######## aabb_step_sequencer_flat ########
Fig. 1: aabb_step_sequencer_flat, gate families picked out
(8 px per um)
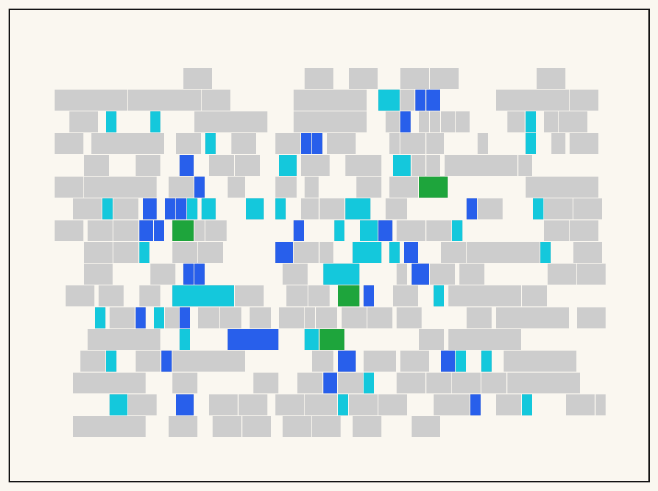
Fig. 2: aabb_step_sequencer_flat, routed metal per tile
(4 px per um) 16 x 12 tiles, from white (low) to dark blue (high), scaled to the fullest tile. Values are wire area over tile area, all layers added.
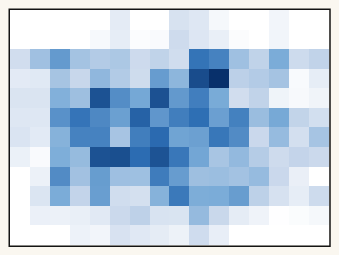
Fig. 3: aabb_step_sequencer_flat, clock distribution
(4 px per um)
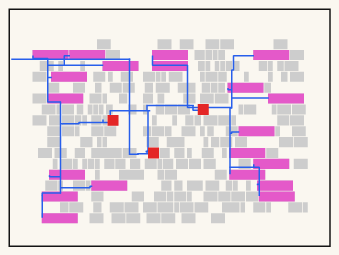
$ cat config.mk
export PLATFORM = sky130hd
export DESIGN_NAME = aabb_step_sequencer_flat
export DESIGN_NICKNAME = d
export VERILOG_FILES = /design/src/rtl/aabb_step_sequencer_if.sv /design/src/rtl/aabb_step_sequencer.sv /design/src/flat_wrapper.sv
export SDC_FILE = /design/constraint.sdc
export NUM_CORES = 1
export LEC_CHECK = 0
export CORE_ASPECT_RATIO = 0.7
export CORE_MARGIN = 5
export CORE_UTILIZATION = 46
export CTS_BUF_LIST = sky130_fd_sc_hd__clkbuf_4
export DETAILED_ROUTE_END_ITERATION = 10
export HOLD_SLACK_MARGIN = 0.06
export MAX_ROUTING_LAYER = met4
export PLACE_DENSITY_LB_ADDON = 0.05
export SYNTH_ARGS = -nofsm -noshare
export SYNTH_HDL_FRONTEND = slang
export SYNTH_SLANG_ARGS = --single-unit
export TNS_END_PERCENT = 10
$ cat constraint.sdc
create_clock -name iClock -period 5.84 [get_ports iClock]
set_clock_uncertainty 0.2 [all_clocks]
set_input_delay 1.46 -clock iClock [delete_from_list [all_inputs] [get_ports iClock]]
set_output_delay 1.46 -clock iClock [all_outputs]
set_load 0.01 [all_outputs]
$ cat src/rtl/aabb_step_sequencer_if.sv
// Control/handshake bundle between the control register unit, the AABB traversal unit
// and aabb_step_sequencer. The sequencer uses the slave modport.
interface aabb_step_sequencer_if #(
  parameter int WORD_W = 32,
  parameter int CNT_W  = 16
);
  logic [WORD_W-1:0] iControlRegister;
  logic              iStepAABB;
  logic [CNT_W-1:0]  iBreakpoint;
  logic              iAABBAck;
  logic              iAABBDone;
  logic              oAABBStart;
  logic [CNT_W-1:0]  oIterCount;
  logic              oBreakHit;
  logic              oHalted;
  logic              oTimeout;

  modport master (
    output iControlRegister, iStepAABB, iBreakpoint, iAABBAck, iAABBDone,
    input  oAABBStart, oIterCount, oBreakHit, oHalted, oTimeout
  );

  modport slave (
    input  iControlRegister, iStepAABB, iBreakpoint, iAABBAck, iAABBDone,
    output oAABBStart, oIterCount, oBreakHit, oHalted, oTimeout
  );
endinterface

$ cat src/rtl/aabb_step_sequencer.sv
// Turns run/step/breakpoint commands into the AABB start/ack/done handshake and counts iterations.
// Optional WAIT watchdog is compiled in when AABB_STEP_TIMEOUT_EN is defined.
module aabb_step_sequencer #(
  parameter int WORD_W         = 32,
  parameter int CNT_W          = 16,
  parameter int RUN_BIT        = 0,
  parameter int STEPMODE_BIT   = 1,
  parameter int BRK_EN_BIT     = 2,
  parameter int CLR_BIT        = 3,
  parameter int TIMEOUT_CYCLES = 1024
) (
  input  logic                 iClock,
  input  logic                 iReset,
  aabb_step_sequencer_if.slave bus
);
  typedef enum logic [1:0] {IDLE, ISSUE, WAIT, HALT} state_t;

  state_t           state;
  logic             step_pending;
  logic [CNT_W-1:0] count;
  logic             brk_hit;
  logic             run, step_mode, brk_en, clr, ack, done, step_req;
  logic [CNT_W:0]   count_inc;
  logic             brk_match;
  logic             unused_ctrl;

  assign run         = bus.iControlRegister[RUN_BIT];
  assign step_mode   = bus.iControlRegister[STEPMODE_BIT];
  assign brk_en      = bus.iControlRegister[BRK_EN_BIT];
  assign clr         = bus.iControlRegister[CLR_BIT];
  assign unused_ctrl = ^bus.iControlRegister;
  assign ack         = bus.iAABBAck;
  assign done        = bus.iAABBDone;
  assign step_req    = bus.iStepAABB & step_mode;

  // Compare on the unsaturated count+1 so a saturated counter can never re-hit a breakpoint.
  assign count_inc = {1'b0, count} + (CNT_W + 1)'(1);
  assign brk_match = brk_en && (count_inc == {1'b0, bus.iBreakpoint});

  function automatic logic [CNT_W-1:0] sat_inc(input logic [CNT_W-1:0] v);
    return (&v) ? v : v + CNT_W'(1);
  endfunction

`ifdef AABB_STEP_TIMEOUT_EN
  localparam int WD_W = $clog2(TIMEOUT_CYCLES + 1);
  logic [WD_W-1:0] wd;
  logic            timeout;
`else
  localparam int unused_timeout = TIMEOUT_CYCLES;
`endif

  always_ff @(posedge iClock or negedge iReset) begin
    if (!iReset) begin
      state        <= IDLE;
      step_pending <= 1'b0;
      count        <= '0;
      brk_hit      <= 1'b0;
`ifdef AABB_STEP_TIMEOUT_EN
      wd           <= '0;
      timeout      <= 1'b0;
`endif
    end else begin
      if (clr)
        count <= '0;
      else if ((state == WAIT && done) || (state == ISSUE && ack && done))
        count <= sat_inc(count);

      if (step_req && state != IDLE)
        step_pending <= 1'b1;

      case (state)
        IDLE: begin
          if (step_mode) begin
            if (step_req || step_pending) begin
              state        <= ISSUE;
              step_pending <= 1'b0;
            end
          end else if (run) begin
            state <= ISSUE;
          end
        end
        ISSUE: begin
          // Ack+done together returns through IDLE so a free-run reissue keeps its gap cycle.
          if (ack && done) begin
            if (brk_match) begin
              state   <= HALT;
              brk_hit <= 1'b1;
            end else begin
              state <= IDLE;
            end
          end else if (ack) begin
            state <= WAIT;
`ifdef AABB_STEP_TIMEOUT_EN
            wd    <= '0;
`endif
          end
        end
        WAIT: begin
          if (done) begin
            if (brk_match) begin
              state   <= HALT;
              brk_hit <= 1'b1;
            end else if (step_mode) begin
              state <= IDLE;
            end else if (run) begin
              state <= ISSUE;
            end else begin
              state <= IDLE;
            end
          end
`ifdef AABB_STEP_TIMEOUT_EN
          else if (wd == WD_W'(TIMEOUT_CYCLES - 1)) begin
            state   <= HALT;
            timeout <= 1'b1;
          end else begin
            wd <= wd + WD_W'(1);
          end
`endif
        end
        HALT: begin
          if (!run && !step_mode) begin
            state   <= IDLE;
            brk_hit <= 1'b0;
`ifdef AABB_STEP_TIMEOUT_EN
            timeout <= 1'b0;
`endif
          end
        end
        default: state <= IDLE;
      endcase
    end
  end

  assign bus.oAABBStart = (state == ISSUE);
  assign bus.oHalted    = (state == HALT);
  assign bus.oIterCount = count;
  assign bus.oBreakHit  = brk_hit;
`ifdef AABB_STEP_TIMEOUT_EN
  assign bus.oTimeout   = timeout;
`else
  assign bus.oTimeout   = 1'b0;
`endif
endmodule

$ cat src/flat_wrapper.sv
// flat-port wrapper written by rule: the top's interface ports become plain ports
module aabb_step_sequencer_flat 
#(
  parameter int WORD_W         = 32,
  parameter int CNT_W          = 16,
  parameter int RUN_BIT        = 0,
  parameter int STEPMODE_BIT   = 1,
  parameter int BRK_EN_BIT     = 2,
  parameter int CLR_BIT        = 3,
  parameter int TIMEOUT_CYCLES = 1024
)
  (iClock, iReset, bus_iControlRegister, bus_iStepAABB, bus_iBreakpoint, bus_iAABBAck, bus_iAABBDone, bus_oAABBStart, bus_oIterCount, bus_oBreakHit, bus_oHalted, bus_oTimeout);
  aabb_step_sequencer_if #(.WORD_W(WORD_W), .CNT_W(CNT_W)) bus_i ();
  input  logic iClock;
  input  logic iReset;
  input wire logic [$bits(bus_i.iControlRegister)-1:0] bus_iControlRegister;
  input wire logic [$bits(bus_i.iStepAABB)-1:0] bus_iStepAABB;
  input wire logic [$bits(bus_i.iBreakpoint)-1:0] bus_iBreakpoint;
  input wire logic [$bits(bus_i.iAABBAck)-1:0] bus_iAABBAck;
  input wire logic [$bits(bus_i.iAABBDone)-1:0] bus_iAABBDone;
  output wire logic [$bits(bus_i.oAABBStart)-1:0] bus_oAABBStart;
  output wire logic [$bits(bus_i.oIterCount)-1:0] bus_oIterCount;
  output wire logic [$bits(bus_i.oBreakHit)-1:0] bus_oBreakHit;
  output wire logic [$bits(bus_i.oHalted)-1:0] bus_oHalted;
  output wire logic [$bits(bus_i.oTimeout)-1:0] bus_oTimeout;
  assign bus_i.iControlRegister = bus_iControlRegister;
  assign bus_i.iStepAABB = bus_iStepAABB;
  assign bus_i.iBreakpoint = bus_iBreakpoint;
  assign bus_i.iAABBAck = bus_iAABBAck;
  assign bus_i.iAABBDone = bus_iAABBDone;
  assign bus_oAABBStart = bus_i.oAABBStart;
  assign bus_oIterCount = bus_i.oIterCount;
  assign bus_oBreakHit = bus_i.oBreakHit;
  assign bus_oHalted = bus_i.oHalted;
  assign bus_oTimeout = bus_i.oTimeout;
  aabb_step_sequencer #(.WORD_W(WORD_W), .CNT_W(CNT_W), .RUN_BIT(RUN_BIT), .STEPMODE_BIT(STEPMODE_BIT), .BRK_EN_BIT(BRK_EN_BIT), .CLR_BIT(CLR_BIT), .TIMEOUT_CYCLES(TIMEOUT_CYCLES)) u_core (.iClock(iClock), .iReset(iReset), .bus(bus_i));
endmodule
==> flow_metrics.py <==
# Generated from Yosys and OpenROAD reports
metrics = {
    "min_path": {
        "hp-class": "reg -> reg",
    },
    "global_routing": {
        "overflow": 0,
    },
    "power": {
        "power_frac_comb": 0.385,
        "leakagePower_uw": 0.000764,
        "pwr_density_cell_nw_per_um2": 190,
        "p_sw_uw": 138,
    },
    "setup_path": {
        "cp_top_family": "AND-OR/OR-AND gates",
        "ff2ff_path_depth": 8,
        "crit_path_end_kind": "flip-flop",
        "cpMaxStageDelayCell": "a31oi_1",
        "crit_chain": "clkdlybuf4s50_1, and3b_1, o21ai_0, a31oi_1, buf_4, and4_1, xnor2_1, nor2_1",
        "reg2reg_slack_ns": 2.80,
    },
    "finish": {
        "comb_area_um2": 995,
        "final_area_um2": 2040,
        "largest_register_ffs": 16,
    },
    "yosys": {
        "synth-cells-yosys": 181,
        "synth-edff-count": 0,
        "synthTopCellsByCount": "25 x xnor2_1, 24 x nor2_1, 20 x dfrtp_1",
    },
    "sta": {
        "fmax_mhz": 276,
    },
    "outcome": {
        "status": "finished clean",
    },
    "floorplanning": {
        "core_um2": 3210,
    },
    "place": {
        "pre_cts_slack_ns": 1.89,
    },
    "clock_tree": {
        "cts_sinks": 20,
    },
}
About Fig. 1:
Key: blue = NAND gates [cells 30]; green = AND-OR and OR-AND gates [cells 4, where center]; cyan = NOR gates [cells 36]

About Fig. 2:
23% of the tiles are over half the peak. 17% of the tiles are nearly empty. The densest ninth of the die: center.
routed len/inst: 14.5 um
Total Routing Usage GR: 0.177
final WL: 3.88 mm

About Fig. 3:
Key: red = clock drivers [count 3]; magenta = flip-flops [count 20]; blue = clock wires [length 293 um]
Position of the flops: spread over the die.
clock power share: 0.180
Clock group: 70.0 uW


######## bus_slave_regbank ########
Fig. 4: bus_slave_regbank, close-up of the layout
Window x 65 to 95, y 33 to 63 um. Cells in gray, sequential cells in the stronger gray; small squares are vias.
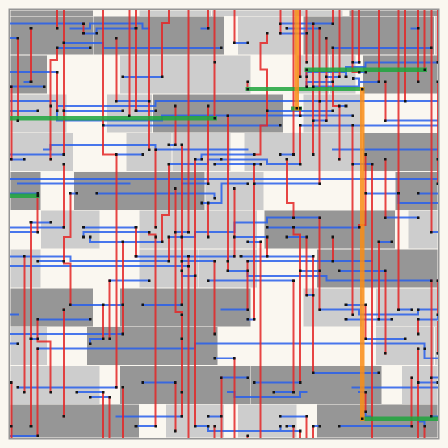
Fig. 5: bus_slave_regbank, routed metal per tile
(2 px per um) 32 x 32 tiles, from white (low) to dark blue (high), scaled to the fullest tile. Values are wire area over tile area, all layers added.
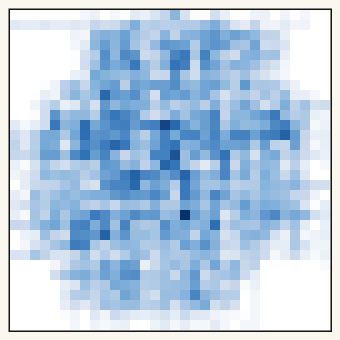
<file path="src/rtl/bus_slave_pkg.sv">
// Shared definitions for the bus slave register bank:
// bus-level polarities, widths, FSM encoding and register indices.
package bus_slave_pkg;

    localparam logic ENABLE_  = 1'b0;
    localparam logic DISABLE_ = 1'b1;
    localparam logic READ     = 1'b1;
    localparam logic WRITE    = 1'b0;

    localparam int WORD_ADDR_W = 30;
    localparam int WORD_DATA_W = 32;

    localparam int              REG_IDX_W = 3;
    localparam logic [REG_IDX_W-1:0] R7_IDX = 3'd7;

    typedef enum logic [1:0] {
        IDLE = 2'd0,
        WAIT = 2'd1,
        RESP = 2'd2
    } state_t;

endpackage

</file>
<file path="src/rtl/bus_slave_regbank.sv">
// Eight-word bus slave: R0..R6 read/write, R7 read-only count of
// completed accesses, fixed-latency response after WAIT_CYCLES.
module bus_slave_regbank
    import bus_slave_pkg::*;
#(
    parameter int unsigned WAIT_CYCLES = 1
) (
    input  logic                   clk,
    input  logic                   reset_,
    input  logic                   cs_,
    input  logic [WORD_ADDR_W-1:0] s_addr,
    input  logic                   s_as_,
    input  logic                   s_rw,
    input  logic [WORD_DATA_W-1:0] s_wr_data,
    output logic [WORD_DATA_W-1:0] rd_data,
    output logic                   rdy_
);

    localparam logic [3:0] WAIT_LD = 4'(WAIT_CYCLES);

    state_t                 state;
    state_t                 state_nxt;
    logic [3:0]             wait_cnt;
    logic [REG_IDX_W-1:0]   idx;
    logic                   rw;
    logic [WORD_DATA_W-1:0] regs [0:6];
    logic [WORD_DATA_W-1:0] acc_cnt;
    logic                   accept;
    logic                   unused_addr;

    assign unused_addr = ^s_addr[WORD_ADDR_W-1:REG_IDX_W];
    assign accept = (state == IDLE) && (cs_ == ENABLE_) && (s_as_ == ENABLE_);

    always_ff @(posedge clk or negedge reset_) begin
        if (!reset_) state <= IDLE;
        else         state <= state_nxt;
    end

    always_comb begin
        state_nxt = state;
        unique case (state)
            IDLE: begin
                if (accept)
                    state_nxt = (WAIT_CYCLES == 0) ? RESP : WAIT;
            end
            WAIT: begin
                // a dropped strobe or select wins over a due response
                if (cs_ == DISABLE_ || s_as_ == DISABLE_)
                    state_nxt = IDLE;
                else if (wait_cnt == 4'd1)
                    state_nxt = RESP;
            end
            RESP:    state_nxt = IDLE;
            default: state_nxt = IDLE;
        endcase
    end

    always_ff @(posedge clk or negedge reset_) begin
        if (!reset_) begin
            wait_cnt <= '0;
            idx      <= '0;
            rw       <= READ;
            acc_cnt  <= '0;
            for (int i = 0; i < 7; i++) regs[i] <= '0;
        end else begin
            if (accept) begin
                idx      <= s_addr[REG_IDX_W-1:0];
                rw       <= s_rw;
                wait_cnt <= WAIT_LD;
                if (s_rw == WRITE && s_addr[REG_IDX_W-1:0] != R7_IDX)
                    regs[s_addr[REG_IDX_W-1:0]] <= s_wr_data;
            end else if (state == WAIT) begin
                wait_cnt <= wait_cnt - 4'd1;
            end
            if (state == RESP)
                acc_cnt <= acc_cnt + 32'd1;
        end
    end

    always_comb begin
        rdy_    = DISABLE_;
        rd_data = '0;
        if (state == RESP) begin
            rdy_ = ENABLE_;
            if (rw == READ)
                rd_data = (idx == R7_IDX) ? acc_cnt : regs[idx];
        end
    end

endmodule

</file>
<file path="config.mk">
export PLATFORM = sky130hd
export DESIGN_NAME = bus_slave_regbank
export DESIGN_NICKNAME = d
export VERILOG_FILES = /design/src/rtl/bus_slave_pkg.sv /design/src/rtl/bus_slave_regbank.sv
export SDC_FILE = /design/constraint.sdc
export NUM_CORES = 1
export LEC_CHECK = 0
export ABC_AREA = 0
export CAP_MARGIN = 5
export CORE_MARGIN = 2
export CORE_UTILIZATION = 50
export DETAILED_ROUTE_END_ITERATION = 6
export PLACE_DENSITY = 0.8
export SLEW_MARGIN = 20
export SYNTH_ARGS = -nofsm -noshare
export SYNTH_HDL_FRONTEND = slang
export SYNTH_SLANG_ARGS = --single-unit
</file>
<file path="constraint.sdc">
create_clock -name clk -period 4.1 [get_ports clk]
set_input_delay 0.82 -clock clk [delete_from_list [all_inputs] [get_ports clk]]
set_output_delay 0.82 -clock clk [all_outputs]
set_load 0.005 [all_outputs]
</file>
==> flow_metrics.py <==
# Generated from Yosys and OpenROAD reports
metrics = {
    "outcome": {
        "status": "finished clean",
    },
    "sta": {
        "tns_ns": 0,
        "hold_ws_ns": 0.311,
    },
    "setup_path": {
        "ff2ff_path_depth": 5,
        "setup.worst_path.end": "rd_data[5]",
        "crit_chain": "buf_12, mux4_2, mux2i_1, nor2_1, clkdlybuf4s50_1",
    },
    "yosys": {
        "yosysUniqueCellTypes": 33,
        "synth-cells-yosys": 794,
        "syn-mean-instance-area_um2": 15.4,
        "synth-compound-area-share": 0.00154,
        "synth-seq-cells": 266,
    },
    "global_routing": {
        "gr-usage-met1": 0.285,
        "gr-max-usage-layer": "met2",
        "grtUsageMet2": 0.341,
    },
    "route": {
        "wl_met3_um": 932,
    },
    "power": {
        "p_comb_uw": 1420,
        "pwr_density_cell_nw_per_um2": 523,
        "largestPowerGroup": "registers",
        "ir_drop_mv": 0.274,
    },
    "finish": {
        "buffer_area_frac": 0.0668,
        "antenna_cells": 0,
    },
    "clock_tree": {
        "htreeDepth": 1,
        "insertion_delay_ns": 0.53,
    },
}
Notes on Fig. 4 above:
Key: red = metal 2; orange = metal 4; green = metal 3; blue = metal 1
Netlist names of flops here include regs (14), acc_cnt (2). Most frequent: dfrtp_1 (16), mux2_2 (15), mux4_2 (5). 41 logic cells have their middle in the window. Sequential cells in the window: 16.

Notes on Fig. 5 above:
The densest ninth of the die: center. The emptiest ninth of the die: south-east. The mean over all tiles is 0.15. 18% of the tiles are nearly empty.
final WL: 25.3 mm
routed len/inst: 20.8 um


######## banco_registradores ########
### src/rtl/banco_registradores.sv
// Register file for the single-cycle MIPS datapath: two combinational read ports, a debug
// read port and one synchronous write port. Optional write-first bypass: BANCO_BYPASS_EN.
module banco_registradores #(
    parameter int unsigned         LARGURA    = 32,
    parameter int unsigned         NUM_REGS   = 32,
    parameter int unsigned         END_W      = 5,
    parameter logic [LARGURA-1:0]  GP_INICIAL = 32'h1000_8000,
    parameter logic [LARGURA-1:0]  SP_INICIAL = 32'h7FFF_EFFC
) (
    input  logic               clock,
    input  logic               reset_n,
    input  logic               regEscrita,
    input  logic [END_W-1:0]   escreveReg,
    input  logic [LARGURA-1:0] dadoEscrita,
    input  logic [END_W-1:0]   leReg1,
    input  logic [END_W-1:0]   leReg2,
    input  logic [END_W-1:0]   regDebug,
    output logic [LARGURA-1:0] dados1,
    output logic [LARGURA-1:0] dados2,
    output logic [LARGURA-1:0] dadoDebug,
    output logic [15:0]        escritas
);

    logic [LARGURA-1:0] regs [NUM_REGS];
    logic               escreve;
    logic [15:0]        escritas_q;
    logic [15:0]        escritas_d;

    // Writes to $zero are dropped entirely, including from the write counter.
    assign escreve = regEscrita && (escreveReg != '0);

    for (genvar g = 0; g < NUM_REGS; g++) begin : g_reg
        if (g == 0) begin : g_zero
            assign regs[g] = '0;
        end else begin : g_store
            localparam logic [LARGURA-1:0] ValorReset = (g == 28) ? GP_INICIAL :
                                                        (g == 29) ? SP_INICIAL : '0;
            logic [LARGURA-1:0] reg_q;

            always_ff @(posedge clock or negedge reset_n) begin
                if (!reset_n) begin
                    reg_q <= ValorReset;
                end else if (escreve && (escreveReg == END_W'(g))) begin
                    reg_q <= dadoEscrita;
                end
            end

            assign regs[g] = reg_q;
        end
    end

    always_comb begin
        escritas_d = escritas_q;
        if (escreve && (escritas_q != 16'hFFFF)) begin
            escritas_d = escritas_q + 16'd1;
        end
    end

    always_ff @(posedge clock or negedge reset_n) begin
        if (!reset_n) begin
            escritas_q <= '0;
        end else begin
            escritas_q <= escritas_d;
        end
    end

    assign escritas = escritas_q;

`ifdef BANCO_BYPASS_EN
    assign dados1    = (escreve && (escreveReg == leReg1))   ? dadoEscrita : regs[leReg1];
    assign dados2    = (escreve && (escreveReg == leReg2))   ? dadoEscrita : regs[leReg2];
    assign dadoDebug = (escreve && (escreveReg == regDebug)) ? dadoEscrita : regs[regDebug];
`else
    assign dados1    = regs[leReg1];
    assign dados2    = regs[leReg2];
    assign dadoDebug = regs[regDebug];
`endif

endmodule
### config.mk
export PLATFORM = sky130hd
export DESIGN_NAME = banco_registradores
export DESIGN_NICKNAME = d
export VERILOG_FILES = /design/src/rtl/banco_registradores.sv
export SDC_FILE = /design/constraint.sdc
export NUM_CORES = 2
export LEC_CHECK = 0
export CAP_MARGIN = 20
export CORE_MARGIN = 2
export CORE_UTILIZATION = 60
export CTS_CLUSTER_SIZE = 10
export DETAILED_ROUTE_END_ITERATION = 8
export HOLD_SLACK_MARGIN = 0.15
export PLACE_DENSITY = 0.86
export SLEW_MARGIN = 15
export SYNTH_ARGS = -nofsm -noshare
export SYNTH_HDL_FRONTEND = slang
export SYNTH_SLANG_ARGS = --single-unit
### constraint.sdc
create_clock -name clock -period 4.1 [get_ports clock]
set_input_delay 0.82 -clock clock [delete_from_list [all_inputs] [get_ports clock]]
set_output_delay 0.82 -clock clock [all_outputs]
set_load 0.05 [all_outputs]
==> flow_metrics.py <==
# Generated from Yosys and OpenROAD reports
metrics = {
    "sta": {
        "fin_crit_ns": 4.17,
        "layout_setup_ws_ns": -0.0745,
        "setup_violations": 3,
        "fmax_mhz": 240,
    },
    "finish": {
        "biggestCellCategory": "multi-input combinational cells",
        "fin_cells": 5909,
        "clkbuf_count": 203,
        "clockNetworkAreaShare": 0.0478,
    },
    "global_routing": {
        "grt_usage": 0.404,
    },
    "floorplanning": {
        "n_tap_cell": 1380,
    },
    "clock_tree": {
        "cts_resized": 0,
        "htreeDepth": 3,
    },
    "yosys": {
        "top_cells_by_area": "dfrtp_1 39%, mux4_2 21%, mux2_2 20%, mux2i_1 4.6%, a22o_1 4.1%",
        "ff_type": "dfrtp_1",
        "yosys.area_share.simple": 0.0184,
        "syn_inst": 4365,
        "yosysWarnings": 0,
    },
    "run": {
        "tool_warnings": 30,
        "maxCapViolations": 0,
    },
    "place": {
        "pre_cts_slack_ns": 0.152,
    },
    "outcome": {
        "status": "complete, but fails checks",
        "violations": "setup timing",
    },
    "power": {
        "seqPwrFrac": 0.417,
    },
    "setup_path": {
        "crit_top_cell": "buf_12",
    },
    "route": {
        "met2_length_mm": 92.4,
    },
}
Fig. 6: banco_registradores, routing congestion map
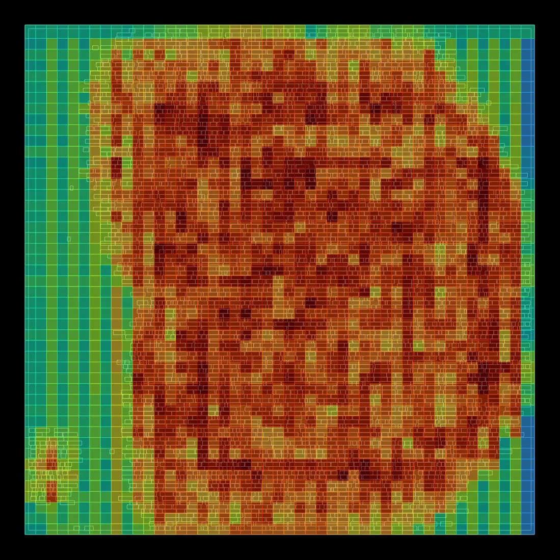
GRT met2 Usage: 0.584
met1 GRT Util: 0.496
GRT busiest layer: met2


######## cra_seq ########
## src/rtl/cra_seq.sv

```systemverilog
// Microsequencer address logic: registered CRADR, dispatch/skip merging and a return-address stack.
// Define CRA_DIAG_LOAD_EN to add the diagLoad/diagAdr direct address-load path.
module cra_seq #(
  parameter int STACK_DEPTH = 16
) (
  input  logic        eboxClk,
  input  logic        eboxReset,
  input  logic        crStall,
  input  logic [0:10] CRAM_J,
  input  logic        CRAM_CALL,
  input  logic [0:4]  CRAM_DISP,
  input  logic        skipTrue,
  input  logic [0:3]  dispIn,
  input  logic [0:10] DRAM_J,
`ifdef CRA_DIAG_LOAD_EN
  input  logic        diagLoad,
  input  logic [0:10] diagAdr,
`endif
  output logic [0:10] CRADR,
  output logic [5:0]  stackDepth,
  output logic        stackOvf,
  output logic        stackUnf
);

  localparam int         AW   = $clog2(STACK_DEPTH);
  localparam logic [5:0] FULL = 6'(STACK_DEPTH);

  typedef enum logic [1:0] {
    DISP_NONE,
    DISP_RET,
    DISP_DRAM,
    DISP_MULTI
  } disp_e;

  disp_e       disp_sel;
  logic [0:10] cradr_q, cradr_d;
  logic [5:0]  depth_q, depth_d;
  logic        ovf_q, ovf_d;
  logic        unf_q, unf_d;
  logic [0:10] stack_q [STACK_DEPTH];

  logic [AW-1:0] top_idx;
  logic [AW-1:0] push_idx;
  logic          push_we;
  logic [5:0]    popped_depth;
  logic [0:10]   tos;
  logic [0:10]   base;
  logic          diag_ld;
  logic [0:10]   diag_adr;

`ifdef CRA_DIAG_LOAD_EN
  assign diag_ld  = diagLoad;
  assign diag_adr = diagAdr;
`else
  assign diag_ld  = 1'b0;
  assign diag_adr = '0;
`endif

  // NOTE: every always_comb output gets a default first, so no path can infer a latch.
  always_comb begin
    disp_sel = DISP_NONE;
    if (CRAM_DISP[0])                disp_sel = DISP_MULTI;
    else if (CRAM_DISP == 5'b00001)  disp_sel = DISP_RET;
    else if (CRAM_DISP == 5'b00010)  disp_sel = DISP_DRAM;
  end

  // An empty stack reads as zero so an underflowing RETURN jumps straight to CRAM_J.
  always_comb begin
    top_idx = AW'(depth_q - 6'd1);
    tos     = (depth_q != 6'd0) ? stack_q[top_idx] : '0;
  end

  always_comb begin
    base = CRAM_J;
    case (disp_sel)
      DISP_RET:   base = tos | CRAM_J;
      DISP_DRAM:  base = DRAM_J;
      DISP_MULTI: base[7:10] = CRAM_J[7:10] | dispIn;
      default:    base = CRAM_J;
    endcase
    if (disp_sel != DISP_RET) base[10] = base[10] | skipTrue;
  end

  // Pop is resolved before push, so CALL+RETURN replaces the top entry in place.
  always_comb begin
    cradr_d      = cradr_q;
    depth_d      = depth_q;
    ovf_d        = ovf_q;
    unf_d        = unf_q;
    push_we      = 1'b0;
    push_idx     = '0;
    popped_depth = depth_q;
    if (diag_ld) begin
      cradr_d = diag_adr;
    end else if (!crStall) begin
      cradr_d = base;
      if (disp_sel == DISP_RET) begin
        if (depth_q == 6'd0) unf_d = 1'b1;
        else                 popped_depth = depth_q - 6'd1;
      end
      depth_d = popped_depth;
      if (CRAM_CALL) begin
        if (popped_depth == FULL) begin
          ovf_d = 1'b1;
        end else begin
          push_we  = 1'b1;
          push_idx = AW'(popped_depth);
          depth_d  = popped_depth + 6'd1;
        end
      end
    end
  end

  // NOTE: sequential state uses non-blocking assignments so all registers update from pre-edge values.
  always_ff @(posedge eboxClk or posedge eboxReset) begin
    if (eboxReset) begin
      cradr_q <= '0;
      depth_q <= '0;
      ovf_q   <= 1'b0;
      unf_q   <= 1'b0;
    end else begin
      cradr_q <= cradr_d;
      depth_q <= depth_d;
      ovf_q   <= ovf_d;
      unf_q   <= unf_d;
    end
  end

  // NOTE: the stack array is deliberately not reset; entries above depth are never read.
  always_ff @(posedge eboxClk) begin
    if (push_we && !eboxReset) stack_q[push_idx] <= cradr_q;
  end

  assign CRADR      = cradr_q;
  assign stackDepth = depth_q;
  assign stackOvf   = ovf_q;
  assign stackUnf   = unf_q;

endmodule

```

## config.mk

```make
export PLATFORM = sky130hd
export DESIGN_NAME = cra_seq
export DESIGN_NICKNAME = d
export VERILOG_FILES = /design/src/rtl/cra_seq.sv
export SDC_FILE = /design/constraint.sdc
export NUM_CORES = 1
export LEC_CHECK = 0
export CELL_PAD_IN_SITES_DETAIL_PLACEMENT = 1
export CELL_PAD_IN_SITES_GLOBAL_PLACEMENT = 2
export CORE_MARGIN = 5
export CORE_UTILIZATION = 45
export CTS_CLUSTER_DIAMETER = 40
export DETAILED_ROUTE_END_ITERATION = 7
export PLACE_DENSITY_LB_ADDON = 0.1
export SLEW_MARGIN = 20
export SYNTH_ARGS = -nofsm -noshare
export SYNTH_HDL_FRONTEND = slang
export SYNTH_SLANG_ARGS = --single-unit
export TNS_END_PERCENT = 50
```

## constraint.sdc

```tcl
create_clock -name eboxClk -period 5.7 [get_ports eboxClk]
set_clock_uncertainty 0.05 [all_clocks]
set_input_delay 1.14 -clock eboxClk [delete_from_list [all_inputs] [get_ports eboxClk]]
set_output_delay 1.14 -clock eboxClk [all_outputs]
set_load 0.05 [all_outputs]
```

==> flow_metrics.py <==
# Generated from Yosys and OpenROAD reports
metrics = {
    "setup_path": {
        "crit_chain": "clkdlybuf4s50_1, or3_1, a211oi_4, xnor2_1, ha_1, nor4bb_1, inv_1, ha_1, nor3_1, nand2_1, nor3_2, buf_4",
        "cp_num_cells": 12,
        "crit_top_cell": "ha_1",
        "crit_start": "CRAM_DISP[0]",
    },
    "yosys": {
        "yosys_area_um2": 8330,
        "top_cells_by_area": "edfxtp_1 63%, mux4_2 9.5%, dfrtp_1 5.7%, mux4_1 3.8%, mux2i_1 2.9%",
        "synth-edff-count": 176,
        "ys_sh_xor": 0.00826,
        "yosysWarnings": 0,
        "yosys.area.top_type": "edfxtp_1",
    },
    "floorplanning": {
        "rows": 49,
        "dieArea_um2": 21300,
        "chipWidth_um": 146,
    },
    "global_routing": {
        "grtUsageMet2": 0.318,
    },
    "finish": {
        "fin_cells": 783,
        "comb_area_frac": 0.245,
    },
    "clock_tree": {
        "cts_buffers": 17,
        "tritoncts": "done",
        "cts_setup_buffers": 0,
    },
    "power": {
        "power_frac_comb": 0.304,
        "p_int_uw": 2870,
        "pwr_density_cell_nw_per_um2": 443,
    },
    "outcome": {
        "status": "finished clean",
    },
    "run": {
        "maxCapViolations": 0,
    },
    "sta": {
        "slew_viol_final": 0,
    },
    "place": {
        "dpl.hpwl_mm": 13.7,
    },
}
Fig. 7: cra_seq, M4 wires
(3 px per um) Supply wires on this layer in gray.
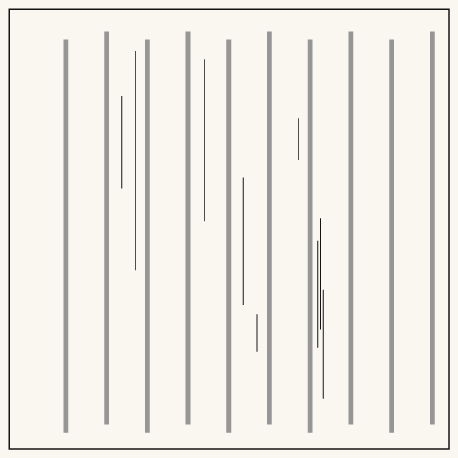
The wires run mostly vertical. 7 nets have wire on it. The longest straight run is 72.8 um.

Fig. 8: cra_seq, gate families picked out
(4 px per um)
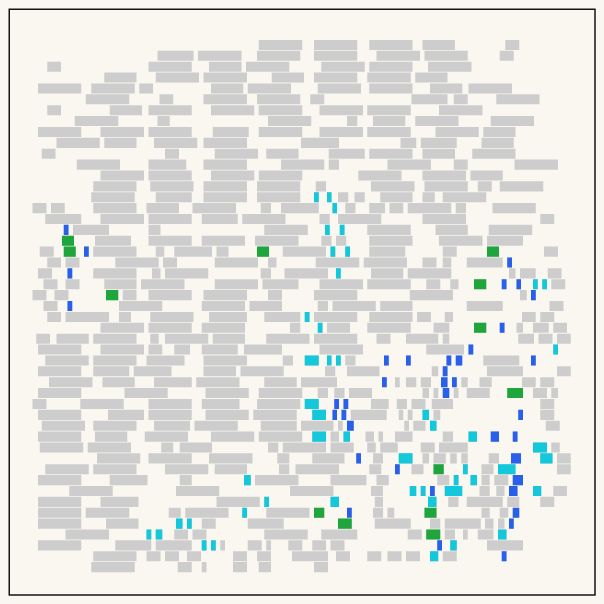
Key: blue = NAND gates [cells 39]; green = AND-OR and OR-AND gates [cells 13]; cyan = NOR gates [cells 48]

Fig. 9: cra_seq, close-up of the layout
Window x 58 to 88, y 29 to 59 um. Cells in gray, sequential cells in the stronger gray; small squares are vias.
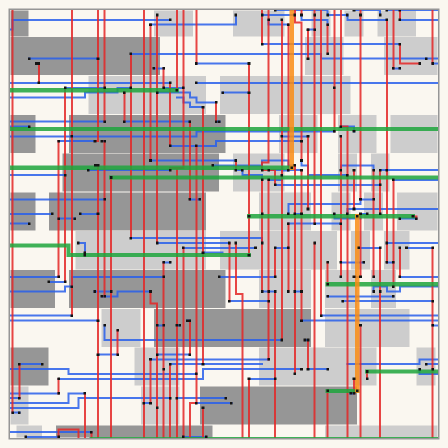
Key: blue = metal 1; green = metal 3; red = metal 2; orange = metal 4
Sequential cells in the window: 7. Netlist names of flops here include stack_q (7). Most frequent: buf_4 (7), edfxtp_1 (7), nand2_1 (5). 37 logic cells have their middle in the window.


######## kyber_pke_encrypt ########
Fig. 10: kyber_pke_encrypt, routing congestion map
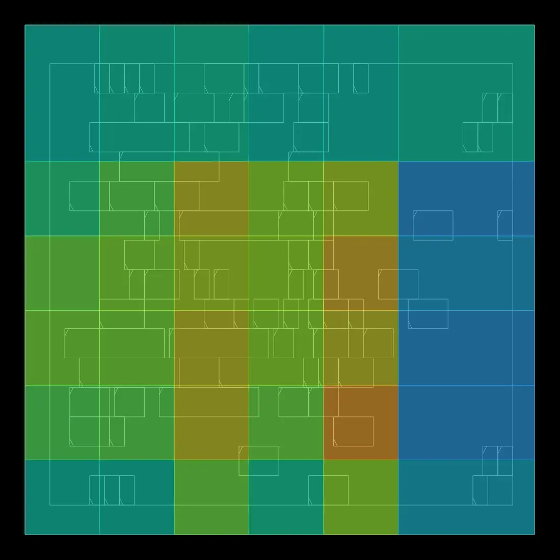
File: src/rtl/kyber_pke_encrypt.sv
// Kyber-768 PKE encryption front end: stages r, ek, m, c into a 1280-byte buffer.
// Define KYBER_PKE_DIGEST_EN to build the post-load 16-bit byte-sum digest scan.
module kyber_pke_encrypt (
  input  logic        clk,
  input  logic        reset,
  input  logic        set,
  input  logic        readin,
  input  logic        full_in,
  input  logic [3:0]  data_type,
  input  logic [7:0]  kyber_din,
  input  logic [15:0] kyber_in_index,
  output logic [3:0]  input_type,
  output logic        readin_ok,
  output logic        done,
  output logic [15:0] digest
);

  typedef enum logic [2:0] {
    S_IDLE, S_LD_R, S_LD_EK, S_LD_M, S_LD_C, S_SCAN, S_DONE
  } state_t;

  state_t      r_state;
  logic [7:0]  r_buf [0:1279];
  logic [10:0] w_base;
  logic [15:0] w_len;
  logic        w_load;
  logic        w_match;
  logic        w_wr;
  logic        w_adv;
  logic [10:0] w_addr;
`ifdef KYBER_PKE_DIGEST_EN
  logic [10:0] r_cnt;
  logic [15:0] r_acc;
`endif

  always_comb begin
    w_base = '0;
    w_len  = '0;
    w_load = 1'b0;
    case (r_state)
      S_LD_R:  begin w_base = 11'd0;    w_len = 16'd32;   w_load = 1'b1; end
      S_LD_EK: begin w_base = 11'd32;   w_len = 16'd1184; w_load = 1'b1; end
      S_LD_M:  begin w_base = 11'd1216; w_len = 16'd32;   w_load = 1'b1; end
      S_LD_C:  begin w_base = 11'd1248; w_len = 16'd32;   w_load = 1'b1; end
      default: ;
    endcase
    w_match = w_load && (data_type == input_type);
    w_wr    = set && w_match && readin && (kyber_in_index < w_len);
    w_adv   = w_match && full_in;
    w_addr  = w_base + kyber_in_index[10:0];
  end

  // Buffer survives a set-low abort; only reset clears it.
  always_ff @(posedge clk or posedge reset) begin
    if (reset) begin
      for (int unsigned i = 0; i < 1280; i++) r_buf[i] <= '0;
    end else if (w_wr) begin
      r_buf[w_addr] <= kyber_din;
    end
  end

  always_ff @(posedge clk or posedge reset) begin
    if (reset) begin
      r_state    <= S_IDLE;
      input_type <= '0;
      readin_ok  <= 1'b0;
      done       <= 1'b0;
      digest     <= '0;
`ifdef KYBER_PKE_DIGEST_EN
      r_cnt      <= '0;
      r_acc      <= '0;
`endif
    end else if (!set) begin
      r_state    <= S_IDLE;
      input_type <= '0;
      readin_ok  <= 1'b0;
      done       <= 1'b0;
      digest     <= '0;
    end else begin
      case (r_state)
        S_IDLE: if (readin) begin
          r_state    <= S_LD_R;
          input_type <= 4'd1;
          readin_ok  <= 1'b1;
        end
        S_LD_R:  if (w_adv) begin r_state <= S_LD_EK; input_type <= 4'd2; end
        S_LD_EK: if (w_adv) begin r_state <= S_LD_M;  input_type <= 4'd3; end
        S_LD_M:  if (w_adv) begin r_state <= S_LD_C;  input_type <= 4'd4; end
        S_LD_C: if (w_adv) begin
          input_type <= '0;
          readin_ok  <= 1'b0;
`ifdef KYBER_PKE_DIGEST_EN
          r_state    <= S_SCAN;
          r_cnt      <= '0;
          r_acc      <= '0;
`else
          r_state    <= S_DONE;
          done       <= 1'b1;
`endif
        end
`ifdef KYBER_PKE_DIGEST_EN
        S_SCAN: begin
          r_acc <= r_acc + {8'h00, r_buf[r_cnt]};
          r_cnt <= r_cnt + 11'd1;
          if (r_cnt == 11'd1279) begin
            r_state <= S_DONE;
            done    <= 1'b1;
            digest  <= r_acc + {8'h00, r_buf[r_cnt]};
          end
        end
`endif
        S_DONE:  ;
        default: begin
          r_state    <= S_IDLE;
          input_type <= '0;
          readin_ok  <= 1'b0;
        end
      endcase
    end
  end

endmodule

File: config.mk
export PLATFORM = sky130hd
export DESIGN_NAME = kyber_pke_encrypt
export DESIGN_NICKNAME = d
export VERILOG_FILES = /design/src/rtl/kyber_pke_encrypt.sv
export SDC_FILE = /design/constraint.sdc
export NUM_CORES = 1
export LEC_CHECK = 0
export CAP_MARGIN = 20
export CORE_MARGIN = 2
export CORE_UTILIZATION = 32
export DETAILED_ROUTE_END_ITERATION = 10
export PLACE_DENSITY_LB_ADDON = 0.3
export SLEW_MARGIN = 20
export SYNTH_ARGS = -nofsm -noshare
export SYNTH_HDL_FRONTEND = slang
export SYNTH_SLANG_ARGS = --single-unit
File: constraint.sdc
create_clock -name clk -period 4.7 [get_ports clk]
set_input_delay 0.47 -clock clk [delete_from_list [all_inputs] [get_ports clk]]
set_output_delay 0.47 -clock clk [all_outputs]
set_load 0.02 [all_outputs]
==> flow_metrics.py <==
# Generated from Yosys and OpenROAD reports
metrics = {
    "setup_path": {
        "worstReg2RegStart": "r_state[1]",
        "cp_top_family": "buffers and inverters",
        "critPathMaxStageDelay_ns": 0.68,
        "reg2reg_slack_ns": 3.01,
    },
    "place": {
        "place_area_um2": 662,
    },
    "finish": {
        "clockNetworkAreaShare": 0.0382,
        "antenna_cells": 0,
        "lay_top_cells": "17 x conb_1, 13 x clkdlybuf4s50_1, 7 x dfrtp_1, 6 x nor2_1, 4 x xnor2_1",
        "fin_cells": 106,
        "syn_to_final_growth_pct": 15.8,
    },
    "power": {
        "p_sw_uw": 64.0,
        "finalPower_uw": 188,
    },
    "outcome": {
        "status": "finished clean",
    },
    "yosys": {
        "synthTopCellsByCount": "20 x buf_4, 7 x dfrtp_1, 6 x nor2_1",
        "synth-cells-yosys": 69,
        "synth_seq_share": 0.295,
        "mux_share": 0.0568,
    },
    "clock_tree": {
        "tritoncts": "done",
        "cts_root_buffer": "clkbuf_4",
    },
    "global_routing": {
        "grt_pass1_vias": 383,
        "grt_usage": 0.107,
    },
    "route": {
        "drt-met1-wl_um": 470,
    },
    "sta": {
        "skew_ns": 0.00172,
    },
    "floorplanning": {
        "ios": 55,
        "n_tap_cell": 25,
    },
}
## Picture notes: Fig. 10
final core occ: 0.394
met3 usage: 0.0154
routed len/inst: 9.42 um
met1 GRT Util: 0.143
GRT busiest layer: met2


######## quad_paddle_decoder ########
### src/rtl/pong_pkg.sv
// Shared definitions for the pong paddle path: screen-sized position defaults,
// quadrature gray-code state names, direction encoding and the edge decoder.
// Pure declarations; no logic, no latency, no backpressure.
package pong_pkg;

  // Defaults sized for a 640x480 screen: vertical paddle travel 0..479.
  localparam int PONG_POS_WIDTH = 10;
  localparam int PONG_POS_MIN   = 0;
  localparam int PONG_POS_MAX   = 479;

  // The four quadrature states, written as {A,B}.
  localparam logic [1:0] GRAY_00 = 2'b00;
  localparam logic [1:0] GRAY_10 = 2'b10;
  localparam logic [1:0] GRAY_11 = 2'b11;
  localparam logic [1:0] GRAY_01 = 2'b01;

  // Direction encoding: up means A leads B.
  localparam logic DIR_UP   = 1'b1;
  localparam logic DIR_DOWN = 1'b0;

  // Result of comparing two consecutive filtered {A,B} samples.
  typedef struct packed {
    logic up;
    logic down;
    logic illegal;
  } quad_step_t;

  // Up walks 00->10->11->01->00, down walks the reverse. A change of both
  // bits at once cannot be attributed to a direction and is flagged illegal.
  function automatic quad_step_t quad_decode(input logic [1:0] prev,
                                             input logic [1:0] cur);
    quad_step_t s;
    s = '0;
    case ({prev, cur})
      {GRAY_00, GRAY_10},
      {GRAY_10, GRAY_11},
      {GRAY_11, GRAY_01},
      {GRAY_01, GRAY_00}: s.up = 1'b1;
      {GRAY_00, GRAY_01},
      {GRAY_01, GRAY_11},
      {GRAY_11, GRAY_10},
      {GRAY_10, GRAY_00}: s.down = 1'b1;
      default:            s.illegal = ((prev ^ cur) == 2'b11);
    endcase
    return s;
  endfunction

endpackage

### src/rtl/quad_input_filter.sv
// Purpose: bring one asynchronous encoder pin into clk and reject short glitches.
// Latency: pin change reaches out after 2 (synchronizer) + FILTER_LEN cycles.
// Backpressure: none; free-running sampler.
// Ports: clk, reset (async, active-high), in (async pin), out (filtered bit).
module quad_input_filter #(
  parameter int FILTER_LEN = 4
) (
  input  logic clk,
  input  logic reset,
  input  logic in,
  output logic out
);

  localparam int CW = (FILTER_LEN < 2) ? 1 : $clog2(FILTER_LEN + 1);
  localparam logic [CW-1:0] CNT_LAST = CW'(FILTER_LEN - 1);

  logic          sync_meta;
  logic          sync_q;
  logic [CW-1:0] cnt;

  always_ff @(posedge clk or posedge reset) begin
    if (reset) begin
      sync_meta <= 1'b0;
      sync_q    <= 1'b0;
    end else begin
      sync_meta <= in;
      sync_q    <= sync_meta;
    end
  end

  // cnt counts consecutive cycles where the synced value disagrees with out.
  // The FILTER_LEN-th disagreeing cycle commits the new value; any agreeing
  // cycle restarts the count, so a short glitch never reaches out.
  always_ff @(posedge clk or posedge reset) begin
    if (reset) begin
      cnt <= '0;
      out <= 1'b0;
    end else if (sync_q == out) begin
      cnt <= '0;
    end else if (cnt == CNT_LAST) begin
      cnt <= '0;
      out <= sync_q;
    end else begin
      cnt <= cnt + 1'b1;
    end
  end

endmodule

### src/rtl/quad_paddle_decoder.sv
// Purpose: quadrature encoder -> saturating paddle position, plus a copy
//          latched on each vga_v_sync rising edge for the renderer.
// Latency: pin change -> filtered bit 2+FILTER_LEN cycles, pos_live +1, moved +1.
// Backpressure: none; every legal edge is consumed as it arrives.
// Ports: clk, reset (async, active-high), quadA/quadB (async pins),
//        vga_v_sync (frame strobe), pos_live, pos_frame, moved, dir.
// Build option QUAD_ERROR_EN adds err_count[7:0] (saturating illegal-edge
// count) and err_flag (sticky). Without it illegal edges are dropped silently.
module quad_paddle_decoder
  import pong_pkg::*;
#(
  parameter int POS_WIDTH  = PONG_POS_WIDTH,
  parameter int POS_MIN    = PONG_POS_MIN,
  parameter int POS_MAX    = PONG_POS_MAX,
  parameter int POS_RESET  = 240,
  parameter int STEP       = 1,
  parameter int FILTER_LEN = 4
) (
  input  logic                 clk,
  input  logic                 reset,
  input  logic                 quadA,
  input  logic                 quadB,
  input  logic                 vga_v_sync,
  output logic [POS_WIDTH-1:0] pos_live,
  output logic [POS_WIDTH-1:0] pos_frame,
  output logic                 moved,
  output logic                 dir
`ifdef QUAD_ERROR_EN
  ,
  output logic [7:0]           err_count,
  output logic                 err_flag
`endif
);

  // Parameter sanity, caught at elaboration.
  if (!((POS_MIN <= POS_RESET) && (POS_RESET <= POS_MAX) &&
        (POS_MAX < (1 << POS_WIDTH)))) begin : g_bad_range
    $error("quad_paddle_decoder: need POS_MIN <= POS_RESET <= POS_MAX < 2**POS_WIDTH");
  end
  if (STEP < 1) begin : g_bad_step
    $error("quad_paddle_decoder: STEP must be >= 1");
  end
  if (FILTER_LEN < 1) begin : g_bad_filter
    $error("quad_paddle_decoder: FILTER_LEN must be >= 1");
  end

  // Clamp arithmetic is done one bit wider than the position so that
  // pos+STEP can exceed the top of the range without wrapping.
  localparam logic [POS_WIDTH:0]   MAX_X     = (POS_WIDTH + 1)'(POS_MAX);
  localparam logic [POS_WIDTH:0]   MIN_X     = (POS_WIDTH + 1)'(POS_MIN);
  localparam logic [POS_WIDTH:0]   STEP_X    = (POS_WIDTH + 1)'(STEP);
  localparam logic [POS_WIDTH-1:0] RESET_POS = POS_WIDTH'(POS_RESET);

  // ---------------------------------------------------------------- inputs
  logic qa_filt;
  logic qb_filt;

  quad_input_filter #(.FILTER_LEN(FILTER_LEN)) u_filt_a (
    .clk   (clk),
    .reset (reset),
    .in    (quadA),
    .out   (qa_filt)
  );

  quad_input_filter #(.FILTER_LEN(FILTER_LEN)) u_filt_b (
    .clk   (clk),
    .reset (reset),
    .in    (quadB),
    .out   (qb_filt)
  );

  // ---------------------------------------------------------------- decode
  logic [1:0] ab_cur;
  logic [1:0] ab_prev;
  quad_step_t stp;

  assign ab_cur = {qa_filt, qb_filt};
  assign stp    = quad_decode(ab_prev, ab_cur);

  // ab_prev resets to 00, so an encoder resting at 11 shows up as a
  // double-bit change after reset and is discarded as illegal.
  always_ff @(posedge clk or posedge reset) begin
    if (reset) begin
      ab_prev <= GRAY_00;
    end else begin
      ab_prev <= ab_cur;
    end
  end

  // -------------------------------------------------------------- position
  logic [POS_WIDTH:0]   pos_x;
  logic [POS_WIDTH:0]   up_sum;
  logic [POS_WIDTH-1:0] pos_next;

  always_comb begin
    pos_x    = {1'b0, pos_live};
    up_sum   = pos_x + STEP_X;
    pos_next = pos_live;
    if (stp.up) begin
      pos_next = (up_sum > MAX_X) ? MAX_X[POS_WIDTH-1:0] : up_sum[POS_WIDTH-1:0];
    end else if (stp.down) begin
      // Compare before subtracting so the floor never wraps below zero.
      pos_next = (pos_x < (MIN_X + STEP_X)) ? MIN_X[POS_WIDTH-1:0]
                                            : (pos_live - STEP_X[POS_WIDTH-1:0]);
    end
  end

  // pos_chg marks the cycle pos_live takes a new value; moved follows it by
  // one cycle. Saturated edges leave pos_next == pos_live and so never pulse.
  logic pos_chg;

  always_ff @(posedge clk or posedge reset) begin
    if (reset) begin
      pos_live <= RESET_POS;
      pos_chg  <= 1'b0;
      moved    <= 1'b0;
      dir      <= DIR_DOWN;
    end else begin
      pos_live <= pos_next;
      pos_chg  <= (pos_next != pos_live);
      moved    <= pos_chg;
      if (stp.up) begin
        dir <= DIR_UP;
      end else if (stp.down) begin
        dir <= DIR_DOWN;
      end
    end
  end

  // ----------------------------------------------------------- frame latch
  logic vs_meta;
  logic vs_sync;
  logic vs_hist;
  logic vs_rise;

  assign vs_rise = vs_sync & ~vs_hist;

  always_ff @(posedge clk or posedge reset) begin
    if (reset) begin
      vs_meta <= 1'b0;
      vs_sync <= 1'b0;
      vs_hist <= 1'b0;
    end else begin
      vs_meta <= vga_v_sync;
      vs_sync <= vs_meta;
      vs_hist <= vs_sync;
    end
  end

  // Latches the registered pos_live, i.e. the value before any update
  // landing on this same edge, so the whole frame sees one position.
  always_ff @(posedge clk or posedge reset) begin
    if (reset) begin
      pos_frame <= RESET_POS;
    end else if (vs_rise) begin
      pos_frame <= pos_live;
    end
  end

  // ------------------------------------------------------ illegal tracking
`ifdef QUAD_ERROR_EN
  always_ff @(posedge clk or posedge reset) begin
    if (reset) begin
      err_count <= 8'd0;
      err_flag  <= 1'b0;
    end else if (stp.illegal) begin
      err_flag <= 1'b1;
      if (err_count != 8'hFF) begin
        err_count <= err_count + 8'd1;
      end
    end
  end
`else
  logic unused_illegal;
  assign unused_illegal = stp.illegal;
`endif

endmodule
### config.mk
export PLATFORM = sky130hd
export DESIGN_NAME = quad_paddle_decoder
export DESIGN_NICKNAME = d
export VERILOG_FILES = /design/src/rtl/pong_pkg.sv /design/src/rtl/quad_input_filter.sv /design/src/rtl/quad_paddle_decoder.sv
export SDC_FILE = /design/constraint.sdc
export NUM_CORES = 1
export LEC_CHECK = 0
export ABC_AREA = 1
export CAP_MARGIN = 10
export CORE_MARGIN = 2
export CORE_UTILIZATION = 55
export DETAILED_ROUTE_END_ITERATION = 16
export PLACE_DENSITY = 0.76
export SETUP_SLACK_MARGIN = 0.02
export SLEW_MARGIN = 20
export SYNTH_ARGS = -nofsm -noshare
export SYNTH_HDL_FRONTEND = slang
export SYNTH_HIERARCHICAL = 1
export SYNTH_SLANG_ARGS = --single-unit
### constraint.sdc
create_clock -name clk -period 2.2 [get_ports clk]
set_clock_uncertainty 0.1 [all_clocks]
set_input_delay 0.22 -clock clk [delete_from_list [all_inputs] [get_ports clk]]
set_output_delay 0.22 -clock clk [all_outputs]
set_load 0.05 [all_outputs]
Fig. 11: quad_paddle_decoder, routed metal per tile
(6 px per um) 14 x 14 tiles, from white (low) to dark blue (high), scaled to the fullest tile. Values are wire area over tile area, all layers added.
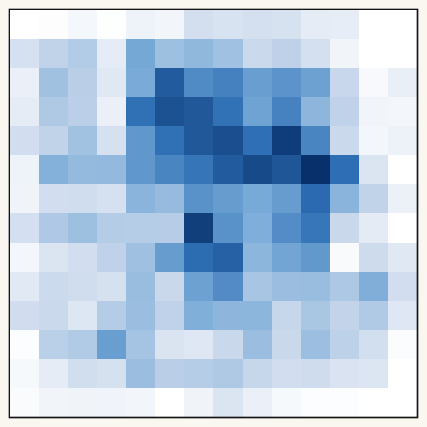
22% of the tiles are over half the peak. The mean over all tiles is 0.18. 8.7% of the tiles are nearly empty. The fullest tile reaches 0.57.

==> flow_metrics.py <==
# Generated from Yosys and OpenROAD reports
metrics = {
    "min_path": {
        "hp-class": "in -> async",
    },
    "finish": {
        "seqCellArea_um2": 1020,
        "buffer_area_frac": 0.133,
    },
    "setup_path": {
        "reg2reg_to": "pos_live[2]",
        "ff2ff_path_depth": 11,
        "critPathMaxStageDelay_ns": 0.79,
        "worstReg2RegStart": "pos_live[6]",
        "crit_type": "reg -> out",
    },
    "run": {
        "maxCapViolations": 0,
    },
    "clock_tree": {
        "cts_setup_buffers": 0,
    },
    "sta": {
        "tightest_slew_ns": 0.513,
        "fin_crit_ns": 2.11,
    },
    "power": {
        "powerClk_uw": 636,
        "finalPower_uw": 4300,
    },
    "outcome": {
        "status": "finished clean",
    },
}

######## fifo_unpacker ########
Fig. 12: fifo_unpacker, M4 wires
(4 px per um) Supply wires on this layer in gray.
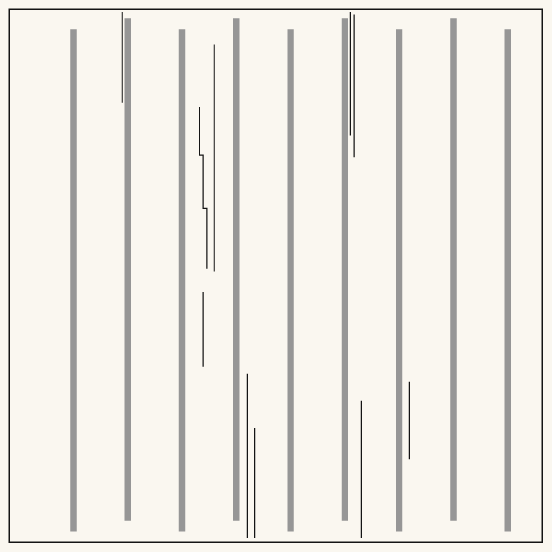
Fig. 13: fifo_unpacker, routing congestion map
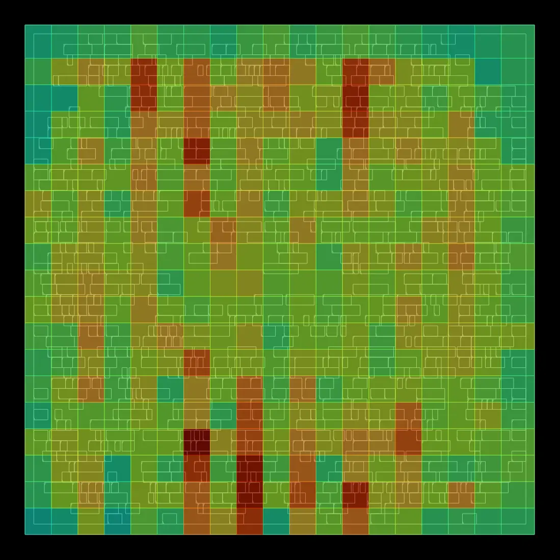
===== src/rtl/fifo_unpacker_pkg.sv =====
// Shared types and elaboration helpers for the FIFO word unpacker.
// Optional feature macro (used by fifo_unpacker): FIFO_UNPACKER_LAST_EN.
package fifo_unpacker_pkg;

  // Unpacker control states
  //   state   | meaning
  //   IDLE    | waiting for a non-empty FIFO and an expired read holdoff
  //   CAPTURE | fifo_q is valid this cycle; latch it into the shift register
  //   SHIFT   | presenting beats MSB-first until the last one is accepted
  typedef enum logic [1:0] {
    IDLE    = 2'd0,
    CAPTURE = 2'd1,
    SHIFT   = 2'd2
  } state_t;

  // Number of OUT_WIDTH beats per FIFO word.
  function automatic int calc_beats(input int data_width, input int out_width);
    return data_width / out_width;
  endfunction

  // Index/counter width able to hold 0..n-1, never narrower than one bit.
  function automatic int calc_idx_w(input int n);
    return (n <= 2) ? 1 : $clog2(n);
  endfunction

endpackage


===== src/rtl/fifo_rd_holdoff.sv =====
// Read-spacing timer: a down-counter loaded on each FIFO pop. While it is
// nonzero the registered empty flag may still describe the pre-pop pointers,
// so the unpacker must not issue another read.
module fifo_rd_holdoff
  import fifo_unpacker_pkg::*;
#(
  parameter int RD_HOLDOFF = 3
) (
  input  logic clk,
  input  logic rst,
  input  logic i_load,
  output logic o_expired
);

  localparam int CW = calc_idx_w(RD_HOLDOFF);
  // Loading N-1 means the earliest next pop is exactly N cycles later.
  localparam logic [CW-1:0] LOAD_VAL = CW'(RD_HOLDOFF - 1);

  logic [CW-1:0] r_cnt;

  // Load on a pop, otherwise count down to zero and hold there.
  always_ff @(posedge clk) begin
    if (rst) begin
      r_cnt <= '0;
    end else if (i_load) begin
      r_cnt <= LOAD_VAL;
    end else if (r_cnt != '0) begin
      r_cnt <= r_cnt - CW'(1);
    end
  end

  assign o_expired = (r_cnt == '0);

endmodule


===== src/rtl/fifo_unpacker.sv =====
// FIFO word unpacker: pops one DATA_WIDTH word at a time from a FIFO with a
// registered (lagging) empty flag and serialises it MSB-first into
// OUT_WIDTH beats on a valid/ready stream.
// Optional feature macro: FIFO_UNPACKER_LAST_EN adds out_last, high with the
// final beat of every word.
module fifo_unpacker
  import fifo_unpacker_pkg::*;
#(
  parameter int DATA_WIDTH = 128,
  parameter int OUT_WIDTH  = 32,
  parameter int RD_HOLDOFF = 3,
  parameter int CNT_WIDTH  = 16
) (
  input  logic                  clk,
  input  logic                  rst,
  input  logic                  fifo_mty,
  input  logic [DATA_WIDTH-1:0] fifo_q,
  output logic                  fifo_rd,
  output logic                  out_valid,
  input  logic                  out_ready,
  output logic [OUT_WIDTH-1:0]  out_data,
  output logic                  busy,
  output logic [CNT_WIDTH-1:0]  words_cnt
`ifdef FIFO_UNPACKER_LAST_EN
  ,
  output logic                  out_last
`endif
);

  localparam int BEATS = calc_beats(DATA_WIDTH, OUT_WIDTH);
  localparam int BW    = calc_idx_w(BEATS);
  localparam logic [BW-1:0] LAST_BEAT = BW'(BEATS - 1);

  generate
    if ((DATA_WIDTH % OUT_WIDTH) != 0) begin : g_bad_width
      $error("fifo_unpacker: DATA_WIDTH must be an integer multiple of OUT_WIDTH");
    end
    if (RD_HOLDOFF < 3) begin : g_bad_holdoff
      $error("fifo_unpacker: RD_HOLDOFF must be at least 3 to cover the empty-flag lag");
    end
  endgenerate

  state_t                r_state;
  state_t                w_state_nxt;
  logic [DATA_WIDTH-1:0] r_word;
  logic [BW-1:0]         r_beat;
  logic                  r_out_valid;
  logic [CNT_WIDTH-1:0]  r_words_cnt;
  logic                  w_rd;
  logic                  w_expired;
  logic                  w_accept;
  logic                  w_last_beat;

  assign w_accept    = r_out_valid & out_ready;
  assign w_last_beat = (r_beat == LAST_BEAT);

  fifo_rd_holdoff #(
    .RD_HOLDOFF(RD_HOLDOFF)
  ) u_holdoff (
    .clk      (clk),
    .rst      (rst),
    .i_load   (w_rd),
    .o_expired(w_expired)
  );

  // State register.
  always_ff @(posedge clk) begin
    if (rst) begin
      r_state <= IDLE;
    end else begin
      r_state <= w_state_nxt;
    end
  end

  // Next-state logic and the pop strobe. The strobe is gated by rst so that
  // a reset cycle can never consume a FIFO word that would then be dropped.
  always_comb begin
    w_state_nxt = r_state;
    w_rd        = 1'b0;
    case (r_state)
      IDLE: begin
        if (!rst && !fifo_mty && w_expired) begin
          w_rd        = 1'b1;
          w_state_nxt = CAPTURE;
        end
      end
      CAPTURE: begin
        w_state_nxt = SHIFT;
      end
      SHIFT: begin
        if (w_accept && w_last_beat) begin
          w_state_nxt = IDLE;
        end
      end
      default: begin
        w_state_nxt = IDLE;
      end
    endcase
  end

  // Word capture, beat stepping and word counting. The word is shifted left
  // on each non-final accept so the current beat always sits in the top
  // OUT_WIDTH bits; nothing moves while a beat is stalled.
  always_ff @(posedge clk) begin
    if (rst) begin
      r_word      <= '0;
      r_beat      <= '0;
      r_out_valid <= 1'b0;
      r_words_cnt <= '0;
    end else begin
      case (r_state)
        CAPTURE: begin
          r_word      <= fifo_q;
          r_beat      <= '0;
          r_out_valid <= 1'b1;
        end
        SHIFT: begin
          if (w_accept) begin
            if (w_last_beat) begin
              r_out_valid <= 1'b0;
              r_words_cnt <= r_words_cnt + CNT_WIDTH'(1);
            end else begin
              r_beat <= r_beat + BW'(1);
              r_word <= r_word << OUT_WIDTH;
            end
          end
        end
        default: begin
        end
      endcase
    end
  end

  assign fifo_rd   = w_rd;
  assign out_valid = r_out_valid;
  assign out_data  = r_word[DATA_WIDTH-1 -: OUT_WIDTH];
  assign busy      = (r_state != IDLE);
  assign words_cnt = r_words_cnt;

`ifdef FIFO_UNPACKER_LAST_EN
  assign out_last = r_out_valid & w_last_beat;
`endif

endmodule


===== config.mk =====
export PLATFORM = sky130hd
export DESIGN_NAME = fifo_unpacker
export DESIGN_NICKNAME = d
export VERILOG_FILES = /design/src/rtl/fifo_unpacker_pkg.sv /design/src/rtl/fifo_rd_holdoff.sv /design/src/rtl/fifo_unpacker.sv
export SDC_FILE = /design/constraint.sdc
export NUM_CORES = 1
export LEC_CHECK = 0
export CELL_PAD_IN_SITES_DETAIL_PLACEMENT = 0
export CELL_PAD_IN_SITES_GLOBAL_PLACEMENT = 1
export CORE_MARGIN = 2
export CORE_UTILIZATION = 39
export CTS_CLUSTER_SIZE = 24
export DETAILED_ROUTE_END_ITERATION = 7
export PLACE_DENSITY_LB_ADDON = 0.1
export SYNTH_ARGS = -nofsm -noshare
export SYNTH_HDL_FRONTEND = slang
export SYNTH_SLANG_ARGS = --single-unit

===== constraint.sdc =====
create_clock -name clk -period 3 [get_ports clk]
set_clock_uncertainty 0.05 [all_clocks]
set_input_delay 0.6 -clock clk [delete_from_list [all_inputs] [get_ports clk]]
set_output_delay 0.6 -clock clk [all_outputs]
set_load 0.02 [all_outputs]

==> flow_metrics.py <==
# Generated from Yosys and OpenROAD reports
metrics = {
    "outcome": {
        "status": "finished clean",
    },
    "finish": {
        "layout.nets": 944,
        "lay_top_cells": "181 x clkdlybuf4s50_1, 151 x dfxtp_1, 140 x nor2_1, 96 x mux2i_1, 96 x a211oi_1",
        "fin_util": 0.542,
        "antenna_cells": 0,
    },
    "clock_tree": {
        "insertion_delay_ns": 0.42,
        "cts_sinks": 151,
        "cts_setup_buffers": 0,
        "cts_buffers": 17,
    },
    "setup_path": {
        "crit_required_ns": 2.35,
        "crit_start": "fifo_mty",
        "reg2reg_to": "words_cnt[15]",
    },
    "yosys": {
        "synth.comb.largest_family": "AND-OR/OR-AND gates",
        "mux_share": 0.148,
        "yosys_area_um2": 6480,
        "synth-compound-area-share": 0.168,
    },
    "route": {
        "first_pass_iters": 4,
        "topRoutingLayerUsed": "met4",
        "ant_nets": 0,
    },
    "global_routing": {
        "grt_pass1_wl_mm": 26.6,
        "overflow": 0,
        "grtUsageMet2": 0.288,
    },
    "power": {
        "powerClk_uw": 2140,
        "finalPower_uw": 5280,
    },
    "floorplanning": {
        "initial_utilization": 0.395,
    },
    "place": {
        "dp_cells": 1011,
        "dpl.hpwl_mm": 11.6,
    },
    "min_path": {
        "hp-class": "reg -> reg",
    },
    "sta": {
        "hold_ws_ns": 0.412,
    },
}
## Picture notes: Fig. 12
The longest straight run is 56.4 um. 8 nets have wire on it. The layer carries 326 um of wire.

## Picture notes: Fig. 13
routed len/inst: 15.7 um
met3 usage: 0.0609
GRT busiest layer: met2


######## bin2bcd_serializer ########
Fig. 14: bin2bcd_serializer, routing congestion map
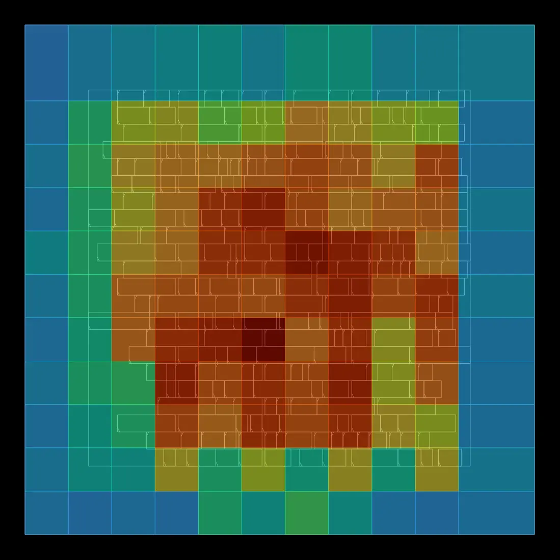
Fig. 15: bin2bcd_serializer, routed metal per tile
(4 px per um) 16 x 16 tiles, from white (low) to dark blue (high), scaled to the fullest tile. Values are wire area over tile area, all layers added.
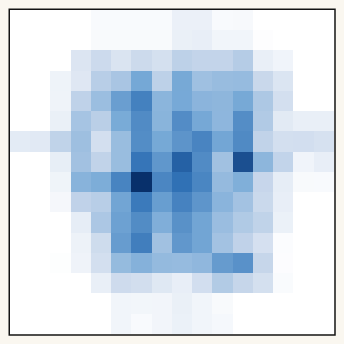
==> config.mk <==
export PLATFORM = sky130hd
export DESIGN_NAME = bin2bcd_serializer
export DESIGN_NICKNAME = d
export VERILOG_FILES = /design/src/rtl/bin2bcd_serializer.sv
export SDC_FILE = /design/constraint.sdc
export NUM_CORES = 1
export LEC_CHECK = 0
export CAP_MARGIN = 30
export CORE_MARGIN = 10
export CORE_UTILIZATION = 47
export DETAILED_ROUTE_END_ITERATION = 8
export GPL_TIMING_DRIVEN = 0
export PLACE_DENSITY = 0.88
export RECOVER_POWER = 100
export SLEW_MARGIN = 20
export SYNTH_ARGS = -nofsm -noshare
export SYNTH_HDL_FRONTEND = slang
export SYNTH_SLANG_ARGS = --single-unit
==> constraint.sdc <==
create_clock -name clk -period 1.4 [get_ports clk]
set_clock_uncertainty 0.05 [all_clocks]
set_input_delay 0.21 -clock clk [delete_from_list [all_inputs] [get_ports clk]]
set_output_delay 0.21 -clock clk [all_outputs]
set_load 0.02 [all_outputs]
==> src/rtl/bin2bcd_serializer.sv <==
// bin2bcd_serializer: double-dabble binary-to-BCD converter streaming digits MSD first
module bin2bcd_serializer #(
  parameter int BIN_W  = 8,
  parameter int DIGITS = 3
) (
  input  logic                  clk,
  input  logic                  rst_n,
  input  logic                  in_valid,
  output logic                  in_ready,
  input  logic [BIN_W-1:0]      bin_in,
  output logic                  dig_valid,
  input  logic                  dig_ready,
  output logic [3:0]            dig_out,
  output logic                  dig_last,
  output logic [4*DIGITS-1:0]   bcd_word,
  output logic                  busy
);
  localparam int BW = 4 * DIGITS;
  localparam int CW = $clog2(BIN_W + 1);
  localparam int IW = DIGITS > 1 ? $clog2(DIGITS) : 1;
  typedef enum logic [1:0] {IDLE, CONV, SEND} state_t;
  state_t              state, state_n;
  logic [BW+BIN_W-1:0] sr, sr_n;
  logic [BW-1:0]       adj, bcd;
  logic [CW-1:0]       cnt, cnt_n;
  logic [IW-1:0]       idx, idx_n;
  assign bcd       = sr[BW+BIN_W-1:BIN_W];
  assign in_ready  = state == IDLE;
  assign busy      = state != IDLE;
  assign dig_valid = state == SEND;
  assign dig_last  = dig_valid && idx == '0;
  assign bcd_word  = dig_valid ? bcd : '0;
  assign dig_out   = dig_valid ? 4'(bcd >> {idx, 2'b00}) : 4'd0;
  always_ff @(posedge clk or negedge rst_n)
    if (!rst_n) begin
      state <= IDLE;
      sr    <= '0;
      cnt   <= '0;
      idx   <= '0;
    end else begin
      state <= state_n;
      sr    <= sr_n;
      cnt   <= cnt_n;
      idx   <= idx_n;
    end
  // add-3 correction per digit precedes the shift of each iteration
  always_comb begin
    for (int i = 0; i < DIGITS; i++)
      adj[4*i+:4] = bcd[4*i+:4] >= 4'd5 ? bcd[4*i+:4] + 4'd3 : bcd[4*i+:4];
    state_n = state;
    sr_n    = sr;
    cnt_n   = cnt;
    idx_n   = idx;
    case (state)
      IDLE: if (in_valid) begin
        state_n = CONV;
        sr_n    = {{BW{1'b0}}, bin_in};
        cnt_n   = CW'(BIN_W);
      end
      CONV: begin
        sr_n  = {adj, sr[BIN_W-1:0]} << 1;
        cnt_n = cnt - 1'b1;
        if (cnt == CW'(1)) begin
          state_n = SEND;
          idx_n   = IW'(DIGITS - 1);
        end
      end
      SEND: if (dig_ready) begin
        idx_n = idx == '0 ? '0 : idx - 1'b1;
        if (idx == '0) state_n = IDLE;
      end
      default: state_n = IDLE;
    endcase
  end
endmodule

==> flow_metrics.py <==
# Generated from Yosys and OpenROAD reports
metrics = {
    "sta": {
        "finalHoldViolations": 0,
        "layout_setup_ws_ns": -0.378,
        "fin_crit_ns": 1.78,
        "setup_violations": 40,
    },
    "yosys": {
        "ff_type": "dfrtp_1",
        "yosys.area.top_type": "dfrtp_1",
        "synth_seq_share": 0.400,
        "yosysWarnings": 0,
        "synth-compound-area-share": 0.212,
        "syn_area_um2": 1750,
        "syn_inst": 189,
    },
    "setup_path": {
        "crit_required_ns": 1.14,
        "critPathMaxStageDelay_ns": 0.57,
        "setup.worst_path.end": "dig_out[3]",
    },
    "min_path": {
        "hp-class": "in -> async",
    },
    "power": {
        "switching_share": 0.447,
        "p_comb_uw": 4810,
    },
    "global_routing": {
        "grt_max_degree": 29,
    },
    "route": {
        "drt-met1-wl_mm": 2.78,
        "topRoutingLayerUsed": "met4",
    },
    "floorplanning": {
        "dieHeight_um": 81.1,
        "dieArea_um2": 6570,
        "n_tap_cell": 48,
    },
    "finish": {
        "lay_top_count": "buf_6",
        "top_register": "sr",
        "seq_share": 0.235,
    },
    "place": {
        "pre_cts_slack_ns": -0.547,
    },
    "outcome": {
        "violations": "setup timing",
        "status": "complete, but fails checks",
    },
}
Notes on Fig. 14 above:
Total Routing Usage GR: 0.171
met1 GRT Util: 0.208
routed len/inst: 23.8 um

Notes on Fig. 15 above:
The mean over all tiles is 0.18. The fullest tile reaches 0.87. 16% of the tiles are over half the peak.
final WL: 7.26 mm
vias: 1918


######## lp1_coef_ctl_flat ########
--- config.mk ---
export PLATFORM = sky130hd
export DESIGN_NAME = lp1_coef_ctl_flat
export DESIGN_NICKNAME = d
export VERILOG_FILES = /design/src/rtl/lp1_coef_ctl_if.sv /design/src/rtl/lp1_coef_ctl.sv /design/src/flat_wrapper.sv
export SDC_FILE = /design/constraint.sdc
export NUM_CORES = 1
export LEC_CHECK = 0
export CORE_ASPECT_RATIO = 0.8
export CORE_MARGIN = 3
export CORE_UTILIZATION = 55
export CTS_CLUSTER_DIAMETER = 50
export DETAILED_ROUTE_END_ITERATION = 12
export PLACE_DENSITY = 0.84
export SLEW_MARGIN = 0
export SYNTH_ARGS = -nofsm -noshare
export SYNTH_HDL_FRONTEND = slang
export SYNTH_SLANG_ARGS = --single-unit
--- constraint.sdc ---
create_clock -name clk -period 2.2 [get_ports clk]
set_clock_uncertainty 0.1 [all_clocks]
set_input_delay 0.66 -clock clk [delete_from_list [all_inputs] [get_ports clk]]
set_output_delay 0.66 -clock clk [all_outputs]
set_load 0.05 [all_outputs]
--- src/rtl/lp1_coef_ctl_if.sv ---
// Host/filter bundle for the coefficient controller: shadow writes, the commit
// handshake and the zero-latency coefficient lookup.
interface lp1_coef_ctl_if #(
  parameter int CW = 18
);
  logic          run;
  logic          wr_en;
  logic [1:0]    wr_addr;
  logic [CW-1:0] wr_data;
  // commit_req is a one-cycle request accepted only while busy=0; the
  // controller answers with a one-cycle commit_ack on the bank-swap cycle.
  logic          commit_req;
  logic          commit_ack;
  logic          busy;
  logic          clamped;
  logic          iq;
  logic          kx_addr;
  logic [CW-1:0] kx;
  logic          ky_addr;
  logic [CW-1:0] ky;

  modport master (
    output run, wr_en, wr_addr, wr_data, commit_req, kx_addr, ky_addr,
    input  commit_ack, busy, clamped, iq, kx, ky
  );

  modport slave (
    input  run, wr_en, wr_addr, wr_data, commit_req, kx_addr, ky_addr,
    output commit_ack, busy, clamped, iq, kx, ky
  );
endinterface

--- src/rtl/lp1_coef_ctl.sv ---
// Double-buffered coefficient bank for a 1st-order I/Q filter: host writes a
// shadow bank, a commit swaps it into the active bank only at a pair boundary.
module lp1_coef_ctl #(
  parameter int CW = 18
) (
  input logic clk,
  input logic rst_n,
  lp1_coef_ctl_if.slave bus
);
  typedef enum logic {IDLE, PEND} state_t;

  localparam logic [CW-1:0] NEG_FS    = {1'b1, {(CW-1){1'b0}}};
  localparam logic [CW-1:0] NEG_CLAMP = {1'b1, {(CW-2){1'b0}}, 1'b1};

  state_t        state;
  logic          iq_q;
  logic          ack_q;
  logic          busy_q;
  logic          clamped_q;
  logic [CW-1:0] shadow [4];
  logic [CW-1:0] active [4];

  logic          clamp_hit;
  logic [CW-1:0] wr_val;
  logic          legal;

  assign clamp_hit = bus.wr_en && (bus.wr_data == NEG_FS);
  assign wr_val    = clamp_hit ? NEG_CLAMP : bus.wr_data;
  // Swapping after a Q sample (or while idle) keeps each I/Q pair on one bank.
  assign legal     = !bus.run || !iq_q;

  always_ff @(posedge clk or negedge rst_n) begin
    if (!rst_n) begin
      state     <= IDLE;
      iq_q      <= 1'b1;
      ack_q     <= 1'b0;
      busy_q    <= 1'b0;
      clamped_q <= 1'b0;
      for (int i = 0; i < 4; i++) begin
        shadow[i] <= '0;
        active[i] <= '0;
      end
    end else begin
      iq_q  <= bus.run ? ~iq_q : 1'b1;
      ack_q <= 1'b0;
      if (bus.wr_en) shadow[bus.wr_addr] <= wr_val;
      case (state)
        IDLE: begin
          if (bus.commit_req) begin
            state  <= PEND;
            busy_q <= 1'b1;
          end
        end
        PEND: begin
          if (legal) begin
            state  <= IDLE;
            busy_q <= 1'b0;
            ack_q  <= 1'b1;
            for (int i = 0; i < 4; i++) active[i] <= shadow[i];
          end
        end
        default: state <= IDLE;
      endcase
      // A clamp landing on the swap edge must survive the clear.
      if (state == PEND && legal) clamped_q <= 1'b0;
      if (clamp_hit) clamped_q <= 1'b1;
    end
  end

  assign bus.iq         = iq_q;
  assign bus.commit_ack = ack_q;
  assign bus.busy       = busy_q;
  assign bus.clamped    = clamped_q;
  assign bus.kx         = active[{1'b0, ~bus.kx_addr}];
  assign bus.ky         = active[{1'b1, ~bus.ky_addr}];
endmodule

--- src/flat_wrapper.sv ---
// flat-port wrapper written by rule: the top's interface ports become plain ports
module lp1_coef_ctl_flat 
#(
  parameter int CW = 18
)
  (clk, rst_n, bus_run, bus_wr_en, bus_wr_addr, bus_wr_data, bus_commit_req, bus_kx_addr, bus_ky_addr, bus_commit_ack, bus_busy, bus_clamped, bus_iq, bus_kx, bus_ky);
  lp1_coef_ctl_if #(.CW(CW)) bus_i ();
  input logic clk;
  input logic rst_n;
  input wire logic [$bits(bus_i.run)-1:0] bus_run;
  input wire logic [$bits(bus_i.wr_en)-1:0] bus_wr_en;
  input wire logic [$bits(bus_i.wr_addr)-1:0] bus_wr_addr;
  input wire logic [$bits(bus_i.wr_data)-1:0] bus_wr_data;
  input wire logic [$bits(bus_i.commit_req)-1:0] bus_commit_req;
  input wire logic [$bits(bus_i.kx_addr)-1:0] bus_kx_addr;
  input wire logic [$bits(bus_i.ky_addr)-1:0] bus_ky_addr;
  output wire logic [$bits(bus_i.commit_ack)-1:0] bus_commit_ack;
  output wire logic [$bits(bus_i.busy)-1:0] bus_busy;
  output wire logic [$bits(bus_i.clamped)-1:0] bus_clamped;
  output wire logic [$bits(bus_i.iq)-1:0] bus_iq;
  output wire logic [$bits(bus_i.kx)-1:0] bus_kx;
  output wire logic [$bits(bus_i.ky)-1:0] bus_ky;
  assign bus_i.run = bus_run;
  assign bus_i.wr_en = bus_wr_en;
  assign bus_i.wr_addr = bus_wr_addr;
  assign bus_i.wr_data = bus_wr_data;
  assign bus_i.commit_req = bus_commit_req;
  assign bus_i.kx_addr = bus_kx_addr;
  assign bus_i.ky_addr = bus_ky_addr;
  assign bus_commit_ack = bus_i.commit_ack;
  assign bus_busy = bus_i.busy;
  assign bus_clamped = bus_i.clamped;
  assign bus_iq = bus_i.iq;
  assign bus_kx = bus_i.kx;
  assign bus_ky = bus_i.ky;
  lp1_coef_ctl #(.CW(CW)) u_core (.clk(clk), .rst_n(rst_n), .bus(bus_i));
endmodule
Fig. 16: lp1_coef_ctl_flat, M4 wires
(4 px per um) Supply wires on this layer in gray.
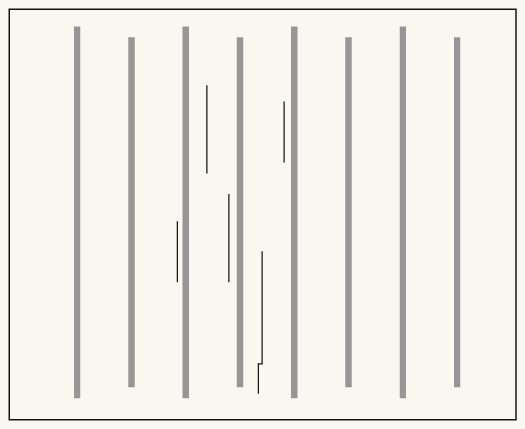
The layer holds 0.77% of the routed length. The wires run mostly vertical.
final WL: 14.3 mm
vias: 3577

==> flow_metrics.py <==
# Generated from Yosys and OpenROAD reports
metrics = {
    "outcome": {
        "status": "finished clean",
    },
    "route": {
        "topRoutingLayerUsed": "met4",
        "first_pass_iters": 5,
        "remaining_drc_errors": 0,
    },
    "clock_tree": {
        "clk_transition_reported_paths_ns": 0.06,
        "cts_resized": 27,
    },
    "yosys": {
        "yosysWarnings": 0,
        "yosys_area_um2": 6370,
        "synth-compound-area-share": 0.00805,
        "synth-cells-yosys": 374,
        "ys_sh_xor": 0,
    },
    "power": {
        "largestPowerGroup": "registers",
        "powerClk_uw": 3380,
        "p_sw_uw": 3480,
    },
    "finish": {
        "syn_to_final_growth_pct": 34.3,
        "comb_area_frac": 0.290,
        "largestRegisters": "u_core.active x72, u_core.shadow x72",
        "final_area_um2": 8550,
    },
    "setup_path": {
        "arrival_ns": 1.43,
        "reg2reg_slack_ns": 0.56,
        "ff2ff_path_depth": 4,
        "crit_chain": "buf_6, buf_16, mux2_4, buf_12",
    },
    "floorplanning": {
        "chipWidth_um": 126,
        "dieArea_um2": 12900,
    },
    "global_routing": {
        "overflow": 0,
    },
    "sta": {
        "slew_viol_final": 0,
    },
}
Fig. 17: lp1_coef_ctl_flat, close-up of the layout
Window x 48 to 78, y 16 to 46 um. Cells in gray, sequential cells in the stronger gray; small squares are vias.
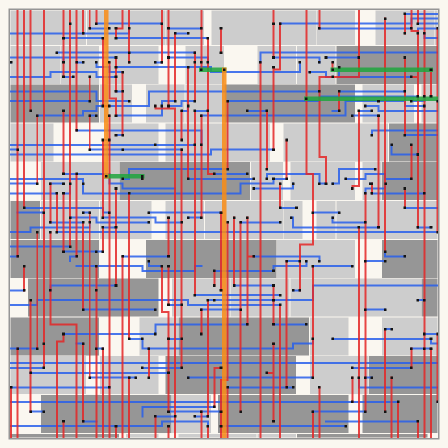
Key: green = metal 3; orange = metal 4; red = metal 2; blue = metal 1
Netlist names of flops here include u_core.shadow (7), u_core.active (6). Sequential cells in the window: 14. Most frequent: dfrtp_1 (14), mux2_2 (7), buf_4 (7). 54 logic cells have their middle in the window.


######## stream_arbiter ########
Fig. 18: stream_arbiter, routed metal per tile
(6 px per um) 13 x 13 tiles, from white (low) to dark blue (high), scaled to the fullest tile. Values are wire area over tile area, all layers added.
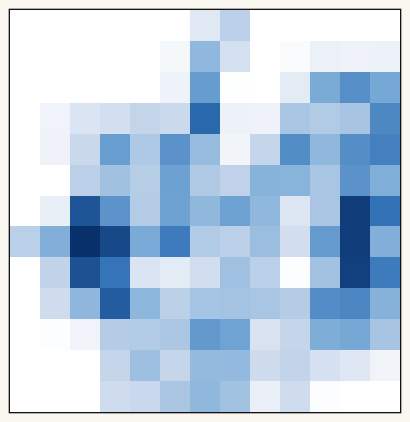
Fig. 19: stream_arbiter, clock distribution
(6 px per um)
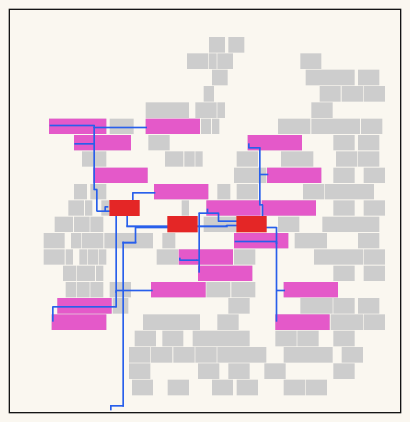
$ cat config.mk
export PLATFORM = sky130hd
export DESIGN_NAME = stream_arbiter
export DESIGN_NICKNAME = d
export VERILOG_FILES = /design/src/rtl/stream_arbiter.sv
export SDC_FILE = /design/constraint.sdc
export NUM_CORES = 1
export LEC_CHECK = 0
export CAP_MARGIN = 10
export CORE_AREA = 2 2 63 65
export CTS_CLUSTER_SIZE = 24
export DETAILED_ROUTE_END_ITERATION = 10
export DIE_AREA = 0 0 65 67
export SLEW_MARGIN = 20
export SYNTH_ARGS = -nofsm -noshare
export SYNTH_HDL_FRONTEND = slang
export SYNTH_SLANG_ARGS = --single-unit
export TNS_END_PERCENT = 5
$ cat constraint.sdc
create_clock -name clk_i -period 2.6 [get_ports clk_i]
set_input_delay 0.26 -clock clk_i [delete_from_list [all_inputs] [get_ports clk_i]]
set_output_delay 0.26 -clock clk_i [all_outputs]
set_load 0.05 [all_outputs]
$ cat src/rtl/stream_arbiter.sv
// Packet-level N:1 valid/ready arbiter (round-robin or fixed priority) feeding one registered output.
// Latency: request seen in IDLE -> grant next cycle -> first beat on m_* one cycle later; one IDLE cycle between packets.
// Backpressure: only the granted port sees ready, and only while the output register can load (!m_valid_o | m_ready_i).
//
// Ports:
//   clk_i, rst_ni         clock (rising edge), asynchronous active-low reset
//   s_data_i/s_valid_i/s_last_i/s_ready_o   N input streams, port i data at [(i+1)*DATAW-1 : i*DATAW]
//   m_data_o/m_valid_o/m_last_o/m_ready_i   merged output stream (registered)
//   m_sel_o               source port of the beat currently on m_data_o
module stream_arbiter #(
  parameter int N           = 4,
  parameter int DATAW       = 8,
  parameter int ROUND_ROBIN = 1,
  localparam int SELW       = (N > 1) ? $clog2(N) : 1
) (
  input  logic                 clk_i,
  input  logic                 rst_ni,
  input  logic [N*DATAW-1:0]   s_data_i,
  input  logic [N-1:0]         s_valid_i,
  input  logic [N-1:0]         s_last_i,
  output logic [N-1:0]         s_ready_o,
  output logic [DATAW-1:0]     m_data_o,
  output logic                 m_valid_o,
  output logic                 m_last_o,
  input  logic                 m_ready_i,
  output logic [SELW-1:0]      m_sel_o
);

  typedef enum logic {S_IDLE, S_BUSY} state_t;

  // Reset pointer at the top port so the first round-robin search begins at port 0.
  localparam logic [SELW-1:0] RR_INIT = SELW'(N - 1);

  state_t            r_state;
  logic [SELW-1:0]   r_grant;
  logic [SELW-1:0]   r_rr_ptr;
  logic [DATAW-1:0]  r_m_data;
  logic              r_m_valid;
  logic              r_m_last;
  logic [SELW-1:0]   r_m_sel;

  logic [N-1:0]      w_hi;
  logic [SELW-1:0]   w_pick;
  logic              w_can_load;
  logic              w_busy;
  logic              w_gnt_valid;
  logic              w_gnt_last;
  logic              w_acc;
  logic [DATAW-1:0]  w_beat;
  logic [N-1:0]      w_ready;

  // Requests strictly above the last-served port; empty in fixed-priority mode,
  // which makes the pick fall through to plain lowest-index priority.
  always_comb begin
    w_hi = '0;
    for (int i = 0; i < N; i++) begin
      if (ROUND_ROBIN != 0 && i > int'(r_rr_ptr)) begin
        w_hi[i] = s_valid_i[i];
      end
    end
  end

  // Lowest set index: scan downwards so the last hit is the lowest index.
  always_comb begin
    w_pick = '0;
    if (|w_hi) begin
      for (int i = N - 1; i >= 0; i--) begin
        if (w_hi[i]) w_pick = SELW'(i);
      end
    end else begin
      for (int i = N - 1; i >= 0; i--) begin
        if (s_valid_i[i]) w_pick = SELW'(i);
      end
    end
  end

  assign w_can_load  = !r_m_valid || m_ready_i;
  assign w_busy      = (r_state == S_BUSY);
  assign w_gnt_valid = s_valid_i[r_grant];
  assign w_gnt_last  = s_last_i[r_grant];
  assign w_beat      = s_data_i[r_grant*DATAW +: DATAW];
  assign w_acc       = w_busy && w_can_load && w_gnt_valid;

  // Ready is combinational on m_ready_i so a packet streams at one beat per cycle.
  always_comb begin
    w_ready = '0;
    for (int i = 0; i < N; i++) begin
      w_ready[i] = w_busy && w_can_load && (r_grant == SELW'(i));
    end
  end

  always_ff @(posedge clk_i or negedge rst_ni) begin
    if (!rst_ni) begin
      r_state   <= S_IDLE;
      r_grant   <= '0;
      r_rr_ptr  <= RR_INIT;
      r_m_data  <= '0;
      r_m_valid <= 1'b0;
      r_m_last  <= 1'b0;
      r_m_sel   <= '0;
    end else begin
      // Output register: load on accept, drain when downstream takes the beat.
      if (w_acc) begin
        r_m_data  <= w_beat;
        r_m_last  <= w_gnt_last;
        r_m_sel   <= r_grant;
        r_m_valid <= 1'b1;
      end else if (w_can_load) begin
        r_m_valid <= 1'b0;
      end

      case (r_state)
        S_IDLE: begin
          if (|s_valid_i) begin
            r_grant <= w_pick;
            r_state <= S_BUSY;
          end
        end
        S_BUSY: begin
          // Grant is held until the last beat; a stalled granted port simply waits.
          if (w_acc && w_gnt_last) begin
            if (ROUND_ROBIN != 0) r_rr_ptr <= r_grant;
            r_state <= S_IDLE;
          end
        end
        default: r_state <= S_IDLE;
      endcase
    end
  end

  assign s_ready_o = w_ready;
  assign m_data_o  = r_m_data;
  assign m_valid_o = r_m_valid;
  assign m_last_o  = r_m_last;
  assign m_sel_o   = r_m_sel;

endmodule

==> flow_metrics.py <==
# Generated from Yosys and OpenROAD reports
metrics = {
    "power": {
        "leakagePower_uw": 0.000705,
    },
    "outcome": {
        "status": "finished clean",
    },
    "setup_path": {
        "arrival_ns": 1.98,
        "startpoint_type": "input pin",
        "cp_num_cells": 4,
    },
    "route": {
        "avgRoutedWirePerCell_um": 16.0,
        "first_pass_iters": 2,
    },
    "sta": {
        "hold_ws_ns": 0.455,
    },
    "yosys": {
        "yosys.area.top_type": "dfrtp_1",
        "synth.comb.largest_family": "multiplexers",
        "yosysWarnings": 0,
    },
    "clock_tree": {
        "cts_sinks": 17,
        "cts_hold_buffers": 0,
    },
    "floorplanning": {
        "n_tap_cell": 48,
        "dieHeight_um": 67,
    },
    "finish": {
        "largest_register_ffs": 8,
        "fin_util": 0.476,
        "drive_above_1_share": 0.237,
    },
    "global_routing": {
        "grtUsageMet3": 0.0338,
    },
}
## Picture notes: Fig. 18
The mean over all tiles is 0.11. The densest ninth of the die: east. 20% of the tiles are over half the peak. 25% of the tiles are nearly empty.

## Picture notes: Fig. 19
Key: red = clock drivers [count 3]; magenta = flip-flops [count 17]; blue = clock wires [length 218 um]
There are 4 routed clock nets.


######## logu_seq ########
Fig. 20: logu_seq, gate families picked out
(10 px per um)
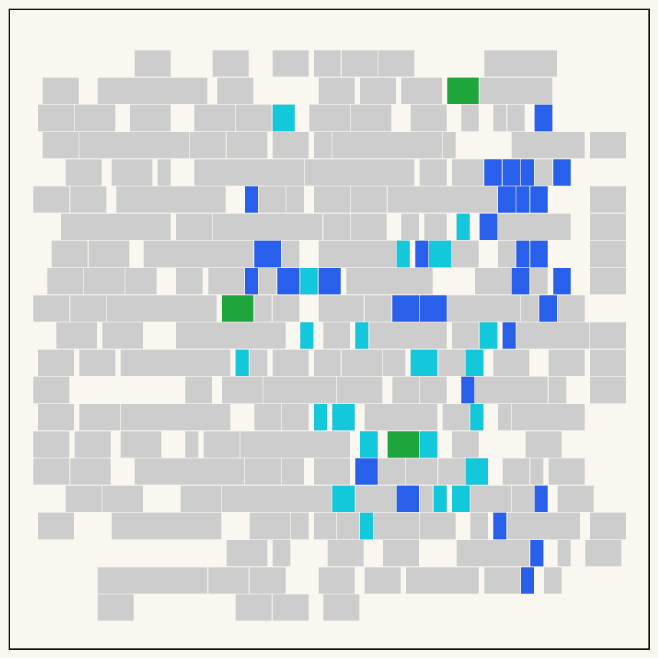
**src/rtl/logu_seq.sv**
```systemverilog
// logu_seq: round-robin two-port arbiter and bit-serial sequencer for the
// 1-bit logic unit. Operands are streamed LSB-first. The assembled result
// is returned on a valid/ready channel, tagged with the owning requester id.
module logu_seq #(
  parameter int W = 8
) (
  input  logic         clk,
  input  logic         rst,
  input  logic         r0_valid,
  output logic         r0_ready,
  input  logic [2:0]   r0_op,
  input  logic [W-1:0] r0_a,
  input  logic [W-1:0] r0_b,
  input  logic         r1_valid,
  output logic         r1_ready,
  input  logic [2:0]   r1_op,
  input  logic [W-1:0] r1_a,
  input  logic [W-1:0] r1_b,
  output logic         rsp_valid,
  input  logic         rsp_ready,
  output logic         rsp_id,
  output logic [W-1:0] rsp_data,
  output logic         rsp_err,
  output logic         lu_a,
  output logic         lu_b,
  output logic         lu_opsel0,
  output logic         lu_opsel1,
  output logic         lu_opsel2,
  input  logic         lu_out,
  output logic         busy
);

  localparam int CW = (W > 1) ? $clog2(W) : 1;

  typedef enum logic [1:0] {IDLE, RUN, DONE} state_t;

  state_t         state;
  logic           last;
  logic [CW-1:0]  cnt;
  logic [2:0]     op_q;
  logic [W-1:0]   a_q;
  logic [W-1:0]   b_q;
  logic [W-1:0]   res_q;
  logic           id_q;
  logic           err_q;

  logic           g0;
  logic           g1;
  logic           acc;
  logic           sel_id;
  logic [2:0]     sel_op;
  logic [W-1:0]   sel_a;
  logic [W-1:0]   sel_b;
  logic           run;

  // Opcodes 000..100 are implemented by the logic unit; 101..111 are rejected.
  function automatic logic op_legal(input logic [2:0] op);
    return (op <= 3'd4);
  endfunction

  // Round-robin grant: a lone requester wins, a tie goes to the one that was not served last.
  always_comb begin
    g0       = r0_valid & (~r1_valid | last);
    g1       = r1_valid & (~r0_valid | ~last);
    r0_ready = (state == IDLE) & g0;
    r1_ready = (state == IDLE) & g1;
    acc      = r0_ready | r1_ready;
    sel_id   = r1_ready;
    sel_op   = r1_ready ? r1_op : r0_op;
    sel_a    = r1_ready ? r1_a  : r0_a;
    sel_b    = r1_ready ? r1_b  : r0_b;
  end

  // Operand capture on acceptance; requester inputs are free to change afterwards.
  always_ff @(posedge clk) begin
    if (acc) begin
      op_q <= sel_op;
      a_q  <= sel_a;
      b_q  <= sel_b;
    end
  end

  // Sequencer FSM: accept in IDLE, one result bit per RUN cycle, hold the response in DONE.
  always_ff @(posedge clk) begin
    if (rst) begin
      state <= IDLE;
      last  <= 1'b1;
      cnt   <= '0;
      id_q  <= 1'b0;
      err_q <= 1'b0;
      res_q <= '0;
    end else begin
      case (state)
        IDLE: begin
          if (acc) begin
            id_q  <= sel_id;
            last  <= sel_id;
            cnt   <= '0;
            res_q <= '0;
            err_q <= ~op_legal(sel_op);
            state <= op_legal(sel_op) ? RUN : DONE;
          end
        end
        RUN: begin
          res_q[cnt] <= lu_out;
          cnt        <= cnt + 1'b1;
          if (cnt == CW'(W - 1)) begin
            state <= DONE;
          end
        end
        DONE: begin
          if (rsp_ready) begin
            state <= IDLE;
          end
        end
        default: state <= IDLE;
      endcase
    end
  end

  // Logic-unit drive is gated to RUN so the unit sees AND select and zero operands otherwise.
  always_comb begin
    run       = (state == RUN);
    lu_a      = run & a_q[cnt];
    lu_b      = run & b_q[cnt];
    lu_opsel0 = run & op_q[0];
    lu_opsel1 = run & op_q[1];
    lu_opsel2 = run & op_q[2];
    rsp_valid = (state == DONE);
    busy      = (state != IDLE);
    rsp_data  = res_q;
    rsp_id    = id_q;
    rsp_err   = err_q;
  end

endmodule

```
**config.mk**
```make
export PLATFORM = sky130hd
export DESIGN_NAME = logu_seq
export DESIGN_NICKNAME = d
export VERILOG_FILES = /design/src/rtl/logu_seq.sv
export SDC_FILE = /design/constraint.sdc
export NUM_CORES = 1
export LEC_CHECK = 0
export CAP_MARGIN = 10
export CORE_MARGIN = 2
export CORE_UTILIZATION = 50
export CTS_BUF_LIST = sky130_fd_sc_hd__clkbuf_4
export DETAILED_ROUTE_END_ITERATION = 8
export HOLD_SLACK_MARGIN = 0.1
export PLACE_DENSITY = 0.85
export SLEW_MARGIN = 40
export SYNTH_ARGS = -nofsm -noshare
export SYNTH_HDL_FRONTEND = slang
export SYNTH_SLANG_ARGS = --single-unit
```
**constraint.sdc**
```tcl
create_clock -name clk -period 2.5 [get_ports clk]
set_input_delay 0.5 -clock clk [delete_from_list [all_inputs] [get_ports clk]]
set_output_delay 0.5 -clock clk [all_outputs]
set_load 0.01 [all_outputs]
```
==> flow_metrics.py <==
# Generated from Yosys and OpenROAD reports
metrics = {
    "finish": {
        "antenna_cells": 0,
        "comb_cells": 119,
        "buffer_area_frac": 0.275,
        "clkbuf_count": 6,
        "seq_share": 0.350,
        "biggestCellCategory": "sequential cells",
    },
    "power": {
        "largestPowerGroup": "registers",
        "ir_drop_mv": 0.284,
        "seqPwrFrac": 0.515,
    },
    "yosys": {
        "synthAdderAreaFrac": 0.0140,
        "yosys.area.top_type": "edfxtp_1",
        "fp_nets": 217,
        "ys_sh_xor": 0,
        "syn_area_um2": 1790,
    },
    "sta": {
        "rsz0062_at_grt": "false",
    },
    "min_path": {
        "hp-class": "reg -> reg",
    },
    "global_routing": {
        "grt_usage": 0.205,
        "grtUsageMet2": 0.363,
    },
    "setup_path": {
        "crit_path_end_kind": "output pin",
    },
    "floorplanning": {
        "core_um2": 3390,
        "initial_utilization": 0.528,
    },
    "clock_tree": {
        "cts_hold_buffers": 0,
    },
    "outcome": {
        "status": "finished clean",
    },
}
Notes on Fig. 20 above:
Key: green = AND-OR and OR-AND gates [cells 3]; cyan = NOR gates [cells 21]; blue = NAND gates [cells 30]


######## median_frame_ctrl ########
Fig. 21: median_frame_ctrl, routed metal per tile
(4 px per um) 18 x 18 tiles, from white (low) to dark blue (high), scaled to the fullest tile. Values are wire area over tile area, all layers added.
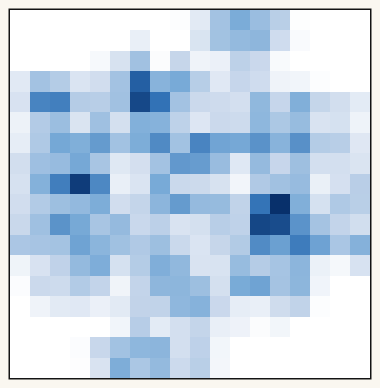
### config.mk
export PLATFORM = sky130hd
export DESIGN_NAME = median_frame_ctrl
export DESIGN_NICKNAME = d
export VERILOG_FILES = /design/src/rtl/median_frame_ctrl.sv
export SDC_FILE = /design/constraint.sdc
export NUM_CORES = 1
export LEC_CHECK = 0
export CAP_MARGIN = 10
export CORE_AREA = 2 2 88 90
export CTS_CLUSTER_SIZE = 12
export DETAILED_ROUTE_END_ITERATION = 8
export DIE_AREA = 0 0 90 92
export PLACE_DENSITY = 0.67
export RECOVER_POWER = 100
export SLEW_MARGIN = 25
export SYNTH_ARGS = -nofsm -noshare
export SYNTH_HDL_FRONTEND = slang
export SYNTH_SLANG_ARGS = --single-unit
### constraint.sdc
create_clock -name clk -period 4.44 [get_ports clk]
set_input_delay 0.666 -clock clk [delete_from_list [all_inputs] [get_ports clk]]
set_output_delay 0.666 -clock clk [all_outputs]
set_load 0.1 [all_outputs]
### src/rtl/median_frame_ctrl.sv
// median_frame_ctrl: frame sequencer for the 3x3 median filter. It clears the
// filter, streams one WIDTH x HEIGHT frame from the source BRAM into the filter,
// appends one zero flush row, and writes the N filtered pixels to the destination
// BRAM in raster order.
// Ports: clk/rst (async, active-high); start/pause/busy/done control;
//   flt_clr registered filter clear; src_rd_en/src_addr/src_rd_data source read
//   (1-cycle latency); flt_pixel_valid/flt_pixel_in filter drive;
//   flt_out_valid/flt_out filter result; dst_wr_en/dst_addr/dst_wr_data dest write.
module median_frame_ctrl #(
  parameter int WIDTH  = 430,
  parameter int HEIGHT = 320,
  parameter int ADDR_W = 18
) (
  input  logic              clk,
  input  logic              rst,
  input  logic              start,
  input  logic              pause,
  output logic              busy,
  output logic              done,
  output logic              flt_clr,
  output logic              src_rd_en,
  output logic [ADDR_W-1:0] src_addr,
  input  logic [7:0]        src_rd_data,
  output logic              flt_pixel_valid,
  output logic [7:0]        flt_pixel_in,
  input  logic              flt_out_valid,
  input  logic [7:0]        flt_out,
  output logic              dst_wr_en,
  output logic [ADDR_W-1:0] dst_addr,
  output logic [7:0]        dst_wr_data
);

  localparam int N    = WIDTH * HEIGHT;
  localparam int FL_W = $clog2(WIDTH + 1);
  localparam logic [ADDR_W-1:0] LAST_ADDR = ADDR_W'(N - 1);
  localparam logic [FL_W-1:0]   LAST_COL  = FL_W'(WIDTH - 1);

  typedef enum logic [2:0] {
    S_IDLE,
    S_CLEAR,
    S_FEED,
    S_FLUSH,
    S_DRAIN,
    S_DONE
  } state_t;

  state_t            state, state_n;
  logic [ADDR_W-1:0] rd_cnt;
  logic [FL_W-1:0]   fl_cnt;
  logic [ADDR_W-1:0] wr_cnt;
  logic              iss_v;
  logic              iss_zero;
  logic              issue;
  logic              wr_fire;

  // Writes are accepted in every active state after the clear cycle; the
  // filter output is registered, so the final write lands while in DRAIN.
  assign wr_fire = flt_out_valid && (state != S_IDLE) && (state != S_CLEAR);

  always_comb begin
    state_n = state;
    issue   = 1'b0;
    unique case (state)
      S_IDLE: begin
        if (start) state_n = S_CLEAR;
      end
      S_CLEAR: begin
        state_n = S_FEED;
      end
      S_FEED: begin
        if (!pause) begin
          issue = 1'b1;
          if (rd_cnt == LAST_ADDR) state_n = S_FLUSH;
        end
      end
      S_FLUSH: begin
        if (!pause) begin
          issue = 1'b1;
          if (fl_cnt == LAST_COL) state_n = S_DRAIN;
        end
      end
      S_DRAIN: begin
        if (wr_fire && (wr_cnt == LAST_ADDR)) state_n = S_DONE;
      end
      S_DONE: begin
        state_n = S_IDLE;
      end
      default: state_n = S_IDLE;
    endcase
  end

  always_ff @(posedge clk or posedge rst) begin
    if (rst) begin
      state   <= S_IDLE;
      flt_clr <= 1'b0;
    end else begin
      state   <= state_n;
      // Registered so the filter sees a clean, glitch-free clear for the
      // whole CLEAR cycle.
      flt_clr <= (state_n == S_CLEAR);
    end
  end

  always_ff @(posedge clk or posedge rst) begin
    if (rst) begin
      rd_cnt   <= '0;
      fl_cnt   <= '0;
      wr_cnt   <= '0;
      iss_v    <= 1'b0;
      iss_zero <= 1'b0;
    end else if ((state == S_IDLE) && start) begin
      rd_cnt   <= '0;
      fl_cnt   <= '0;
      wr_cnt   <= '0;
      iss_v    <= 1'b0;
      iss_zero <= 1'b0;
    end else begin
      // Issue stage lines up with the 1-cycle source read latency.
      iss_v    <= issue;
      iss_zero <= issue && (state == S_FLUSH);
      if (issue && (state == S_FEED))  rd_cnt <= rd_cnt + 1'b1;
      if (issue && (state == S_FLUSH)) fl_cnt <= fl_cnt + 1'b1;
      if (wr_fire)                     wr_cnt <= wr_cnt + 1'b1;
    end
  end

  assign busy            = (state != S_IDLE);
  assign done            = (state == S_DONE);
  assign src_rd_en       = issue && (state == S_FEED);
  assign src_addr        = src_rd_en ? rd_cnt : '0;
  assign flt_pixel_valid = iss_v;
  assign flt_pixel_in    = (iss_v && !iss_zero) ? src_rd_data : 8'd0;
  assign dst_wr_en       = wr_fire;
  assign dst_addr        = wr_cnt;
  // Gated so the write bus is quiet whenever no write is in progress.
  assign dst_wr_data     = wr_fire ? flt_out : 8'd0;

endmodule

==> flow_metrics.py <==
# Generated from Yosys and OpenROAD reports
metrics = {
    "floorplanning": {
        "chipWidth_um": 90,
        "dieArea_um2": 8280,
    },
    "clock_tree": {
        "htreeDepth": 2,
        "insertion_delay_ns": 0.30,
    },
    "power": {
        "p_comb_uw": 724,
    },
    "outcome": {
        "violations": "capacitance limit, slew limit",
        "status": "complete, but fails checks",
    },
    "global_routing": {
        "grt_pass1_wl_mm": 11.0,
    },
    "setup_path": {
        "worstReg2RegStart": "state[2]",
        "crit_buf_inv": 2,
    },
    "finish": {
        "buffer_area_frac": 0.175,
    },
    "yosys": {
        "synth_top_area_share": 0.452,
        "yosysUniqueCellTypes": 40,
    },
    "run": {
        "maxCapViolations": 1,
    },
    "sta": {
        "slew_viol_final": 52,
    },
    "place": {
        "routabilityCongestion": 0.792,
        "port_buffers": 78,
    },
}
Notes on Fig. 21 above:
The emptiest ninth of the die: south-east. 23% of the tiles are nearly empty. The mean over all tiles is 0.12. 11% of the tiles are over half the peak. The fullest tile reaches 0.49.


######## mips_mc_control_flat ########
==> src/rtl/mips_mc_control_pkg.sv <==
// Shared encodings for the multicycle MIPS control unit: opcodes, functs,
// ALU operation codes, datapath mux selects and FSM state encoding.
package mips_pkg;

  localparam logic [5:0] OP_RTYPE = 6'b000000;
  localparam logic [5:0] OP_LW    = 6'b100011;
  localparam logic [5:0] OP_SW    = 6'b101011;
  localparam logic [5:0] OP_BEQ   = 6'b000100;
  localparam logic [5:0] OP_J     = 6'b000010;
  localparam logic [5:0] OP_ADDI  = 6'b001000;

  localparam logic [5:0] FN_ADD = 6'b100000;
  localparam logic [5:0] FN_SUB = 6'b100010;
  localparam logic [5:0] FN_AND = 6'b100100;
  localparam logic [5:0] FN_OR  = 6'b100101;
  localparam logic [5:0] FN_SLT = 6'b101010;

  localparam logic [2:0] ALU_AND = 3'b000;
  localparam logic [2:0] ALU_OR  = 3'b001;
  localparam logic [2:0] ALU_ADD = 3'b010;
  localparam logic [2:0] ALU_SUB = 3'b110;
  localparam logic [2:0] ALU_SLT = 3'b111;

  localparam logic [1:0] SRCB_REG     = 2'b00;
  localparam logic [1:0] SRCB_FOUR    = 2'b01;
  localparam logic [1:0] SRCB_IMM     = 2'b10;
  localparam logic [1:0] SRCB_IMM_SH2 = 2'b11;

  localparam logic [1:0] PCSRC_ALU    = 2'b00;
  localparam logic [1:0] PCSRC_ALUOUT = 2'b01;
  localparam logic [1:0] PCSRC_JUMP   = 2'b10;

  typedef enum logic [1:0] {
    ALU_CLS_ADD   = 2'b00,
    ALU_CLS_SUB   = 2'b01,
    ALU_CLS_FUNCT = 2'b10
  } alu_cls_e;

  typedef enum logic [3:0] {
    ST_FETCH    = 4'd0,
    ST_DECODE   = 4'd1,
    ST_MEMADR   = 4'd2,
    ST_MEMRD    = 4'd3,
    ST_MEMWB    = 4'd4,
    ST_MEMWR    = 4'd5,
    ST_RTYPE_EX = 4'd6,
    ST_RTYPE_WB = 4'd7,
    ST_BRANCH   = 4'd8,
    ST_JUMP     = 4'd9,
    ST_ADDI_EX  = 4'd10,
    ST_ADDI_WB  = 4'd11
  } state_e;

  function automatic logic funct_supported(input logic [5:0] f);
    return (f == FN_ADD) || (f == FN_SUB) || (f == FN_AND) ||
           (f == FN_OR)  || (f == FN_SLT);
  endfunction

endpackage

==> src/rtl/mips_mc_control_if.sv <==
// Control-to-datapath bundle: IR fields and zero flag in, ALU op, mux
// selects and write strobes out.
interface mips_mc_control_if;
  logic [5:0] opcode;
  logic [5:0] funct;
  logic       zero;
  logic [2:0] operation;
  logic       alu_src_a;
  logic [1:0] alu_src_b;
  logic       i_or_d;
  logic       ir_write;
  logic       mem_write;
  logic       reg_write;
  logic       reg_dst;
  logic       mem_to_reg;
  logic [1:0] pc_src;
  logic       pc_en;
  logic       illegal;
  logic [3:0] state;

  modport master (
    input  opcode, funct, zero,
    output operation, alu_src_a, alu_src_b, i_or_d, ir_write, mem_write,
           reg_write, reg_dst, mem_to_reg, pc_src, pc_en, illegal, state
  );

  modport slave (
    output opcode, funct, zero,
    input  operation, alu_src_a, alu_src_b, i_or_d, ir_write, mem_write,
           reg_write, reg_dst, mem_to_reg, pc_src, pc_en, illegal, state
  );
endinterface

==> src/rtl/mips_mc_control_alu_decoder.sv <==
// ALU decoder: maps an operation class plus funct field to the 3-bit ALU op.
// Kept separate so a pipelined datapath can reuse it.
module alu_decoder
  import mips_pkg::*;
(
  input  alu_cls_e   alu_cls,
  input  logic [5:0] funct,
  output logic [2:0] operation
);

  always_comb begin
    operation = ALU_ADD;
    case (alu_cls)
      ALU_CLS_SUB: operation = ALU_SUB;
      ALU_CLS_FUNCT: begin
        case (funct)
          FN_ADD:  operation = ALU_ADD;
          FN_SUB:  operation = ALU_SUB;
          FN_AND:  operation = ALU_AND;
          FN_OR:   operation = ALU_OR;
          FN_SLT:  operation = ALU_SLT;
          default: operation = ALU_ADD;
        endcase
      end
      default: operation = ALU_ADD;
    endcase
  end

endmodule

==> src/rtl/mips_mc_control.sv <==
// Multicycle MIPS control FSM (FETCH/DECODE/EXECUTE/MEM/WB).
// Define MIPS_MC_ADDI_EN to add the ADDI_EX/ADDI_WB states for opcode 001000.
module mips_mc_control
  import mips_pkg::*;
(
  input  logic               clk,
  input  logic               reset,
  mips_mc_control_if.master  bus
);

  state_e     state_q, state_d;
  logic       is_load_q, is_load_d;

  alu_cls_e   alu_cls;
  logic [2:0] alu_operation;
  logic       alu_src_a;
  logic [1:0] alu_src_b;
  logic       i_or_d;
  logic       ir_write;
  logic       mem_write;
  logic       reg_write;
  logic       reg_dst;
  logic       mem_to_reg;
  logic [1:0] pc_src;
  logic       pc_write;
  logic       branch;
  logic       illegal;

  always_ff @(posedge clk) begin
    if (reset) begin
      state_q   <= ST_FETCH;
      is_load_q <= 1'b0;
    end else begin
      state_q   <= state_d;
      is_load_q <= is_load_d;
    end
  end

  always_comb begin
    state_d    = ST_FETCH;
    is_load_d  = is_load_q;
    alu_cls    = ALU_CLS_ADD;
    alu_src_a  = 1'b0;
    alu_src_b  = SRCB_REG;
    i_or_d     = 1'b0;
    ir_write   = 1'b0;
    mem_write  = 1'b0;
    reg_write  = 1'b0;
    reg_dst    = 1'b0;
    mem_to_reg = 1'b0;
    pc_src     = PCSRC_ALU;
    pc_write   = 1'b0;
    branch     = 1'b0;
    illegal    = 1'b0;

    if (reset) begin
      // Fetch-shaped mux settings, but no strobe may fire while reset is held.
      alu_src_b = SRCB_FOUR;
    end else begin
      case (state_q)
        ST_FETCH: begin
          ir_write  = 1'b1;
          alu_src_b = SRCB_FOUR;
          pc_write  = 1'b1;
          state_d   = ST_DECODE;
        end
        ST_DECODE: begin
          alu_src_b = SRCB_IMM_SH2;
          // lw/sw choice is latched here so MEMADR never looks at the IR.
          is_load_d = (bus.opcode == OP_LW);
          case (bus.opcode)
            OP_LW, OP_SW: state_d = ST_MEMADR;
            OP_RTYPE: begin
              if (funct_supported(bus.funct)) state_d = ST_RTYPE_EX;
              else                            illegal = 1'b1;
            end
            OP_BEQ: state_d = ST_BRANCH;
            OP_J:   state_d = ST_JUMP;
`ifdef MIPS_MC_ADDI_EN
            OP_ADDI: state_d = ST_ADDI_EX;
`endif
            default: illegal = 1'b1;
          endcase
        end
        ST_MEMADR: begin
          alu_src_a = 1'b1;
          alu_src_b = SRCB_IMM;
          state_d   = is_load_q ? ST_MEMRD : ST_MEMWR;
        end
        ST_MEMRD: begin
          i_or_d  = 1'b1;
          state_d = ST_MEMWB;
        end
        ST_MEMWB: begin
          mem_to_reg = 1'b1;
          reg_write  = 1'b1;
        end
        ST_MEMWR: begin
          i_or_d    = 1'b1;
          mem_write = 1'b1;
        end
        ST_RTYPE_EX: begin
          alu_src_a = 1'b1;
          alu_cls   = ALU_CLS_FUNCT;
          state_d   = ST_RTYPE_WB;
        end
        ST_RTYPE_WB: begin
          reg_dst   = 1'b1;
          reg_write = 1'b1;
        end
        ST_BRANCH: begin
          alu_src_a = 1'b1;
          alu_cls   = ALU_CLS_SUB;
          pc_src    = PCSRC_ALUOUT;
          branch    = 1'b1;
        end
        ST_JUMP: begin
          pc_src   = PCSRC_JUMP;
          pc_write = 1'b1;
        end
`ifdef MIPS_MC_ADDI_EN
        ST_ADDI_EX: begin
          alu_src_a = 1'b1;
          alu_src_b = SRCB_IMM;
          state_d   = ST_ADDI_WB;
        end
        ST_ADDI_WB: begin
          reg_write = 1'b1;
        end
`endif
        default: state_d = ST_FETCH;
      endcase
    end
  end

  alu_decoder u_alu_decoder (
    .alu_cls   (alu_cls),
    .funct     (bus.funct),
    .operation (alu_operation)
  );

  assign bus.operation  = alu_operation;
  assign bus.alu_src_a  = alu_src_a;
  assign bus.alu_src_b  = alu_src_b;
  assign bus.i_or_d     = i_or_d;
  assign bus.ir_write   = ir_write;
  assign bus.mem_write  = mem_write;
  assign bus.reg_write  = reg_write;
  assign bus.reg_dst    = reg_dst;
  assign bus.mem_to_reg = mem_to_reg;
  assign bus.pc_src     = pc_src;
  assign bus.pc_en      = pc_write | (branch & bus.zero);
  assign bus.illegal    = illegal;
  assign bus.state      = state_q;

endmodule

==> src/flat_wrapper.sv <==
// flat-port wrapper written by rule: the top's interface ports become plain ports
module mips_mc_control_flat import mips_pkg::*;
  (clk, reset, bus_opcode, bus_funct, bus_zero, bus_operation, bus_alu_src_a, bus_alu_src_b, bus_i_or_d, bus_ir_write, bus_mem_write, bus_reg_write, bus_reg_dst, bus_mem_to_reg, bus_pc_src, bus_pc_en, bus_illegal, bus_state);
  mips_mc_control_if bus_i ();
  input  logic clk;
  input  logic reset;
  input wire logic [$bits(bus_i.opcode)-1:0] bus_opcode;
  input wire logic [$bits(bus_i.funct)-1:0] bus_funct;
  input wire logic [$bits(bus_i.zero)-1:0] bus_zero;
  output wire logic [$bits(bus_i.operation)-1:0] bus_operation;
  output wire logic [$bits(bus_i.alu_src_a)-1:0] bus_alu_src_a;
  output wire logic [$bits(bus_i.alu_src_b)-1:0] bus_alu_src_b;
  output wire logic [$bits(bus_i.i_or_d)-1:0] bus_i_or_d;
  output wire logic [$bits(bus_i.ir_write)-1:0] bus_ir_write;
  output wire logic [$bits(bus_i.mem_write)-1:0] bus_mem_write;
  output wire logic [$bits(bus_i.reg_write)-1:0] bus_reg_write;
  output wire logic [$bits(bus_i.reg_dst)-1:0] bus_reg_dst;
  output wire logic [$bits(bus_i.mem_to_reg)-1:0] bus_mem_to_reg;
  output wire logic [$bits(bus_i.pc_src)-1:0] bus_pc_src;
  output wire logic [$bits(bus_i.pc_en)-1:0] bus_pc_en;
  output wire logic [$bits(bus_i.illegal)-1:0] bus_illegal;
  output wire logic [$bits(bus_i.state)-1:0] bus_state;
  assign bus_i.opcode = bus_opcode;
  assign bus_i.funct = bus_funct;
  assign bus_i.zero = bus_zero;
  assign bus_operation = bus_i.operation;
  assign bus_alu_src_a = bus_i.alu_src_a;
  assign bus_alu_src_b = bus_i.alu_src_b;
  assign bus_i_or_d = bus_i.i_or_d;
  assign bus_ir_write = bus_i.ir_write;
  assign bus_mem_write = bus_i.mem_write;
  assign bus_reg_write = bus_i.reg_write;
  assign bus_reg_dst = bus_i.reg_dst;
  assign bus_mem_to_reg = bus_i.mem_to_reg;
  assign bus_pc_src = bus_i.pc_src;
  assign bus_pc_en = bus_i.pc_en;
  assign bus_illegal = bus_i.illegal;
  assign bus_state = bus_i.state;
  mips_mc_control u_core (.clk(clk), .reset(reset), .bus(bus_i));
endmodule
==> config.mk <==
export PLATFORM = sky130hd
export DESIGN_NAME = mips_mc_control_flat
export DESIGN_NICKNAME = d
export VERILOG_FILES = /design/src/rtl/mips_mc_control_pkg.sv /design/src/rtl/mips_mc_control_if.sv /design/src/rtl/mips_mc_control_alu_decoder.sv /design/src/rtl/mips_mc_control.sv /design/src/flat_wrapper.sv
export SDC_FILE = /design/constraint.sdc
export NUM_CORES = 1
export LEC_CHECK = 0
export CORE_MARGIN = 10
export CORE_UTILIZATION = 33
export DETAILED_ROUTE_END_ITERATION = 10
export PLACE_DENSITY = 0.78
export SLEW_MARGIN = 10
export SYNTH_ARGS = -nofsm -noshare
export SYNTH_HDL_FRONTEND = slang
export SYNTH_SLANG_ARGS = --single-unit
==> constraint.sdc <==
create_clock -name clk -period 1.7 [get_ports clk]
set_input_delay 0.255 -clock clk [delete_from_list [all_inputs] [get_ports clk]]
set_output_delay 0.255 -clock clk [all_outputs]
set_load 0.03 [all_outputs]
Fig. 22: mips_mc_control_flat, close-up of the layout
Window x 16 to 46, y 4 to 34 um. Cells in gray, sequential cells in the stronger gray; small squares are vias.
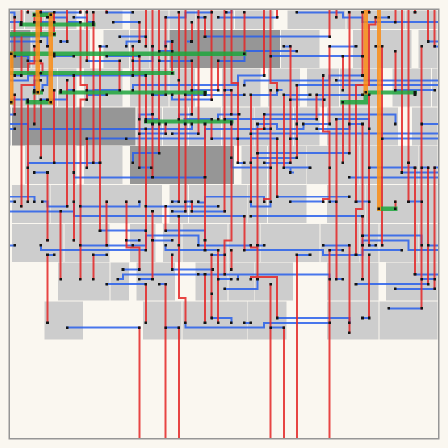
Key: green = metal 3; orange = metal 4; red = metal 2; blue = metal 1
Sequential cells in the window: 3. 65 logic cells have their middle in the window. Netlist names of flops here include u_core.bus.state (3). Most frequent: buf_4 (18), nor2_1 (6), nor3_2 (4).

Fig. 23: mips_mc_control_flat, clock distribution
(6 px per um)
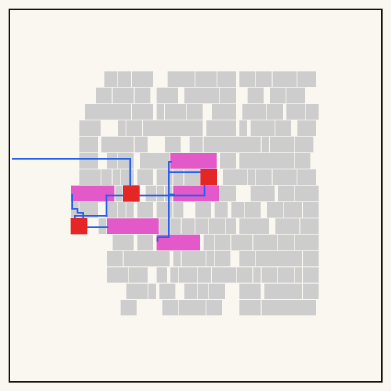
Key: magenta = flip-flops [count 5]; blue = clock wires [length 90.3 um]; red = clock drivers [count 3]
Position of the flops: center. There are 4 routed clock nets.

==> flow_metrics.py <==
# Generated from Yosys and OpenROAD reports
metrics = {
    "yosys": {
        "yosys_area_um2": 578,
        "yosysUniqueCellTypes": 31,
    },
    "sta": {
        "layout_setup_ws_ns": -0.386,
        "setup_violations": 6,
    },
    "global_routing": {
        "antenna_found_initial": 0,
        "gr-usage-met1": 0.151,
    },
    "route": {
        "drt-met1-wl_mm": 1.12,
        "wl_mm": 2.93,
    },
    "outcome": {
        "violations": "setup timing",
        "status": "complete, but fails checks",
    },
    "setup_path": {
        "worstReg2RegStart": "u_core.bus.state[3]",
        "arrival_ns": 1.83,
    },
    "finish": {
        "nonClockInverterCount": 5,
        "final_area_um2": 1400,
        "comb_cells": 71,
    },
    "floorplanning": {
        "dieArea_um2": 3830,
    },
    "power": {
        "switching_share": 0.337,
    },
    "min_path": {
        "hp-start": "u_core.is_load_q",
    },
}

######## delay_sram_responder_flat ########
[config.mk]
export PLATFORM = sky130hd
export DESIGN_NAME = delay_sram_responder_flat
export DESIGN_NICKNAME = d
export VERILOG_FILES = /design/src/rtl/delay_sram_responder_pkg.sv /design/src/rtl/delay_sram_responder_if.sv /design/src/rtl/delay_sram_responder_timer.sv /design/src/rtl/delay_sram_responder.sv /design/src/flat_wrapper.sv
export SDC_FILE = /design/constraint.sdc
export NUM_CORES = 1
export LEC_CHECK = 0
export CORE_UTILIZATION = 37
export CTS_CLUSTER_DIAMETER = 80
export DETAILED_ROUTE_END_ITERATION = 8
export PLACE_DENSITY = 0.76
export SYNTH_ARGS = -nofsm -noshare
export SYNTH_HDL_FRONTEND = slang
export SYNTH_SLANG_ARGS = --single-unit
[constraint.sdc]
create_clock -name clk -period 2 [get_ports clk]
set_clock_uncertainty 0.2 [all_clocks]
set_input_delay 0.4 -clock clk [delete_from_list [all_inputs] [get_ports clk]]
set_output_delay 0.4 -clock clk [all_outputs]
set_load 0.03 [all_outputs]
[src/rtl/delay_sram_responder_pkg.sv]
// Shared constants for the delay-line SRAM responder: state encodings,
// default wait-cycle counts and strobe bit positions.
package delay_sram_responder_pkg;

  localparam logic [2:0] DSR_STATE_IDLE     = 3'd0;
  localparam logic [2:0] DSR_STATE_RD_WAIT  = 3'd1;
  localparam logic [2:0] DSR_STATE_WR_SETUP = 3'd2;
  localparam logic [2:0] DSR_STATE_WR_PULSE = 3'd3;
  localparam logic [2:0] DSR_STATE_WR_HOLD  = 3'd4;
  localparam logic [2:0] DSR_STATE_DONE     = 3'd5;

  typedef enum logic [2:0] {
    S_IDLE     = DSR_STATE_IDLE,
    S_RD_WAIT  = DSR_STATE_RD_WAIT,
    S_WR_SETUP = DSR_STATE_WR_SETUP,
    S_WR_PULSE = DSR_STATE_WR_PULSE,
    S_WR_HOLD  = DSR_STATE_WR_HOLD,
    S_DONE     = DSR_STATE_DONE
  } dsr_state_e;

  localparam int DSR_READ_WAIT_DEFAULT  = 2;
  localparam int DSR_WRITE_WAIT_DEFAULT = 2;

  // Strobe vector layout {ce_n, oe_n, we_n}; all deasserted when idle.
  localparam logic [2:0] DSR_STROBE_IDLE = 3'b111;
  localparam int DSR_CE = 2;
  localparam int DSR_OE = 1;
  localparam int DSR_WE = 0;

  function automatic int dsr_cnt_w(input int max_val);
    return ($clog2(max_val + 1) < 1) ? 1 : $clog2(max_val + 1);
  endfunction

endpackage

[src/rtl/delay_sram_responder_if.sv]
// Request/ready handshake between the delay buffer manager (master) and
// the SRAM responder (slave).
interface delay_sram_responder_if #(
  parameter int data_width      = 16,
  parameter int sram_addr_width = 12
);
  logic                       req_sram_read;
  logic                       req_sram_write;
  logic [sram_addr_width-1:0] req_sram_read_addr;
  logic [sram_addr_width-1:0] req_sram_write_addr;
  logic [data_width-1:0]      data_to_sram;
  logic                       sram_read_ready;
  logic                       sram_write_ready;
  logic [data_width-1:0]      data_from_sram;
  logic                       sram_read_invalid;
  logic                       sram_write_invalid;

  modport master (
    output req_sram_read, req_sram_write, req_sram_read_addr,
           req_sram_write_addr, data_to_sram,
    input  sram_read_ready, sram_write_ready, data_from_sram,
           sram_read_invalid, sram_write_invalid
  );

  modport slave (
    input  req_sram_read, req_sram_write, req_sram_read_addr,
           req_sram_write_addr, data_to_sram,
    output sram_read_ready, sram_write_ready, data_from_sram,
           sram_read_invalid, sram_write_invalid
  );
endinterface

[src/rtl/delay_sram_responder_timer.sv]
// sram_wait_timer: loadable down-counter with a zero flag, shared by the
// read and write wait states.
module sram_wait_timer #(
  parameter int CNT_W = 2
) (
  input  logic             clk,
  input  logic             reset,
  input  logic             load,
  input  logic [CNT_W-1:0] load_val,
  input  logic             dec,
  output logic             zero
);
  logic [CNT_W-1:0] cnt_q, cnt_d;

  always_comb begin
    cnt_d = cnt_q;
    if (load)                    cnt_d = load_val;
    else if (dec && !zero)       cnt_d = cnt_q - CNT_W'(1);
  end

  always_ff @(posedge clk or posedge reset) begin
    if (reset) cnt_q <= '0;
    else       cnt_q <= cnt_d;
  end

  assign zero = (cnt_q == '0);
endmodule

[src/rtl/delay_sram_responder.sv]
// SRAM-side responder: turns level-held read/write requests into timed
// async-SRAM cycles and answers with one-cycle ready/invalid pulses.
module delay_sram_responder
  import delay_sram_responder_pkg::*;
#(
  parameter int data_width        = 16,
  parameter int sram_addr_width   = 12,
  parameter int sram_capacity     = 8096,
  parameter int read_wait_cycles  = DSR_READ_WAIT_DEFAULT,
  parameter int write_wait_cycles = DSR_WRITE_WAIT_DEFAULT
) (
  input  logic                       clk,
  input  logic                       reset,
  delay_sram_responder_if.slave      bus,
  output logic [sram_addr_width-1:0] sram_addr,
  output logic [data_width-1:0]      sram_dq_out,
  output logic                       sram_dq_oe,
  input  logic [data_width-1:0]      sram_dq_in,
  output logic                       sram_ce_n,
  output logic                       sram_oe_n,
  output logic                       sram_we_n
);
  localparam int AW    = sram_addr_width;
  localparam int MAX_W = (read_wait_cycles > write_wait_cycles) ? read_wait_cycles : write_wait_cycles;
  localparam int CNT_W = dsr_cnt_w(MAX_W);
  // A capacity covering the whole address space can never flag invalid.
  localparam bit        CAP_ALL = (sram_capacity >= (1 << sram_addr_width));
  localparam logic [AW:0] CAP_L = CAP_ALL ? '1 : (AW+1)'(sram_capacity);

  dsr_state_e            state_q, state_d;
  logic                  srv_wr_q, srv_wr_d;
  logic [AW-1:0]         addr_q, addr_d;
  logic [data_width-1:0] dq_out_q, dq_out_d, rdata_q, rdata_d;
  logic                  dq_oe_q, dq_oe_d;
  logic [2:0]            strb_q, strb_d;
  logic                  rd_rdy_q, rd_rdy_d, wr_rdy_q, wr_rdy_d;
  logic                  rd_inv_q, rd_inv_d, wr_inv_q, wr_inv_d;
  logic                  tmr_load, tmr_dec, tmr_zero;
  logic [CNT_W-1:0]      tmr_val;
  logic                  rd_bad, wr_bad, srv_req;

  assign rd_bad  = !CAP_ALL && ({1'b0, bus.req_sram_read_addr}  >= CAP_L);
  assign wr_bad  = !CAP_ALL && ({1'b0, bus.req_sram_write_addr} >= CAP_L);
  assign srv_req = srv_wr_q ? bus.req_sram_write : bus.req_sram_read;

  sram_wait_timer #(.CNT_W(CNT_W)) u_timer (
    .clk(clk), .reset(reset), .load(tmr_load), .load_val(tmr_val),
    .dec(tmr_dec), .zero(tmr_zero)
  );

  always_comb begin
    state_d  = state_q;  srv_wr_d = srv_wr_q; addr_d  = addr_q;
    dq_out_d = dq_out_q; dq_oe_d  = dq_oe_q;  strb_d  = strb_q;
    rdata_d  = rdata_q;
    rd_rdy_d = 1'b0; wr_rdy_d = 1'b0; rd_inv_d = 1'b0; wr_inv_d = 1'b0;
    tmr_load = 1'b0; tmr_dec  = 1'b0; tmr_val  = '0;
    case (state_q)
      S_IDLE: begin
        if (bus.req_sram_write) begin
          srv_wr_d = 1'b1;
          if (wr_bad) begin
            wr_inv_d = 1'b1;
            state_d  = S_DONE;
          end else begin
            addr_d         = bus.req_sram_write_addr;
            dq_out_d       = bus.data_to_sram;
            dq_oe_d        = 1'b1;
            strb_d[DSR_CE] = 1'b0;
            state_d        = S_WR_SETUP;
          end
        end else if (bus.req_sram_read) begin
          srv_wr_d = 1'b0;
          if (rd_bad) begin
            rd_inv_d = 1'b1;
            state_d  = S_DONE;
          end else begin
            addr_d         = bus.req_sram_read_addr;
            strb_d[DSR_CE] = 1'b0;
            strb_d[DSR_OE] = 1'b0;
            tmr_load       = 1'b1;
            tmr_val        = CNT_W'(read_wait_cycles - 1);
            state_d        = S_RD_WAIT;
          end
        end
      end
      S_RD_WAIT: begin
        if (tmr_zero) begin
          rdata_d  = sram_dq_in;
          strb_d   = DSR_STROBE_IDLE;
          rd_rdy_d = 1'b1;
          state_d  = S_DONE;
        end else tmr_dec = 1'b1;
      end
      S_WR_SETUP: begin
        strb_d[DSR_WE] = 1'b0;
        tmr_load       = 1'b1;
        tmr_val        = CNT_W'(write_wait_cycles - 1);
        state_d        = S_WR_PULSE;
      end
      S_WR_PULSE: begin
        if (tmr_zero) begin
          strb_d[DSR_WE] = 1'b1;
          state_d        = S_WR_HOLD;
        end else tmr_dec = 1'b1;
      end
      S_WR_HOLD: begin
        dq_oe_d        = 1'b0;
        strb_d[DSR_CE] = 1'b1;
        wr_rdy_d       = 1'b1;
        state_d        = S_DONE;
      end
      // Wait for the requester to drop the serviced line; doubles as bus turnaround.
      S_DONE:  if (!srv_req) state_d = S_IDLE;
      default: state_d = S_IDLE;
    endcase
  end

  always_ff @(posedge clk or posedge reset) begin
    if (reset) begin
      state_q  <= S_IDLE; srv_wr_q <= 1'b0; addr_q  <= '0;
      dq_out_q <= '0;     dq_oe_q  <= 1'b0; strb_q  <= DSR_STROBE_IDLE;
      rdata_q  <= '0;
      rd_rdy_q <= 1'b0; wr_rdy_q <= 1'b0; rd_inv_q <= 1'b0; wr_inv_q <= 1'b0;
    end else begin
      state_q  <= state_d;  srv_wr_q <= srv_wr_d; addr_q  <= addr_d;
      dq_out_q <= dq_out_d; dq_oe_q  <= dq_oe_d;  strb_q  <= strb_d;
      rdata_q  <= rdata_d;
      rd_rdy_q <= rd_rdy_d; wr_rdy_q <= wr_rdy_d; rd_inv_q <= rd_inv_d; wr_inv_q <= wr_inv_d;
    end
  end

  assign sram_addr              = addr_q;
  assign sram_dq_out            = dq_out_q;
  assign sram_dq_oe             = dq_oe_q;
  assign sram_ce_n              = strb_q[DSR_CE];
  assign sram_oe_n              = strb_q[DSR_OE];
  assign sram_we_n              = strb_q[DSR_WE];
  assign bus.data_from_sram     = rdata_q;
  assign bus.sram_read_ready    = rd_rdy_q;
  assign bus.sram_write_ready   = wr_rdy_q;
  assign bus.sram_read_invalid  = rd_inv_q;
  assign bus.sram_write_invalid = wr_inv_q;
endmodule

[src/flat_wrapper.sv]
// flat-port wrapper written by rule: the top's interface ports become plain ports
module delay_sram_responder_flat import delay_sram_responder_pkg::*;
#(
  parameter int data_width        = 16,
  parameter int sram_addr_width   = 12,
  parameter int sram_capacity     = 8096,
  parameter int read_wait_cycles  = DSR_READ_WAIT_DEFAULT,
  parameter int write_wait_cycles = DSR_WRITE_WAIT_DEFAULT
)
  (clk, reset, sram_addr, sram_dq_out, sram_dq_oe, sram_dq_in, sram_ce_n, sram_oe_n, sram_we_n, bus_req_sram_read, bus_req_sram_write, bus_req_sram_read_addr, bus_req_sram_write_addr, bus_data_to_sram, bus_sram_read_ready, bus_sram_write_ready, bus_data_from_sram, bus_sram_read_invalid, bus_sram_write_invalid);
  delay_sram_responder_if #(.data_width(data_width), .sram_addr_width(sram_addr_width)) bus_i ();
  input  logic clk;
  input  logic reset;
  output logic [sram_addr_width-1:0] sram_addr;
  output logic [data_width-1:0] sram_dq_out;
  output logic sram_dq_oe;
  input  logic [data_width-1:0] sram_dq_in;
  output logic sram_ce_n;
  output logic sram_oe_n;
  output logic sram_we_n;
  input wire logic [$bits(bus_i.req_sram_read)-1:0] bus_req_sram_read;
  input wire logic [$bits(bus_i.req_sram_write)-1:0] bus_req_sram_write;
  input wire logic [$bits(bus_i.req_sram_read_addr)-1:0] bus_req_sram_read_addr;
  input wire logic [$bits(bus_i.req_sram_write_addr)-1:0] bus_req_sram_write_addr;
  input wire logic [$bits(bus_i.data_to_sram)-1:0] bus_data_to_sram;
  output wire logic [$bits(bus_i.sram_read_ready)-1:0] bus_sram_read_ready;
  output wire logic [$bits(bus_i.sram_write_ready)-1:0] bus_sram_write_ready;
  output wire logic [$bits(bus_i.data_from_sram)-1:0] bus_data_from_sram;
  output wire logic [$bits(bus_i.sram_read_invalid)-1:0] bus_sram_read_invalid;
  output wire logic [$bits(bus_i.sram_write_invalid)-1:0] bus_sram_write_invalid;
  assign bus_i.req_sram_read = bus_req_sram_read;
  assign bus_i.req_sram_write = bus_req_sram_write;
  assign bus_i.req_sram_read_addr = bus_req_sram_read_addr;
  assign bus_i.req_sram_write_addr = bus_req_sram_write_addr;
  assign bus_i.data_to_sram = bus_data_to_sram;
  assign bus_sram_read_ready = bus_i.sram_read_ready;
  assign bus_sram_write_ready = bus_i.sram_write_ready;
  assign bus_data_from_sram = bus_i.data_from_sram;
  assign bus_sram_read_invalid = bus_i.sram_read_invalid;
  assign bus_sram_write_invalid = bus_i.sram_write_invalid;
  delay_sram_responder #(.data_width(data_width), .sram_addr_width(sram_addr_width), .sram_capacity(sram_capacity), .read_wait_cycles(read_wait_cycles), .write_wait_cycles(write_wait_cycles)) u_core (.clk(clk), .reset(reset), .bus(bus_i), .sram_addr(sram_addr), .sram_dq_out(sram_dq_out), .sram_dq_oe(sram_dq_oe), .sram_dq_in(sram_dq_in), .sram_ce_n(sram_ce_n), .sram_oe_n(sram_oe_n), .sram_we_n(sram_we_n));
endmodule
Fig. 24: delay_sram_responder_flat, close-up of the layout
Window x 27 to 57, y 10 to 40 um. Cells in gray, sequential cells in the stronger gray; small squares are vias.
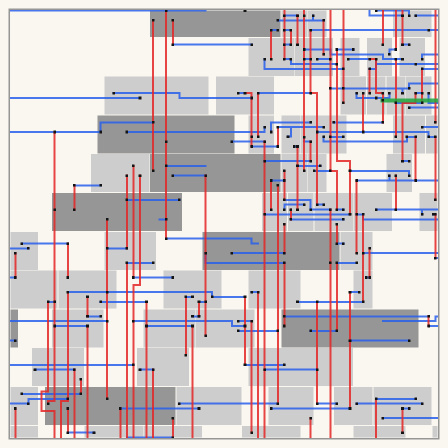
Key: green = metal 3; red = metal 2; blue = metal 1
Most frequent: clkdlybuf4s50_1 (7). Sequential cells in the window: 7. 52 logic cells have their middle in the window. Netlist names of flops here include u_core.sram_addr (3), u_core.strb_q (3).

Fig. 25: delay_sram_responder_flat, routing congestion map
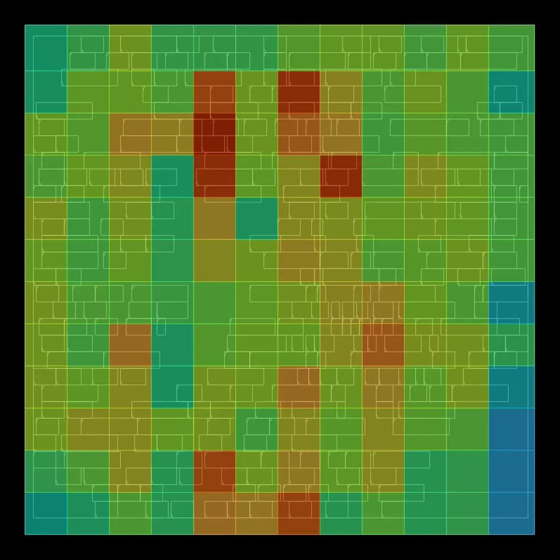
routed len/inst: 14.6 um
met1 GRT Util: 0.196

==> flow_metrics.py <==
# Generated from Yosys and OpenROAD reports
metrics = {
    "outcome": {
        "status": "finished clean",
    },
    "finish": {
        "nonClockInverterCount": 8,
        "fin_util": 0.588,
        "seq_share": 0.374,
    },
    "route": {
        "ant_nets": 0,
        "drtIter0Drc": 78,
    },
    "setup_path": {
        "worstReg2RegStart": "u_core.u_timer.cnt_q[0]",
        "reg2reg_slack_ns": 0.18,
        "cp_num_cells": 1,
        "crit_buf_inv": 1,
        "ff2ff_path_depth": 6,
    },
    "clock_tree": {
        "cts_sinks": 56,
        "htreeDepth": 2,
        "cts_resized": 3,
    },
    "yosys": {
        "syn_inst": 170,
        "ys_sh_xor": 0,
        "synth_top_area_share": 0.541,
        "synth.comb.largest_family": "multiplexers",
        "synth-cells-yosys": 170,
        "yosysUniqueCellTypes": 35,
    },
    "floorplanning": {
        "dieHeight_um": 83.4,
        "n_tap_cell": 77,
        "ios": 112,
    },
    "global_routing": {
        "grt_pass1_wl_mm": 8.80,
        "overflow": 0,
    },
    "power": {
        "seq_power_uw": 2030,
        "switching_share": 0.398,
    },
}
Fig. 26: delay_sram_responder_flat, clock distribution
(4 px per um)
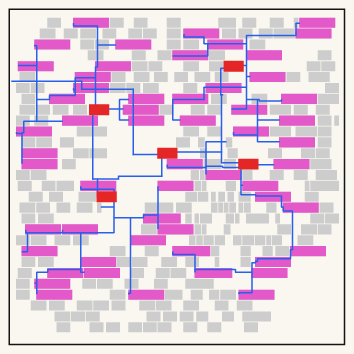
Key: red = clock drivers [count 5]; magenta = flip-flops [count 56]; blue = clock wires [length 652 um]
There are 6 routed clock nets. Position of the flops: spread over the die.
Clock group: 585 uW
Insertion Delay late pin: 0.30 ns


######## msgr_arbiter ########
### config.mk
export PLATFORM = sky130hd
export DESIGN_NAME = msgr_arbiter
export DESIGN_NICKNAME = d
export VERILOG_FILES = /design/src/rtl/msgr_pkg.sv /design/src/rtl/msgr_arbiter_rr_pick.sv /design/src/rtl/msgr_arbiter.sv
export SDC_FILE = /design/constraint.sdc
export NUM_CORES = 1
export LEC_CHECK = 0
export ABC_AREA = 1
export CAP_MARGIN = 0
export CELL_PAD_IN_SITES_DETAIL_PLACEMENT = 1
export CELL_PAD_IN_SITES_GLOBAL_PLACEMENT = 1
export CORE_UTILIZATION = 19
export CTS_CLUSTER_SIZE = 14
export DETAILED_ROUTE_END_ITERATION = 8
export GPL_TIMING_DRIVEN = 0
export HOLD_SLACK_MARGIN = 0.06
export MAX_ROUTING_LAYER = met4
export PLACE_DENSITY = 0.91
export SLEW_MARGIN = 20
export SYNTH_ARGS = -nofsm -noshare
export SYNTH_HDL_FRONTEND = slang
export SYNTH_HIERARCHICAL = 1
export SYNTH_SLANG_ARGS = --single-unit
### constraint.sdc
create_clock -name clock -period 3.4 [get_ports clock]
set_input_delay 0.51 -clock clock [delete_from_list [all_inputs] [get_ports clock]]
set_output_delay 0.51 -clock clock [all_outputs]
set_load 0.05 [all_outputs]
### src/rtl/msgr_pkg.sv
// Shared Messenger definitions: slot types, aq[16:3] field layout and arbiter states.
package msgr_pkg;

  typedef enum logic [3:0] {
    SLOT_TOKEN     = 4'd1,
    SLOT_NULL      = 4'd7,
    SLOT_MESSAGE   = 4'd8,
    SLOT_BROADCAST = 4'd12
  } slot_type_e;

  // Bit positions within the Messenger's aq register; the arbiter carries aq[16:3].
  localparam int unsigned AQ_TYPE_HI = 16;
  localparam int unsigned AQ_TYPE_LO = 13;
  localparam int unsigned AQ_LEN_HI  = 12;
  localparam int unsigned AQ_LEN_LO  = 7;
  localparam int unsigned AQ_DEST_HI = 6;
  localparam int unsigned AQ_DEST_LO = 3;
  localparam int unsigned AQ_W       = AQ_TYPE_HI - AQ_DEST_LO + 1;

  typedef enum logic [1:0] {
    ST_IDLE  = 2'd0,
    ST_ISSUE = 2'd1,
    ST_BUSY  = 2'd2
  } arb_state_e;

endpackage

### src/rtl/msgr_arbiter_rr_pick.sv
// Round-robin search: first set request at or above ptr, wrapping at N.
module rr_pick
  import msgr_pkg::*;
#(
  parameter int unsigned N  = 4,
  parameter int unsigned IW = (N > 1) ? $clog2(N) : 1
) (
  input  logic [N-1:0]  req,
  input  logic [IW-1:0] ptr,
  output logic [IW-1:0] idx,
  output logic          found
);

  int unsigned  cand;
  logic [N-1:0] shifted;

  always_comb begin
    idx     = '0;
    found   = 1'b0;
    cand    = 0;
    shifted = '0;
    for (int unsigned k = 0; k < N; k++) begin
      cand    = (32'(ptr) + k) % N;
      shifted = req >> cand;
      if (!found && shifted[0]) begin
        found = 1'b1;
        idx   = IW'(cand);
      end
    end
  end

endmodule

### src/rtl/msgr_arbiter.sv
// Shares one Messenger among NREQ requesters; round-robin grant held until done.
module msgr_arbiter
  import msgr_pkg::*;
#(
  parameter int unsigned NREQ = 4,
  parameter int unsigned WDOG = 1024
) (
  input  logic                 clock,
  input  logic                 reset,
  input  logic [NREQ-1:0]      reqValid,
  input  logic [NREQ-1:0]      reqRead,
  input  logic [NREQ*AQ_W-1:0] reqHdr,
  input  logic [NREQ*32-1:0]   reqWdata,
  output logic [NREQ-1:0]      reqAccept,
  output logic [NREQ-1:0]      reqWready,
  output logic [NREQ-1:0]      reqRvalid,
  output logic [31:0]          rdata,
  output logic [NREQ-1:0]      reqDone,
  output logic [AQ_W-1:0]      aq,
  output logic                 read,
  output logic [31:0]          wq,
  output logic                 selMsgr,
  input  logic                 rwq,
  input  logic [31:0]          rqMsgr,
  input  logic                 wrq,
  input  logic                 done,
  output logic                 stall,
  output logic [2:0]           owner
);

  localparam int unsigned CW = $clog2(WDOG + 1);

  arb_state_e      state_q, state_d;
  logic [2:0]      owner_q, owner_d;
  logic [2:0]      ptr_q, ptr_d;
  logic            rd_q, rd_d;
  logic [NREQ-1:0] accept_q, accept_d;
  logic [CW-1:0]   cnt_q, cnt_d;
  logic            stall_q, stall_d;

  logic [2:0]      pick_idx;
  logic            pick_found;
  logic [NREQ-1:0] pick_oh;
  logic            pick_read;
  logic [AQ_W-1:0] hdr_sel;
  logic [31:0]     wdata_sel;
  logic            active;
  logic            op_done;

  rr_pick #(.N(NREQ), .IW(3)) u_pick (
    .req   (reqValid),
    .ptr   (ptr_q),
    .idx   (pick_idx),
    .found (pick_found)
  );

  assign active  = (state_q != ST_IDLE);
  assign op_done = active && done;

  always_comb begin
    hdr_sel   = '0;
    wdata_sel = '0;
    pick_oh   = '0;
    pick_read = 1'b0;
    for (int unsigned i = 0; i < NREQ; i++) begin
      if (owner_q == 3'(i)) begin
        hdr_sel   = reqHdr[i*AQ_W +: AQ_W];
        wdata_sel = reqWdata[i*32 +: 32];
      end
      if (pick_idx == 3'(i)) begin
        pick_oh[i] = 1'b1;
        pick_read  = reqRead[i];
      end
    end
  end

  always_comb begin
    state_d  = state_q;
    owner_d  = owner_q;
    ptr_d    = ptr_q;
    rd_d     = rd_q;
    accept_d = '0;
    cnt_d    = cnt_q;
    stall_d  = stall_q;
    case (state_q)
      ST_IDLE: begin
        cnt_d = '0;
        if (pick_found) begin
          owner_d  = pick_idx;
          rd_d     = pick_read;
          accept_d = pick_oh;
          state_d  = ST_ISSUE;
        end
      end
      default: begin
        if (cnt_q != CW'(WDOG)) cnt_d = cnt_q + CW'(1);
        // ISSUE and BUSY share the exit path: done ends the grant, otherwise wait in BUSY.
        if (done) begin
          state_d = ST_IDLE;
          ptr_d   = (32'(owner_q) == NREQ - 1) ? 3'd0 : owner_q + 3'd1;
        end else begin
          state_d = ST_BUSY;
        end
      end
    endcase
    if (cnt_d == CW'(WDOG)) stall_d = 1'b1;
  end

  always_ff @(posedge clock) begin
    if (reset) begin
      state_q  <= ST_IDLE;
      owner_q  <= '0;
      ptr_q    <= '0;
      rd_q     <= 1'b0;
      accept_q <= '0;
      cnt_q    <= '0;
      stall_q  <= 1'b0;
    end else begin
      state_q  <= state_d;
      owner_q  <= owner_d;
      ptr_q    <= ptr_d;
      rd_q     <= rd_d;
      accept_q <= accept_d;
      cnt_q    <= cnt_d;
      stall_q  <= stall_d;
    end
  end

  always_comb begin
    reqWready = '0;
    reqRvalid = '0;
    reqDone   = '0;
    for (int unsigned i = 0; i < NREQ; i++) begin
      if (owner_q == 3'(i)) begin
        reqWready[i] = rwq;
        reqRvalid[i] = wrq;
        reqDone[i]   = op_done;
      end
    end
  end

  assign reqAccept = accept_q;
  assign selMsgr   = (state_q == ST_ISSUE);
  assign read      = active && rd_q;
  assign aq        = active ? hdr_sel : '0;
  assign wq        = wdata_sel;
  assign rdata     = rqMsgr;
  assign stall     = stall_q;
  assign owner     = owner_q;

endmodule

Fig. 27: msgr_arbiter, close-up of the layout
Window x 51 to 81, y 24 to 54 um. Cells in gray, sequential cells in the stronger gray; small squares are vias.
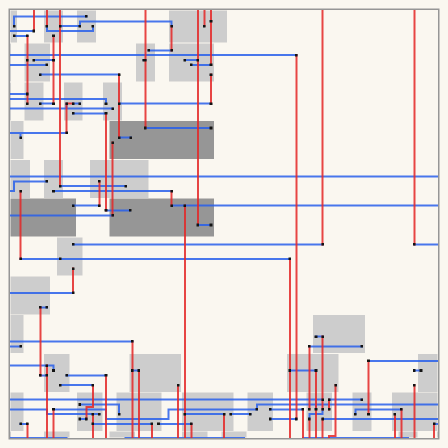
Key: red = metal 2; blue = metal 1
Most frequent: clkdlybuf4s50_1 (6), nor2_1 (4). Netlist names of flops here include cnt_q (3). 29 logic cells have their middle in the window. Sequential cells in the window: 3.

==> flow_metrics.py <==
# Generated from Yosys and OpenROAD reports
metrics = {
    "power": {
        "p_int_uw": 1370,
    },
    "route": {
        "avgRoutedWirePerCell_um": 17.6,
        "vias_per_cell": 4.61,
    },
    "clock_tree": {
        "cts_root_buffer": "clkbuf_16",
        "cts_buffers": 3,
        "tritoncts": "done",
        "clockBufferDepth": 2,
    },
    "global_routing": {
        "antenna_found_initial": 1,
        "grtUsageMet3": 0.0351,
    },
    "outcome": {
        "status": "finished clean",
    },
    "finish": {
        "seq_cells": 24,
        "buffer_area_frac": 0.507,
        "lay_top_count": "clkdlybuf4s50_1",
        "fin_util": 0.397,
        "final_area_um2": 6400,
    },
    "sta": {
        "skew_ns": 0.00617,
    },
    "min_path": {
        "hold_end": "stall",
    },
    "floorplanning": {
        "core_um2": 16100,
    },
    "setup_path": {
        "critPathMaxStageDelay_ns": 0.56,
    },
}

######## float_to_int ########
Fig. 28: float_to_int, routed metal per tile
(3 px per um) 25 x 25 tiles, from white (low) to dark blue (high), scaled to the fullest tile. Values are wire area over tile area, all layers added.
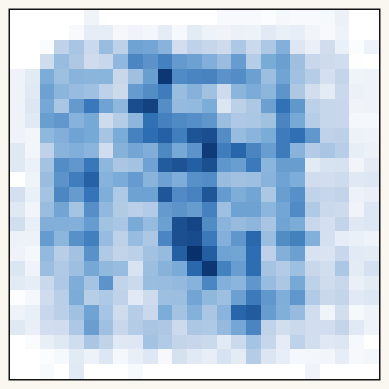
Fig. 29: float_to_int, gate families picked out
(4 px per um)
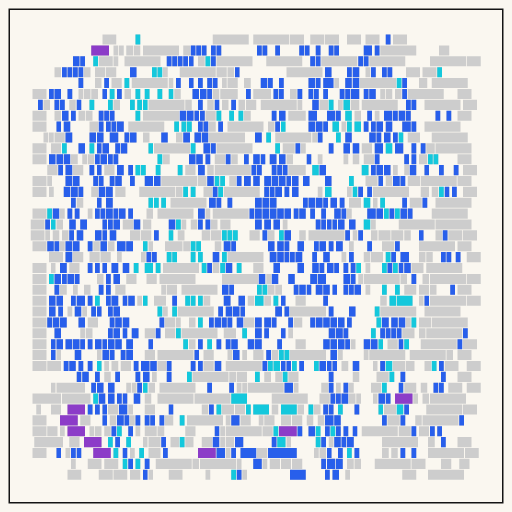
$ cat config.mk
export PLATFORM = sky130hd
export DESIGN_NAME = float_to_int
export DESIGN_NICKNAME = d
export VERILOG_FILES = /design/src/rtl/float_to_int_pkg.sv /design/src/rtl/float_to_int_unpack.sv /design/src/rtl/float_to_int.sv
export SDC_FILE = /design/constraint.sdc
export NUM_CORES = 1
export LEC_CHECK = 0
export ABC_AREA = 1
export CORE_MARGIN = 5
export CORE_UTILIZATION = 59
export DETAILED_ROUTE_END_ITERATION = 10
export PLACE_DENSITY = 0.82
export SLEW_MARGIN = 20
export SYNTH_ARGS = -nofsm -noshare
export SYNTH_HDL_FRONTEND = slang
export SYNTH_HIERARCHICAL = 1
export SYNTH_SLANG_ARGS = --single-unit
export TNS_END_PERCENT = 5
$ cat constraint.sdc
create_clock -name clk -period 2.5 [get_ports clk]
set_input_delay 0.375 -clock clk [delete_from_list [all_inputs] [get_ports clk]]
set_output_delay 0.375 -clock clk [all_outputs]
set_load 0.02 [all_outputs]
$ cat src/rtl/float_to_int_pkg.sv
// Shared FPU constants and state encoding for the float->int converter.
package float_to_int_pkg;

  localparam logic [7:0]  FP_BIAS        = 8'd127;
  localparam logic [7:0]  FP_EXP_SPECIAL = 8'hFF;
  localparam logic [31:0] INT32_MIN      = 32'h8000_0000;
  // Exponent at which the mantissa LSB has weight 1, and where |x| reaches 2^31.
  localparam logic [7:0]  EXP_INT_LSB    = FP_BIAS + 8'd23;
  localparam logic [7:0]  EXP_INT_MAX    = FP_BIAS + 8'd31;

  typedef enum logic {
    IDLE  = 1'b0,
    SHIFT = 1'b1
  } state_e;

endpackage

$ cat src/rtl/float_to_int_unpack.sv
// Combinational field split of a single-precision operand.
module float_to_int_unpack
  import float_to_int_pkg::*;
(
  input  logic [31:0] value_i,
  output logic        sign_o,
  output logic [7:0]  exp_o,
  output logic [22:0] frac_o,
  output logic        is_zero_or_denormal_o,
  output logic        is_special_o
);

  assign sign_o                = value_i[31];
  assign exp_o                 = value_i[30:23];
  assign frac_o                = value_i[22:0];
  assign is_zero_or_denormal_o = (value_i[30:23] == 8'd0);
  assign is_special_o          = (value_i[30:23] == FP_EXP_SPECIAL);

endmodule

$ cat src/rtl/float_to_int.sv
// Float -> int32 cast, truncating; denormalizes with an iterative right shift.
module float_to_int
  import float_to_int_pkg::*;
#(
  parameter int STEP = 8
) (
  input  logic        clk,
  input  logic        clr,
  input  logic        start,
  input  logic [31:0] value_in,
  output logic [31:0] result,
  output logic        done,
  output logic        busy,
  output logic        invalid,
  output logic        inexact
);

  // rem never exceeds 23, so clamping STEP to 31 keeps min(rem,STEP) exact in 5 bits.
  localparam int         STEP_C = (STEP > 31) ? 31 : STEP;
  localparam logic [4:0] STEP5  = 5'(STEP_C);

  logic        u_sign, u_zd, u_special;
  logic [7:0]  u_exp;
  logic [22:0] u_frac;

  float_to_int_unpack u_unpack (
    .value_i               (value_in),
    .sign_o                (u_sign),
    .exp_o                 (u_exp),
    .frac_o                (u_frac),
    .is_zero_or_denormal_o (u_zd),
    .is_special_o          (u_special)
  );

  state_e      state_q, state_d;
  logic [31:0] mag_q, mag_d;
  logic [4:0]  rem_q, rem_d;
  logic        sticky_q, sticky_d;
  logic        s_q, s_d;
  logic        inv_q, inv_d;
  logic [31:0] result_q, result_d;
  logic        done_q, done_d;
  logic        invalid_q, invalid_d;
  logic        inexact_q, inexact_d;

  logic [31:0] dec_mag, mant;
  logic [4:0]  dec_rem;
  logic        dec_sticky, dec_inv, dec_s;

  always_comb begin
    mant       = {8'd0, 1'b1, u_frac};
    dec_mag    = 32'd0;
    dec_rem    = 5'd0;
    dec_sticky = 1'b0;
    dec_inv    = 1'b0;
    dec_s      = u_sign;
    if (u_zd) begin
      dec_sticky = (u_frac != 23'd0);
    end else if (u_special || (u_exp > EXP_INT_MAX) ||
                 ((u_exp == EXP_INT_MAX) && !(u_sign && (u_frac == 23'd0)))) begin
      dec_mag = INT32_MIN;
      dec_s   = 1'b0;
      dec_inv = 1'b1;
    end else if (u_exp < FP_BIAS) begin
      dec_sticky = 1'b1;
    end else if (u_exp == EXP_INT_MAX) begin
      dec_mag = INT32_MIN;
    end else if (u_exp >= EXP_INT_LSB) begin
      dec_mag = mant << 3'(u_exp - EXP_INT_LSB);
    end else begin
      dec_mag = mant;
      dec_rem = 5'(EXP_INT_LSB - u_exp);
    end
  end

  logic [4:0]  amt;
  logic [31:0] lost_mask;

  assign amt       = (rem_q > STEP5) ? STEP5 : rem_q;
  assign lost_mask = (32'd1 << amt) - 32'd1;

  always_comb begin
    state_d   = state_q;
    mag_d     = mag_q;
    rem_d     = rem_q;
    sticky_d  = sticky_q;
    s_d       = s_q;
    inv_d     = inv_q;
    result_d  = result_q;
    invalid_d = invalid_q;
    inexact_d = inexact_q;
    done_d    = 1'b0;
    case (state_q)
      IDLE: begin
        if (start) begin
          mag_d    = dec_mag;
          rem_d    = dec_rem;
          sticky_d = dec_sticky;
          s_d      = dec_s;
          inv_d    = dec_inv;
          state_d  = SHIFT;
        end
      end
      SHIFT: begin
        if (rem_q != 5'd0) begin
          mag_d    = mag_q >> amt;
          rem_d    = rem_q - amt;
          sticky_d = sticky_q | (|(mag_q & lost_mask));
        end else begin
          // Negating INT32_MIN wraps back to itself, which is the wanted answer.
          result_d  = s_q ? -mag_q : mag_q;
          inexact_d = sticky_q;
          invalid_d = inv_q;
          done_d    = 1'b1;
          state_d   = IDLE;
        end
      end
      default: state_d = IDLE;
    endcase
  end

  always_ff @(posedge clk or negedge clr) begin
    if (!clr) begin
      state_q   <= IDLE;
      mag_q     <= 32'd0;
      rem_q     <= 5'd0;
      sticky_q  <= 1'b0;
      s_q       <= 1'b0;
      inv_q     <= 1'b0;
      result_q  <= 32'd0;
      done_q    <= 1'b0;
      invalid_q <= 1'b0;
      inexact_q <= 1'b0;
    end else begin
      state_q   <= state_d;
      mag_q     <= mag_d;
      rem_q     <= rem_d;
      sticky_q  <= sticky_d;
      s_q       <= s_d;
      inv_q     <= inv_d;
      result_q  <= result_d;
      done_q    <= done_d;
      invalid_q <= invalid_d;
      inexact_q <= inexact_d;
    end
  end

  assign result  = result_q;
  assign done    = done_q;
  assign busy    = (state_q == SHIFT);
  assign invalid = invalid_q;
  assign inexact = inexact_q;

endmodule

==> flow_metrics.py <==
# Generated from Yosys and OpenROAD reports
metrics = {
    "power": {
        "powerClk_uw": 1190,
        "ir_drop_mv": 0.674,
    },
    "clock_tree": {
        "clockBufferDepth": 2,
    },
    "setup_path": {
        "crit_required_ns": 2.74,
    },
    "route": {
        "vias": 8529,
        "remaining_drc_errors": 0,
    },
    "finish": {
        "fillers": 1197,
        "layout.nets": 1339,
        "biggestCellCategory": "multi-input combinational cells",
        "drive_above_1_share": 0.0762,
    },
    "yosys": {
        "synthTopCellsByCount": "373 x nand2_1, 229 x nand3_1, 141 x nor2_1",
        "synth-edff-count": 0,
    },
    "outcome": {
        "status": "finished clean",
    },
    "sta": {
        "period_used_share": 0.893,
    },
    "global_routing": {
        "gr-usage-met1": 0.415,
        "grt_pass1_vias": 7679,
    },
}
## Picture notes: Fig. 28
The fullest tile reaches 0.78. 9.0% of the tiles are nearly empty. The mean over all tiles is 0.26. 25% of the tiles are over half the peak. The densest ninth of the die: center.

## Picture notes: Fig. 29
Key: blue = NAND gates [cells 630, where spread over the die]; purple = adder and majority cells [cells 9]; cyan = NOR gates [cells 161]
Post-Layout Cell Count: 1472
most used logic cell in the final layout: nand2_1
combinational fraction of the cell area: 0.545


######## hdmi_vtg_pattern_flat ########
Fig. 30: hdmi_vtg_pattern_flat, M4 wires
(4 px per um) Supply wires on this layer in gray.
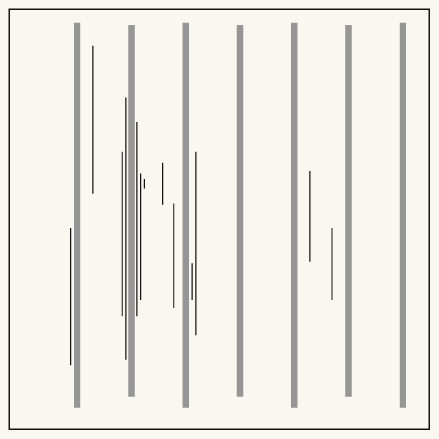
Fig. 31: hdmi_vtg_pattern_flat, routing congestion map
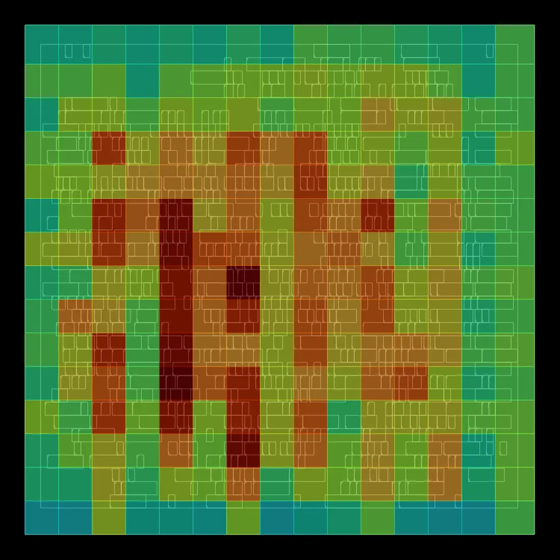
Fig. 32: hdmi_vtg_pattern_flat, close-up of the layout
Window x 37 to 67, y 16 to 46 um. Cells in gray, sequential cells in the stronger gray; small squares are vias.
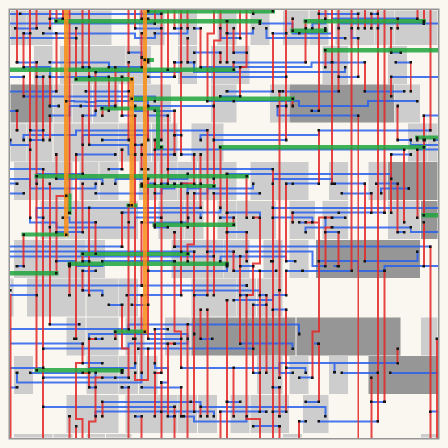
### src/rtl/hdmi_vtg_pattern_if.sv
// Video port bundle for hdmi_vtg_pattern.
//   en, mode      : control into the generator (raster enable, pattern select)
//   vid_de/hs/vs  : timing strobes out of the generator
//   vid_data      : pixel word, DW bits
//   vid_sof       : start-of-frame pulse, aligned with pixel (0,0)
//   fcnt          : frame counter, aligned with the displayed pixel
interface hdmi_vtg_pattern_if #(
    parameter int unsigned DW = 16
);
    logic          en;
    logic [3:0]    mode;
    logic          vid_de;
    logic          vid_hs;
    logic          vid_vs;
    logic [DW-1:0] vid_data;
    logic          vid_sof;
    logic [11:0]   fcnt;

    // generator side
    modport master (
        input  en, mode,
        output vid_de, vid_hs, vid_vs, vid_data, vid_sof, fcnt
    );

    // consumer / controller side
    modport slave (
        output en, mode,
        input  vid_de, vid_hs, vid_vs, vid_data, vid_sof, fcnt
    );
endinterface

### src/rtl/hdmi_vtg_pattern.sv
// Parametrised video timing generator with test-pattern source for the
// ADV7511 HDMI transmitter port, sys2 pixel-clock domain.
//   sys2_clk : pixel clock
//   sys2_rst : synchronous active-high reset
//   vif      : master side of hdmi_vtg_pattern_if (en/mode in, video out)
// Pipeline: stage 0 counters + mode_r, stage 1 decode, stage 2 output flops.
// Outputs therefore show the counter state from two edges earlier.
module hdmi_vtg_pattern #(
    parameter int unsigned H_ACTIVE = 1920,
    parameter int unsigned H_FP     = 88,
    parameter int unsigned H_SYNC   = 44,
    parameter int unsigned H_BP     = 148,
    parameter int unsigned V_ACTIVE = 1080,
    parameter int unsigned V_FP     = 4,
    parameter int unsigned V_SYNC   = 5,
    parameter int unsigned V_BP     = 36,
    parameter bit          HS_POL   = 1'b1,
    parameter bit          VS_POL   = 1'b1,
    parameter int unsigned DW       = 16,
    parameter int unsigned BOX_X    = 128,
    parameter int unsigned BOX_Y    = 128,
    parameter int unsigned BOX_SZ   = 128
) (
    input  logic                sys2_clk,
    input  logic                sys2_rst,
    hdmi_vtg_pattern_if.master  vif
);

    localparam int unsigned H_TOT  = H_ACTIVE + H_FP + H_SYNC + H_BP;
    localparam int unsigned V_TOT  = V_ACTIVE + V_FP + V_SYNC + V_BP;
    // counters are at least 11 bits so the widest ramp slice [10:3] exists
    localparam int unsigned H_CLOG = $clog2(H_TOT);
    localparam int unsigned V_CLOG = $clog2(V_TOT);
    localparam int unsigned HCW    = (H_CLOG > 11) ? H_CLOG : 11;
    localparam int unsigned VCW    = (V_CLOG > 11) ? V_CLOG : 11;
    localparam int unsigned BAR_W  = H_ACTIVE / 8;
    localparam int unsigned BAR_CW = (BAR_W > 1) ? $clog2(BAR_W) : 1;
    localparam int unsigned NCH    = (DW - 8) / 8;

    localparam logic [HCW-1:0] H_ACT_C  = HCW'(H_ACTIVE);
    localparam logic [HCW-1:0] H_LAST_C = HCW'(H_TOT - 1);
    localparam logic [HCW-1:0] HS_BEG_C = HCW'(H_ACTIVE + H_FP);
    localparam logic [HCW-1:0] HS_END_C = HCW'(H_ACTIVE + H_FP + H_SYNC - 1);
    localparam logic [HCW-1:0] BX_BEG_C = HCW'(BOX_X);
    localparam logic [HCW-1:0] BX_END_C = HCW'(BOX_X + BOX_SZ - 1);
    localparam logic [VCW-1:0] V_ACT_C  = VCW'(V_ACTIVE);
    localparam logic [VCW-1:0] V_LAST_C = VCW'(V_TOT - 1);
    localparam logic [VCW-1:0] VS_BEG_C = VCW'(V_ACTIVE + V_FP);
    localparam logic [VCW-1:0] VS_END_C = VCW'(V_ACTIVE + V_FP + V_SYNC - 1);
    localparam logic [VCW-1:0] BY_BEG_C = VCW'(BOX_Y);
    localparam logic [VCW-1:0] BY_END_C = VCW'(BOX_Y + BOX_SZ - 1);
    localparam logic [BAR_CW-1:0] BAR_LAST_C = BAR_CW'(BAR_W - 1);
    localparam logic [DW-9:0]  CHROMA   = {NCH{8'h80}};
    localparam logic           HS_IDLE  = ~HS_POL;
    localparam logic           VS_IDLE  = ~VS_POL;

    // ---------------- stage 0: raster counters ----------------
    logic [HCW-1:0]    hcnt;
    logic [VCW-1:0]    vcnt;
    logic [11:0]       fcnt;
    logic [3:0]        mode_r;
    logic [2:0]        bar;
    logic [BAR_CW-1:0] bar_sub;

    logic h_wrap_c;
    logic v_wrap_c;
    logic at_origin_c;

    assign h_wrap_c    = (hcnt == H_LAST_C);
    assign v_wrap_c    = (vcnt == V_LAST_C);
    assign at_origin_c = (hcnt == '0) && (vcnt == '0);

    // Counters; bar/bar_sub form a divider-free column counter that restarts each line.
    always_ff @(posedge sys2_clk) begin
        if (sys2_rst) begin
            hcnt    <= '0;
            vcnt    <= '0;
            fcnt    <= '0;
            mode_r  <= '0;
            bar     <= '0;
            bar_sub <= '0;
        end else if (!vif.en) begin
            hcnt    <= '0;
            vcnt    <= '0;
            bar     <= '0;
            bar_sub <= '0;
        end else begin
            if (at_origin_c) begin
                mode_r <= vif.mode;
            end
            if (h_wrap_c) begin
                hcnt    <= '0;
                bar     <= '0;
                bar_sub <= '0;
                if (v_wrap_c) begin
                    vcnt <= '0;
                    fcnt <= fcnt + 12'd1;
                end else begin
                    vcnt <= vcnt + VCW'(1);
                end
            end else begin
                hcnt <= hcnt + HCW'(1);
                if (bar_sub == BAR_LAST_C) begin
                    bar_sub <= '0;
                    bar     <= bar + 3'd1;
                end else begin
                    bar_sub <= bar_sub + BAR_CW'(1);
                end
            end
        end
    end

    // ---------------- stage 1: decode ----------------
    // At (0,0) mode_r is being loaded on this same edge, so the live input
    // is used for that pixel to keep the whole frame on one mode.
    logic [3:0] mode_sel_c;
    logic       box_c;
    logic       de_c;
    logic       hs_c;
    logic       vs_c;
    logic [7:0] luma_c;

    assign mode_sel_c = at_origin_c ? vif.mode : mode_r;
    assign box_c      = (hcnt >= BX_BEG_C) && (hcnt <= BX_END_C) &&
                        (vcnt >= BY_BEG_C) && (vcnt <= BY_END_C);
    assign de_c       = (hcnt < H_ACT_C) && (vcnt < V_ACT_C);
    assign hs_c       = (hcnt >= HS_BEG_C) && (hcnt <= HS_END_C);
    assign vs_c       = (vcnt >= VS_BEG_C) && (vcnt <= VS_END_C);

    // Luma per pattern mode.
    always_comb begin
        luma_c = 8'h00;
        case (mode_sel_c)
            4'h0:    luma_c = hcnt[7:0];
            4'h1:    luma_c = vcnt[7:0];
            4'h2:    luma_c = hcnt[8:1];
            4'h3:    luma_c = vcnt[8:1];
            4'h4:    luma_c = hcnt[9:2];
            4'h5:    luma_c = vcnt[9:2];
            4'h6:    luma_c = hcnt[10:3];
            4'h7:    luma_c = vcnt[10:3];
            4'h8:    luma_c = box_c ? vcnt[7:0] : hcnt[7:0];
            4'h9:    luma_c = box_c ? fcnt[7:0] : hcnt[7:0];
            4'hA:    luma_c = {bar, 5'b0_0000};
            default: luma_c = 8'h00;
        endcase
    end

    logic        s1_de;
    logic        s1_hs;
    logic        s1_vs;
    logic        s1_sof;
    logic [7:0]  s1_luma;
    logic [11:0] s1_fcnt;

    // Decode register; idle while stopped, frame count keeps tracking.
    always_ff @(posedge sys2_clk) begin
        if (sys2_rst || !vif.en) begin
            s1_de   <= 1'b0;
            s1_hs   <= HS_IDLE;
            s1_vs   <= VS_IDLE;
            s1_sof  <= 1'b0;
            s1_luma <= 8'h00;
            s1_fcnt <= sys2_rst ? 12'd0 : fcnt;
        end else begin
            s1_de   <= de_c;
            s1_hs   <= hs_c ? HS_POL : HS_IDLE;
            s1_vs   <= vs_c ? VS_POL : VS_IDLE;
            s1_sof  <= at_origin_c;
            s1_luma <= luma_c;
            s1_fcnt <= fcnt;
        end
    end

    // ---------------- stage 2: output flops ----------------
    (* IOB = "TRUE" *) logic          vid_de_q;
    (* IOB = "TRUE" *) logic          vid_hs_q;
    (* IOB = "TRUE" *) logic          vid_vs_q;
    (* IOB = "TRUE" *) logic [DW-1:0] vid_data_q;
    (* IOB = "TRUE" *) logic          vid_sof_q;
    logic [11:0] fcnt_q;

    // Pad-side registers; data is blanked outside the active area.
    always_ff @(posedge sys2_clk) begin
        if (sys2_rst || !vif.en) begin
            vid_de_q   <= 1'b0;
            vid_hs_q   <= HS_IDLE;
            vid_vs_q   <= VS_IDLE;
            vid_data_q <= '0;
            vid_sof_q  <= 1'b0;
            fcnt_q     <= sys2_rst ? 12'd0 : s1_fcnt;
        end else begin
            vid_de_q   <= s1_de;
            vid_hs_q   <= s1_hs;
            vid_vs_q   <= s1_vs;
            vid_data_q <= s1_de ? {CHROMA, s1_luma} : '0;
            vid_sof_q  <= s1_sof;
            fcnt_q     <= s1_fcnt;
        end
    end

    assign vif.vid_de   = vid_de_q;
    assign vif.vid_hs   = vid_hs_q;
    assign vif.vid_vs   = vid_vs_q;
    assign vif.vid_data = vid_data_q;
    assign vif.vid_sof  = vid_sof_q;
    assign vif.fcnt     = fcnt_q;

endmodule

### src/flat_wrapper.sv
// flat-port wrapper written by rule: the top's interface ports become plain ports
module hdmi_vtg_pattern_flat 
#(
    parameter int unsigned H_ACTIVE = 1920,
    parameter int unsigned H_FP     = 88,
    parameter int unsigned H_SYNC   = 44,
    parameter int unsigned H_BP     = 148,
    parameter int unsigned V_ACTIVE = 1080,
    parameter int unsigned V_FP     = 4,
    parameter int unsigned V_SYNC   = 5,
    parameter int unsigned V_BP     = 36,
    parameter bit          HS_POL   = 1'b1,
    parameter bit          VS_POL   = 1'b1,
    parameter int unsigned DW       = 16,
    parameter int unsigned BOX_X    = 128,
    parameter int unsigned BOX_Y    = 128,
    parameter int unsigned BOX_SZ   = 128
)
  (sys2_clk, sys2_rst, vif_en, vif_mode, vif_vid_de, vif_vid_hs, vif_vid_vs, vif_vid_data, vif_vid_sof, vif_fcnt);
  hdmi_vtg_pattern_if #(.DW(DW)) vif_i ();
  input  logic sys2_clk;
  input  logic sys2_rst;
  input wire logic [$bits(vif_i.en)-1:0] vif_en;
  input wire logic [$bits(vif_i.mode)-1:0] vif_mode;
  output wire logic [$bits(vif_i.vid_de)-1:0] vif_vid_de;
  output wire logic [$bits(vif_i.vid_hs)-1:0] vif_vid_hs;
  output wire logic [$bits(vif_i.vid_vs)-1:0] vif_vid_vs;
  output wire logic [$bits(vif_i.vid_data)-1:0] vif_vid_data;
  output wire logic [$bits(vif_i.vid_sof)-1:0] vif_vid_sof;
  output wire logic [$bits(vif_i.fcnt)-1:0] vif_fcnt;
  assign vif_i.en = vif_en;
  assign vif_i.mode = vif_mode;
  assign vif_vid_de = vif_i.vid_de;
  assign vif_vid_hs = vif_i.vid_hs;
  assign vif_vid_vs = vif_i.vid_vs;
  assign vif_vid_data = vif_i.vid_data;
  assign vif_vid_sof = vif_i.vid_sof;
  assign vif_fcnt = vif_i.fcnt;
  hdmi_vtg_pattern #(.H_ACTIVE(H_ACTIVE), .H_FP(H_FP), .H_SYNC(H_SYNC), .H_BP(H_BP), .V_ACTIVE(V_ACTIVE), .V_FP(V_FP), .V_SYNC(V_SYNC), .V_BP(V_BP), .HS_POL(HS_POL), .VS_POL(VS_POL), .DW(DW), .BOX_X(BOX_X), .BOX_Y(BOX_Y), .BOX_SZ(BOX_SZ)) u_core (.sys2_clk(sys2_clk), .sys2_rst(sys2_rst), .vif(vif_i));
endmodule
### config.mk
export PLATFORM = sky130hd
export DESIGN_NAME = hdmi_vtg_pattern_flat
export DESIGN_NICKNAME = d
export VERILOG_FILES = /design/src/rtl/hdmi_vtg_pattern_if.sv /design/src/rtl/hdmi_vtg_pattern.sv /design/src/flat_wrapper.sv
export SDC_FILE = /design/constraint.sdc
export NUM_CORES = 1
export LEC_CHECK = 0
export ABC_AREA = 1
export CAP_MARGIN = 20
export CORE_MARGIN = 3
export CORE_UTILIZATION = 55
export CTS_BUF_LIST = sky130_fd_sc_hd__clkbuf_4 sky130_fd_sc_hd__clkbuf_8
export CTS_CLUSTER_SIZE = 10
export DETAILED_ROUTE_END_ITERATION = 6
export DONT_BUFFER_PORTS = 1
export GPL_ROUTABILITY_DRIVEN = 1
export PLACE_DENSITY_LB_ADDON = 0.3
export SLEW_MARGIN = 5
export SYNTH_ARGS = -nofsm -noshare
export SYNTH_HDL_FRONTEND = slang
export SYNTH_SLANG_ARGS = --single-unit
### constraint.sdc
create_clock -name sys2_clk -period 3.25 [get_ports sys2_clk]
set_input_delay 0.65 -clock sys2_clk [delete_from_list [all_inputs] [get_ports sys2_clk]]
set_output_delay 0.65 -clock sys2_clk [all_outputs]
set_load 0.05 [all_outputs]
==> flow_metrics.py <==
# Generated from Yosys and OpenROAD reports
metrics = {
    "setup_path": {
        "cpMaxStageDelayCell": "nor2_4",
        "crit_chain": "inv_1, ha_1, inv_1, nor2_1, nand2_1, nor2_2, nand3_2, nand2_1, nand2_1, nor2_4, nand3_1, nand2_1, nor2_1, nand3_1, nand2_1, inv_1",
        "worstReg2RegStart": "u_core.hcnt[0]",
        "crit_required_ns": 3.55,
    },
    "finish": {
        "comb_area_frac": 0.494,
        "buffers_excl_clock": 3,
        "biggestCellCategory": "multi-input combinational cells",
        "antenna_cells": 0,
    },
    "outcome": {
        "status": "finished clean",
    },
    "power": {
        "largestPowerGroup": "registers",
        "pwr_density_cell_nw_per_um2": 405,
        "switching_share": 0.290,
    },
    "clock_tree": {
        "cts_setup_buffers": 0,
        "tritoncts": "done",
        "clk_transition_reported_paths_ns": 0.11,
        "clockBufferDepth": 2,
    },
    "yosys": {
        "synthTopCellsByCount": "120 x nand2_1, 109 x inv_1, 107 x nor2_1",
        "synth-edff-count": 0,
        "synth-cells-yosys": 756,
    },
    "sta": {
        "layout_setup_ws_ns": 0.725,
        "tns_ns": 0,
        "hold_ws_ns": 0.353,
        "period_used_share": 0.777,
    },
    "place": {
        "port_buffers": 0,
    },
    "min_path": {
        "hold_end": "u_core.fcnt[8]",
        "hold_depth": 1,
    },
    "global_routing": {
        "overflow": 0,
        "antenna_found_initial": 0,
    },
    "floorplanning": {
        "chipWidth_um": 105,
    },
    "route": {
        "vias_per_cell": 5.49,
    },
}
## Picture notes: Fig. 30
The longest straight run is 65.3 um. The wires run mostly vertical. 11 nets have wire on it. The layer carries 389 um of wire.

## Picture notes: Fig. 31
routed len/inst: 14.5 um
met1 GRT Util: 0.313
final core occ: 0.586
GRT met2 Usage: 0.361

## Picture notes: Fig. 32
Key: blue = metal 1; green = metal 3; orange = metal 4; red = metal 2
Most frequent: inv_1 (15), nor2_1 (12), nand2_1 (12). Netlist names of flops here include u_core.vcnt (3). 89 logic cells have their middle in the window. Sequential cells in the window: 5.


######## seq_detect_param ########
Fig. 33: seq_detect_param, routed metal per tile
(6 px per um) 12 x 12 tiles, from white (low) to dark blue (high), scaled to the fullest tile. Values are wire area over tile area, all layers added.
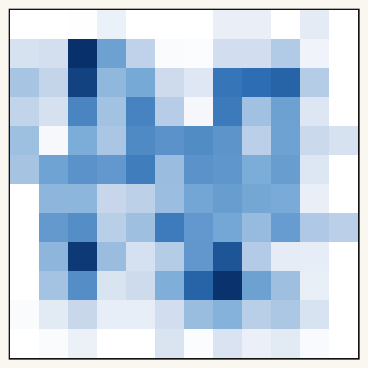
Fig. 34: seq_detect_param, gate families picked out
(10 px per um)
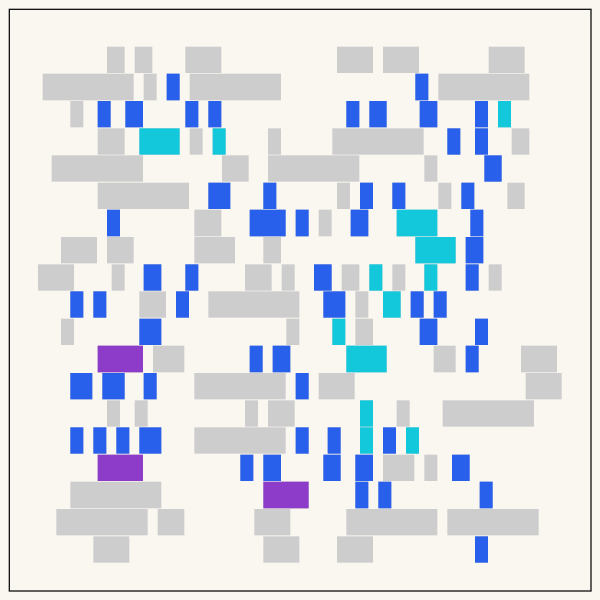
**config.mk**
```make
export PLATFORM = sky130hd
export DESIGN_NAME = seq_detect_param
export DESIGN_NICKNAME = d
export VERILOG_FILES = /design/src/rtl/seq_detect_param.sv
export SDC_FILE = /design/constraint.sdc
export NUM_CORES = 1
export LEC_CHECK = 0
export ABC_AREA = 1
export CAP_MARGIN = 20
export CELL_PAD_IN_SITES_DETAIL_PLACEMENT = 1
export CELL_PAD_IN_SITES_GLOBAL_PLACEMENT = 2
export CORE_MARGIN = 2
export CORE_UTILIZATION = 31
export CTS_CLUSTER_SIZE = 28
export DETAILED_ROUTE_END_ITERATION = 8
export GPL_ROUTABILITY_DRIVEN = 0
export PLACE_DENSITY_LB_ADDON = 0.1
export SLEW_MARGIN = 20
export SYNTH_ARGS = -nofsm -noshare
export SYNTH_HDL_FRONTEND = slang
export SYNTH_SLANG_ARGS = --single-unit
export TNS_END_PERCENT = 20
```
**constraint.sdc**
```tcl
create_clock -name clk -period 2 [get_ports clk]
set_input_delay 0.4 -clock clk [delete_from_list [all_inputs] [get_ports clk]]
set_output_delay 0.4 -clock clk [all_outputs]
set_load 0.01 [all_outputs]
```
**src/rtl/seq_detect_param.sv**
```systemverilog
// seq_detect_param: serial pattern detector for an N-bit PATTERN (MSB
// received first). Mealy or Moore output is chosen at elaboration time.
// Overlapping matches are enabled at run time. A saturating counter keeps
// the number of matches seen.
//
// Ports
//   clk        rising-edge clock
//   rst        asynchronous reset, active low
//   i          serial data bit
//   in_valid   i is accepted only on edges where this is 1
//   overlap_en 1: matches may share bits; 0: history restarts after a match
//   clr_cnt    synchronous clear of match_cnt (wins over a same-edge hit)
//   out        one-cycle match pulse (combinational if Mealy, flop if Moore)
//   match_cnt  matches since reset or last clear, saturating
module seq_detect_param #(
    parameter int             N       = 5,
    parameter logic [N-1:0]   PATTERN = 5'b10101,
    parameter bit             MOORE   = 1'b0,
    parameter int             CNT_W   = 8
) (
    input  logic             clk,
    input  logic             rst,
    input  logic             i,
    input  logic             in_valid,
    input  logic             overlap_en,
    input  logic             clr_cnt,
    output logic             out,
    output logic [CNT_W-1:0] match_cnt
);

    // fill only needs to reach N-1
    localparam int               FW       = $clog2(N);
    localparam logic [FW-1:0]    FILL_MAX = FW'(N - 1);
    localparam logic [CNT_W-1:0] CNT_MAX  = '1;

    logic [N-2:0]  hist;    // last N-1 accepted bits, newest in LSB
    logic [FW-1:0] fill;    // accepted bits held in hist, saturating
    logic [N-1:0]  window;  // hist plus the bit on the wire this cycle
    logic          hit;

    assign window = {hist, i};
    // fill gate stops a stale or reset-zero history from matching a
    // pattern whose leading bits are zero
    assign hit    = in_valid && (fill == FILL_MAX) && (window == PATTERN);

    always_ff @(posedge clk or negedge rst) begin
        if (!rst) begin
            hist <= '0;
            fill <= '0;
        end else if (in_valid) begin
            if (hit && !overlap_en) begin
                // the matched bits are consumed and cannot start a new match
                hist <= '0;
                fill <= '0;
            end else begin
                // dropping window's MSB is a left shift with i entering the
                // LSB, and holds for N=2 where hist is a single bit
                hist <= window[N-2:0];
                if (fill != FILL_MAX)
                    fill <= fill + 1'b1;
            end
        end
    end

    always_ff @(posedge clk or negedge rst) begin
        if (!rst)
            match_cnt <= '0;
        else if (clr_cnt)
            match_cnt <= '0;
        else if (hit && match_cnt != CNT_MAX)
            match_cnt <= match_cnt + 1'b1;
    end

    generate
        if (MOORE) begin : g_moore
            logic out_q;
            always_ff @(posedge clk or negedge rst) begin
                if (!rst)
                    out_q <= 1'b0;
                else
                    out_q <= hit;
            end
            assign out = out_q;
        end else begin : g_mealy
            assign out = hit;
        end
    endgenerate

endmodule

```
==> flow_metrics.py <==
# Generated from Yosys and OpenROAD reports
metrics = {
    "global_routing": {
        "overflow": 0,
        "grt_pass1_vias": 879,
        "gr-usage-met1": 0.191,
    },
    "power": {
        "p_sw_uw": 236,
    },
    "yosys": {
        "synth-cells-yosys": 122,
        "synth-compound-area-share": 0.0415,
        "top_cells_by_area": "dfrtp_1 41%, nand2_1 16%, nand3_1 7.7%, inv_1 7.1%, nor2_4 5.0%",
        "top_cell": "nand2_1",
        "ys_sh_xor": 0.0194,
        "syn_inst": 122,
    },
    "finish": {
        "seq_cells": 15,
        "largestRegisters": "match_cnt x8, hist x4, fill x3",
        "buffer_area_frac": 0.146,
        "fillers": 345,
        "comb_cells": 87,
        "comb_area_frac": 0.402,
        "antenna_cells": 0,
        "top_register": "match_cnt",
    },
    "sta": {
        "fin_crit_ns": 1.85,
    },
    "place": {
        "dp_cells": 170,
    },
    "outcome": {
        "status": "finished clean",
    },
    "clock_tree": {
        "cts_resized": 2,
    },
    "route": {
        "first_pass_iters": 2,
        "drt-met1-wl_um": 975,
    },
    "setup_path": {
        "reg2reg_to": "match_cnt[1]",
    },
}
## Picture notes: Fig. 33
The mean over all tiles is 0.097. 18% of the tiles are nearly empty. The emptiest ninth of the die: south-east. The densest ninth of the die: center. The fullest tile reaches 0.31.
final WL: 2.17 mm
vias: 845
Total Routing Usage GR: 0.155
routed len/inst: 12.4 um

## Picture notes: Fig. 34
Key: blue = NAND gates [cells 60, where spread over the die]; purple = adder and majority cells [cells 3]; cyan = NOR gates [cells 13]


######## sdr_tune_ctrl ########
Fig. 35: sdr_tune_ctrl, routing congestion map
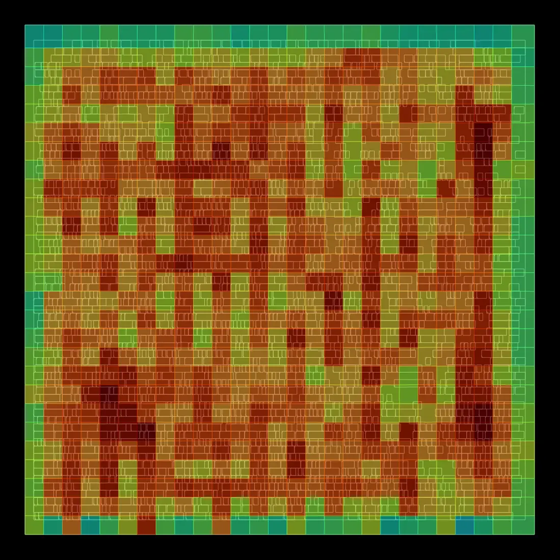
Fig. 36: sdr_tune_ctrl, routed metal per tile
(2 px per um) 38 x 38 tiles, from white (low) to dark blue (high), scaled to the fullest tile. Values are wire area over tile area, all layers added.
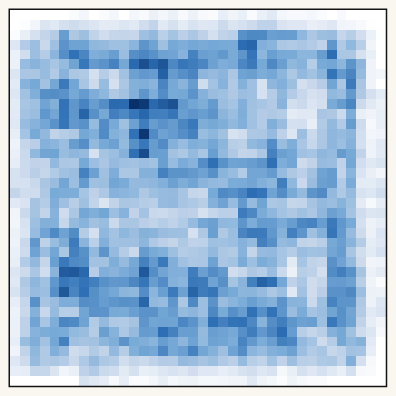
Fig. 37: sdr_tune_ctrl, close-up of the layout
Window x 79 to 109, y 41 to 71 um. Cells in gray, sequential cells in the stronger gray; small squares are vias.
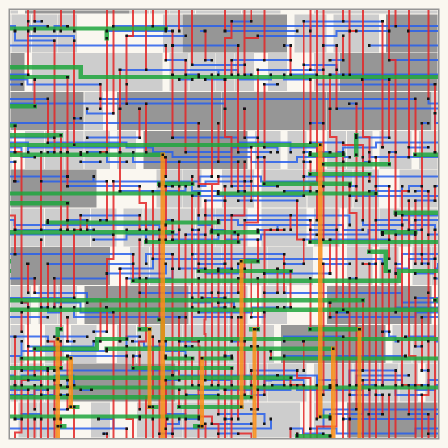
**src/rtl/sdr_ctrl_pkg.sv**
```systemverilog
// Shared definitions for the tuning command parser: opcodes, FSM states and
// payload-length decoding.
package sdr_ctrl_pkg;

    localparam logic [7:0] SYNC_DEFAULT = 8'hA5;

    localparam logic [3:0] OP_SET_INC   = 4'd1;
    localparam logic [3:0] OP_STEP_UP   = 4'd2;
    localparam logic [3:0] OP_STEP_DN   = 4'd3;
    localparam logic [3:0] OP_SET_STEP  = 4'd4;
    localparam logic [3:0] OP_SET_DECIM = 4'd5;

    typedef enum logic [2:0] {
        ST_IDLE,
        ST_CMD,
        ST_PAYLOAD,
        ST_CHK,
        ST_APPLY
    } state_t;

    function automatic logic [3:0] payload_len(input logic [3:0] op, input int phase_w);
        case (op)
            OP_SET_INC, OP_SET_STEP: payload_len = 4'(phase_w / 8);
            OP_SET_DECIM:            payload_len = 4'd2;
            default:                 payload_len = 4'd0;
        endcase
    endfunction

    function automatic logic op_known(input logic [3:0] op);
        return (op >= OP_SET_INC) && (op <= OP_SET_DECIM);
    endfunction

    // Opcodes that address a channel and touch its increment.
    function automatic logic op_is_inc(input logic [3:0] op);
        return (op >= OP_SET_INC) && (op <= OP_STEP_DN);
    endfunction

endpackage

```
**src/rtl/sdr_gap_timer.sv**
```systemverilog
// Inter-byte gap counter: cleared by each received byte, counts while enabled,
// flags a timeout once TIMEOUT_CLKS quiet cycles have elapsed.
module sdr_gap_timer #(
    parameter int TIMEOUT_CLKS = 136000
) (
    input  logic clk,
    input  logic srst,
    input  logic clr,
    input  logic en,
    output logic timeout
);

    localparam int CW = $clog2(TIMEOUT_CLKS + 1);
    localparam logic [CW-1:0] LAST = CW'(TIMEOUT_CLKS - 1);

    logic [CW-1:0] cnt_reg;

    // Saturates at LAST so a stalled enable never wraps into a false restart.
    always_ff @(posedge clk) begin
        if (srst || clr || !en) begin
            cnt_reg <= '0;
        end else if (cnt_reg != LAST) begin
            cnt_reg <= cnt_reg + CW'(1);
        end
    end

    assign timeout = en && (cnt_reg == LAST);

endmodule

```
**src/rtl/sdr_tune_ctrl.sv**
```systemverilog
// Framed UART command parser producing per-channel NCO increments, a tuning
// step and the CIC decimation ratio.
module sdr_tune_ctrl
    import sdr_ctrl_pkg::*;
#(
    parameter int          PHASE_W      = 64,
    parameter int          NUM_CH       = 2,
    parameter logic [63:0] RESET_INC    = 64'h1E25D3E862E4518,
    parameter logic [63:0] RESET_STEP   = 64'h45641C6E59DF0,
    parameter logic [15:0] RESET_DECIM  = 16'd16384,
    parameter int          TIMEOUT_CLKS = 136000,
    parameter logic [7:0]  SYNC_BYTE    = SYNC_DEFAULT
) (
    input  logic                      osc_clk,
    input  logic                      rst,
    input  logic                      rx_dv,
    input  logic [7:0]                rx_byte,
    output logic [NUM_CH*PHASE_W-1:0] phase_inc,
    output logic [NUM_CH-1:0]         inc_upd,
    output logic [15:0]               decim_ratio,
    output logic                      cmd_ok,
    output logic                      frame_err,
    output logic                      busy
);

    localparam logic [PHASE_W-1:0] RESET_INC_W  = RESET_INC[PHASE_W-1:0];
    localparam logic [PHASE_W-1:0] RESET_STEP_W = RESET_STEP[PHASE_W-1:0];

    state_t               state_reg, state_next;
    logic [3:0]           op_reg, ch_reg, byte_cnt_reg;
    logic [7:0]           chk_reg;
    logic [PHASE_W-1:0]   shift_reg, step_reg;
    logic [15:0]          decim_reg;
    logic                 cmd_ok_reg, frame_err_reg;
    logic                 load_cmd, shift_now, err_now, apply_now, timeout;

    sdr_gap_timer #(.TIMEOUT_CLKS(TIMEOUT_CLKS)) u_gap_timer (
        .clk     (osc_clk),
        .srst    (rst),
        .clr     (rx_dv),
        .en      (busy),
        .timeout (timeout)
    );

    always_ff @(posedge osc_clk) begin
        if (rst) begin
            state_reg <= ST_IDLE;
        end else begin
            state_reg <= state_next;
        end
    end

    always_comb begin
        state_next = state_reg;
        load_cmd   = 1'b0;
        shift_now  = 1'b0;
        err_now    = 1'b0;
        apply_now  = 1'b0;
        // Timeout wins over a byte arriving on the same cycle; APPLY is exempt
        // so a frame that already passed its checksum is always committed.
        if (timeout && (state_reg inside {ST_CMD, ST_PAYLOAD, ST_CHK})) begin
            err_now    = 1'b1;
            state_next = ST_IDLE;
        end else begin
            case (state_reg)
                ST_IDLE: begin
                    if (rx_dv && rx_byte == SYNC_BYTE) state_next = ST_CMD;
                end
                ST_CMD: begin
                    if (rx_dv) begin
                        if (!op_known(rx_byte[7:4]) ||
                            (op_is_inc(rx_byte[7:4]) && int'(rx_byte[3:0]) >= NUM_CH)) begin
                            err_now    = 1'b1;
                            state_next = ST_IDLE;
                        end else begin
                            load_cmd   = 1'b1;
                            state_next = (payload_len(rx_byte[7:4], PHASE_W) == 4'd0) ? ST_CHK : ST_PAYLOAD;
                        end
                    end
                end
                ST_PAYLOAD: begin
                    if (rx_dv) begin
                        shift_now = 1'b1;
                        if (byte_cnt_reg == payload_len(op_reg, PHASE_W) - 4'd1) state_next = ST_CHK;
                    end
                end
                ST_CHK: begin
                    if (rx_dv) begin
                        if (rx_byte != chk_reg ||
                            (op_reg == OP_SET_DECIM && shift_reg[15:0] == 16'd0)) begin
                            err_now    = 1'b1;
                            state_next = ST_IDLE;
                        end else begin
                            state_next = ST_APPLY;
                        end
                    end
                end
                ST_APPLY: begin
                    apply_now  = 1'b1;
                    state_next = (rx_dv && rx_byte == SYNC_BYTE) ? ST_CMD : ST_IDLE;
                end
                default: state_next = ST_IDLE;
            endcase
        end
    end

    always_ff @(posedge osc_clk) begin
        if (rst) begin
            op_reg        <= '0;
            ch_reg        <= '0;
            byte_cnt_reg  <= '0;
            chk_reg       <= '0;
            shift_reg     <= '0;
            step_reg      <= RESET_STEP_W;
            decim_reg     <= RESET_DECIM;
            cmd_ok_reg    <= 1'b0;
            frame_err_reg <= 1'b0;
        end else begin
            cmd_ok_reg    <= apply_now;
            frame_err_reg <= err_now;
            if (load_cmd) begin
                op_reg       <= rx_byte[7:4];
                ch_reg       <= rx_byte[3:0];
                chk_reg      <= rx_byte;
                byte_cnt_reg <= '0;
            end
            if (shift_now) begin
                shift_reg    <= {shift_reg[PHASE_W-9:0], rx_byte};
                chk_reg      <= chk_reg ^ rx_byte;
                byte_cnt_reg <= byte_cnt_reg + 4'd1;
            end
            if (apply_now && op_reg == OP_SET_STEP)  step_reg  <= shift_reg;
            if (apply_now && op_reg == OP_SET_DECIM) decim_reg <= shift_reg[15:0];
        end
    end

    for (genvar gi = 0; gi < NUM_CH; gi++) begin : g_ch
        logic [PHASE_W-1:0] inc_reg;
        logic               upd_reg;
        logic               hit;

        assign hit = apply_now && op_is_inc(op_reg) && (ch_reg == 4'(gi));

        always_ff @(posedge osc_clk) begin
            if (rst) begin
                inc_reg <= RESET_INC_W;
                upd_reg <= 1'b0;
            end else begin
                upd_reg <= hit;
                if (hit) begin
                    case (op_reg)
                        OP_SET_INC: inc_reg <= shift_reg;
                        OP_STEP_UP: inc_reg <= inc_reg + step_reg;
                        default:    inc_reg <= inc_reg - step_reg;
                    endcase
                end
            end
        end

        assign phase_inc[gi*PHASE_W +: PHASE_W] = inc_reg;
        assign inc_upd[gi]                      = upd_reg;
    end

    assign decim_ratio = decim_reg;
    assign cmd_ok      = cmd_ok_reg;
    assign frame_err   = frame_err_reg;
    assign busy        = (state_reg != ST_IDLE);

endmodule

```
**config.mk**
```make
export PLATFORM = sky130hd
export DESIGN_NAME = sdr_tune_ctrl
export DESIGN_NICKNAME = d
export VERILOG_FILES = /design/src/rtl/sdr_ctrl_pkg.sv /design/src/rtl/sdr_gap_timer.sv /design/src/rtl/sdr_tune_ctrl.sv
export SDC_FILE = /design/constraint.sdc
export NUM_CORES = 1
export LEC_CHECK = 0
export CORE_MARGIN = 3
export CORE_UTILIZATION = 65
export DETAILED_ROUTE_END_ITERATION = 12
export HOLD_SLACK_MARGIN = 0.03
export PLACE_DENSITY = 0.87
export SLEW_MARGIN = 25
export SYNTH_ARGS = -nofsm -noshare
export SYNTH_HDL_FRONTEND = slang
export SYNTH_SLANG_ARGS = --single-unit
```
**constraint.sdc**
```tcl
create_clock -name osc_clk -period 12.02 [get_ports osc_clk]
set_input_delay 2.404 -clock osc_clk [delete_from_list [all_inputs] [get_ports osc_clk]]
set_output_delay 2.404 -clock osc_clk [all_outputs]
set_load 0.01 [all_outputs]
```
==> flow_metrics.py <==
# Generated from Yosys and OpenROAD reports
metrics = {
    "min_path": {
        "hold_end": "ch_reg[2]",
    },
    "yosys": {
        "synthAdderAreaFrac": 0.0897,
        "ys_sh_xor": 0.0782,
        "yosys_area_um2": 21500,
        "synth-seq-cells": 317,
        "ff_type": "dfxtp_1",
        "synth_top_area_share": 0.295,
    },
    "global_routing": {
        "gr-max-usage-layer": "met2",
        "grt_pass1_wl_mm": 118,
        "antenna_found_initial": 0,
    },
    "setup_path": {
        "cp_top_family": "simple AND/OR/NAND/NOR gates",
        "arrival_ns": 7.03,
        "crit_buf_inv": 0,
        "cp_num_cells": 18,
    },
    "clock_tree": {
        "cts_buffers": 37,
        "htreeDepth": 2,
    },
    "floorplanning": {
        "n_tap_cell": 435,
        "ios": 160,
        "chipWidth_um": 188,
    },
    "route": {
        "drtIter0Drc": 3072,
    },
    "outcome": {
        "status": "finished clean",
    },
    "finish": {
        "buffer_area_frac": 0.0710,
    },
    "sta": {
        "slew_viol_final": 0,
        "finalHoldViolations": 0,
    },
}
About Fig. 35:
met3 usage: 0.0864
Total Routing Usage GR: 0.411
final core occ: 0.763

About Fig. 36:
30% of the tiles are over half the peak. 2.8% of the tiles are nearly empty. The fullest tile reaches 0.99. The mean over all tiles is 0.38.
final WL: 76.4 mm
routed len/inst: 22.3 um
vias: 23526

About Fig. 37:
Key: green = metal 3; red = metal 2; orange = metal 4; blue = metal 1
102 logic cells have their middle in the window. Sequential cells in the window: 14. Most frequent: nand2_1 (32), dfxtp_1 (14), a21oi_1 (10). Netlist names of flops here include step_reg (13), shift_reg (1).


######## conv_encoder_frame ########
Fig. 38: conv_encoder_frame, gate families picked out
(8 px per um)
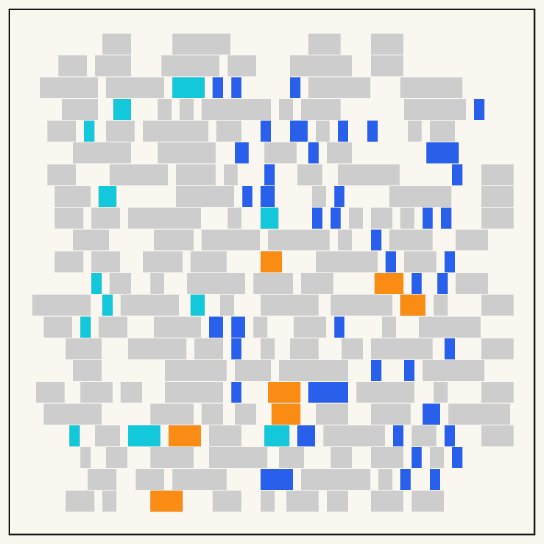
Fig. 39: conv_encoder_frame, routed metal per tile
(6 px per um) 13 x 13 tiles, from white (low) to dark blue (high), scaled to the fullest tile. Values are wire area over tile area, all layers added.
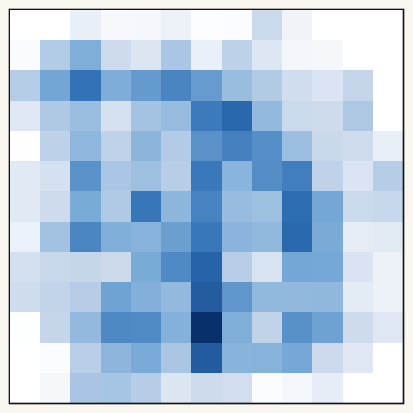
[config.mk]
export PLATFORM = sky130hd
export DESIGN_NAME = conv_encoder_frame
export DESIGN_NICKNAME = d
export VERILOG_FILES = /design/src/rtl/viterbi_pkg.sv /design/src/rtl/conv_enc_step.sv /design/src/rtl/conv_encoder_frame.sv
export SDC_FILE = /design/constraint.sdc
export NUM_CORES = 1
export LEC_CHECK = 0
export CAP_MARGIN = 15
export CELL_PAD_IN_SITES_DETAIL_PLACEMENT = 1
export CELL_PAD_IN_SITES_GLOBAL_PLACEMENT = 1
export CORE_MARGIN = 2
export CORE_UTILIZATION = 35
export DETAILED_ROUTE_END_ITERATION = 16
export PLACE_DENSITY_LB_ADDON = 0.1
export SETUP_SLACK_MARGIN = 0.4
export SLEW_MARGIN = 30
export SYNTH_ARGS = -nofsm -noshare
export SYNTH_HDL_FRONTEND = slang
export SYNTH_HIERARCHICAL = 1
export SYNTH_SLANG_ARGS = --single-unit
export TNS_END_PERCENT = 50
[constraint.sdc]
create_clock -name i_clk -period 1.4 [get_ports i_clk]
set_input_delay 0.14 -clock i_clk [delete_from_list [all_inputs] [get_ports i_clk]]
set_output_delay 0.14 -clock i_clk [all_outputs]
set_load 0.01 [all_outputs]
[src/rtl/viterbi_pkg.sv]
// ---------------------------------------------------------------------------
// viterbi_pkg
// Shared definitions for the rate-1/2 convolutional encoder and the Viterbi
// decoder path: default code parameters, coded-word width helper and the
// encoder frame FSM state type.
// ---------------------------------------------------------------------------
package viterbi_pkg;

  // Default constraint length and generator polynomials.
  // Bit K-1 of each generator taps the current input bit, bit 0 the oldest.
  localparam int         K_DEF  = 3;
  localparam logic [2:0] G0_DEF = 3'b111;
  localparam logic [2:0] G1_DEF = 3'b101;

  // Two code symbols are produced per payload bit.
  function automatic int code_w(input int data_w);
    return 2 * data_w;
  endfunction

  typedef enum logic [1:0] {
    IDLE = 2'd0,
    ENC  = 2'd1,
    DONE = 2'd2
  } enc_state_t;

endpackage

[src/rtl/conv_enc_step.sv]
// ---------------------------------------------------------------------------
// conv_enc_step
// One combinational step of a rate-1/2 feed-forward convolutional encoder.
// Kept separate so the decoder's reference model can reuse the exact same
// symbol equations.
//
// Ports:
//   b         in   1     current input bit
//   mem       in   K-1   encoder memory, mem[K-2] is the newest past bit
//   sym       out  2     {c0, c1} code symbols for this bit
//   mem_next  out  K-1   memory after shifting b in
// ---------------------------------------------------------------------------
module conv_enc_step
  import viterbi_pkg::*;
#(
  parameter int           K  = K_DEF,
  parameter logic [K-1:0] G0 = G0_DEF,
  parameter logic [K-1:0] G1 = G1_DEF
) (
  input  logic         b,
  input  logic [K-2:0] mem,
  output logic [1:0]   sym,
  output logic [K-2:0] mem_next
);

  logic [K-1:0] window;

  // The window lines up with the generator bit order, so each symbol is the
  // parity of the tapped bits. Dropping the oldest window bit gives the next
  // memory, which works for any K >= 2 without a separate slice case.
  always_comb begin
    window   = {b, mem};
    sym      = {^(window & G0), ^(window & G1)};
    mem_next = window[K-1:1];
  end

endmodule

[src/rtl/conv_encoder_frame.sv]
// ---------------------------------------------------------------------------
// conv_encoder_frame
// Rate-1/2 convolutional encoder that serially encodes one payload word,
// MSB first, one bit per clock, and presents the whole coded word in the
// layout the Viterbi decoder input expects (first bit's {c0,c1} in the top
// two bits, last bit's in [1:0]).
//
// Ports:
//   i_clk    in   1       clock, rising edge
//   i_rst    in   1       synchronous reset, active-high
//   i_valid  in   1       payload word valid
//   i_sof    in   1       start of frame, clears encoder memory on accept
//   i_data   in   DATA_W  payload word, bit DATA_W-1 encoded first
//   o_ready  out  1       block can accept a payload word (IDLE only)
//   o_valid  out  1       coded word valid, held until accepted
//   i_ready  in   1       downstream accepts the coded word
//   o_data   out  CODE_W  coded word
//   o_busy   out  1       encoding or holding a coded word
// ---------------------------------------------------------------------------
module conv_encoder_frame
  import viterbi_pkg::*;
#(
  parameter int           DATA_W = 8,
  parameter int           K      = K_DEF,
  parameter logic [K-1:0] G0     = G0_DEF,
  parameter logic [K-1:0] G1     = G1_DEF,
  localparam int          CODE_W = code_w(DATA_W)
) (
  input  logic              i_clk,
  input  logic              i_rst,
  input  logic              i_valid,
  input  logic              i_sof,
  input  logic [DATA_W-1:0] i_data,
  output logic              o_ready,
  output logic              o_valid,
  input  logic              i_ready,
  output logic [CODE_W-1:0] o_data,
  output logic              o_busy
);

  localparam int               CNT_W    = $clog2(DATA_W + 1);
  localparam logic [CNT_W-1:0] LAST_BIT = CNT_W'(DATA_W - 1);

  enc_state_t        state_q, state_d;
  logic [CNT_W-1:0]  bit_cnt;
  logic [DATA_W-1:0] payload;
  logic [CODE_W-1:0] code;
  logic [K-2:0]      mem;
  logic [1:0]        sym;
  logic [K-2:0]      mem_next;

  conv_enc_step #(
    .K  (K),
    .G0 (G0),
    .G1 (G1)
  ) u_step (
    .b        (payload[DATA_W-1]),
    .mem      (mem),
    .sym      (sym),
    .mem_next (mem_next)
  );

  // State register.
  always_ff @(posedge i_clk) begin
    if (i_rst) begin
      state_q <= IDLE;
    end else begin
      state_q <= state_d;
    end
  end

  // Next state: one word accepted in IDLE, DATA_W encode edges, then hold
  // the coded word until downstream takes it.
  always_comb begin
    state_d = state_q;
    unique case (state_q)
      IDLE:    if (i_valid)               state_d = ENC;
      ENC:     if (bit_cnt == LAST_BIT)   state_d = DONE;
      DONE:    if (i_ready)               state_d = IDLE;
      default:                            state_d = IDLE;
    endcase
  end

  // Datapath. Memory survives from word to word so consecutive words form a
  // continuous code stream; only i_sof on the accept edge (or reset) clears
  // it. The code register needs no clearing on accept because DATA_W shifts
  // of two symbols overwrite every bit.
  always_ff @(posedge i_clk) begin
    if (i_rst) begin
      payload <= '0;
      code    <= '0;
      mem     <= '0;
      bit_cnt <= '0;
    end else begin
      unique case (state_q)
        IDLE: begin
          if (i_valid) begin
            payload <= i_data;
            bit_cnt <= '0;
            if (i_sof) begin
              mem <= '0;
            end
          end
        end
        ENC: begin
          code    <= {code[CODE_W-3:0], sym};
          mem     <= mem_next;
          payload <= {payload[DATA_W-2:0], 1'b0};
          bit_cnt <= bit_cnt + CNT_W'(1);
        end
        default: ;
      endcase
    end
  end

  // All outputs derive from registers only.
  assign o_ready = (state_q == IDLE);
  assign o_valid = (state_q == DONE);
  assign o_busy  = (state_q != IDLE);
  assign o_data  = code;

endmodule
==> flow_metrics.py <==
# Generated from Yosys and OpenROAD reports
metrics = {
    "place": {
        "dp_cells": 226,
        "place_area_um2": 1720,
    },
    "finish": {
        "largest_register_ffs": 16,
        "layout.nets": 213,
        "biggestCellCategory": "multi-input combinational cells",
        "comb_area_frac": 0.363,
    },
    "clock_tree": {
        "insertion_delay_ns": 0.28,
        "cts_sinks": 32,
        "cts_buffers": 5,
        "cts_hold_buffers": 0,
        "htreeDepth": 2,
        "cts_resized": 82,
    },
    "power": {
        "seq_power_uw": 975,
        "p_comb_uw": 374,
        "finalPower_uw": 2080,
    },
    "sta": {
        "layout_setup_ws_ns": 0.170,
        "finalHoldViolations": 0,
        "fin_crit_ns": 1.23,
    },
    "route": {
        "wl_met3_um": 142,
        "avgRoutedWirePerCell_um": 14.8,
    },
    "yosys": {
        "synth_seq_share": 0.484,
        "yosys_area_um2": 1320,
        "top_cell": "nand2_1",
        "ys_sh_xor": 0.0246,
    },
    "setup_path": {
        "crit_path_end_kind": "flip-flop",
        "cp_num_cells": 5,
    },
    "outcome": {
        "status": "finished clean",
    },
    "floorplanning": {
        "initial_utilization": 0.364,
    },
}
## Picture notes: Fig. 38
Key: orange = AND and OR gates [cells 7]; cyan = NOR gates [cells 12]; blue = NAND gates [cells 43]

## Picture notes: Fig. 39
The densest ninth of the die: center. The fullest tile reaches 0.41. The mean over all tiles is 0.13. 12% of the tiles are nearly empty. The emptiest ninth of the die: north-east.


######## dragon_body ########
Fig. 40: dragon_body, routing congestion map
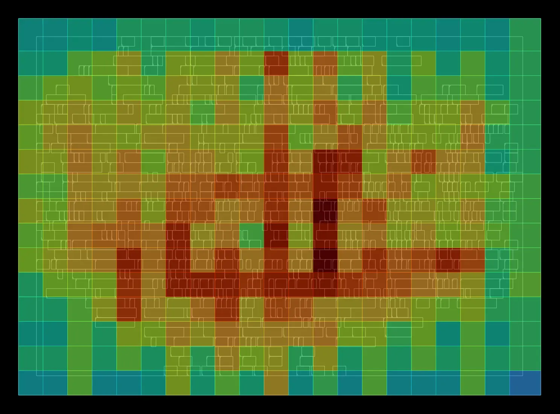
Fig. 41: dragon_body, close-up of the layout
Window x 58 to 88, y 17 to 47 um. Cells in gray, sequential cells in the stronger gray; small squares are vias.
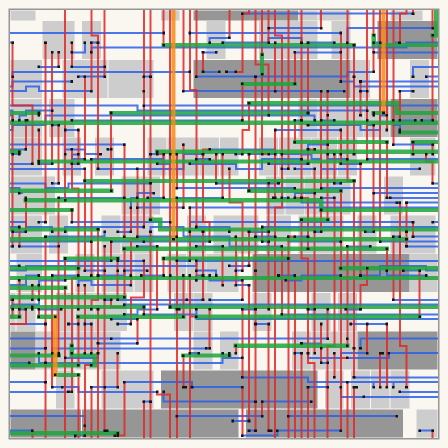
==> src/rtl/dragon_body.sv <==
// dragon_body: turns the dragon head's per-move grid position/direction into a
// chain of body segments. Each head move pushes the head's previous position
// into slot 0 and ripples every slot back by one, so slot i lags the head by
// i+1 moves. An active-length counter (grow/shrink requests) selects how many
// slots are visible, and two collision flags are produced.
//
// Ports:
//   clk, reset      - clock; synchronous active-low reset
//   move_tick       - head_pos/head_dir valid this cycle (once per move period)
//   head_pos/dir    - head grid position {x[7:4], y[3:0]} and direction
//   grow, shrink    - one-cycle length change requests
//   player_pos      - player grid position
//   segment_pos/dir - packed slot history, slot 0 directly behind the head
//   segment_active  - bit i set when slot i is part of the visible body
//   length          - active segment count
//   body_hit        - registered: player sits on an active segment
//   self_hit        - one-cycle pulse: head moved onto its own body
module dragon_body #(
  parameter int MAX_SEGMENTS = 8,
  parameter int INIT_LENGTH  = 3
) (
  input  logic                      clk,
  input  logic                      reset,
  input  logic                      move_tick,
  input  logic [7:0]                head_pos,
  input  logic [1:0]                head_dir,
  input  logic                      grow,
  input  logic                      shrink,
  input  logic [7:0]                player_pos,
  output logic [8*MAX_SEGMENTS-1:0] segment_pos,
  output logic [2*MAX_SEGMENTS-1:0] segment_dir,
  output logic [MAX_SEGMENTS-1:0]   segment_active,
  output logic [3:0]                length,
  output logic                      body_hit,
  output logic                      self_hit
);

  localparam int unsigned NSEG     = MAX_SEGMENTS;
  localparam logic [3:0]  LEN_MAX  = 4'(MAX_SEGMENTS);
  localparam logic [3:0]  LEN_INIT = 4'(INIT_LENGTH);

  logic [7:0] seg_pos_q [NSEG];
  logic [1:0] seg_dir_q [NSEG];
  logic [7:0] last_pos;
  logic [1:0] last_dir;
  logic [1:0] pending_grow;

  logic       shift;
  logic       grow_req;
  logic       shrink_req;
  logic       consume;
  logic [3:0] len_grown;
  logic [3:0] len_next;
  logic [1:0] pend_after;
  logic [1:0] pend_next;
  logic       hit_self;
  logic       hit_body;

  always_comb begin
    shift      = move_tick && (head_pos != last_pos);
    // Simultaneous grow and shrink cancel before either is recorded.
    grow_req   = grow && !shrink;
    shrink_req = shrink && !grow;
    consume    = shift && (pending_grow != 2'd0) && (length < LEN_MAX);

    // Shrink is applied after any grow consumed on the same edge, so the
    // pair nets to zero and the floor of 1 is checked on the grown value.
    len_grown = consume ? length + 4'd1 : length;
    len_next  = (shrink_req && (len_grown > 4'd1)) ? len_grown - 4'd1 : len_grown;

    if (shift && (pending_grow != 2'd0))
      pend_after = (length < LEN_MAX) ? pending_grow - 2'd1 : 2'd0;
    else
      pend_after = pending_grow;
    pend_next = (grow_req && (pend_after != 2'd3)) ? pend_after + 2'd1 : pend_after;

    // The tail slot vacates on a plain move, so it only counts as a hit
    // when this move also grows the body.
    hit_self = 1'b0;
    hit_body = 1'b0;
    for (int unsigned i = 0; i < NSEG; i++) begin
      if (shift && (seg_pos_q[i] == head_pos) &&
          (((4'(i) + 4'd1) < length) || (consume && ((4'(i) + 4'd1) == length))))
        hit_self = 1'b1;
      if ((4'(i) < length) && (seg_pos_q[i] == player_pos))
        hit_body = 1'b1;
    end
  end

  always_ff @(posedge clk) begin
    if (!reset) begin
      for (int unsigned i = 0; i < NSEG; i++) begin
        seg_pos_q[i] <= '0;
        seg_dir_q[i] <= '0;
      end
      last_pos     <= '0;
      last_dir     <= '0;
      length       <= LEN_INIT;
      pending_grow <= '0;
      body_hit     <= 1'b0;
      self_hit     <= 1'b0;
    end else begin
      if (shift) begin
        // Every slot shifts regardless of length so inactive slots keep real
        // trailing history for segments that appear on a later grow.
        seg_pos_q[0] <= last_pos;
        seg_dir_q[0] <= last_dir;
        for (int unsigned i = 1; i < NSEG; i++) begin
          seg_pos_q[i] <= seg_pos_q[i-1];
          seg_dir_q[i] <= seg_dir_q[i-1];
        end
        last_pos <= head_pos;
        last_dir <= head_dir;
      end
      length       <= len_next;
      pending_grow <= pend_next;
      body_hit     <= hit_body;
      self_hit     <= hit_self;
    end
  end

  always_comb begin
    segment_pos    = '0;
    segment_dir    = '0;
    segment_active = '0;
    for (int unsigned i = 0; i < NSEG; i++) begin
      segment_pos[8*i +: 8] = seg_pos_q[i];
      segment_dir[2*i +: 2] = seg_dir_q[i];
      segment_active[i]     = (4'(i) < length);
    end
  end

endmodule

==> config.mk <==
export PLATFORM = sky130hd
export DESIGN_NAME = dragon_body
export DESIGN_NICKNAME = d
export VERILOG_FILES = /design/src/rtl/dragon_body.sv
export SDC_FILE = /design/constraint.sdc
export NUM_CORES = 1
export LEC_CHECK = 0
export ABC_AREA = 1
export CAP_MARGIN = 40
export CORE_ASPECT_RATIO = 0.7
export CORE_MARGIN = 5
export CORE_UTILIZATION = 45
export DETAILED_ROUTE_END_ITERATION = 8
export PLACE_DENSITY = 0.8
export SLEW_MARGIN = 20
export SYNTH_ARGS = -nofsm -noshare
export SYNTH_HDL_FRONTEND = slang
export SYNTH_SLANG_ARGS = --single-unit
==> constraint.sdc <==
create_clock -name clk -period 11.7 [get_ports clk]
set_input_delay 2.34 -clock clk [delete_from_list [all_inputs] [get_ports clk]]
set_output_delay 2.34 -clock clk [all_outputs]
set_load 0.01 [all_outputs]
==> flow_metrics.py <==
# Generated from Yosys and OpenROAD reports
metrics = {
    "global_routing": {
        "grt_pass1_wl_mm": 28.7,
    },
    "finish": {
        "comb_area_um2": 2490,
        "seqCellArea_um2": 2760,
        "layout.nets": 835,
        "largest_register_ffs": 64,
        "lay_top_count": "nand2_1",
        "seq_cells": 98,
        "clockNetworkAreaShare": 0.0368,
    },
    "floorplanning": {
        "dieHeight_um": 106,
        "dieArea_um2": 15500,
    },
    "setup_path": {
        "crit_path_end_kind": "output pin",
        "startpoint_type": "flip-flop",
        "cpMaxStageDelayCell": "nor2_1",
        "critPathMaxStageDelay_ns": 0.51,
        "cp_num_cells": 5,
    },
    "sta": {
        "slew_viol_final": 0,
        "layout_setup_ws_ns": 6.68,
    },
    "yosys": {
        "syn_inst": 702,
        "top_cells_by_area": "edfxtp_1 41%, nand2_1 8.9%, inv_1 7.4%, dfxtp_1 6.1%, nor2_1 5.7%",
        "syn-mean-instance-area_um2": 8.39,
        "yosysUniqueCellTypes": 39,
    },
    "power": {
        "p_comb_uw": 250,
        "p_sw_uw": 309,
        "seq_power_uw": 438,
    },
    "place": {
        "dpl.hpwl_mm": 13.5,
    },
    "outcome": {
        "status": "finished clean",
    },
    "route": {
        "drtIter0Drc": 642,
    },
}
## Picture notes: Fig. 40
met3 usage: 0.0898
final core occ: 0.570
routed len/inst: 19.0 um
met1 GRT Util: 0.338

## Picture notes: Fig. 41
Key: orange = metal 4; blue = metal 1; red = metal 2; green = metal 3
Sequential cells in the window: 7. 81 logic cells have their middle in the window. Most frequent: nand2_1 (22), inv_1 (12), nor2_1 (9). Netlist names of flops here include seg_pos_q (6), last_pos (1).


######## vedic_mult_signed_pipe ########
### src/rtl/vedic_mult_signed_pipe.sv
// rtl/vedic_mult_signed_pipe.sv - 3-stage pipelined signed/unsigned Urdhva-Tiryagbhyam multiplier
`timescale 1ns/1ps

// Parallel-prefix (Kogge-Stone) carry adder; carry-in is folded into bit 0's generate.
module vedic_cla_adder #(
    parameter int W = 16
) (
    input  logic [W-1:0] i_a,
    input  logic [W-1:0] i_b,
    input  logic         i_cin,
    output logic [W-1:0] o_sum
);

    logic [W-1:0] w_half;
    logic [W-2:0] w_g;
    logic [W-2:0] w_p;
    logic [W-2:0] w_gn;
    logic [W-2:0] w_pn;

    always_comb begin
        w_half = i_a ^ i_b;
        w_g    = i_a[W-2:0] & i_b[W-2:0];
        w_p    = w_half[W-2:0];
        w_g[0] = w_g[0] | (w_p[0] & i_cin);
        w_p[0] = 1'b0;
        w_gn   = w_g;
        w_pn   = w_p;
        for (int d = 1; d < W - 1; d = d * 2) begin
            w_gn = w_g;
            w_pn = w_p;
            for (int i = d; i < W - 1; i++) begin
                w_gn[i] = w_g[i] | (w_p[i] & w_g[i-d]);
                w_pn[i] = w_p[i] & w_p[i-d];
            end
            w_g = w_gn;
            w_p = w_pn;
        end
        // w_g[i] is now the carry out of bit i, i.e. the carry into bit i+1.
        o_sum = w_half ^ {w_g, i_cin};
    end

endmodule

// Half-width vedic block: one more Urdhva split into quarter-width cross products.
module vedic_mult_half #(
    parameter int H = 16
) (
    input  logic [H-1:0]   i_a,
    input  logic [H-1:0]   i_b,
    output logic [2*H-1:0] o_p
);

    localparam int Q = H / 2;

    logic [H-1:0] w_ll;
    logic [H-1:0] w_lh;
    logic [H-1:0] w_hl;
    logic [H-1:0] w_hh;
    logic [H:0]   w_mid;

    assign w_ll  = {{Q{1'b0}}, i_a[Q-1:0]} * {{Q{1'b0}}, i_b[Q-1:0]};
    assign w_lh  = {{Q{1'b0}}, i_a[Q-1:0]} * {{Q{1'b0}}, i_b[H-1:Q]};
    assign w_hl  = {{Q{1'b0}}, i_a[H-1:Q]} * {{Q{1'b0}}, i_b[Q-1:0]};
    assign w_hh  = {{Q{1'b0}}, i_a[H-1:Q]} * {{Q{1'b0}}, i_b[H-1:Q]};
    assign w_mid = {1'b0, w_lh} + {1'b0, w_hl};
    assign o_p   = {w_hh, w_ll} + {{(Q-1){1'b0}}, w_mid, {Q{1'b0}}};

endmodule

module vedic_mult_signed_pipe #(
    parameter int WIDTH = 32,
    parameter int TAG_W = 4
) (
    input  logic               clk,
    input  logic               rst_n,
    input  logic               in_valid,
    output logic               in_ready,
    input  logic               in_signed,
    input  logic [WIDTH-1:0]   in_a,
    input  logic [WIDTH-1:0]   in_b,
    input  logic [TAG_W-1:0]   in_tag,
    output logic               out_valid,
    input  logic               out_ready,
    output logic [2*WIDTH-1:0] out_prod,
    output logic [TAG_W-1:0]   out_tag
);

    localparam int H  = WIDTH / 2;
    localparam int W2 = 2 * WIDTH;

    logic               r_s1_valid;
    logic               r_s1_sign;
    logic [WIDTH-1:0]   r_s1_a;
    logic [WIDTH-1:0]   r_s1_b;
    logic [TAG_W-1:0]   r_s1_tag;

    logic               r_s2_valid;
    logic               r_s2_sign;
    logic [WIDTH-1:0]   r_s2_ll;
    logic [WIDTH-1:0]   r_s2_lh;
    logic [WIDTH-1:0]   r_s2_hl;
    logic [WIDTH-1:0]   r_s2_hh;
    logic [TAG_W-1:0]   r_s2_tag;

    logic               r_s3_valid;
    logic [W2-1:0]      r_s3_prod;
    logic [TAG_W-1:0]   r_s3_tag;

    logic               w_stall;
    logic               w_neg_a;
    logic               w_neg_b;
    logic [WIDTH-1:0]   w_abs_a;
    logic [WIDTH-1:0]   w_abs_b;
    logic [WIDTH-1:0]   w_ll;
    logic [WIDTH-1:0]   w_lh;
    logic [WIDTH-1:0]   w_hl;
    logic [WIDTH-1:0]   w_hh;
    logic [WIDTH:0]     w_mid;
    logic [W2-1:0]      w_mag;
    logic [W2-1:0]      w_res;

    // Global stall: a product waiting at the output freezes every stage.
    assign w_stall   = r_s3_valid & ~out_ready;
    assign in_ready  = rst_n & ~w_stall;
    assign out_valid = r_s3_valid;
    assign out_prod  = r_s3_prod;
    assign out_tag   = r_s3_tag;

    assign w_neg_a = in_signed & in_a[WIDTH-1];
    assign w_neg_b = in_signed & in_b[WIDTH-1];

    // Magnitude via invert-and-increment; -2^(W-1) maps onto 2^(W-1) unsigned.
    vedic_cla_adder #(.W(WIDTH)) u_abs_a (
        .i_a   (in_a ^ {WIDTH{w_neg_a}}),
        .i_b   ('0),
        .i_cin (w_neg_a),
        .o_sum (w_abs_a)
    );

    vedic_cla_adder #(.W(WIDTH)) u_abs_b (
        .i_a   (in_b ^ {WIDTH{w_neg_b}}),
        .i_b   ('0),
        .i_cin (w_neg_b),
        .o_sum (w_abs_b)
    );

    vedic_mult_half #(.H(H)) u_pp_ll (.i_a(r_s1_a[H-1:0]),     .i_b(r_s1_b[H-1:0]),     .o_p(w_ll));
    vedic_mult_half #(.H(H)) u_pp_lh (.i_a(r_s1_a[H-1:0]),     .i_b(r_s1_b[WIDTH-1:H]), .o_p(w_lh));
    vedic_mult_half #(.H(H)) u_pp_hl (.i_a(r_s1_a[WIDTH-1:H]), .i_b(r_s1_b[H-1:0]),     .o_p(w_hl));
    vedic_mult_half #(.H(H)) u_pp_hh (.i_a(r_s1_a[WIDTH-1:H]), .i_b(r_s1_b[WIDTH-1:H]), .o_p(w_hh));

    // Cross-term sum keeps its carry (WIDTH+1 bits) so no product bit is dropped.
    vedic_cla_adder #(.W(WIDTH + 1)) u_mid (
        .i_a   ({1'b0, r_s2_lh}),
        .i_b   ({1'b0, r_s2_hl}),
        .i_cin (1'b0),
        .o_sum (w_mid)
    );

    vedic_cla_adder #(.W(W2)) u_sum (
        .i_a   ({r_s2_hh, r_s2_ll}),
        .i_b   ({{(H-1){1'b0}}, w_mid, {H{1'b0}}}),
        .i_cin (1'b0),
        .o_sum (w_mag)
    );

    vedic_cla_adder #(.W(W2)) u_neg (
        .i_a   (w_mag ^ {W2{r_s2_sign}}),
        .i_b   ('0),
        .i_cin (r_s2_sign),
        .o_sum (w_res)
    );

    always_ff @(posedge clk) begin
        if (!rst_n) begin
            r_s1_valid <= 1'b0;
            r_s1_sign  <= 1'b0;
            r_s1_a     <= '0;
            r_s1_b     <= '0;
            r_s1_tag   <= '0;
            r_s2_valid <= 1'b0;
            r_s2_sign  <= 1'b0;
            r_s2_ll    <= '0;
            r_s2_lh    <= '0;
            r_s2_hl    <= '0;
            r_s2_hh    <= '0;
            r_s2_tag   <= '0;
            r_s3_valid <= 1'b0;
            r_s3_prod  <= '0;
            r_s3_tag   <= '0;
        end else if (!w_stall) begin
            r_s1_valid <= in_valid;
            if (in_valid) begin
                r_s1_sign <= in_signed & (in_a[WIDTH-1] ^ in_b[WIDTH-1]);
                r_s1_a    <= w_abs_a;
                r_s1_b    <= w_abs_b;
                r_s1_tag  <= in_tag;
            end
            r_s2_valid <= r_s1_valid;
            if (r_s1_valid) begin
                r_s2_sign <= r_s1_sign;
                r_s2_ll   <= w_ll;
                r_s2_lh   <= w_lh;
                r_s2_hl   <= w_hl;
                r_s2_hh   <= w_hh;
                r_s2_tag  <= r_s1_tag;
            end
            // Bubbles leave the output data untouched so it keeps its last value.
            r_s3_valid <= r_s2_valid;
            if (r_s2_valid) begin
                r_s3_prod <= w_res;
                r_s3_tag  <= r_s2_tag;
            end
        end
    end

endmodule

### config.mk
export PLATFORM = sky130hd
export DESIGN_NAME = vedic_mult_signed_pipe
export DESIGN_NICKNAME = d
export VERILOG_FILES = /design/src/rtl/vedic_mult_signed_pipe.sv
export SDC_FILE = /design/constraint.sdc
export NUM_CORES = 2
export LEC_CHECK = 0
export ABC_AREA = 1
export ABC_CLOCK_PERIOD_IN_PS = 8150
export CAP_MARGIN = 20
export CORE_ASPECT_RATIO = 0.7
export CORE_MARGIN = 5
export CORE_UTILIZATION = 55
export CTS_CLUSTER_DIAMETER = 200
export DETAILED_ROUTE_END_ITERATION = 10
export PLACE_DENSITY_LB_ADDON = 0.2
export RECOVER_POWER = 100
export SETUP_SLACK_MARGIN = 0.5
export SLEW_MARGIN = 20
export SYNTH_ARGS = -nofsm -noshare
export SYNTH_HDL_FRONTEND = slang
export SYNTH_SLANG_ARGS = --single-unit
### constraint.sdc
create_clock -name clk -period 8.15 [get_ports clk]
set_clock_uncertainty 0.15 [all_clocks]
set_input_delay 1.2225 -clock clk [delete_from_list [all_inputs] [get_ports clk]]
set_output_delay 1.2225 -clock clk [all_outputs]
set_load 0.05 [all_outputs]
Fig. 42: vedic_mult_signed_pipe, M4 wires
(1 px per um) Supply wires on this layer in gray.
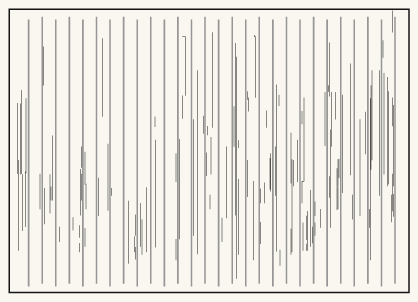
The layer holds 3.4% of the routed length. The layer carries 5830 um of wire. 85 nets have wire on it.

==> flow_metrics.py <==
# Generated from Yosys and OpenROAD reports
metrics = {
    "sta": {
        "hold_ws_ns": 0.321,
        "slew_viol_final": 489,
        "period_used_share": 0.919,
    },
    "setup_path": {
        "reg2reg_slack_ns": 0.66,
        "setup.worst_path.end": "r_s2_hl[31]",
        "crit_path_end_kind": "flip-flop",
    },
    "yosys": {
        "top_cell": "inv_1",
        "synthTopCellsByCount": "2242 x inv_1, 1905 x nand2_1, 714 x nor2_1",
        "fp_nets": 9951,
        "top_cells_by_area": "fa_1 24%, ha_1 15%, inv_1 15%, nand2_1 12%, dfxtp_1 9.4%",
        "yosys.area_share.simple": 0.206,
    },
    "floorplanning": {
        "dieHeight_um": 282,
    },
    "route": {
        "ant_nets": 0,
        "vias": 51319,
    },
    "finish": {
        "final_area_um2": 63100,
        "clockNetworkAreaShare": 0.0171,
        "drive_above_1_share": 0.0473,
    },
    "min_path": {
        "hold_depth": 2,
    },
    "outcome": {
        "violations": "capacitance limit, slew limit",
        "status": "complete, but fails checks",
    },
    "run": {
        "maxCapViolations": 8,
    },
    "clock_tree": {
        "cts_resized": 31,
    },
    "global_routing": {
        "grt_usage": 0.303,
    },
}
Fig. 43: vedic_mult_signed_pipe, routing congestion map
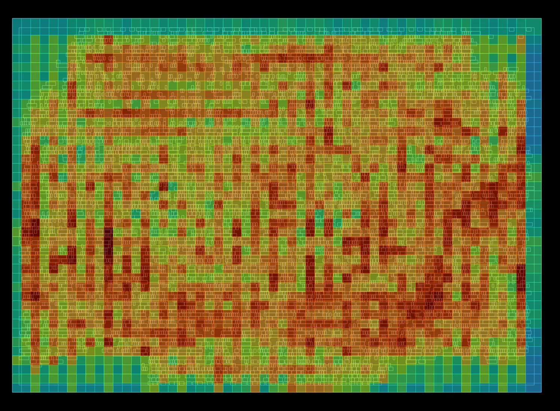
GRT met2 Usage: 0.476
met3 usage: 0.0570
routed len/inst: 17.1 um


######## sqr_wav_meas ########
$ cat src/rtl/sqr_wav_pkg.sv
// Shared definitions for the square-wave generator/measurement pair.
// Holds the measurement FSM encoding and the default prescaler ratio.
package sqr_wav_pkg;

  typedef enum logic [1:0] {
    WAIT_RISE = 2'd0,
    HIGH      = 2'd1,
    LOW       = 2'd2
  } meas_state_t;

  localparam int unsigned DEFAULT_TICK_DIV = 5;

endpackage

$ cat src/rtl/sqr_wav_meas_sync_edge_det.sv
// Two-flop synchroniser plus delay flop for an asynchronous level input.
// Produces the synchronised level and single-cycle rise/fall pulses.
module sync_edge_det (
  input  logic clk,
  input  logic reset,
  input  logic din,
  output logic lvl,
  output logic rise,
  output logic fall
);

  logic s1, s2, s3;

  always_ff @(posedge clk or posedge reset) begin
    if (reset) begin
      s1 <= 1'b0;
      s2 <= 1'b0;
      s3 <= 1'b0;
    end else begin
      s1 <= din;
      s2 <= s1;
      s3 <= s2;
    end
  end

  assign lvl  = s2;
  assign rise = s2 & ~s3;
  assign fall = ~s2 & s3;

endmodule

$ cat src/rtl/sqr_wav_meas.sv
// Measures high and low durations of an asynchronous square wave in TICK_DIV-clock
// units and publishes each complete period with a one-cycle valid strobe.
module sqr_wav_meas
  import sqr_wav_pkg::*;
#(
  parameter int unsigned N        = 4,
  parameter int unsigned TICK_DIV = DEFAULT_TICK_DIV
) (
  input  logic         clk,
  input  logic         reset,
  input  logic         sqr_wav_i,
  input  logic         clr,
  output logic [N-1:0] m_meas,
  output logic [N-1:0] n_meas,
  output logic         meas_valid,
  output logic         meas_sat
);

  localparam int unsigned    PW      = $clog2(TICK_DIV);
  localparam logic [PW-1:0]  PRE_MAX = PW'(TICK_DIV - 1);
  localparam logic [PW-1:0]  PRE_ONE = PW'(1);
  localparam logic [N-1:0]   CNT_MAX = '1;
  localparam logic [N-1:0]   CNT_ONE = N'(1);

  meas_state_t   state, state_next;
  logic          lvl, rise, fall, edge_cyc;
  logic [PW-1:0] pre;
  logic          tick;
  logic [N-1:0]  cnt;
  logic          sat_ph;
  logic          cnt_run;
  logic [N-1:0]  hi_hold;
  logic          hi_sat;
  logic          latch_hi, publish;

  sync_edge_det u_sync (
    .clk   (clk),
    .reset (reset),
    .din   (sqr_wav_i),
    .lvl   (lvl),
    .rise  (rise),
    .fall  (fall)
  );

  assign edge_cyc = rise | fall;
  assign tick     = (pre == PRE_MAX);

  // Edge cycle counts as the first clock of the new phase, hence the load of 1.
  always_ff @(posedge clk or posedge reset) begin
    if (reset) begin
      pre <= '0;
    end else if (clr) begin
      pre <= '0;
    end else if (edge_cyc) begin
      pre <= PRE_ONE;
    end else if (tick) begin
      pre <= '0;
    end else begin
      pre <= pre + PRE_ONE;
    end
  end

  assign cnt_run = ((state == HIGH) & lvl) | ((state == LOW) & ~lvl);

  always_ff @(posedge clk or posedge reset) begin
    if (reset) begin
      cnt    <= '0;
      sat_ph <= 1'b0;
    end else if (clr || edge_cyc) begin
      cnt    <= '0;
      sat_ph <= 1'b0;
    end else if (tick && cnt_run) begin
      if (cnt == CNT_MAX) begin
        sat_ph <= 1'b1;
      end else begin
        cnt <= cnt + CNT_ONE;
      end
    end
  end

  always_ff @(posedge clk or posedge reset) begin
    if (reset) begin
      state <= WAIT_RISE;
    end else begin
      state <= state_next;
    end
  end

  always_comb begin
    state_next = state;
    latch_hi   = 1'b0;
    publish    = 1'b0;
    if (clr) begin
      state_next = WAIT_RISE;
    end else begin
      unique case (state)
        WAIT_RISE: begin
          if (rise) state_next = HIGH;
        end
        HIGH: begin
          if (fall) begin
            latch_hi   = 1'b1;
            state_next = LOW;
          end
        end
        LOW: begin
          if (rise) begin
            publish    = 1'b1;
            state_next = HIGH;
          end
        end
        default: state_next = WAIT_RISE;
      endcase
    end
  end

  always_ff @(posedge clk or posedge reset) begin
    if (reset) begin
      hi_hold    <= '0;
      hi_sat     <= 1'b0;
      m_meas     <= '0;
      n_meas     <= '0;
      meas_valid <= 1'b0;
      meas_sat   <= 1'b0;
    end else if (clr) begin
      hi_hold    <= '0;
      hi_sat     <= 1'b0;
      m_meas     <= '0;
      n_meas     <= '0;
      meas_valid <= 1'b0;
      meas_sat   <= 1'b0;
    end else begin
      meas_valid <= publish;
      if (latch_hi) begin
        hi_hold <= cnt;
        hi_sat  <= sat_ph;
      end
      if (publish) begin
        m_meas   <= hi_hold;
        n_meas   <= cnt;
        meas_sat <= hi_sat | sat_ph;
      end
    end
  end

endmodule
$ cat config.mk
export PLATFORM = sky130hd
export DESIGN_NAME = sqr_wav_meas
export DESIGN_NICKNAME = d
export VERILOG_FILES = /design/src/rtl/sqr_wav_pkg.sv /design/src/rtl/sqr_wav_meas_sync_edge_det.sv /design/src/rtl/sqr_wav_meas.sv
export SDC_FILE = /design/constraint.sdc
export NUM_CORES = 1
export LEC_CHECK = 0
export ABC_CLOCK_PERIOD_IN_PS = 1900
export CELL_PAD_IN_SITES_DETAIL_PLACEMENT = 1
export CELL_PAD_IN_SITES_GLOBAL_PLACEMENT = 1
export CORE_AREA = 10 10 66 68
export CTS_CLUSTER_SIZE = 40
export DETAILED_ROUTE_END_ITERATION = 16
export DIE_AREA = 0 0 76 78
export PLACE_DENSITY = 0.77
export SLEW_MARGIN = 20
export SYNTH_ARGS = -nofsm -noshare
export SYNTH_HDL_FRONTEND = slang
export SYNTH_HIERARCHICAL = 1
export SYNTH_SLANG_ARGS = --single-unit
$ cat constraint.sdc
create_clock -name clk -period 1.9 [get_ports clk]
set_clock_uncertainty 0.1 [all_clocks]
set_input_delay 0.19 -clock clk [delete_from_list [all_inputs] [get_ports clk]]
set_output_delay 0.19 -clock clk [all_outputs]
set_load 0.01 [all_outputs]
Fig. 44: sqr_wav_meas, gate families picked out
(8 px per um)
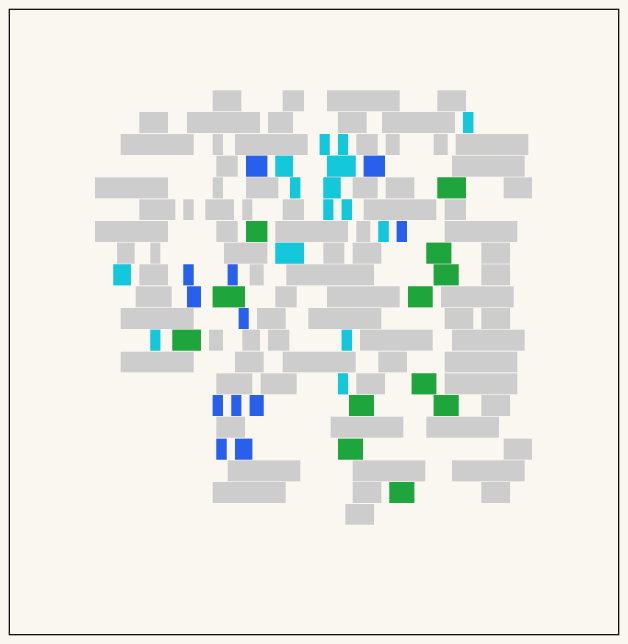
Key: green = AND-OR and OR-AND gates [cells 12]; blue = NAND gates [cells 12]; cyan = NOR gates [cells 15]
combinational fraction of the cell area: 0.324
Post-Layout Cell Count: 166

==> flow_metrics.py <==
# Generated from Yosys and OpenROAD reports
metrics = {
    "outcome": {
        "status": "finished clean",
    },
    "power": {
        "seq_power_uw": 612,
    },
    "sta": {
        "fin_crit_ns": 1.73,
        "slew_viol_final": 0,
        "setup_violations": 0,
    },
    "route": {
        "met2_length_mm": 1.25,
    },
    "finish": {
        "final_area_um2": 1480,
        "antenna_cells": 0,
    },
    "yosys": {
        "synth-compound-area-share": 0.151,
        "syn-mean-instance-area_um2": 12.0,
    },
    "setup_path": {
        "arrival_ns": 1.92,
        "crit_chain": "nor2b_1, nor4bb_1, buf_4, a22o_1",
        "crit_buf_inv": 1,
    },
    "run": {
        "tool_warnings": 27,
    },
    "clock_tree": {
        "cts_sinks": 28,
    },
}

######## instr_decode_stage ########
Fig. 45: instr_decode_stage, M4 wires
(3 px per um) Supply wires on this layer in gray.
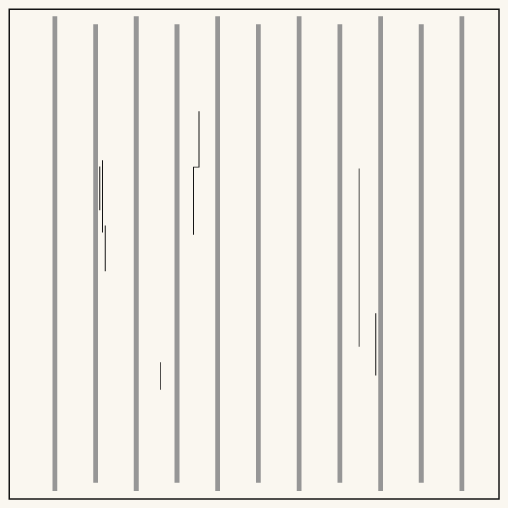
Fig. 46: instr_decode_stage, close-up of the layout
Window x 66 to 96, y 34 to 64 um. Cells in gray, sequential cells in the stronger gray; small squares are vias.
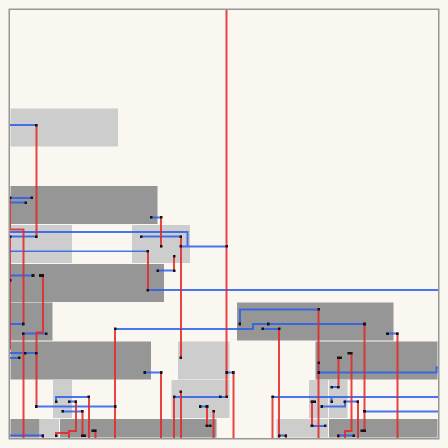
Fig. 47: instr_decode_stage, gate families picked out
(4 px per um)
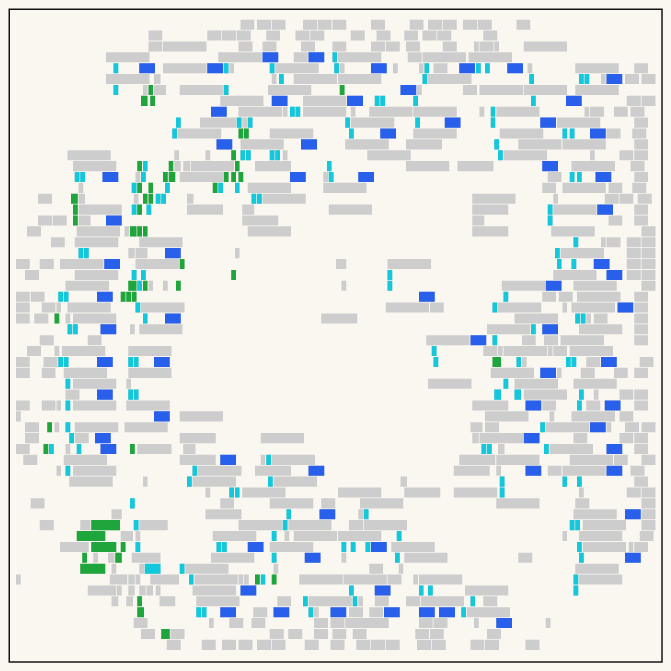
===== src/rtl/instr_decode_stage.sv =====
// Registered MIPS instruction decode stage: valid/ready input, 2-entry FIFO of decoded entries, flush.
// Optional macro LOGIC_ZEXT_EN: andi/ori/xori zero-extend their immediate instead of sign-extending.
module instr_decode_stage #(
  parameter int DATA_W = 32,
  parameter int PC_W   = 32
) (
  input  logic              clk,
  input  logic              rst_n,
  input  logic              in_valid,
  output logic              in_ready,
  input  logic [31:0]       in_instr,
  input  logic [PC_W-1:0]   in_pc,
  input  logic              flush,
  output logic              out_valid,
  input  logic              out_ready,
  output logic [5:0]        out_opcode,
  output logic [5:0]        out_funct,
  output logic [4:0]        out_rs,
  output logic [4:0]        out_rt,
  output logic [4:0]        out_rd,
  output logic [4:0]        out_shamt,
  output logic [DATA_W-1:0] out_imm_ext,
  output logic [PC_W-1:0]   out_jtarget,
  output logic [PC_W-1:0]   out_pc,
  output logic [1:0]        out_type
);

  localparam logic [1:0] TYPE_R = 2'b00;
  localparam logic [1:0] TYPE_I = 2'b01;
  localparam logic [1:0] TYPE_J = 2'b10;

  typedef struct packed {
    logic [5:0]        opcode;
    logic [5:0]        funct;
    logic [4:0]        rs;
    logic [4:0]        rt;
    logic [4:0]        rd;
    logic [4:0]        shamt;
    logic [DATA_W-1:0] imm_ext;
    logic [PC_W-1:0]   jtarget;
    logic [PC_W-1:0]   pc;
    logic [1:0]        itype;
  } entry_t;

  function automatic entry_t decode(input logic [31:0] instr, input logic [PC_W-1:0] pc);
    entry_t          e;
    logic [PC_W-1:0] pc4;
    e.opcode = instr[31:26];
    e.funct  = instr[5:0];
    e.rs     = instr[25:21];
    e.rt     = instr[20:16];
    e.rd     = instr[15:11];
    e.shamt  = instr[10:6];
    e.pc     = pc;
`ifdef LOGIC_ZEXT_EN
    if (instr[31:26] == 6'h0C || instr[31:26] == 6'h0D || instr[31:26] == 6'h0E)
      e.imm_ext = DATA_W'(instr[15:0]);
    else
      e.imm_ext = DATA_W'($signed(instr[15:0]));
`else
    e.imm_ext = DATA_W'($signed(instr[15:0]));
`endif
    // Upper PC bits come from pc+4; the low 28 bits are overwritten by the target field.
    pc4           = pc + PC_W'(4);
    e.jtarget     = pc4;
    e.jtarget[27:0] = {instr[25:0], 2'b00};
    if (instr[31:26] == 6'h00)
      e.itype = TYPE_R;
    else if (instr[31:26] == 6'h02 || instr[31:26] == 6'h03)
      e.itype = TYPE_J;
    else
      e.itype = TYPE_I;
    return e;
  endfunction

  entry_t     mem_q [2];
  logic [1:0] count_q, count_d;
  logic       wr_ptr_q, wr_ptr_d;
  logic       rd_ptr_q, rd_ptr_d;
  logic       live_q;
  logic       push, pop;
  entry_t     head;

  assign in_ready  = live_q && (count_q != 2'd2);
  assign out_valid = (count_q != 2'd0);
  assign push      = in_valid && in_ready && !flush;
  assign pop       = out_valid && out_ready && !flush;

  always_comb begin
    count_d  = count_q;
    wr_ptr_d = wr_ptr_q;
    rd_ptr_d = rd_ptr_q;
    if (flush) begin
      // Keep the read pointer so the head outputs hold their last values.
      count_d  = 2'd0;
      wr_ptr_d = rd_ptr_q;
    end else begin
      if (push) wr_ptr_d = ~wr_ptr_q;
      if (pop)  rd_ptr_d = ~rd_ptr_q;
      case ({push, pop})
        2'b10:   count_d = count_q + 2'd1;
        2'b01:   count_d = count_q - 2'd1;
        default: count_d = count_q;
      endcase
    end
  end

  always_ff @(posedge clk) begin
    if (!rst_n) begin
      count_q  <= 2'd0;
      wr_ptr_q <= 1'b0;
      rd_ptr_q <= 1'b0;
      live_q   <= 1'b0;
      mem_q[0] <= '0;
      mem_q[1] <= '0;
    end else begin
      count_q  <= count_d;
      wr_ptr_q <= wr_ptr_d;
      rd_ptr_q <= rd_ptr_d;
      live_q   <= 1'b1;
      if (push) mem_q[wr_ptr_q] <= decode(in_instr, in_pc);
    end
  end

  assign head        = mem_q[rd_ptr_q];
  assign out_opcode  = head.opcode;
  assign out_funct   = head.funct;
  assign out_rs      = head.rs;
  assign out_rt      = head.rt;
  assign out_rd      = head.rd;
  assign out_shamt   = head.shamt;
  assign out_imm_ext = head.imm_ext;
  assign out_jtarget = head.jtarget;
  assign out_pc      = head.pc;
  assign out_type    = head.itype;

endmodule


===== config.mk =====
export PLATFORM = sky130hd
export DESIGN_NAME = instr_decode_stage
export DESIGN_NICKNAME = d
export VERILOG_FILES = /design/src/rtl/instr_decode_stage.sv
export SDC_FILE = /design/constraint.sdc
export NUM_CORES = 1
export LEC_CHECK = 0
export ABC_AREA = 1
export CAP_MARGIN = 20
export CORE_UTILIZATION = 27
export DETAILED_ROUTE_END_ITERATION = 16
export REMOVE_ABC_BUFFERS = 1
export SLEW_MARGIN = 30
export SYNTH_ARGS = -nofsm -noshare
export SYNTH_HDL_FRONTEND = slang
export SYNTH_SLANG_ARGS = --single-unit

===== constraint.sdc =====
create_clock -name clk -period 5.7 [get_ports clk]
set_input_delay 0.57 -clock clk [delete_from_list [all_inputs] [get_ports clk]]
set_output_delay 0.57 -clock clk [all_outputs]
set_load 0.02 [all_outputs]

==> flow_metrics.py <==
# Generated from Yosys and OpenROAD reports
metrics = {
    "floorplanning": {
        "core_um2": 25300,
        "rows": 58,
    },
    "min_path": {
        "hold_end": "count_q[1]",
        "hp-class": "reg -> reg",
    },
    "yosys": {
        "synthTopCellsByCount": "150 x nor2_1, 140 x edfxtp_1, 73 x inv_1",
        "syn-mean-instance-area_um2": 11.7,
        "yosysWarnings": 0,
    },
    "route": {
        "wl_mm": 15.9,
        "drtIter0Drc": 191,
    },
    "outcome": {
        "status": "finished clean",
    },
    "run": {
        "maxCapViolations": 0,
    },
    "finish": {
        "largestRegisters": "mem_q x140, count_q x2",
        "comb_area_um2": 1770,
    },
    "global_routing": {
        "gr-usage-met1": 0.145,
    },
    "place": {
        "dp_cells": 1047,
    },
    "power": {
        "pwr_density_cell_nw_per_um2": 299,
    },
    "setup_path": {
        "setup.worst_path.end": "out_jtarget[11]",
    },
}
Notes on Fig. 45 above:
The longest straight run is 59.2 um. The layer carries 184 um of wire. The layer holds 1.2% of the routed length. The wires run mostly vertical.

Notes on Fig. 46 above:
Key: blue = metal 1; red = metal 2
Most frequent: edfxtp_1 (7), nor2_1 (3). Sequential cells in the window: 7. Netlist names of flops here include mem_q (7). 16 logic cells have their middle in the window.

Notes on Fig. 47 above:
Key: blue = multiplexers [cells 70, where spread over the die]; cyan = NOR gates [cells 153, where spread over the die]; green = NAND gates [cells 52]
most used logic cell in the final layout: clkdlybuf4s50_1
combinational fraction of the cell area: 0.188


######## inst_fetch_ctrl ########
Fig. 48: inst_fetch_ctrl, M4 wires
(4 px per um) Supply wires on this layer in gray.
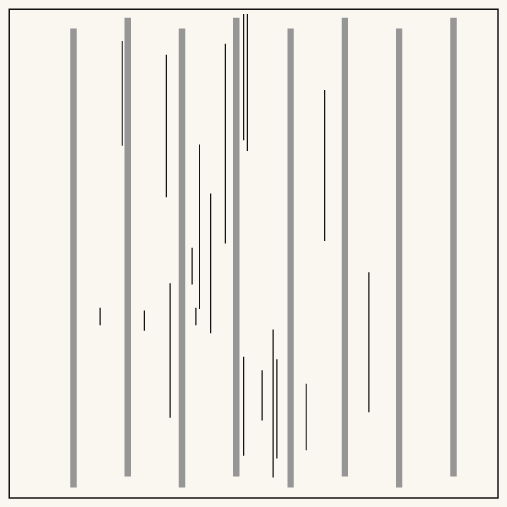
<file path="src/rtl/fetch_pkg.sv">
// fetch_pkg: shared types and constants for the instruction fetch slice.
//   fetch_state_t    - fetch FSM states (HALT only with FETCH_MISALIGN_EXC_EN)
//   fetch_entry_t    - buffered fetch entry {pc, inst}
//   DEFAULT_RESET_PC - default first fetch address after reset
package fetch_pkg;

  localparam logic [31:0] DEFAULT_RESET_PC = 32'h0000_0000;

`ifdef FETCH_MISALIGN_EXC_EN
  typedef enum logic [1:0] {
    ST_IDLE,
    ST_RUN,
    ST_HALT
  } fetch_state_t;
`else
  typedef enum logic [1:0] {
    ST_IDLE,
    ST_RUN
  } fetch_state_t;
`endif

  typedef struct packed {
    logic [31:0] pc;
    logic [31:0] inst;
  } fetch_entry_t;

endpackage

</file>
<file path="src/rtl/fetch_fifo.sv">
// fetch_fifo: 2-entry buffer between instruction ROM and decode.
//   clk, rst_n  - clock, asynchronous active-low reset
//   push        - write push_data (accepted when not full, or full with a pop)
//   pop         - drop the head entry (ignored when empty)
//   flush       - empty the buffer; takes priority over push/pop
//   push_data   - entry to write
//   count       - number of valid entries (0..2)
//   head        - oldest entry (meaningful only when count != 0)
module fetch_fifo
  import fetch_pkg::*;
(
  input  logic         clk,
  input  logic         rst_n,
  input  logic         push,
  input  logic         pop,
  input  logic         flush,
  input  fetch_entry_t push_data,
  output logic [1:0]   count,
  output fetch_entry_t head
);

  fetch_entry_t mem [2];
  logic         wr_ptr;
  logic         rd_ptr;
  logic         do_push;
  logic         do_pop;

  always_comb begin
    do_pop  = pop && (count != 2'd0);
    do_push = push && ((count != 2'd2) || do_pop);
  end

  always_ff @(posedge clk or negedge rst_n) begin
    if (!rst_n) begin
      mem[0] <= '0;
      mem[1] <= '0;
      wr_ptr <= 1'b0;
      rd_ptr <= 1'b0;
      count  <= '0;
    end else if (flush) begin
      wr_ptr <= 1'b0;
      rd_ptr <= 1'b0;
      count  <= '0;
    end else begin
      if (do_push) begin
        mem[wr_ptr] <= push_data;
        wr_ptr      <= ~wr_ptr;
      end
      if (do_pop) begin
        rd_ptr <= ~rd_ptr;
      end
      case ({do_push, do_pop})
        2'b10:   count <= count + 2'd1;
        2'b01:   count <= count - 2'd1;
        default: count <= count;
      endcase
    end
  end

  assign head = mem[rd_ptr];

endmodule

</file>
<file path="src/rtl/inst_fetch_ctrl.sv">
// inst_fetch_ctrl: instruction fetch controller with a 2-entry output buffer.
//   clk, rst_n         - clock, asynchronous active-low reset
//   rom_ce, rom_addr   - ROM chip enable and byte address (= current PC)
//   rom_inst           - combinational ROM data for rom_addr
//   redirect_valid/pc  - PC change request (branch/jump/trap); flushes buffer
//   out_valid/ready    - handshake toward decode
//   out_pc, out_inst   - buffered head entry (zero when out_valid=0)
//   misalign_exc       - misaligned redirect flag (FETCH_MISALIGN_EXC_EN only)
// Macro FETCH_MISALIGN_EXC_EN enables misaligned-redirect detection and HALT;
// without it redirect targets are forced to word alignment.
module inst_fetch_ctrl
  import fetch_pkg::*;
#(
  parameter logic [31:0] RESET_PC = DEFAULT_RESET_PC
) (
  input  logic        clk,
  input  logic        rst_n,
  output logic        rom_ce,
  output logic [31:0] rom_addr,
  input  logic [31:0] rom_inst,
  input  logic        redirect_valid,
  input  logic [31:0] redirect_pc,
  output logic        out_valid,
  input  logic        out_ready,
  output logic [31:0] out_pc,
  output logic [31:0] out_inst
`ifdef FETCH_MISALIGN_EXC_EN
  ,
  output logic        misalign_exc
`endif
);

  fetch_state_t state;
  fetch_state_t state_nxt;
  logic [31:0]  pc;
  logic [31:0]  pc_nxt;
  logic [31:0]  tgt_pc;
  logic         pop;
  logic [1:0]   count;
  fetch_entry_t push_data;
  fetch_entry_t head;

`ifdef FETCH_MISALIGN_EXC_EN
  logic misalign;
  assign misalign = (redirect_pc[1:0] != 2'b00);
  assign tgt_pc   = redirect_pc;
`else
  assign tgt_pc   = redirect_pc & 32'hFFFF_FFFC;
`endif

  always_comb begin
    state_nxt = state;
    pc_nxt    = pc;
    rom_ce    = 1'b0;
    // A redirect discards the head, so it never counts as a transfer.
    pop       = out_valid && out_ready && !redirect_valid;
    case (state)
      ST_IDLE: state_nxt = ST_RUN;
      ST_RUN:  rom_ce = !redirect_valid && ((count != 2'd2) || pop);
      default: ;
    endcase
    if (rom_ce) begin
      pc_nxt = pc + 32'd4;
    end
    if (redirect_valid) begin
      pc_nxt = tgt_pc;
`ifdef FETCH_MISALIGN_EXC_EN
      state_nxt = misalign ? ST_HALT : ST_RUN;
`else
      state_nxt = ST_RUN;
`endif
    end
  end

  always_ff @(posedge clk or negedge rst_n) begin
    if (!rst_n) begin
      state <= ST_IDLE;
      pc    <= RESET_PC;
    end else begin
      state <= state_nxt;
      pc    <= pc_nxt;
    end
  end

`ifdef FETCH_MISALIGN_EXC_EN
  always_ff @(posedge clk or negedge rst_n) begin
    if (!rst_n) begin
      misalign_exc <= 1'b0;
    end else if (redirect_valid) begin
      misalign_exc <= misalign;
    end
  end
`endif

  assign push_data.pc   = pc;
  assign push_data.inst = rom_inst;

  fetch_fifo u_fifo (
    .clk       (clk),
    .rst_n     (rst_n),
    .push      (rom_ce),
    .pop       (pop),
    .flush     (redirect_valid),
    .push_data (push_data),
    .count     (count),
    .head      (head)
  );

  assign rom_addr  = pc;
  assign out_valid = (count != 2'd0);
  assign out_pc    = out_valid ? head.pc   : '0;
  assign out_inst  = out_valid ? head.inst : '0;

endmodule

</file>
<file path="config.mk">
export PLATFORM = sky130hd
export DESIGN_NAME = inst_fetch_ctrl
export DESIGN_NICKNAME = d
export VERILOG_FILES = /design/src/rtl/fetch_pkg.sv /design/src/rtl/fetch_fifo.sv /design/src/rtl/inst_fetch_ctrl.sv
export SDC_FILE = /design/constraint.sdc
export NUM_CORES = 1
export LEC_CHECK = 0
export CAP_MARGIN = 20
export CORE_MARGIN = 2
export CORE_UTILIZATION = 55
export CTS_CLUSTER_SIZE = 20
export DETAILED_ROUTE_END_ITERATION = 16
export GPL_TIMING_DRIVEN = 0
export MAX_ROUTING_LAYER = met4
export PLACE_DENSITY = 0.86
export SKIP_CTS_REPAIR_TIMING = 1
export SLEW_MARGIN = 20
export SYNTH_ARGS = -nofsm -noshare
export SYNTH_HDL_FRONTEND = slang
export SYNTH_SLANG_ARGS = --single-unit
</file>
<file path="constraint.sdc">
create_clock -name clk -period 6.7 [get_ports clk]
set_clock_uncertainty 0.05 [all_clocks]
set_input_delay 1.34 -clock clk [delete_from_list [all_inputs] [get_ports clk]]
set_output_delay 1.34 -clock clk [all_outputs]
set_load 0.005 [all_outputs]
</file>
==> flow_metrics.py <==
# Generated from Yosys and OpenROAD reports
metrics = {
    "finish": {
        "syn_to_final_growth_pct": 31.9,
        "antenna_cells": 0,
    },
    "setup_path": {
        "ff2ff_path_depth": 6,
        "crit_required_ns": 5.31,
    },
    "floorplanning": {
        "chipWidth_um": 122,
        "ios": 166,
        "n_tap_cell": 180,
    },
    "route": {
        "vias_per_cell": 5.82,
    },
    "global_routing": {
        "grt_max_degree": 92,
        "antenna_found_initial": 0,
    },
    "outcome": {
        "status": "finished clean",
    },
    "sta": {
        "layout_setup_ws_ns": 2.05,
    },
    "power": {
        "p_comb_uw": 655,
        "switching_share": 0.269,
        "seqPwrFrac": 0.458,
    },
    "yosys": {
        "syn-mean-instance-area_um2": 11.7,
        "yosysUniqueCellTypes": 44,
    },
    "clock_tree": {
        "htreeDepth": 4,
        "cts_sinks": 159,
    },
}
About Fig. 48:
15 nets have wire on it. The layer carries 493 um of wire.
vias: 5981
final WL: 19.0 mm


######## sr_latch_write_ctrl ########
Fig. 49: sr_latch_write_ctrl, routing congestion map
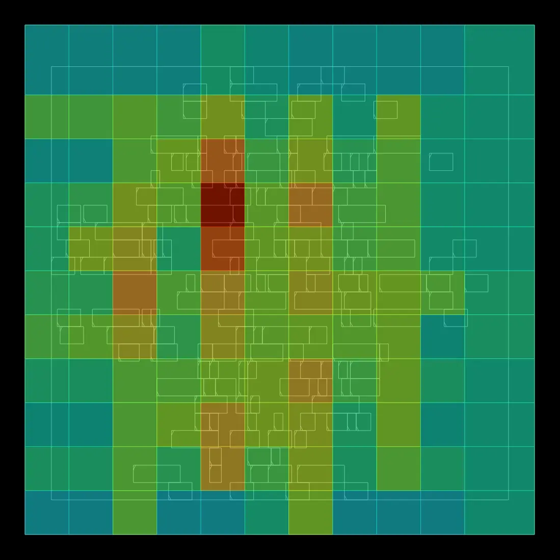
File: src/rtl/sr_latch_write_ctrl.sv
// ============================================================================
// Module   : sr_latch_write_ctrl
// Brief    : Write sequencer for a bank of N gated SR latches. Turns one
//            accepted request into SETUP -> PULSE -> HOLD -> CHECK, never
//            presents S=R=1, never moves S/R while Enable is high, and checks
//            the latch readback against the written data.
// Revision : 1.0  initial release
// ============================================================================
`default_nettype none

module sr_latch_write_ctrl #(
  parameter int N            = 4,
  parameter int PULSE_CYCLES = 2,
  parameter int HOLD_CYCLES  = 1
) (
  input  logic         clk,
  input  logic         rst,
  input  logic         req_valid,
  output logic         req_ready,
  input  logic [N-1:0] req_data,
  input  logic [N-1:0] req_mask,
  output logic         enable,
  output logic [N-1:0] s,
  output logic [N-1:0] r,
  input  logic [N-1:0] q_in,
  output logic         done,
  output logic         err,
  output logic [N-1:0] shadow
);

  localparam int C_MAX_CNT = (PULSE_CYCLES > HOLD_CYCLES) ? PULSE_CYCLES : HOLD_CYCLES;
  localparam int C_CW      = $clog2(C_MAX_CNT + 1);
  // Counters load "cycles remaining minus one" and the state exits at zero.
  localparam logic [C_CW-1:0] C_PULSE_LOAD = C_CW'(PULSE_CYCLES - 1);
  localparam logic [C_CW-1:0] C_HOLD_LOAD  = C_CW'(HOLD_CYCLES - 1);

  typedef enum logic [2:0] {
    IDLE  = 3'd0,
    SETUP = 3'd1,
    PULSE = 3'd2,
    HOLD  = 3'd3,
    CHECK = 3'd4
  } state_t;

  state_t          state_q, state_d;
  logic [C_CW-1:0] cnt_q, cnt_d;
  logic [N-1:0]    data_q, data_d;
  logic [N-1:0]    mask_q, mask_d;
  logic            enable_q, enable_d;
  logic [N-1:0]    s_q, s_d;
  logic [N-1:0]    r_q, r_d;
  logic            done_q, done_d;
  logic            err_q, err_d;
  logic [N-1:0]    shadow_q, shadow_d;
  logic            accept;

  // Ready only in IDLE and never while reset is asserted.
  assign req_ready = (state_q == IDLE) && !rst;
  assign accept    = req_valid && req_ready;

  assign enable = enable_q;
  assign s      = s_q;
  assign r      = r_q;
  assign done   = done_q;
  assign err    = err_q;
  assign shadow = shadow_q;

  // Next-state and next-output logic; outputs are computed for the state being entered.
  always_comb begin
    state_d  = state_q;
    cnt_d    = cnt_q;
    data_d   = data_q;
    mask_d   = mask_q;
    enable_d = 1'b0;
    s_d      = s_q;
    r_d      = r_q;
    done_d   = 1'b0;
    err_d    = 1'b0;
    shadow_d = shadow_q;
    unique case (state_q)
      IDLE: begin
        s_d = '0;
        r_d = '0;
        if (accept) begin
          data_d = req_data;
          mask_d = req_mask;
          if (req_mask != '0) begin
            state_d = SETUP;
            // S and R are complementary only on masked channels, so S&R is never 1.
            s_d     = req_data & req_mask;
            r_d     = ~req_data & req_mask;
          end else begin
            // Nothing to write: report completion straight away, no error.
            state_d = CHECK;
            done_d  = 1'b1;
          end
        end
      end
      SETUP: begin
        state_d  = PULSE;
        cnt_d    = C_PULSE_LOAD;
        enable_d = 1'b1;
      end
      PULSE: begin
        if (cnt_q == '0) begin
          state_d = HOLD;
          cnt_d   = C_HOLD_LOAD;
        end else begin
          cnt_d    = cnt_q - C_CW'(1);
          enable_d = 1'b1;
        end
      end
      HOLD: begin
        if (cnt_q == '0) begin
          // Readback is sampled in the last HOLD cycle, after Enable has fallen.
          state_d  = CHECK;
          s_d      = '0;
          r_d      = '0;
          done_d   = 1'b1;
          err_d    = |(mask_q & (q_in ^ data_q));
          shadow_d = (shadow_q & ~mask_q) | (data_q & mask_q);
        end else begin
          cnt_d = cnt_q - C_CW'(1);
        end
      end
      CHECK: begin
        state_d = IDLE;
      end
      default: begin
        state_d = IDLE;
        s_d     = '0;
        r_d     = '0;
      end
    endcase
  end

  // FSM state, counter, request capture and registered outputs.
  always_ff @(posedge clk) begin
    if (rst) begin
      state_q  <= IDLE;
      cnt_q    <= '0;
      data_q   <= '0;
      mask_q   <= '0;
      enable_q <= 1'b0;
      s_q      <= '0;
      r_q      <= '0;
      done_q   <= 1'b0;
      err_q    <= 1'b0;
      shadow_q <= '0;
    end else begin
      state_q  <= state_d;
      cnt_q    <= cnt_d;
      data_q   <= data_d;
      mask_q   <= mask_d;
      enable_q <= enable_d;
      s_q      <= s_d;
      r_q      <= r_d;
      done_q   <= done_d;
      err_q    <= err_d;
      shadow_q <= shadow_d;
    end
  end

  // Set and Reset are never asserted together on any channel.
  a_no_sr_overlap : assert property (@(posedge clk) (s_q & r_q) == '0);

  // S/R move only across an edge where Enable is low on both sides (reset edges excepted).
  a_sr_stable : assert property (@(posedge clk) disable iff (rst)
    (!$past(rst) && ((s_q != $past(s_q)) || (r_q != $past(r_q))))
      |-> (!enable_q && !$past(enable_q)));

  // Enable is high exactly while in PULSE.
  a_enable_pulse : assert property (@(posedge clk) disable iff (rst)
    enable_q == (state_q == PULSE));

endmodule

`default_nettype wire

File: config.mk
export PLATFORM = sky130hd
export DESIGN_NAME = sr_latch_write_ctrl
export DESIGN_NICKNAME = d
export VERILOG_FILES = /design/src/rtl/sr_latch_write_ctrl.sv
export SDC_FILE = /design/constraint.sdc
export NUM_CORES = 1
export LEC_CHECK = 0
export CORE_MARGIN = 4
export CORE_UTILIZATION = 25
export DETAILED_ROUTE_END_ITERATION = 7
export HOLD_SLACK_MARGIN = 0.05
export SKIP_CTS_REPAIR_TIMING = 1
export SLEW_MARGIN = 15
export SYNTH_ARGS = -nofsm -noshare
export SYNTH_HDL_FRONTEND = slang
export SYNTH_SLANG_ARGS = --single-unit
File: constraint.sdc
create_clock -name clk -period 4.4 [get_ports clk]
set_clock_uncertainty 0.05 [all_clocks]
set_input_delay 0.44 -clock clk [delete_from_list [all_inputs] [get_ports clk]]
set_output_delay 0.44 -clock clk [all_outputs]
set_load 0.01 [all_outputs]
==> flow_metrics.py <==
# Generated from Yosys and OpenROAD reports
metrics = {
    "sta": {
        "slew_viol_final": 0,
        "relSlewSlack": 0.601,
        "finalHoldViolations": 0,
        "fmax_mhz": 381,
    },
    "outcome": {
        "status": "finished clean",
    },
    "yosys": {
        "fp_nets": 157,
        "syn_area_um2": 1290,
        "syn_inst": 139,
    },
    "setup_path": {
        "cp_num_cells": 5,
        "critPathMaxFanout": 24,
        "crit_buf_inv": 3,
    },
    "global_routing": {
        "grt_max_degree": 25,
    },
    "floorplanning": {
        "dieHeight_um": 80.0,
        "n_tap_cell": 67,
    },
    "power": {
        "switching_share": 0.291,
        "ir_drop_mv": 0.109,
    },
    "finish": {
        "drive_above_1_share": 0.0970,
    },
}
Notes on Fig. 49 above:
Total Routing Usage GR: 0.0880
GRT busiest layer: met2
final core occ: 0.339
met3 usage: 0.0203
met1 GRT Util: 0.122


######## mem_responder ########
### src/rtl/mem_responder.sv
// mem_responder: single-outstanding word memory responder with fixed response latency
//   Optional feature macro: MEM_RESPONDER_CHECK_EN (address alignment/range error reporting)
//   Ports:
//     clk        - sole clock, rising edge
//     reset      - asynchronous active-high reset
//     req_valid  - request present          req_ready - accepting (IDLE only)
//     req_we     - 1 write / 0 read         req_addr  - byte address
//     req_wdata  - write data
//     rsp_valid  - response present         rsp_ready - response taken
//     rsp_rdata  - read data (0 for writes/errors)
//     rsp_err    - address error flag
module mem_responder #(
   parameter int DEPTH   = 64,
   parameter int LATENCY = 2
) (
   input  logic        clk,
   input  logic        reset,
   input  logic        req_valid,
   output logic        req_ready,
   input  logic        req_we,
   input  logic [31:0] req_addr,
   input  logic [31:0] req_wdata,
   output logic        rsp_valid,
   input  logic        rsp_ready,
   output logic [31:0] rsp_rdata,
   output logic        rsp_err
);
   localparam int AW = $clog2(DEPTH);
   typedef enum logic [1:0] {IDLE, WAIT, RESP} state_t;
   state_t state, state_nx;
   logic [3:0] cnt;
   logic we_q, err_q, addr_err, accept, enter_resp;
   logic [AW-1:0] idx_q;
   logic [31:0] wdata_q, rdata_q;
   logic [31:0] mem [DEPTH];
   logic t_we, t_err;
   logic [AW-1:0] t_idx;
   logic [31:0] t_wdata;

`ifdef MEM_RESPONDER_CHECK_EN
   assign addr_err = (|req_addr[1:0]) || (|req_addr[31:AW+2]);
`else
   logic unused_addr;
   assign unused_addr = ^{req_addr[1:0], req_addr[31:AW+2]};
   assign addr_err = 1'b0;
`endif

   assign req_ready = state == IDLE;
   assign rsp_valid = state == RESP;
   assign rsp_rdata = rsp_valid ? rdata_q : '0;
   assign rsp_err   = rsp_valid & err_q;
   assign accept    = req_ready & req_valid;

   // With zero latency the RESP entry coincides with acceptance, so the
   // transaction fields come straight from the request inputs that cycle.
   assign t_we    = req_ready ? req_we : we_q;
   assign t_err   = req_ready ? addr_err : err_q;
   assign t_idx   = req_ready ? req_addr[AW+1:2] : idx_q;
   assign t_wdata = req_ready ? req_wdata : wdata_q;

   always_comb begin
      state_nx = state;
      if (state == IDLE) begin
         if (req_valid) state_nx = (LATENCY == 0) ? RESP : WAIT;
      end else if (state == WAIT) begin
         if (cnt == 4'd1) state_nx = RESP;
      end else if (rsp_ready) begin
         state_nx = IDLE;
      end
      enter_resp = (state_nx == RESP) && (state != RESP);
   end

   always_ff @(posedge clk or posedge reset) begin
      if (reset) state <= IDLE;
      else       state <= state_nx;
   end

   always_ff @(posedge clk or posedge reset) begin
      if (reset) begin
         cnt     <= '0;
         we_q    <= 1'b0;
         err_q   <= 1'b0;
         idx_q   <= '0;
         wdata_q <= '0;
         rdata_q <= '0;
      end else begin
         if (accept) begin
            we_q    <= req_we;
            err_q   <= addr_err;
            idx_q   <= req_addr[AW+1:2];
            wdata_q <= req_wdata;
            cnt     <= 4'(LATENCY);
         end else if (state == WAIT) begin
            cnt <= cnt - 4'd1;
         end
         if (enter_resp) rdata_q <= (t_we || t_err) ? '0 : mem[t_idx];
      end
   end

   // Storage has no reset; a reset in WAIT forces IDLE so the commit never fires.
   always_ff @(posedge clk) begin
      if (enter_resp && t_we && !t_err) mem[t_idx] <= t_wdata;
   end
endmodule

### config.mk
export PLATFORM = sky130hd
export DESIGN_NAME = mem_responder
export DESIGN_NICKNAME = d
export VERILOG_FILES = /design/src/rtl/mem_responder.sv
export SDC_FILE = /design/constraint.sdc
export NUM_CORES = 2
export LEC_CHECK = 0
export ABC_AREA = 1
export CORE_MARGIN = 4
export CORE_UTILIZATION = 50
export CTS_CLUSTER_SIZE = 8
export DETAILED_ROUTE_END_ITERATION = 10
export MAX_ROUTING_LAYER = met4
export PLACE_DENSITY = 0.72
export RECOVER_POWER = 25
export SLEW_MARGIN = 20
export SYNTH_ARGS = -nofsm -noshare
export SYNTH_HDL_FRONTEND = slang
export SYNTH_SLANG_ARGS = --single-unit
### constraint.sdc
create_clock -name clk -period 9.35 [get_ports clk]
set_input_delay 1.87 -clock clk [delete_from_list [all_inputs] [get_ports clk]]
set_output_delay 1.87 -clock clk [all_outputs]
set_load 0.005 [all_outputs]
Fig. 50: mem_responder, close-up of the layout
Window x 200 to 230, y 114 to 144 um. Cells in gray, sequential cells in the stronger gray; small squares are vias.
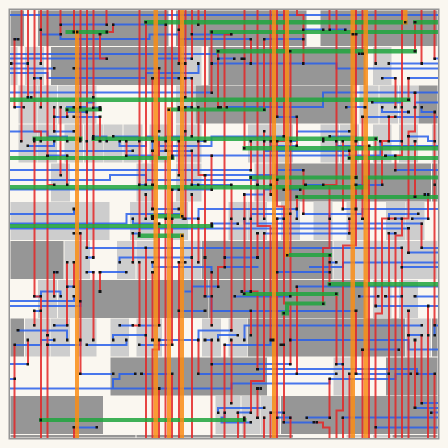
Key: green = metal 3; red = metal 2; orange = metal 4; blue = metal 1
Most frequent: nand2_1 (36), edfxtp_1 (9), nor2_1 (7). Sequential cells in the window: 14. 74 logic cells have their middle in the window. Netlist names of flops here include mem (9), rdata_q (5).

Fig. 51: mem_responder, routed metal per tile
21 x 21 tiles, from white (low) to dark blue (high), scaled to the fullest tile. Values are wire area over tile area, all layers added.
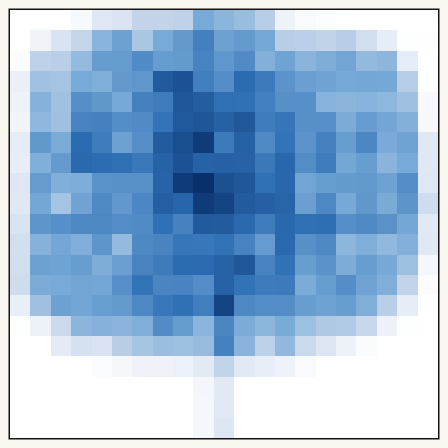
The densest ninth of the die: center. 21% of the tiles are nearly empty. 47% of the tiles are over half the peak. The mean over all tiles is 0.23. The fullest tile reaches 0.56. The emptiest ninth of the die: south-east.
vias: 60293
final WL: 243 mm
routed len/inst: 22.2 um
Total Routing Usage GR: 0.265

==> flow_metrics.py <==
# Generated from Yosys and OpenROAD reports
metrics = {
    "outcome": {
        "status": "complete, but fails checks",
        "violations": "capacitance limit, slew limit",
    },
    "sta": {
        "slew_viol_final": 713,
        "fin_crit_ns": 6.27,
    },
    "route": {
        "topRoutingLayerUsed": "met4",
        "remaining_drc_errors": 0,
    },
    "clock_tree": {
        "cts_hold_buffers": 0,
        "clk_transition_reported_paths_ns": 0.05,
        "htreeDepth": 5,
        "cts_resized": 0,
    },
    "run": {
        "maxCapViolations": 12,
    },
    "setup_path": {
        "reg2reg_slack_ns": 3.08,
        "crit_start": "state[0]",
        "crit_buf_inv": 4,
        "setup.worst_path.end": "wdata_q[12]",
        "crit_top_cell": "buf_4",
    },
    "global_routing": {
        "grt_pass1_vias": 57512,
    },
    "yosys": {
        "top_cells_by_area": "edfxtp_1 69%, nand2_1 15%, inv_1 3.8%, nand3_1 3.2%, dfrtp_1 2.2%",
    },
    "power": {
        "switching_share": 0.411,
    },
    "finish": {
        "fillers": 13925,
        "clkbuf_count": 370,
        "final_area_um2": 101000,
    },
    "min_path": {
        "hold_depth": 2,
    },
}


==> gallery <==
Clock distribution.
image #1
(6 px per um)
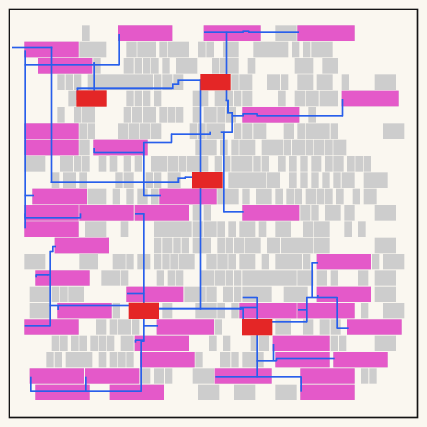
image #2
(6 px per um)
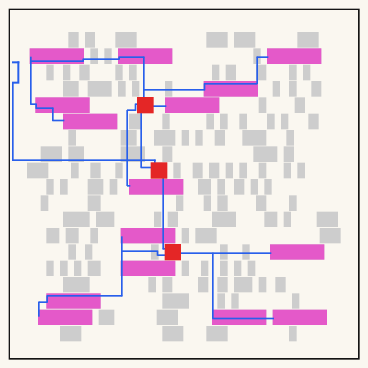
image #3
(4 px per um)
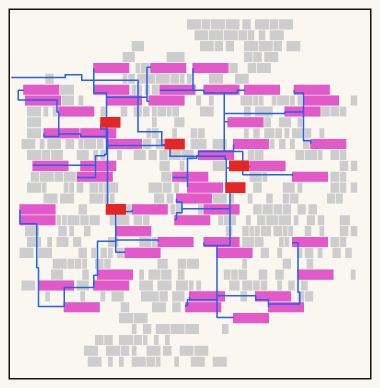
image #4
(6 px per um)
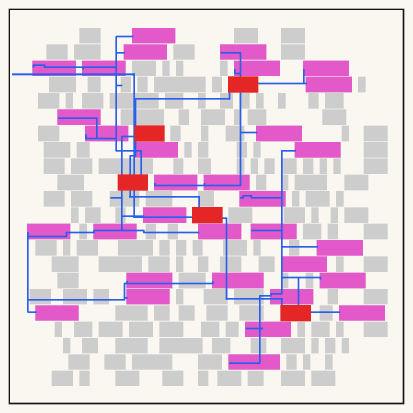
image #5
(4 px per um)
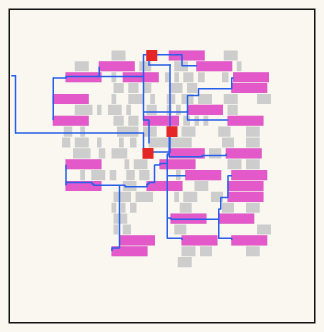
image #6
(6 px per um)
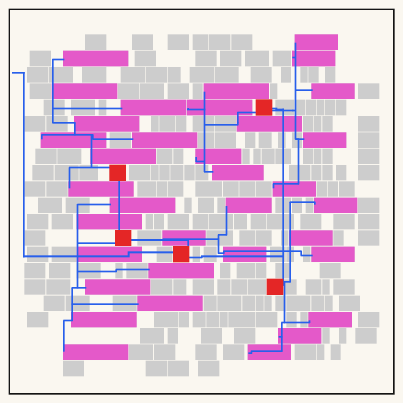
image #5 -> sqr_wav_meas
image #2 -> seq_detect_param
image #1 -> quad_paddle_decoder
image #3 -> median_frame_ctrl
image #4 -> conv_encoder_frame
image #6 -> logu_seq
The one with the fewest sequential cells is image #2.


==> gallery <==
Close-up of the layout.
shot_01.png
Window x 148 to 178, y 83 to 113 um. Cells in gray, sequential cells in the stronger gray; small squares are vias.
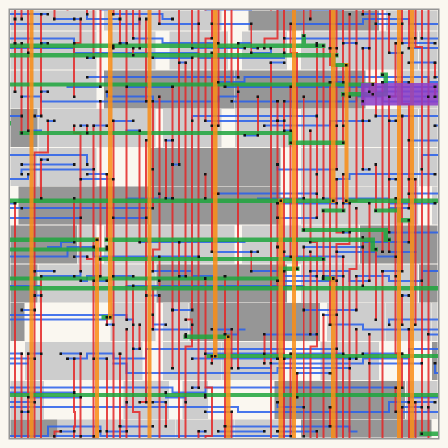
shot_02.png
Window x 18 to 48, y 5 to 35 um. Cells in gray, sequential cells in the stronger gray; small squares are vias.
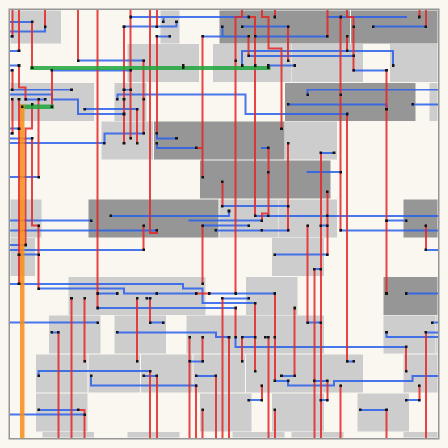
shot_03.png
Window x 17 to 47, y 4 to 34 um. Cells in gray, sequential cells in the stronger gray; small squares are vias.
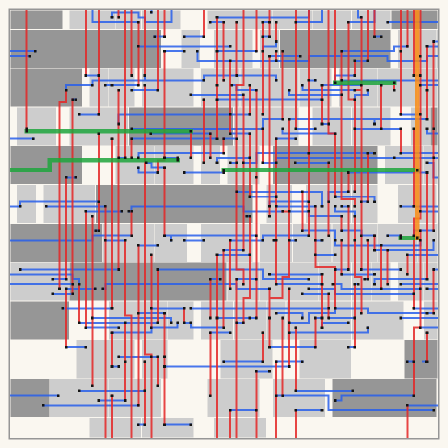
shot_04.png
Window x 18 to 48, y 5 to 35 um. Cells in gray, sequential cells in the stronger gray; small squares are vias.
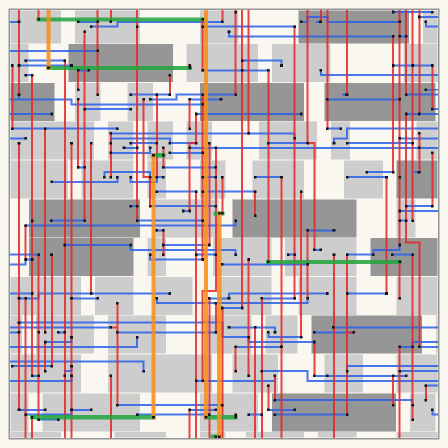
shot_05.png
Window x 46 to 76, y 22 to 52 um. Cells in gray, sequential cells in the stronger gray; small squares are vias.
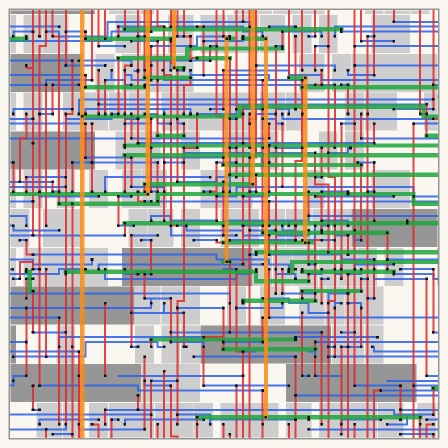
shot_06.png
Window x 9 to 39, y 0 to 30 um. Cells in gray, sequential cells in the stronger gray; small squares are vias.
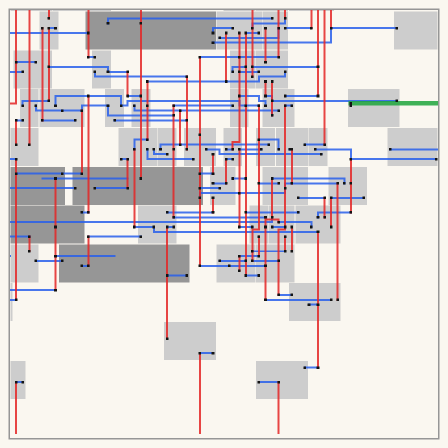
shot_06.png is kyber_pke_encrypt.
shot_03.png is logu_seq.
shot_05.png is float_to_int.
shot_01.png is banco_registradores.
shot_04.png is conv_encoder_frame.
shot_02.png is stream_arbiter.

Power figures rest on the tool's default switching activity, not on a simulated workload.
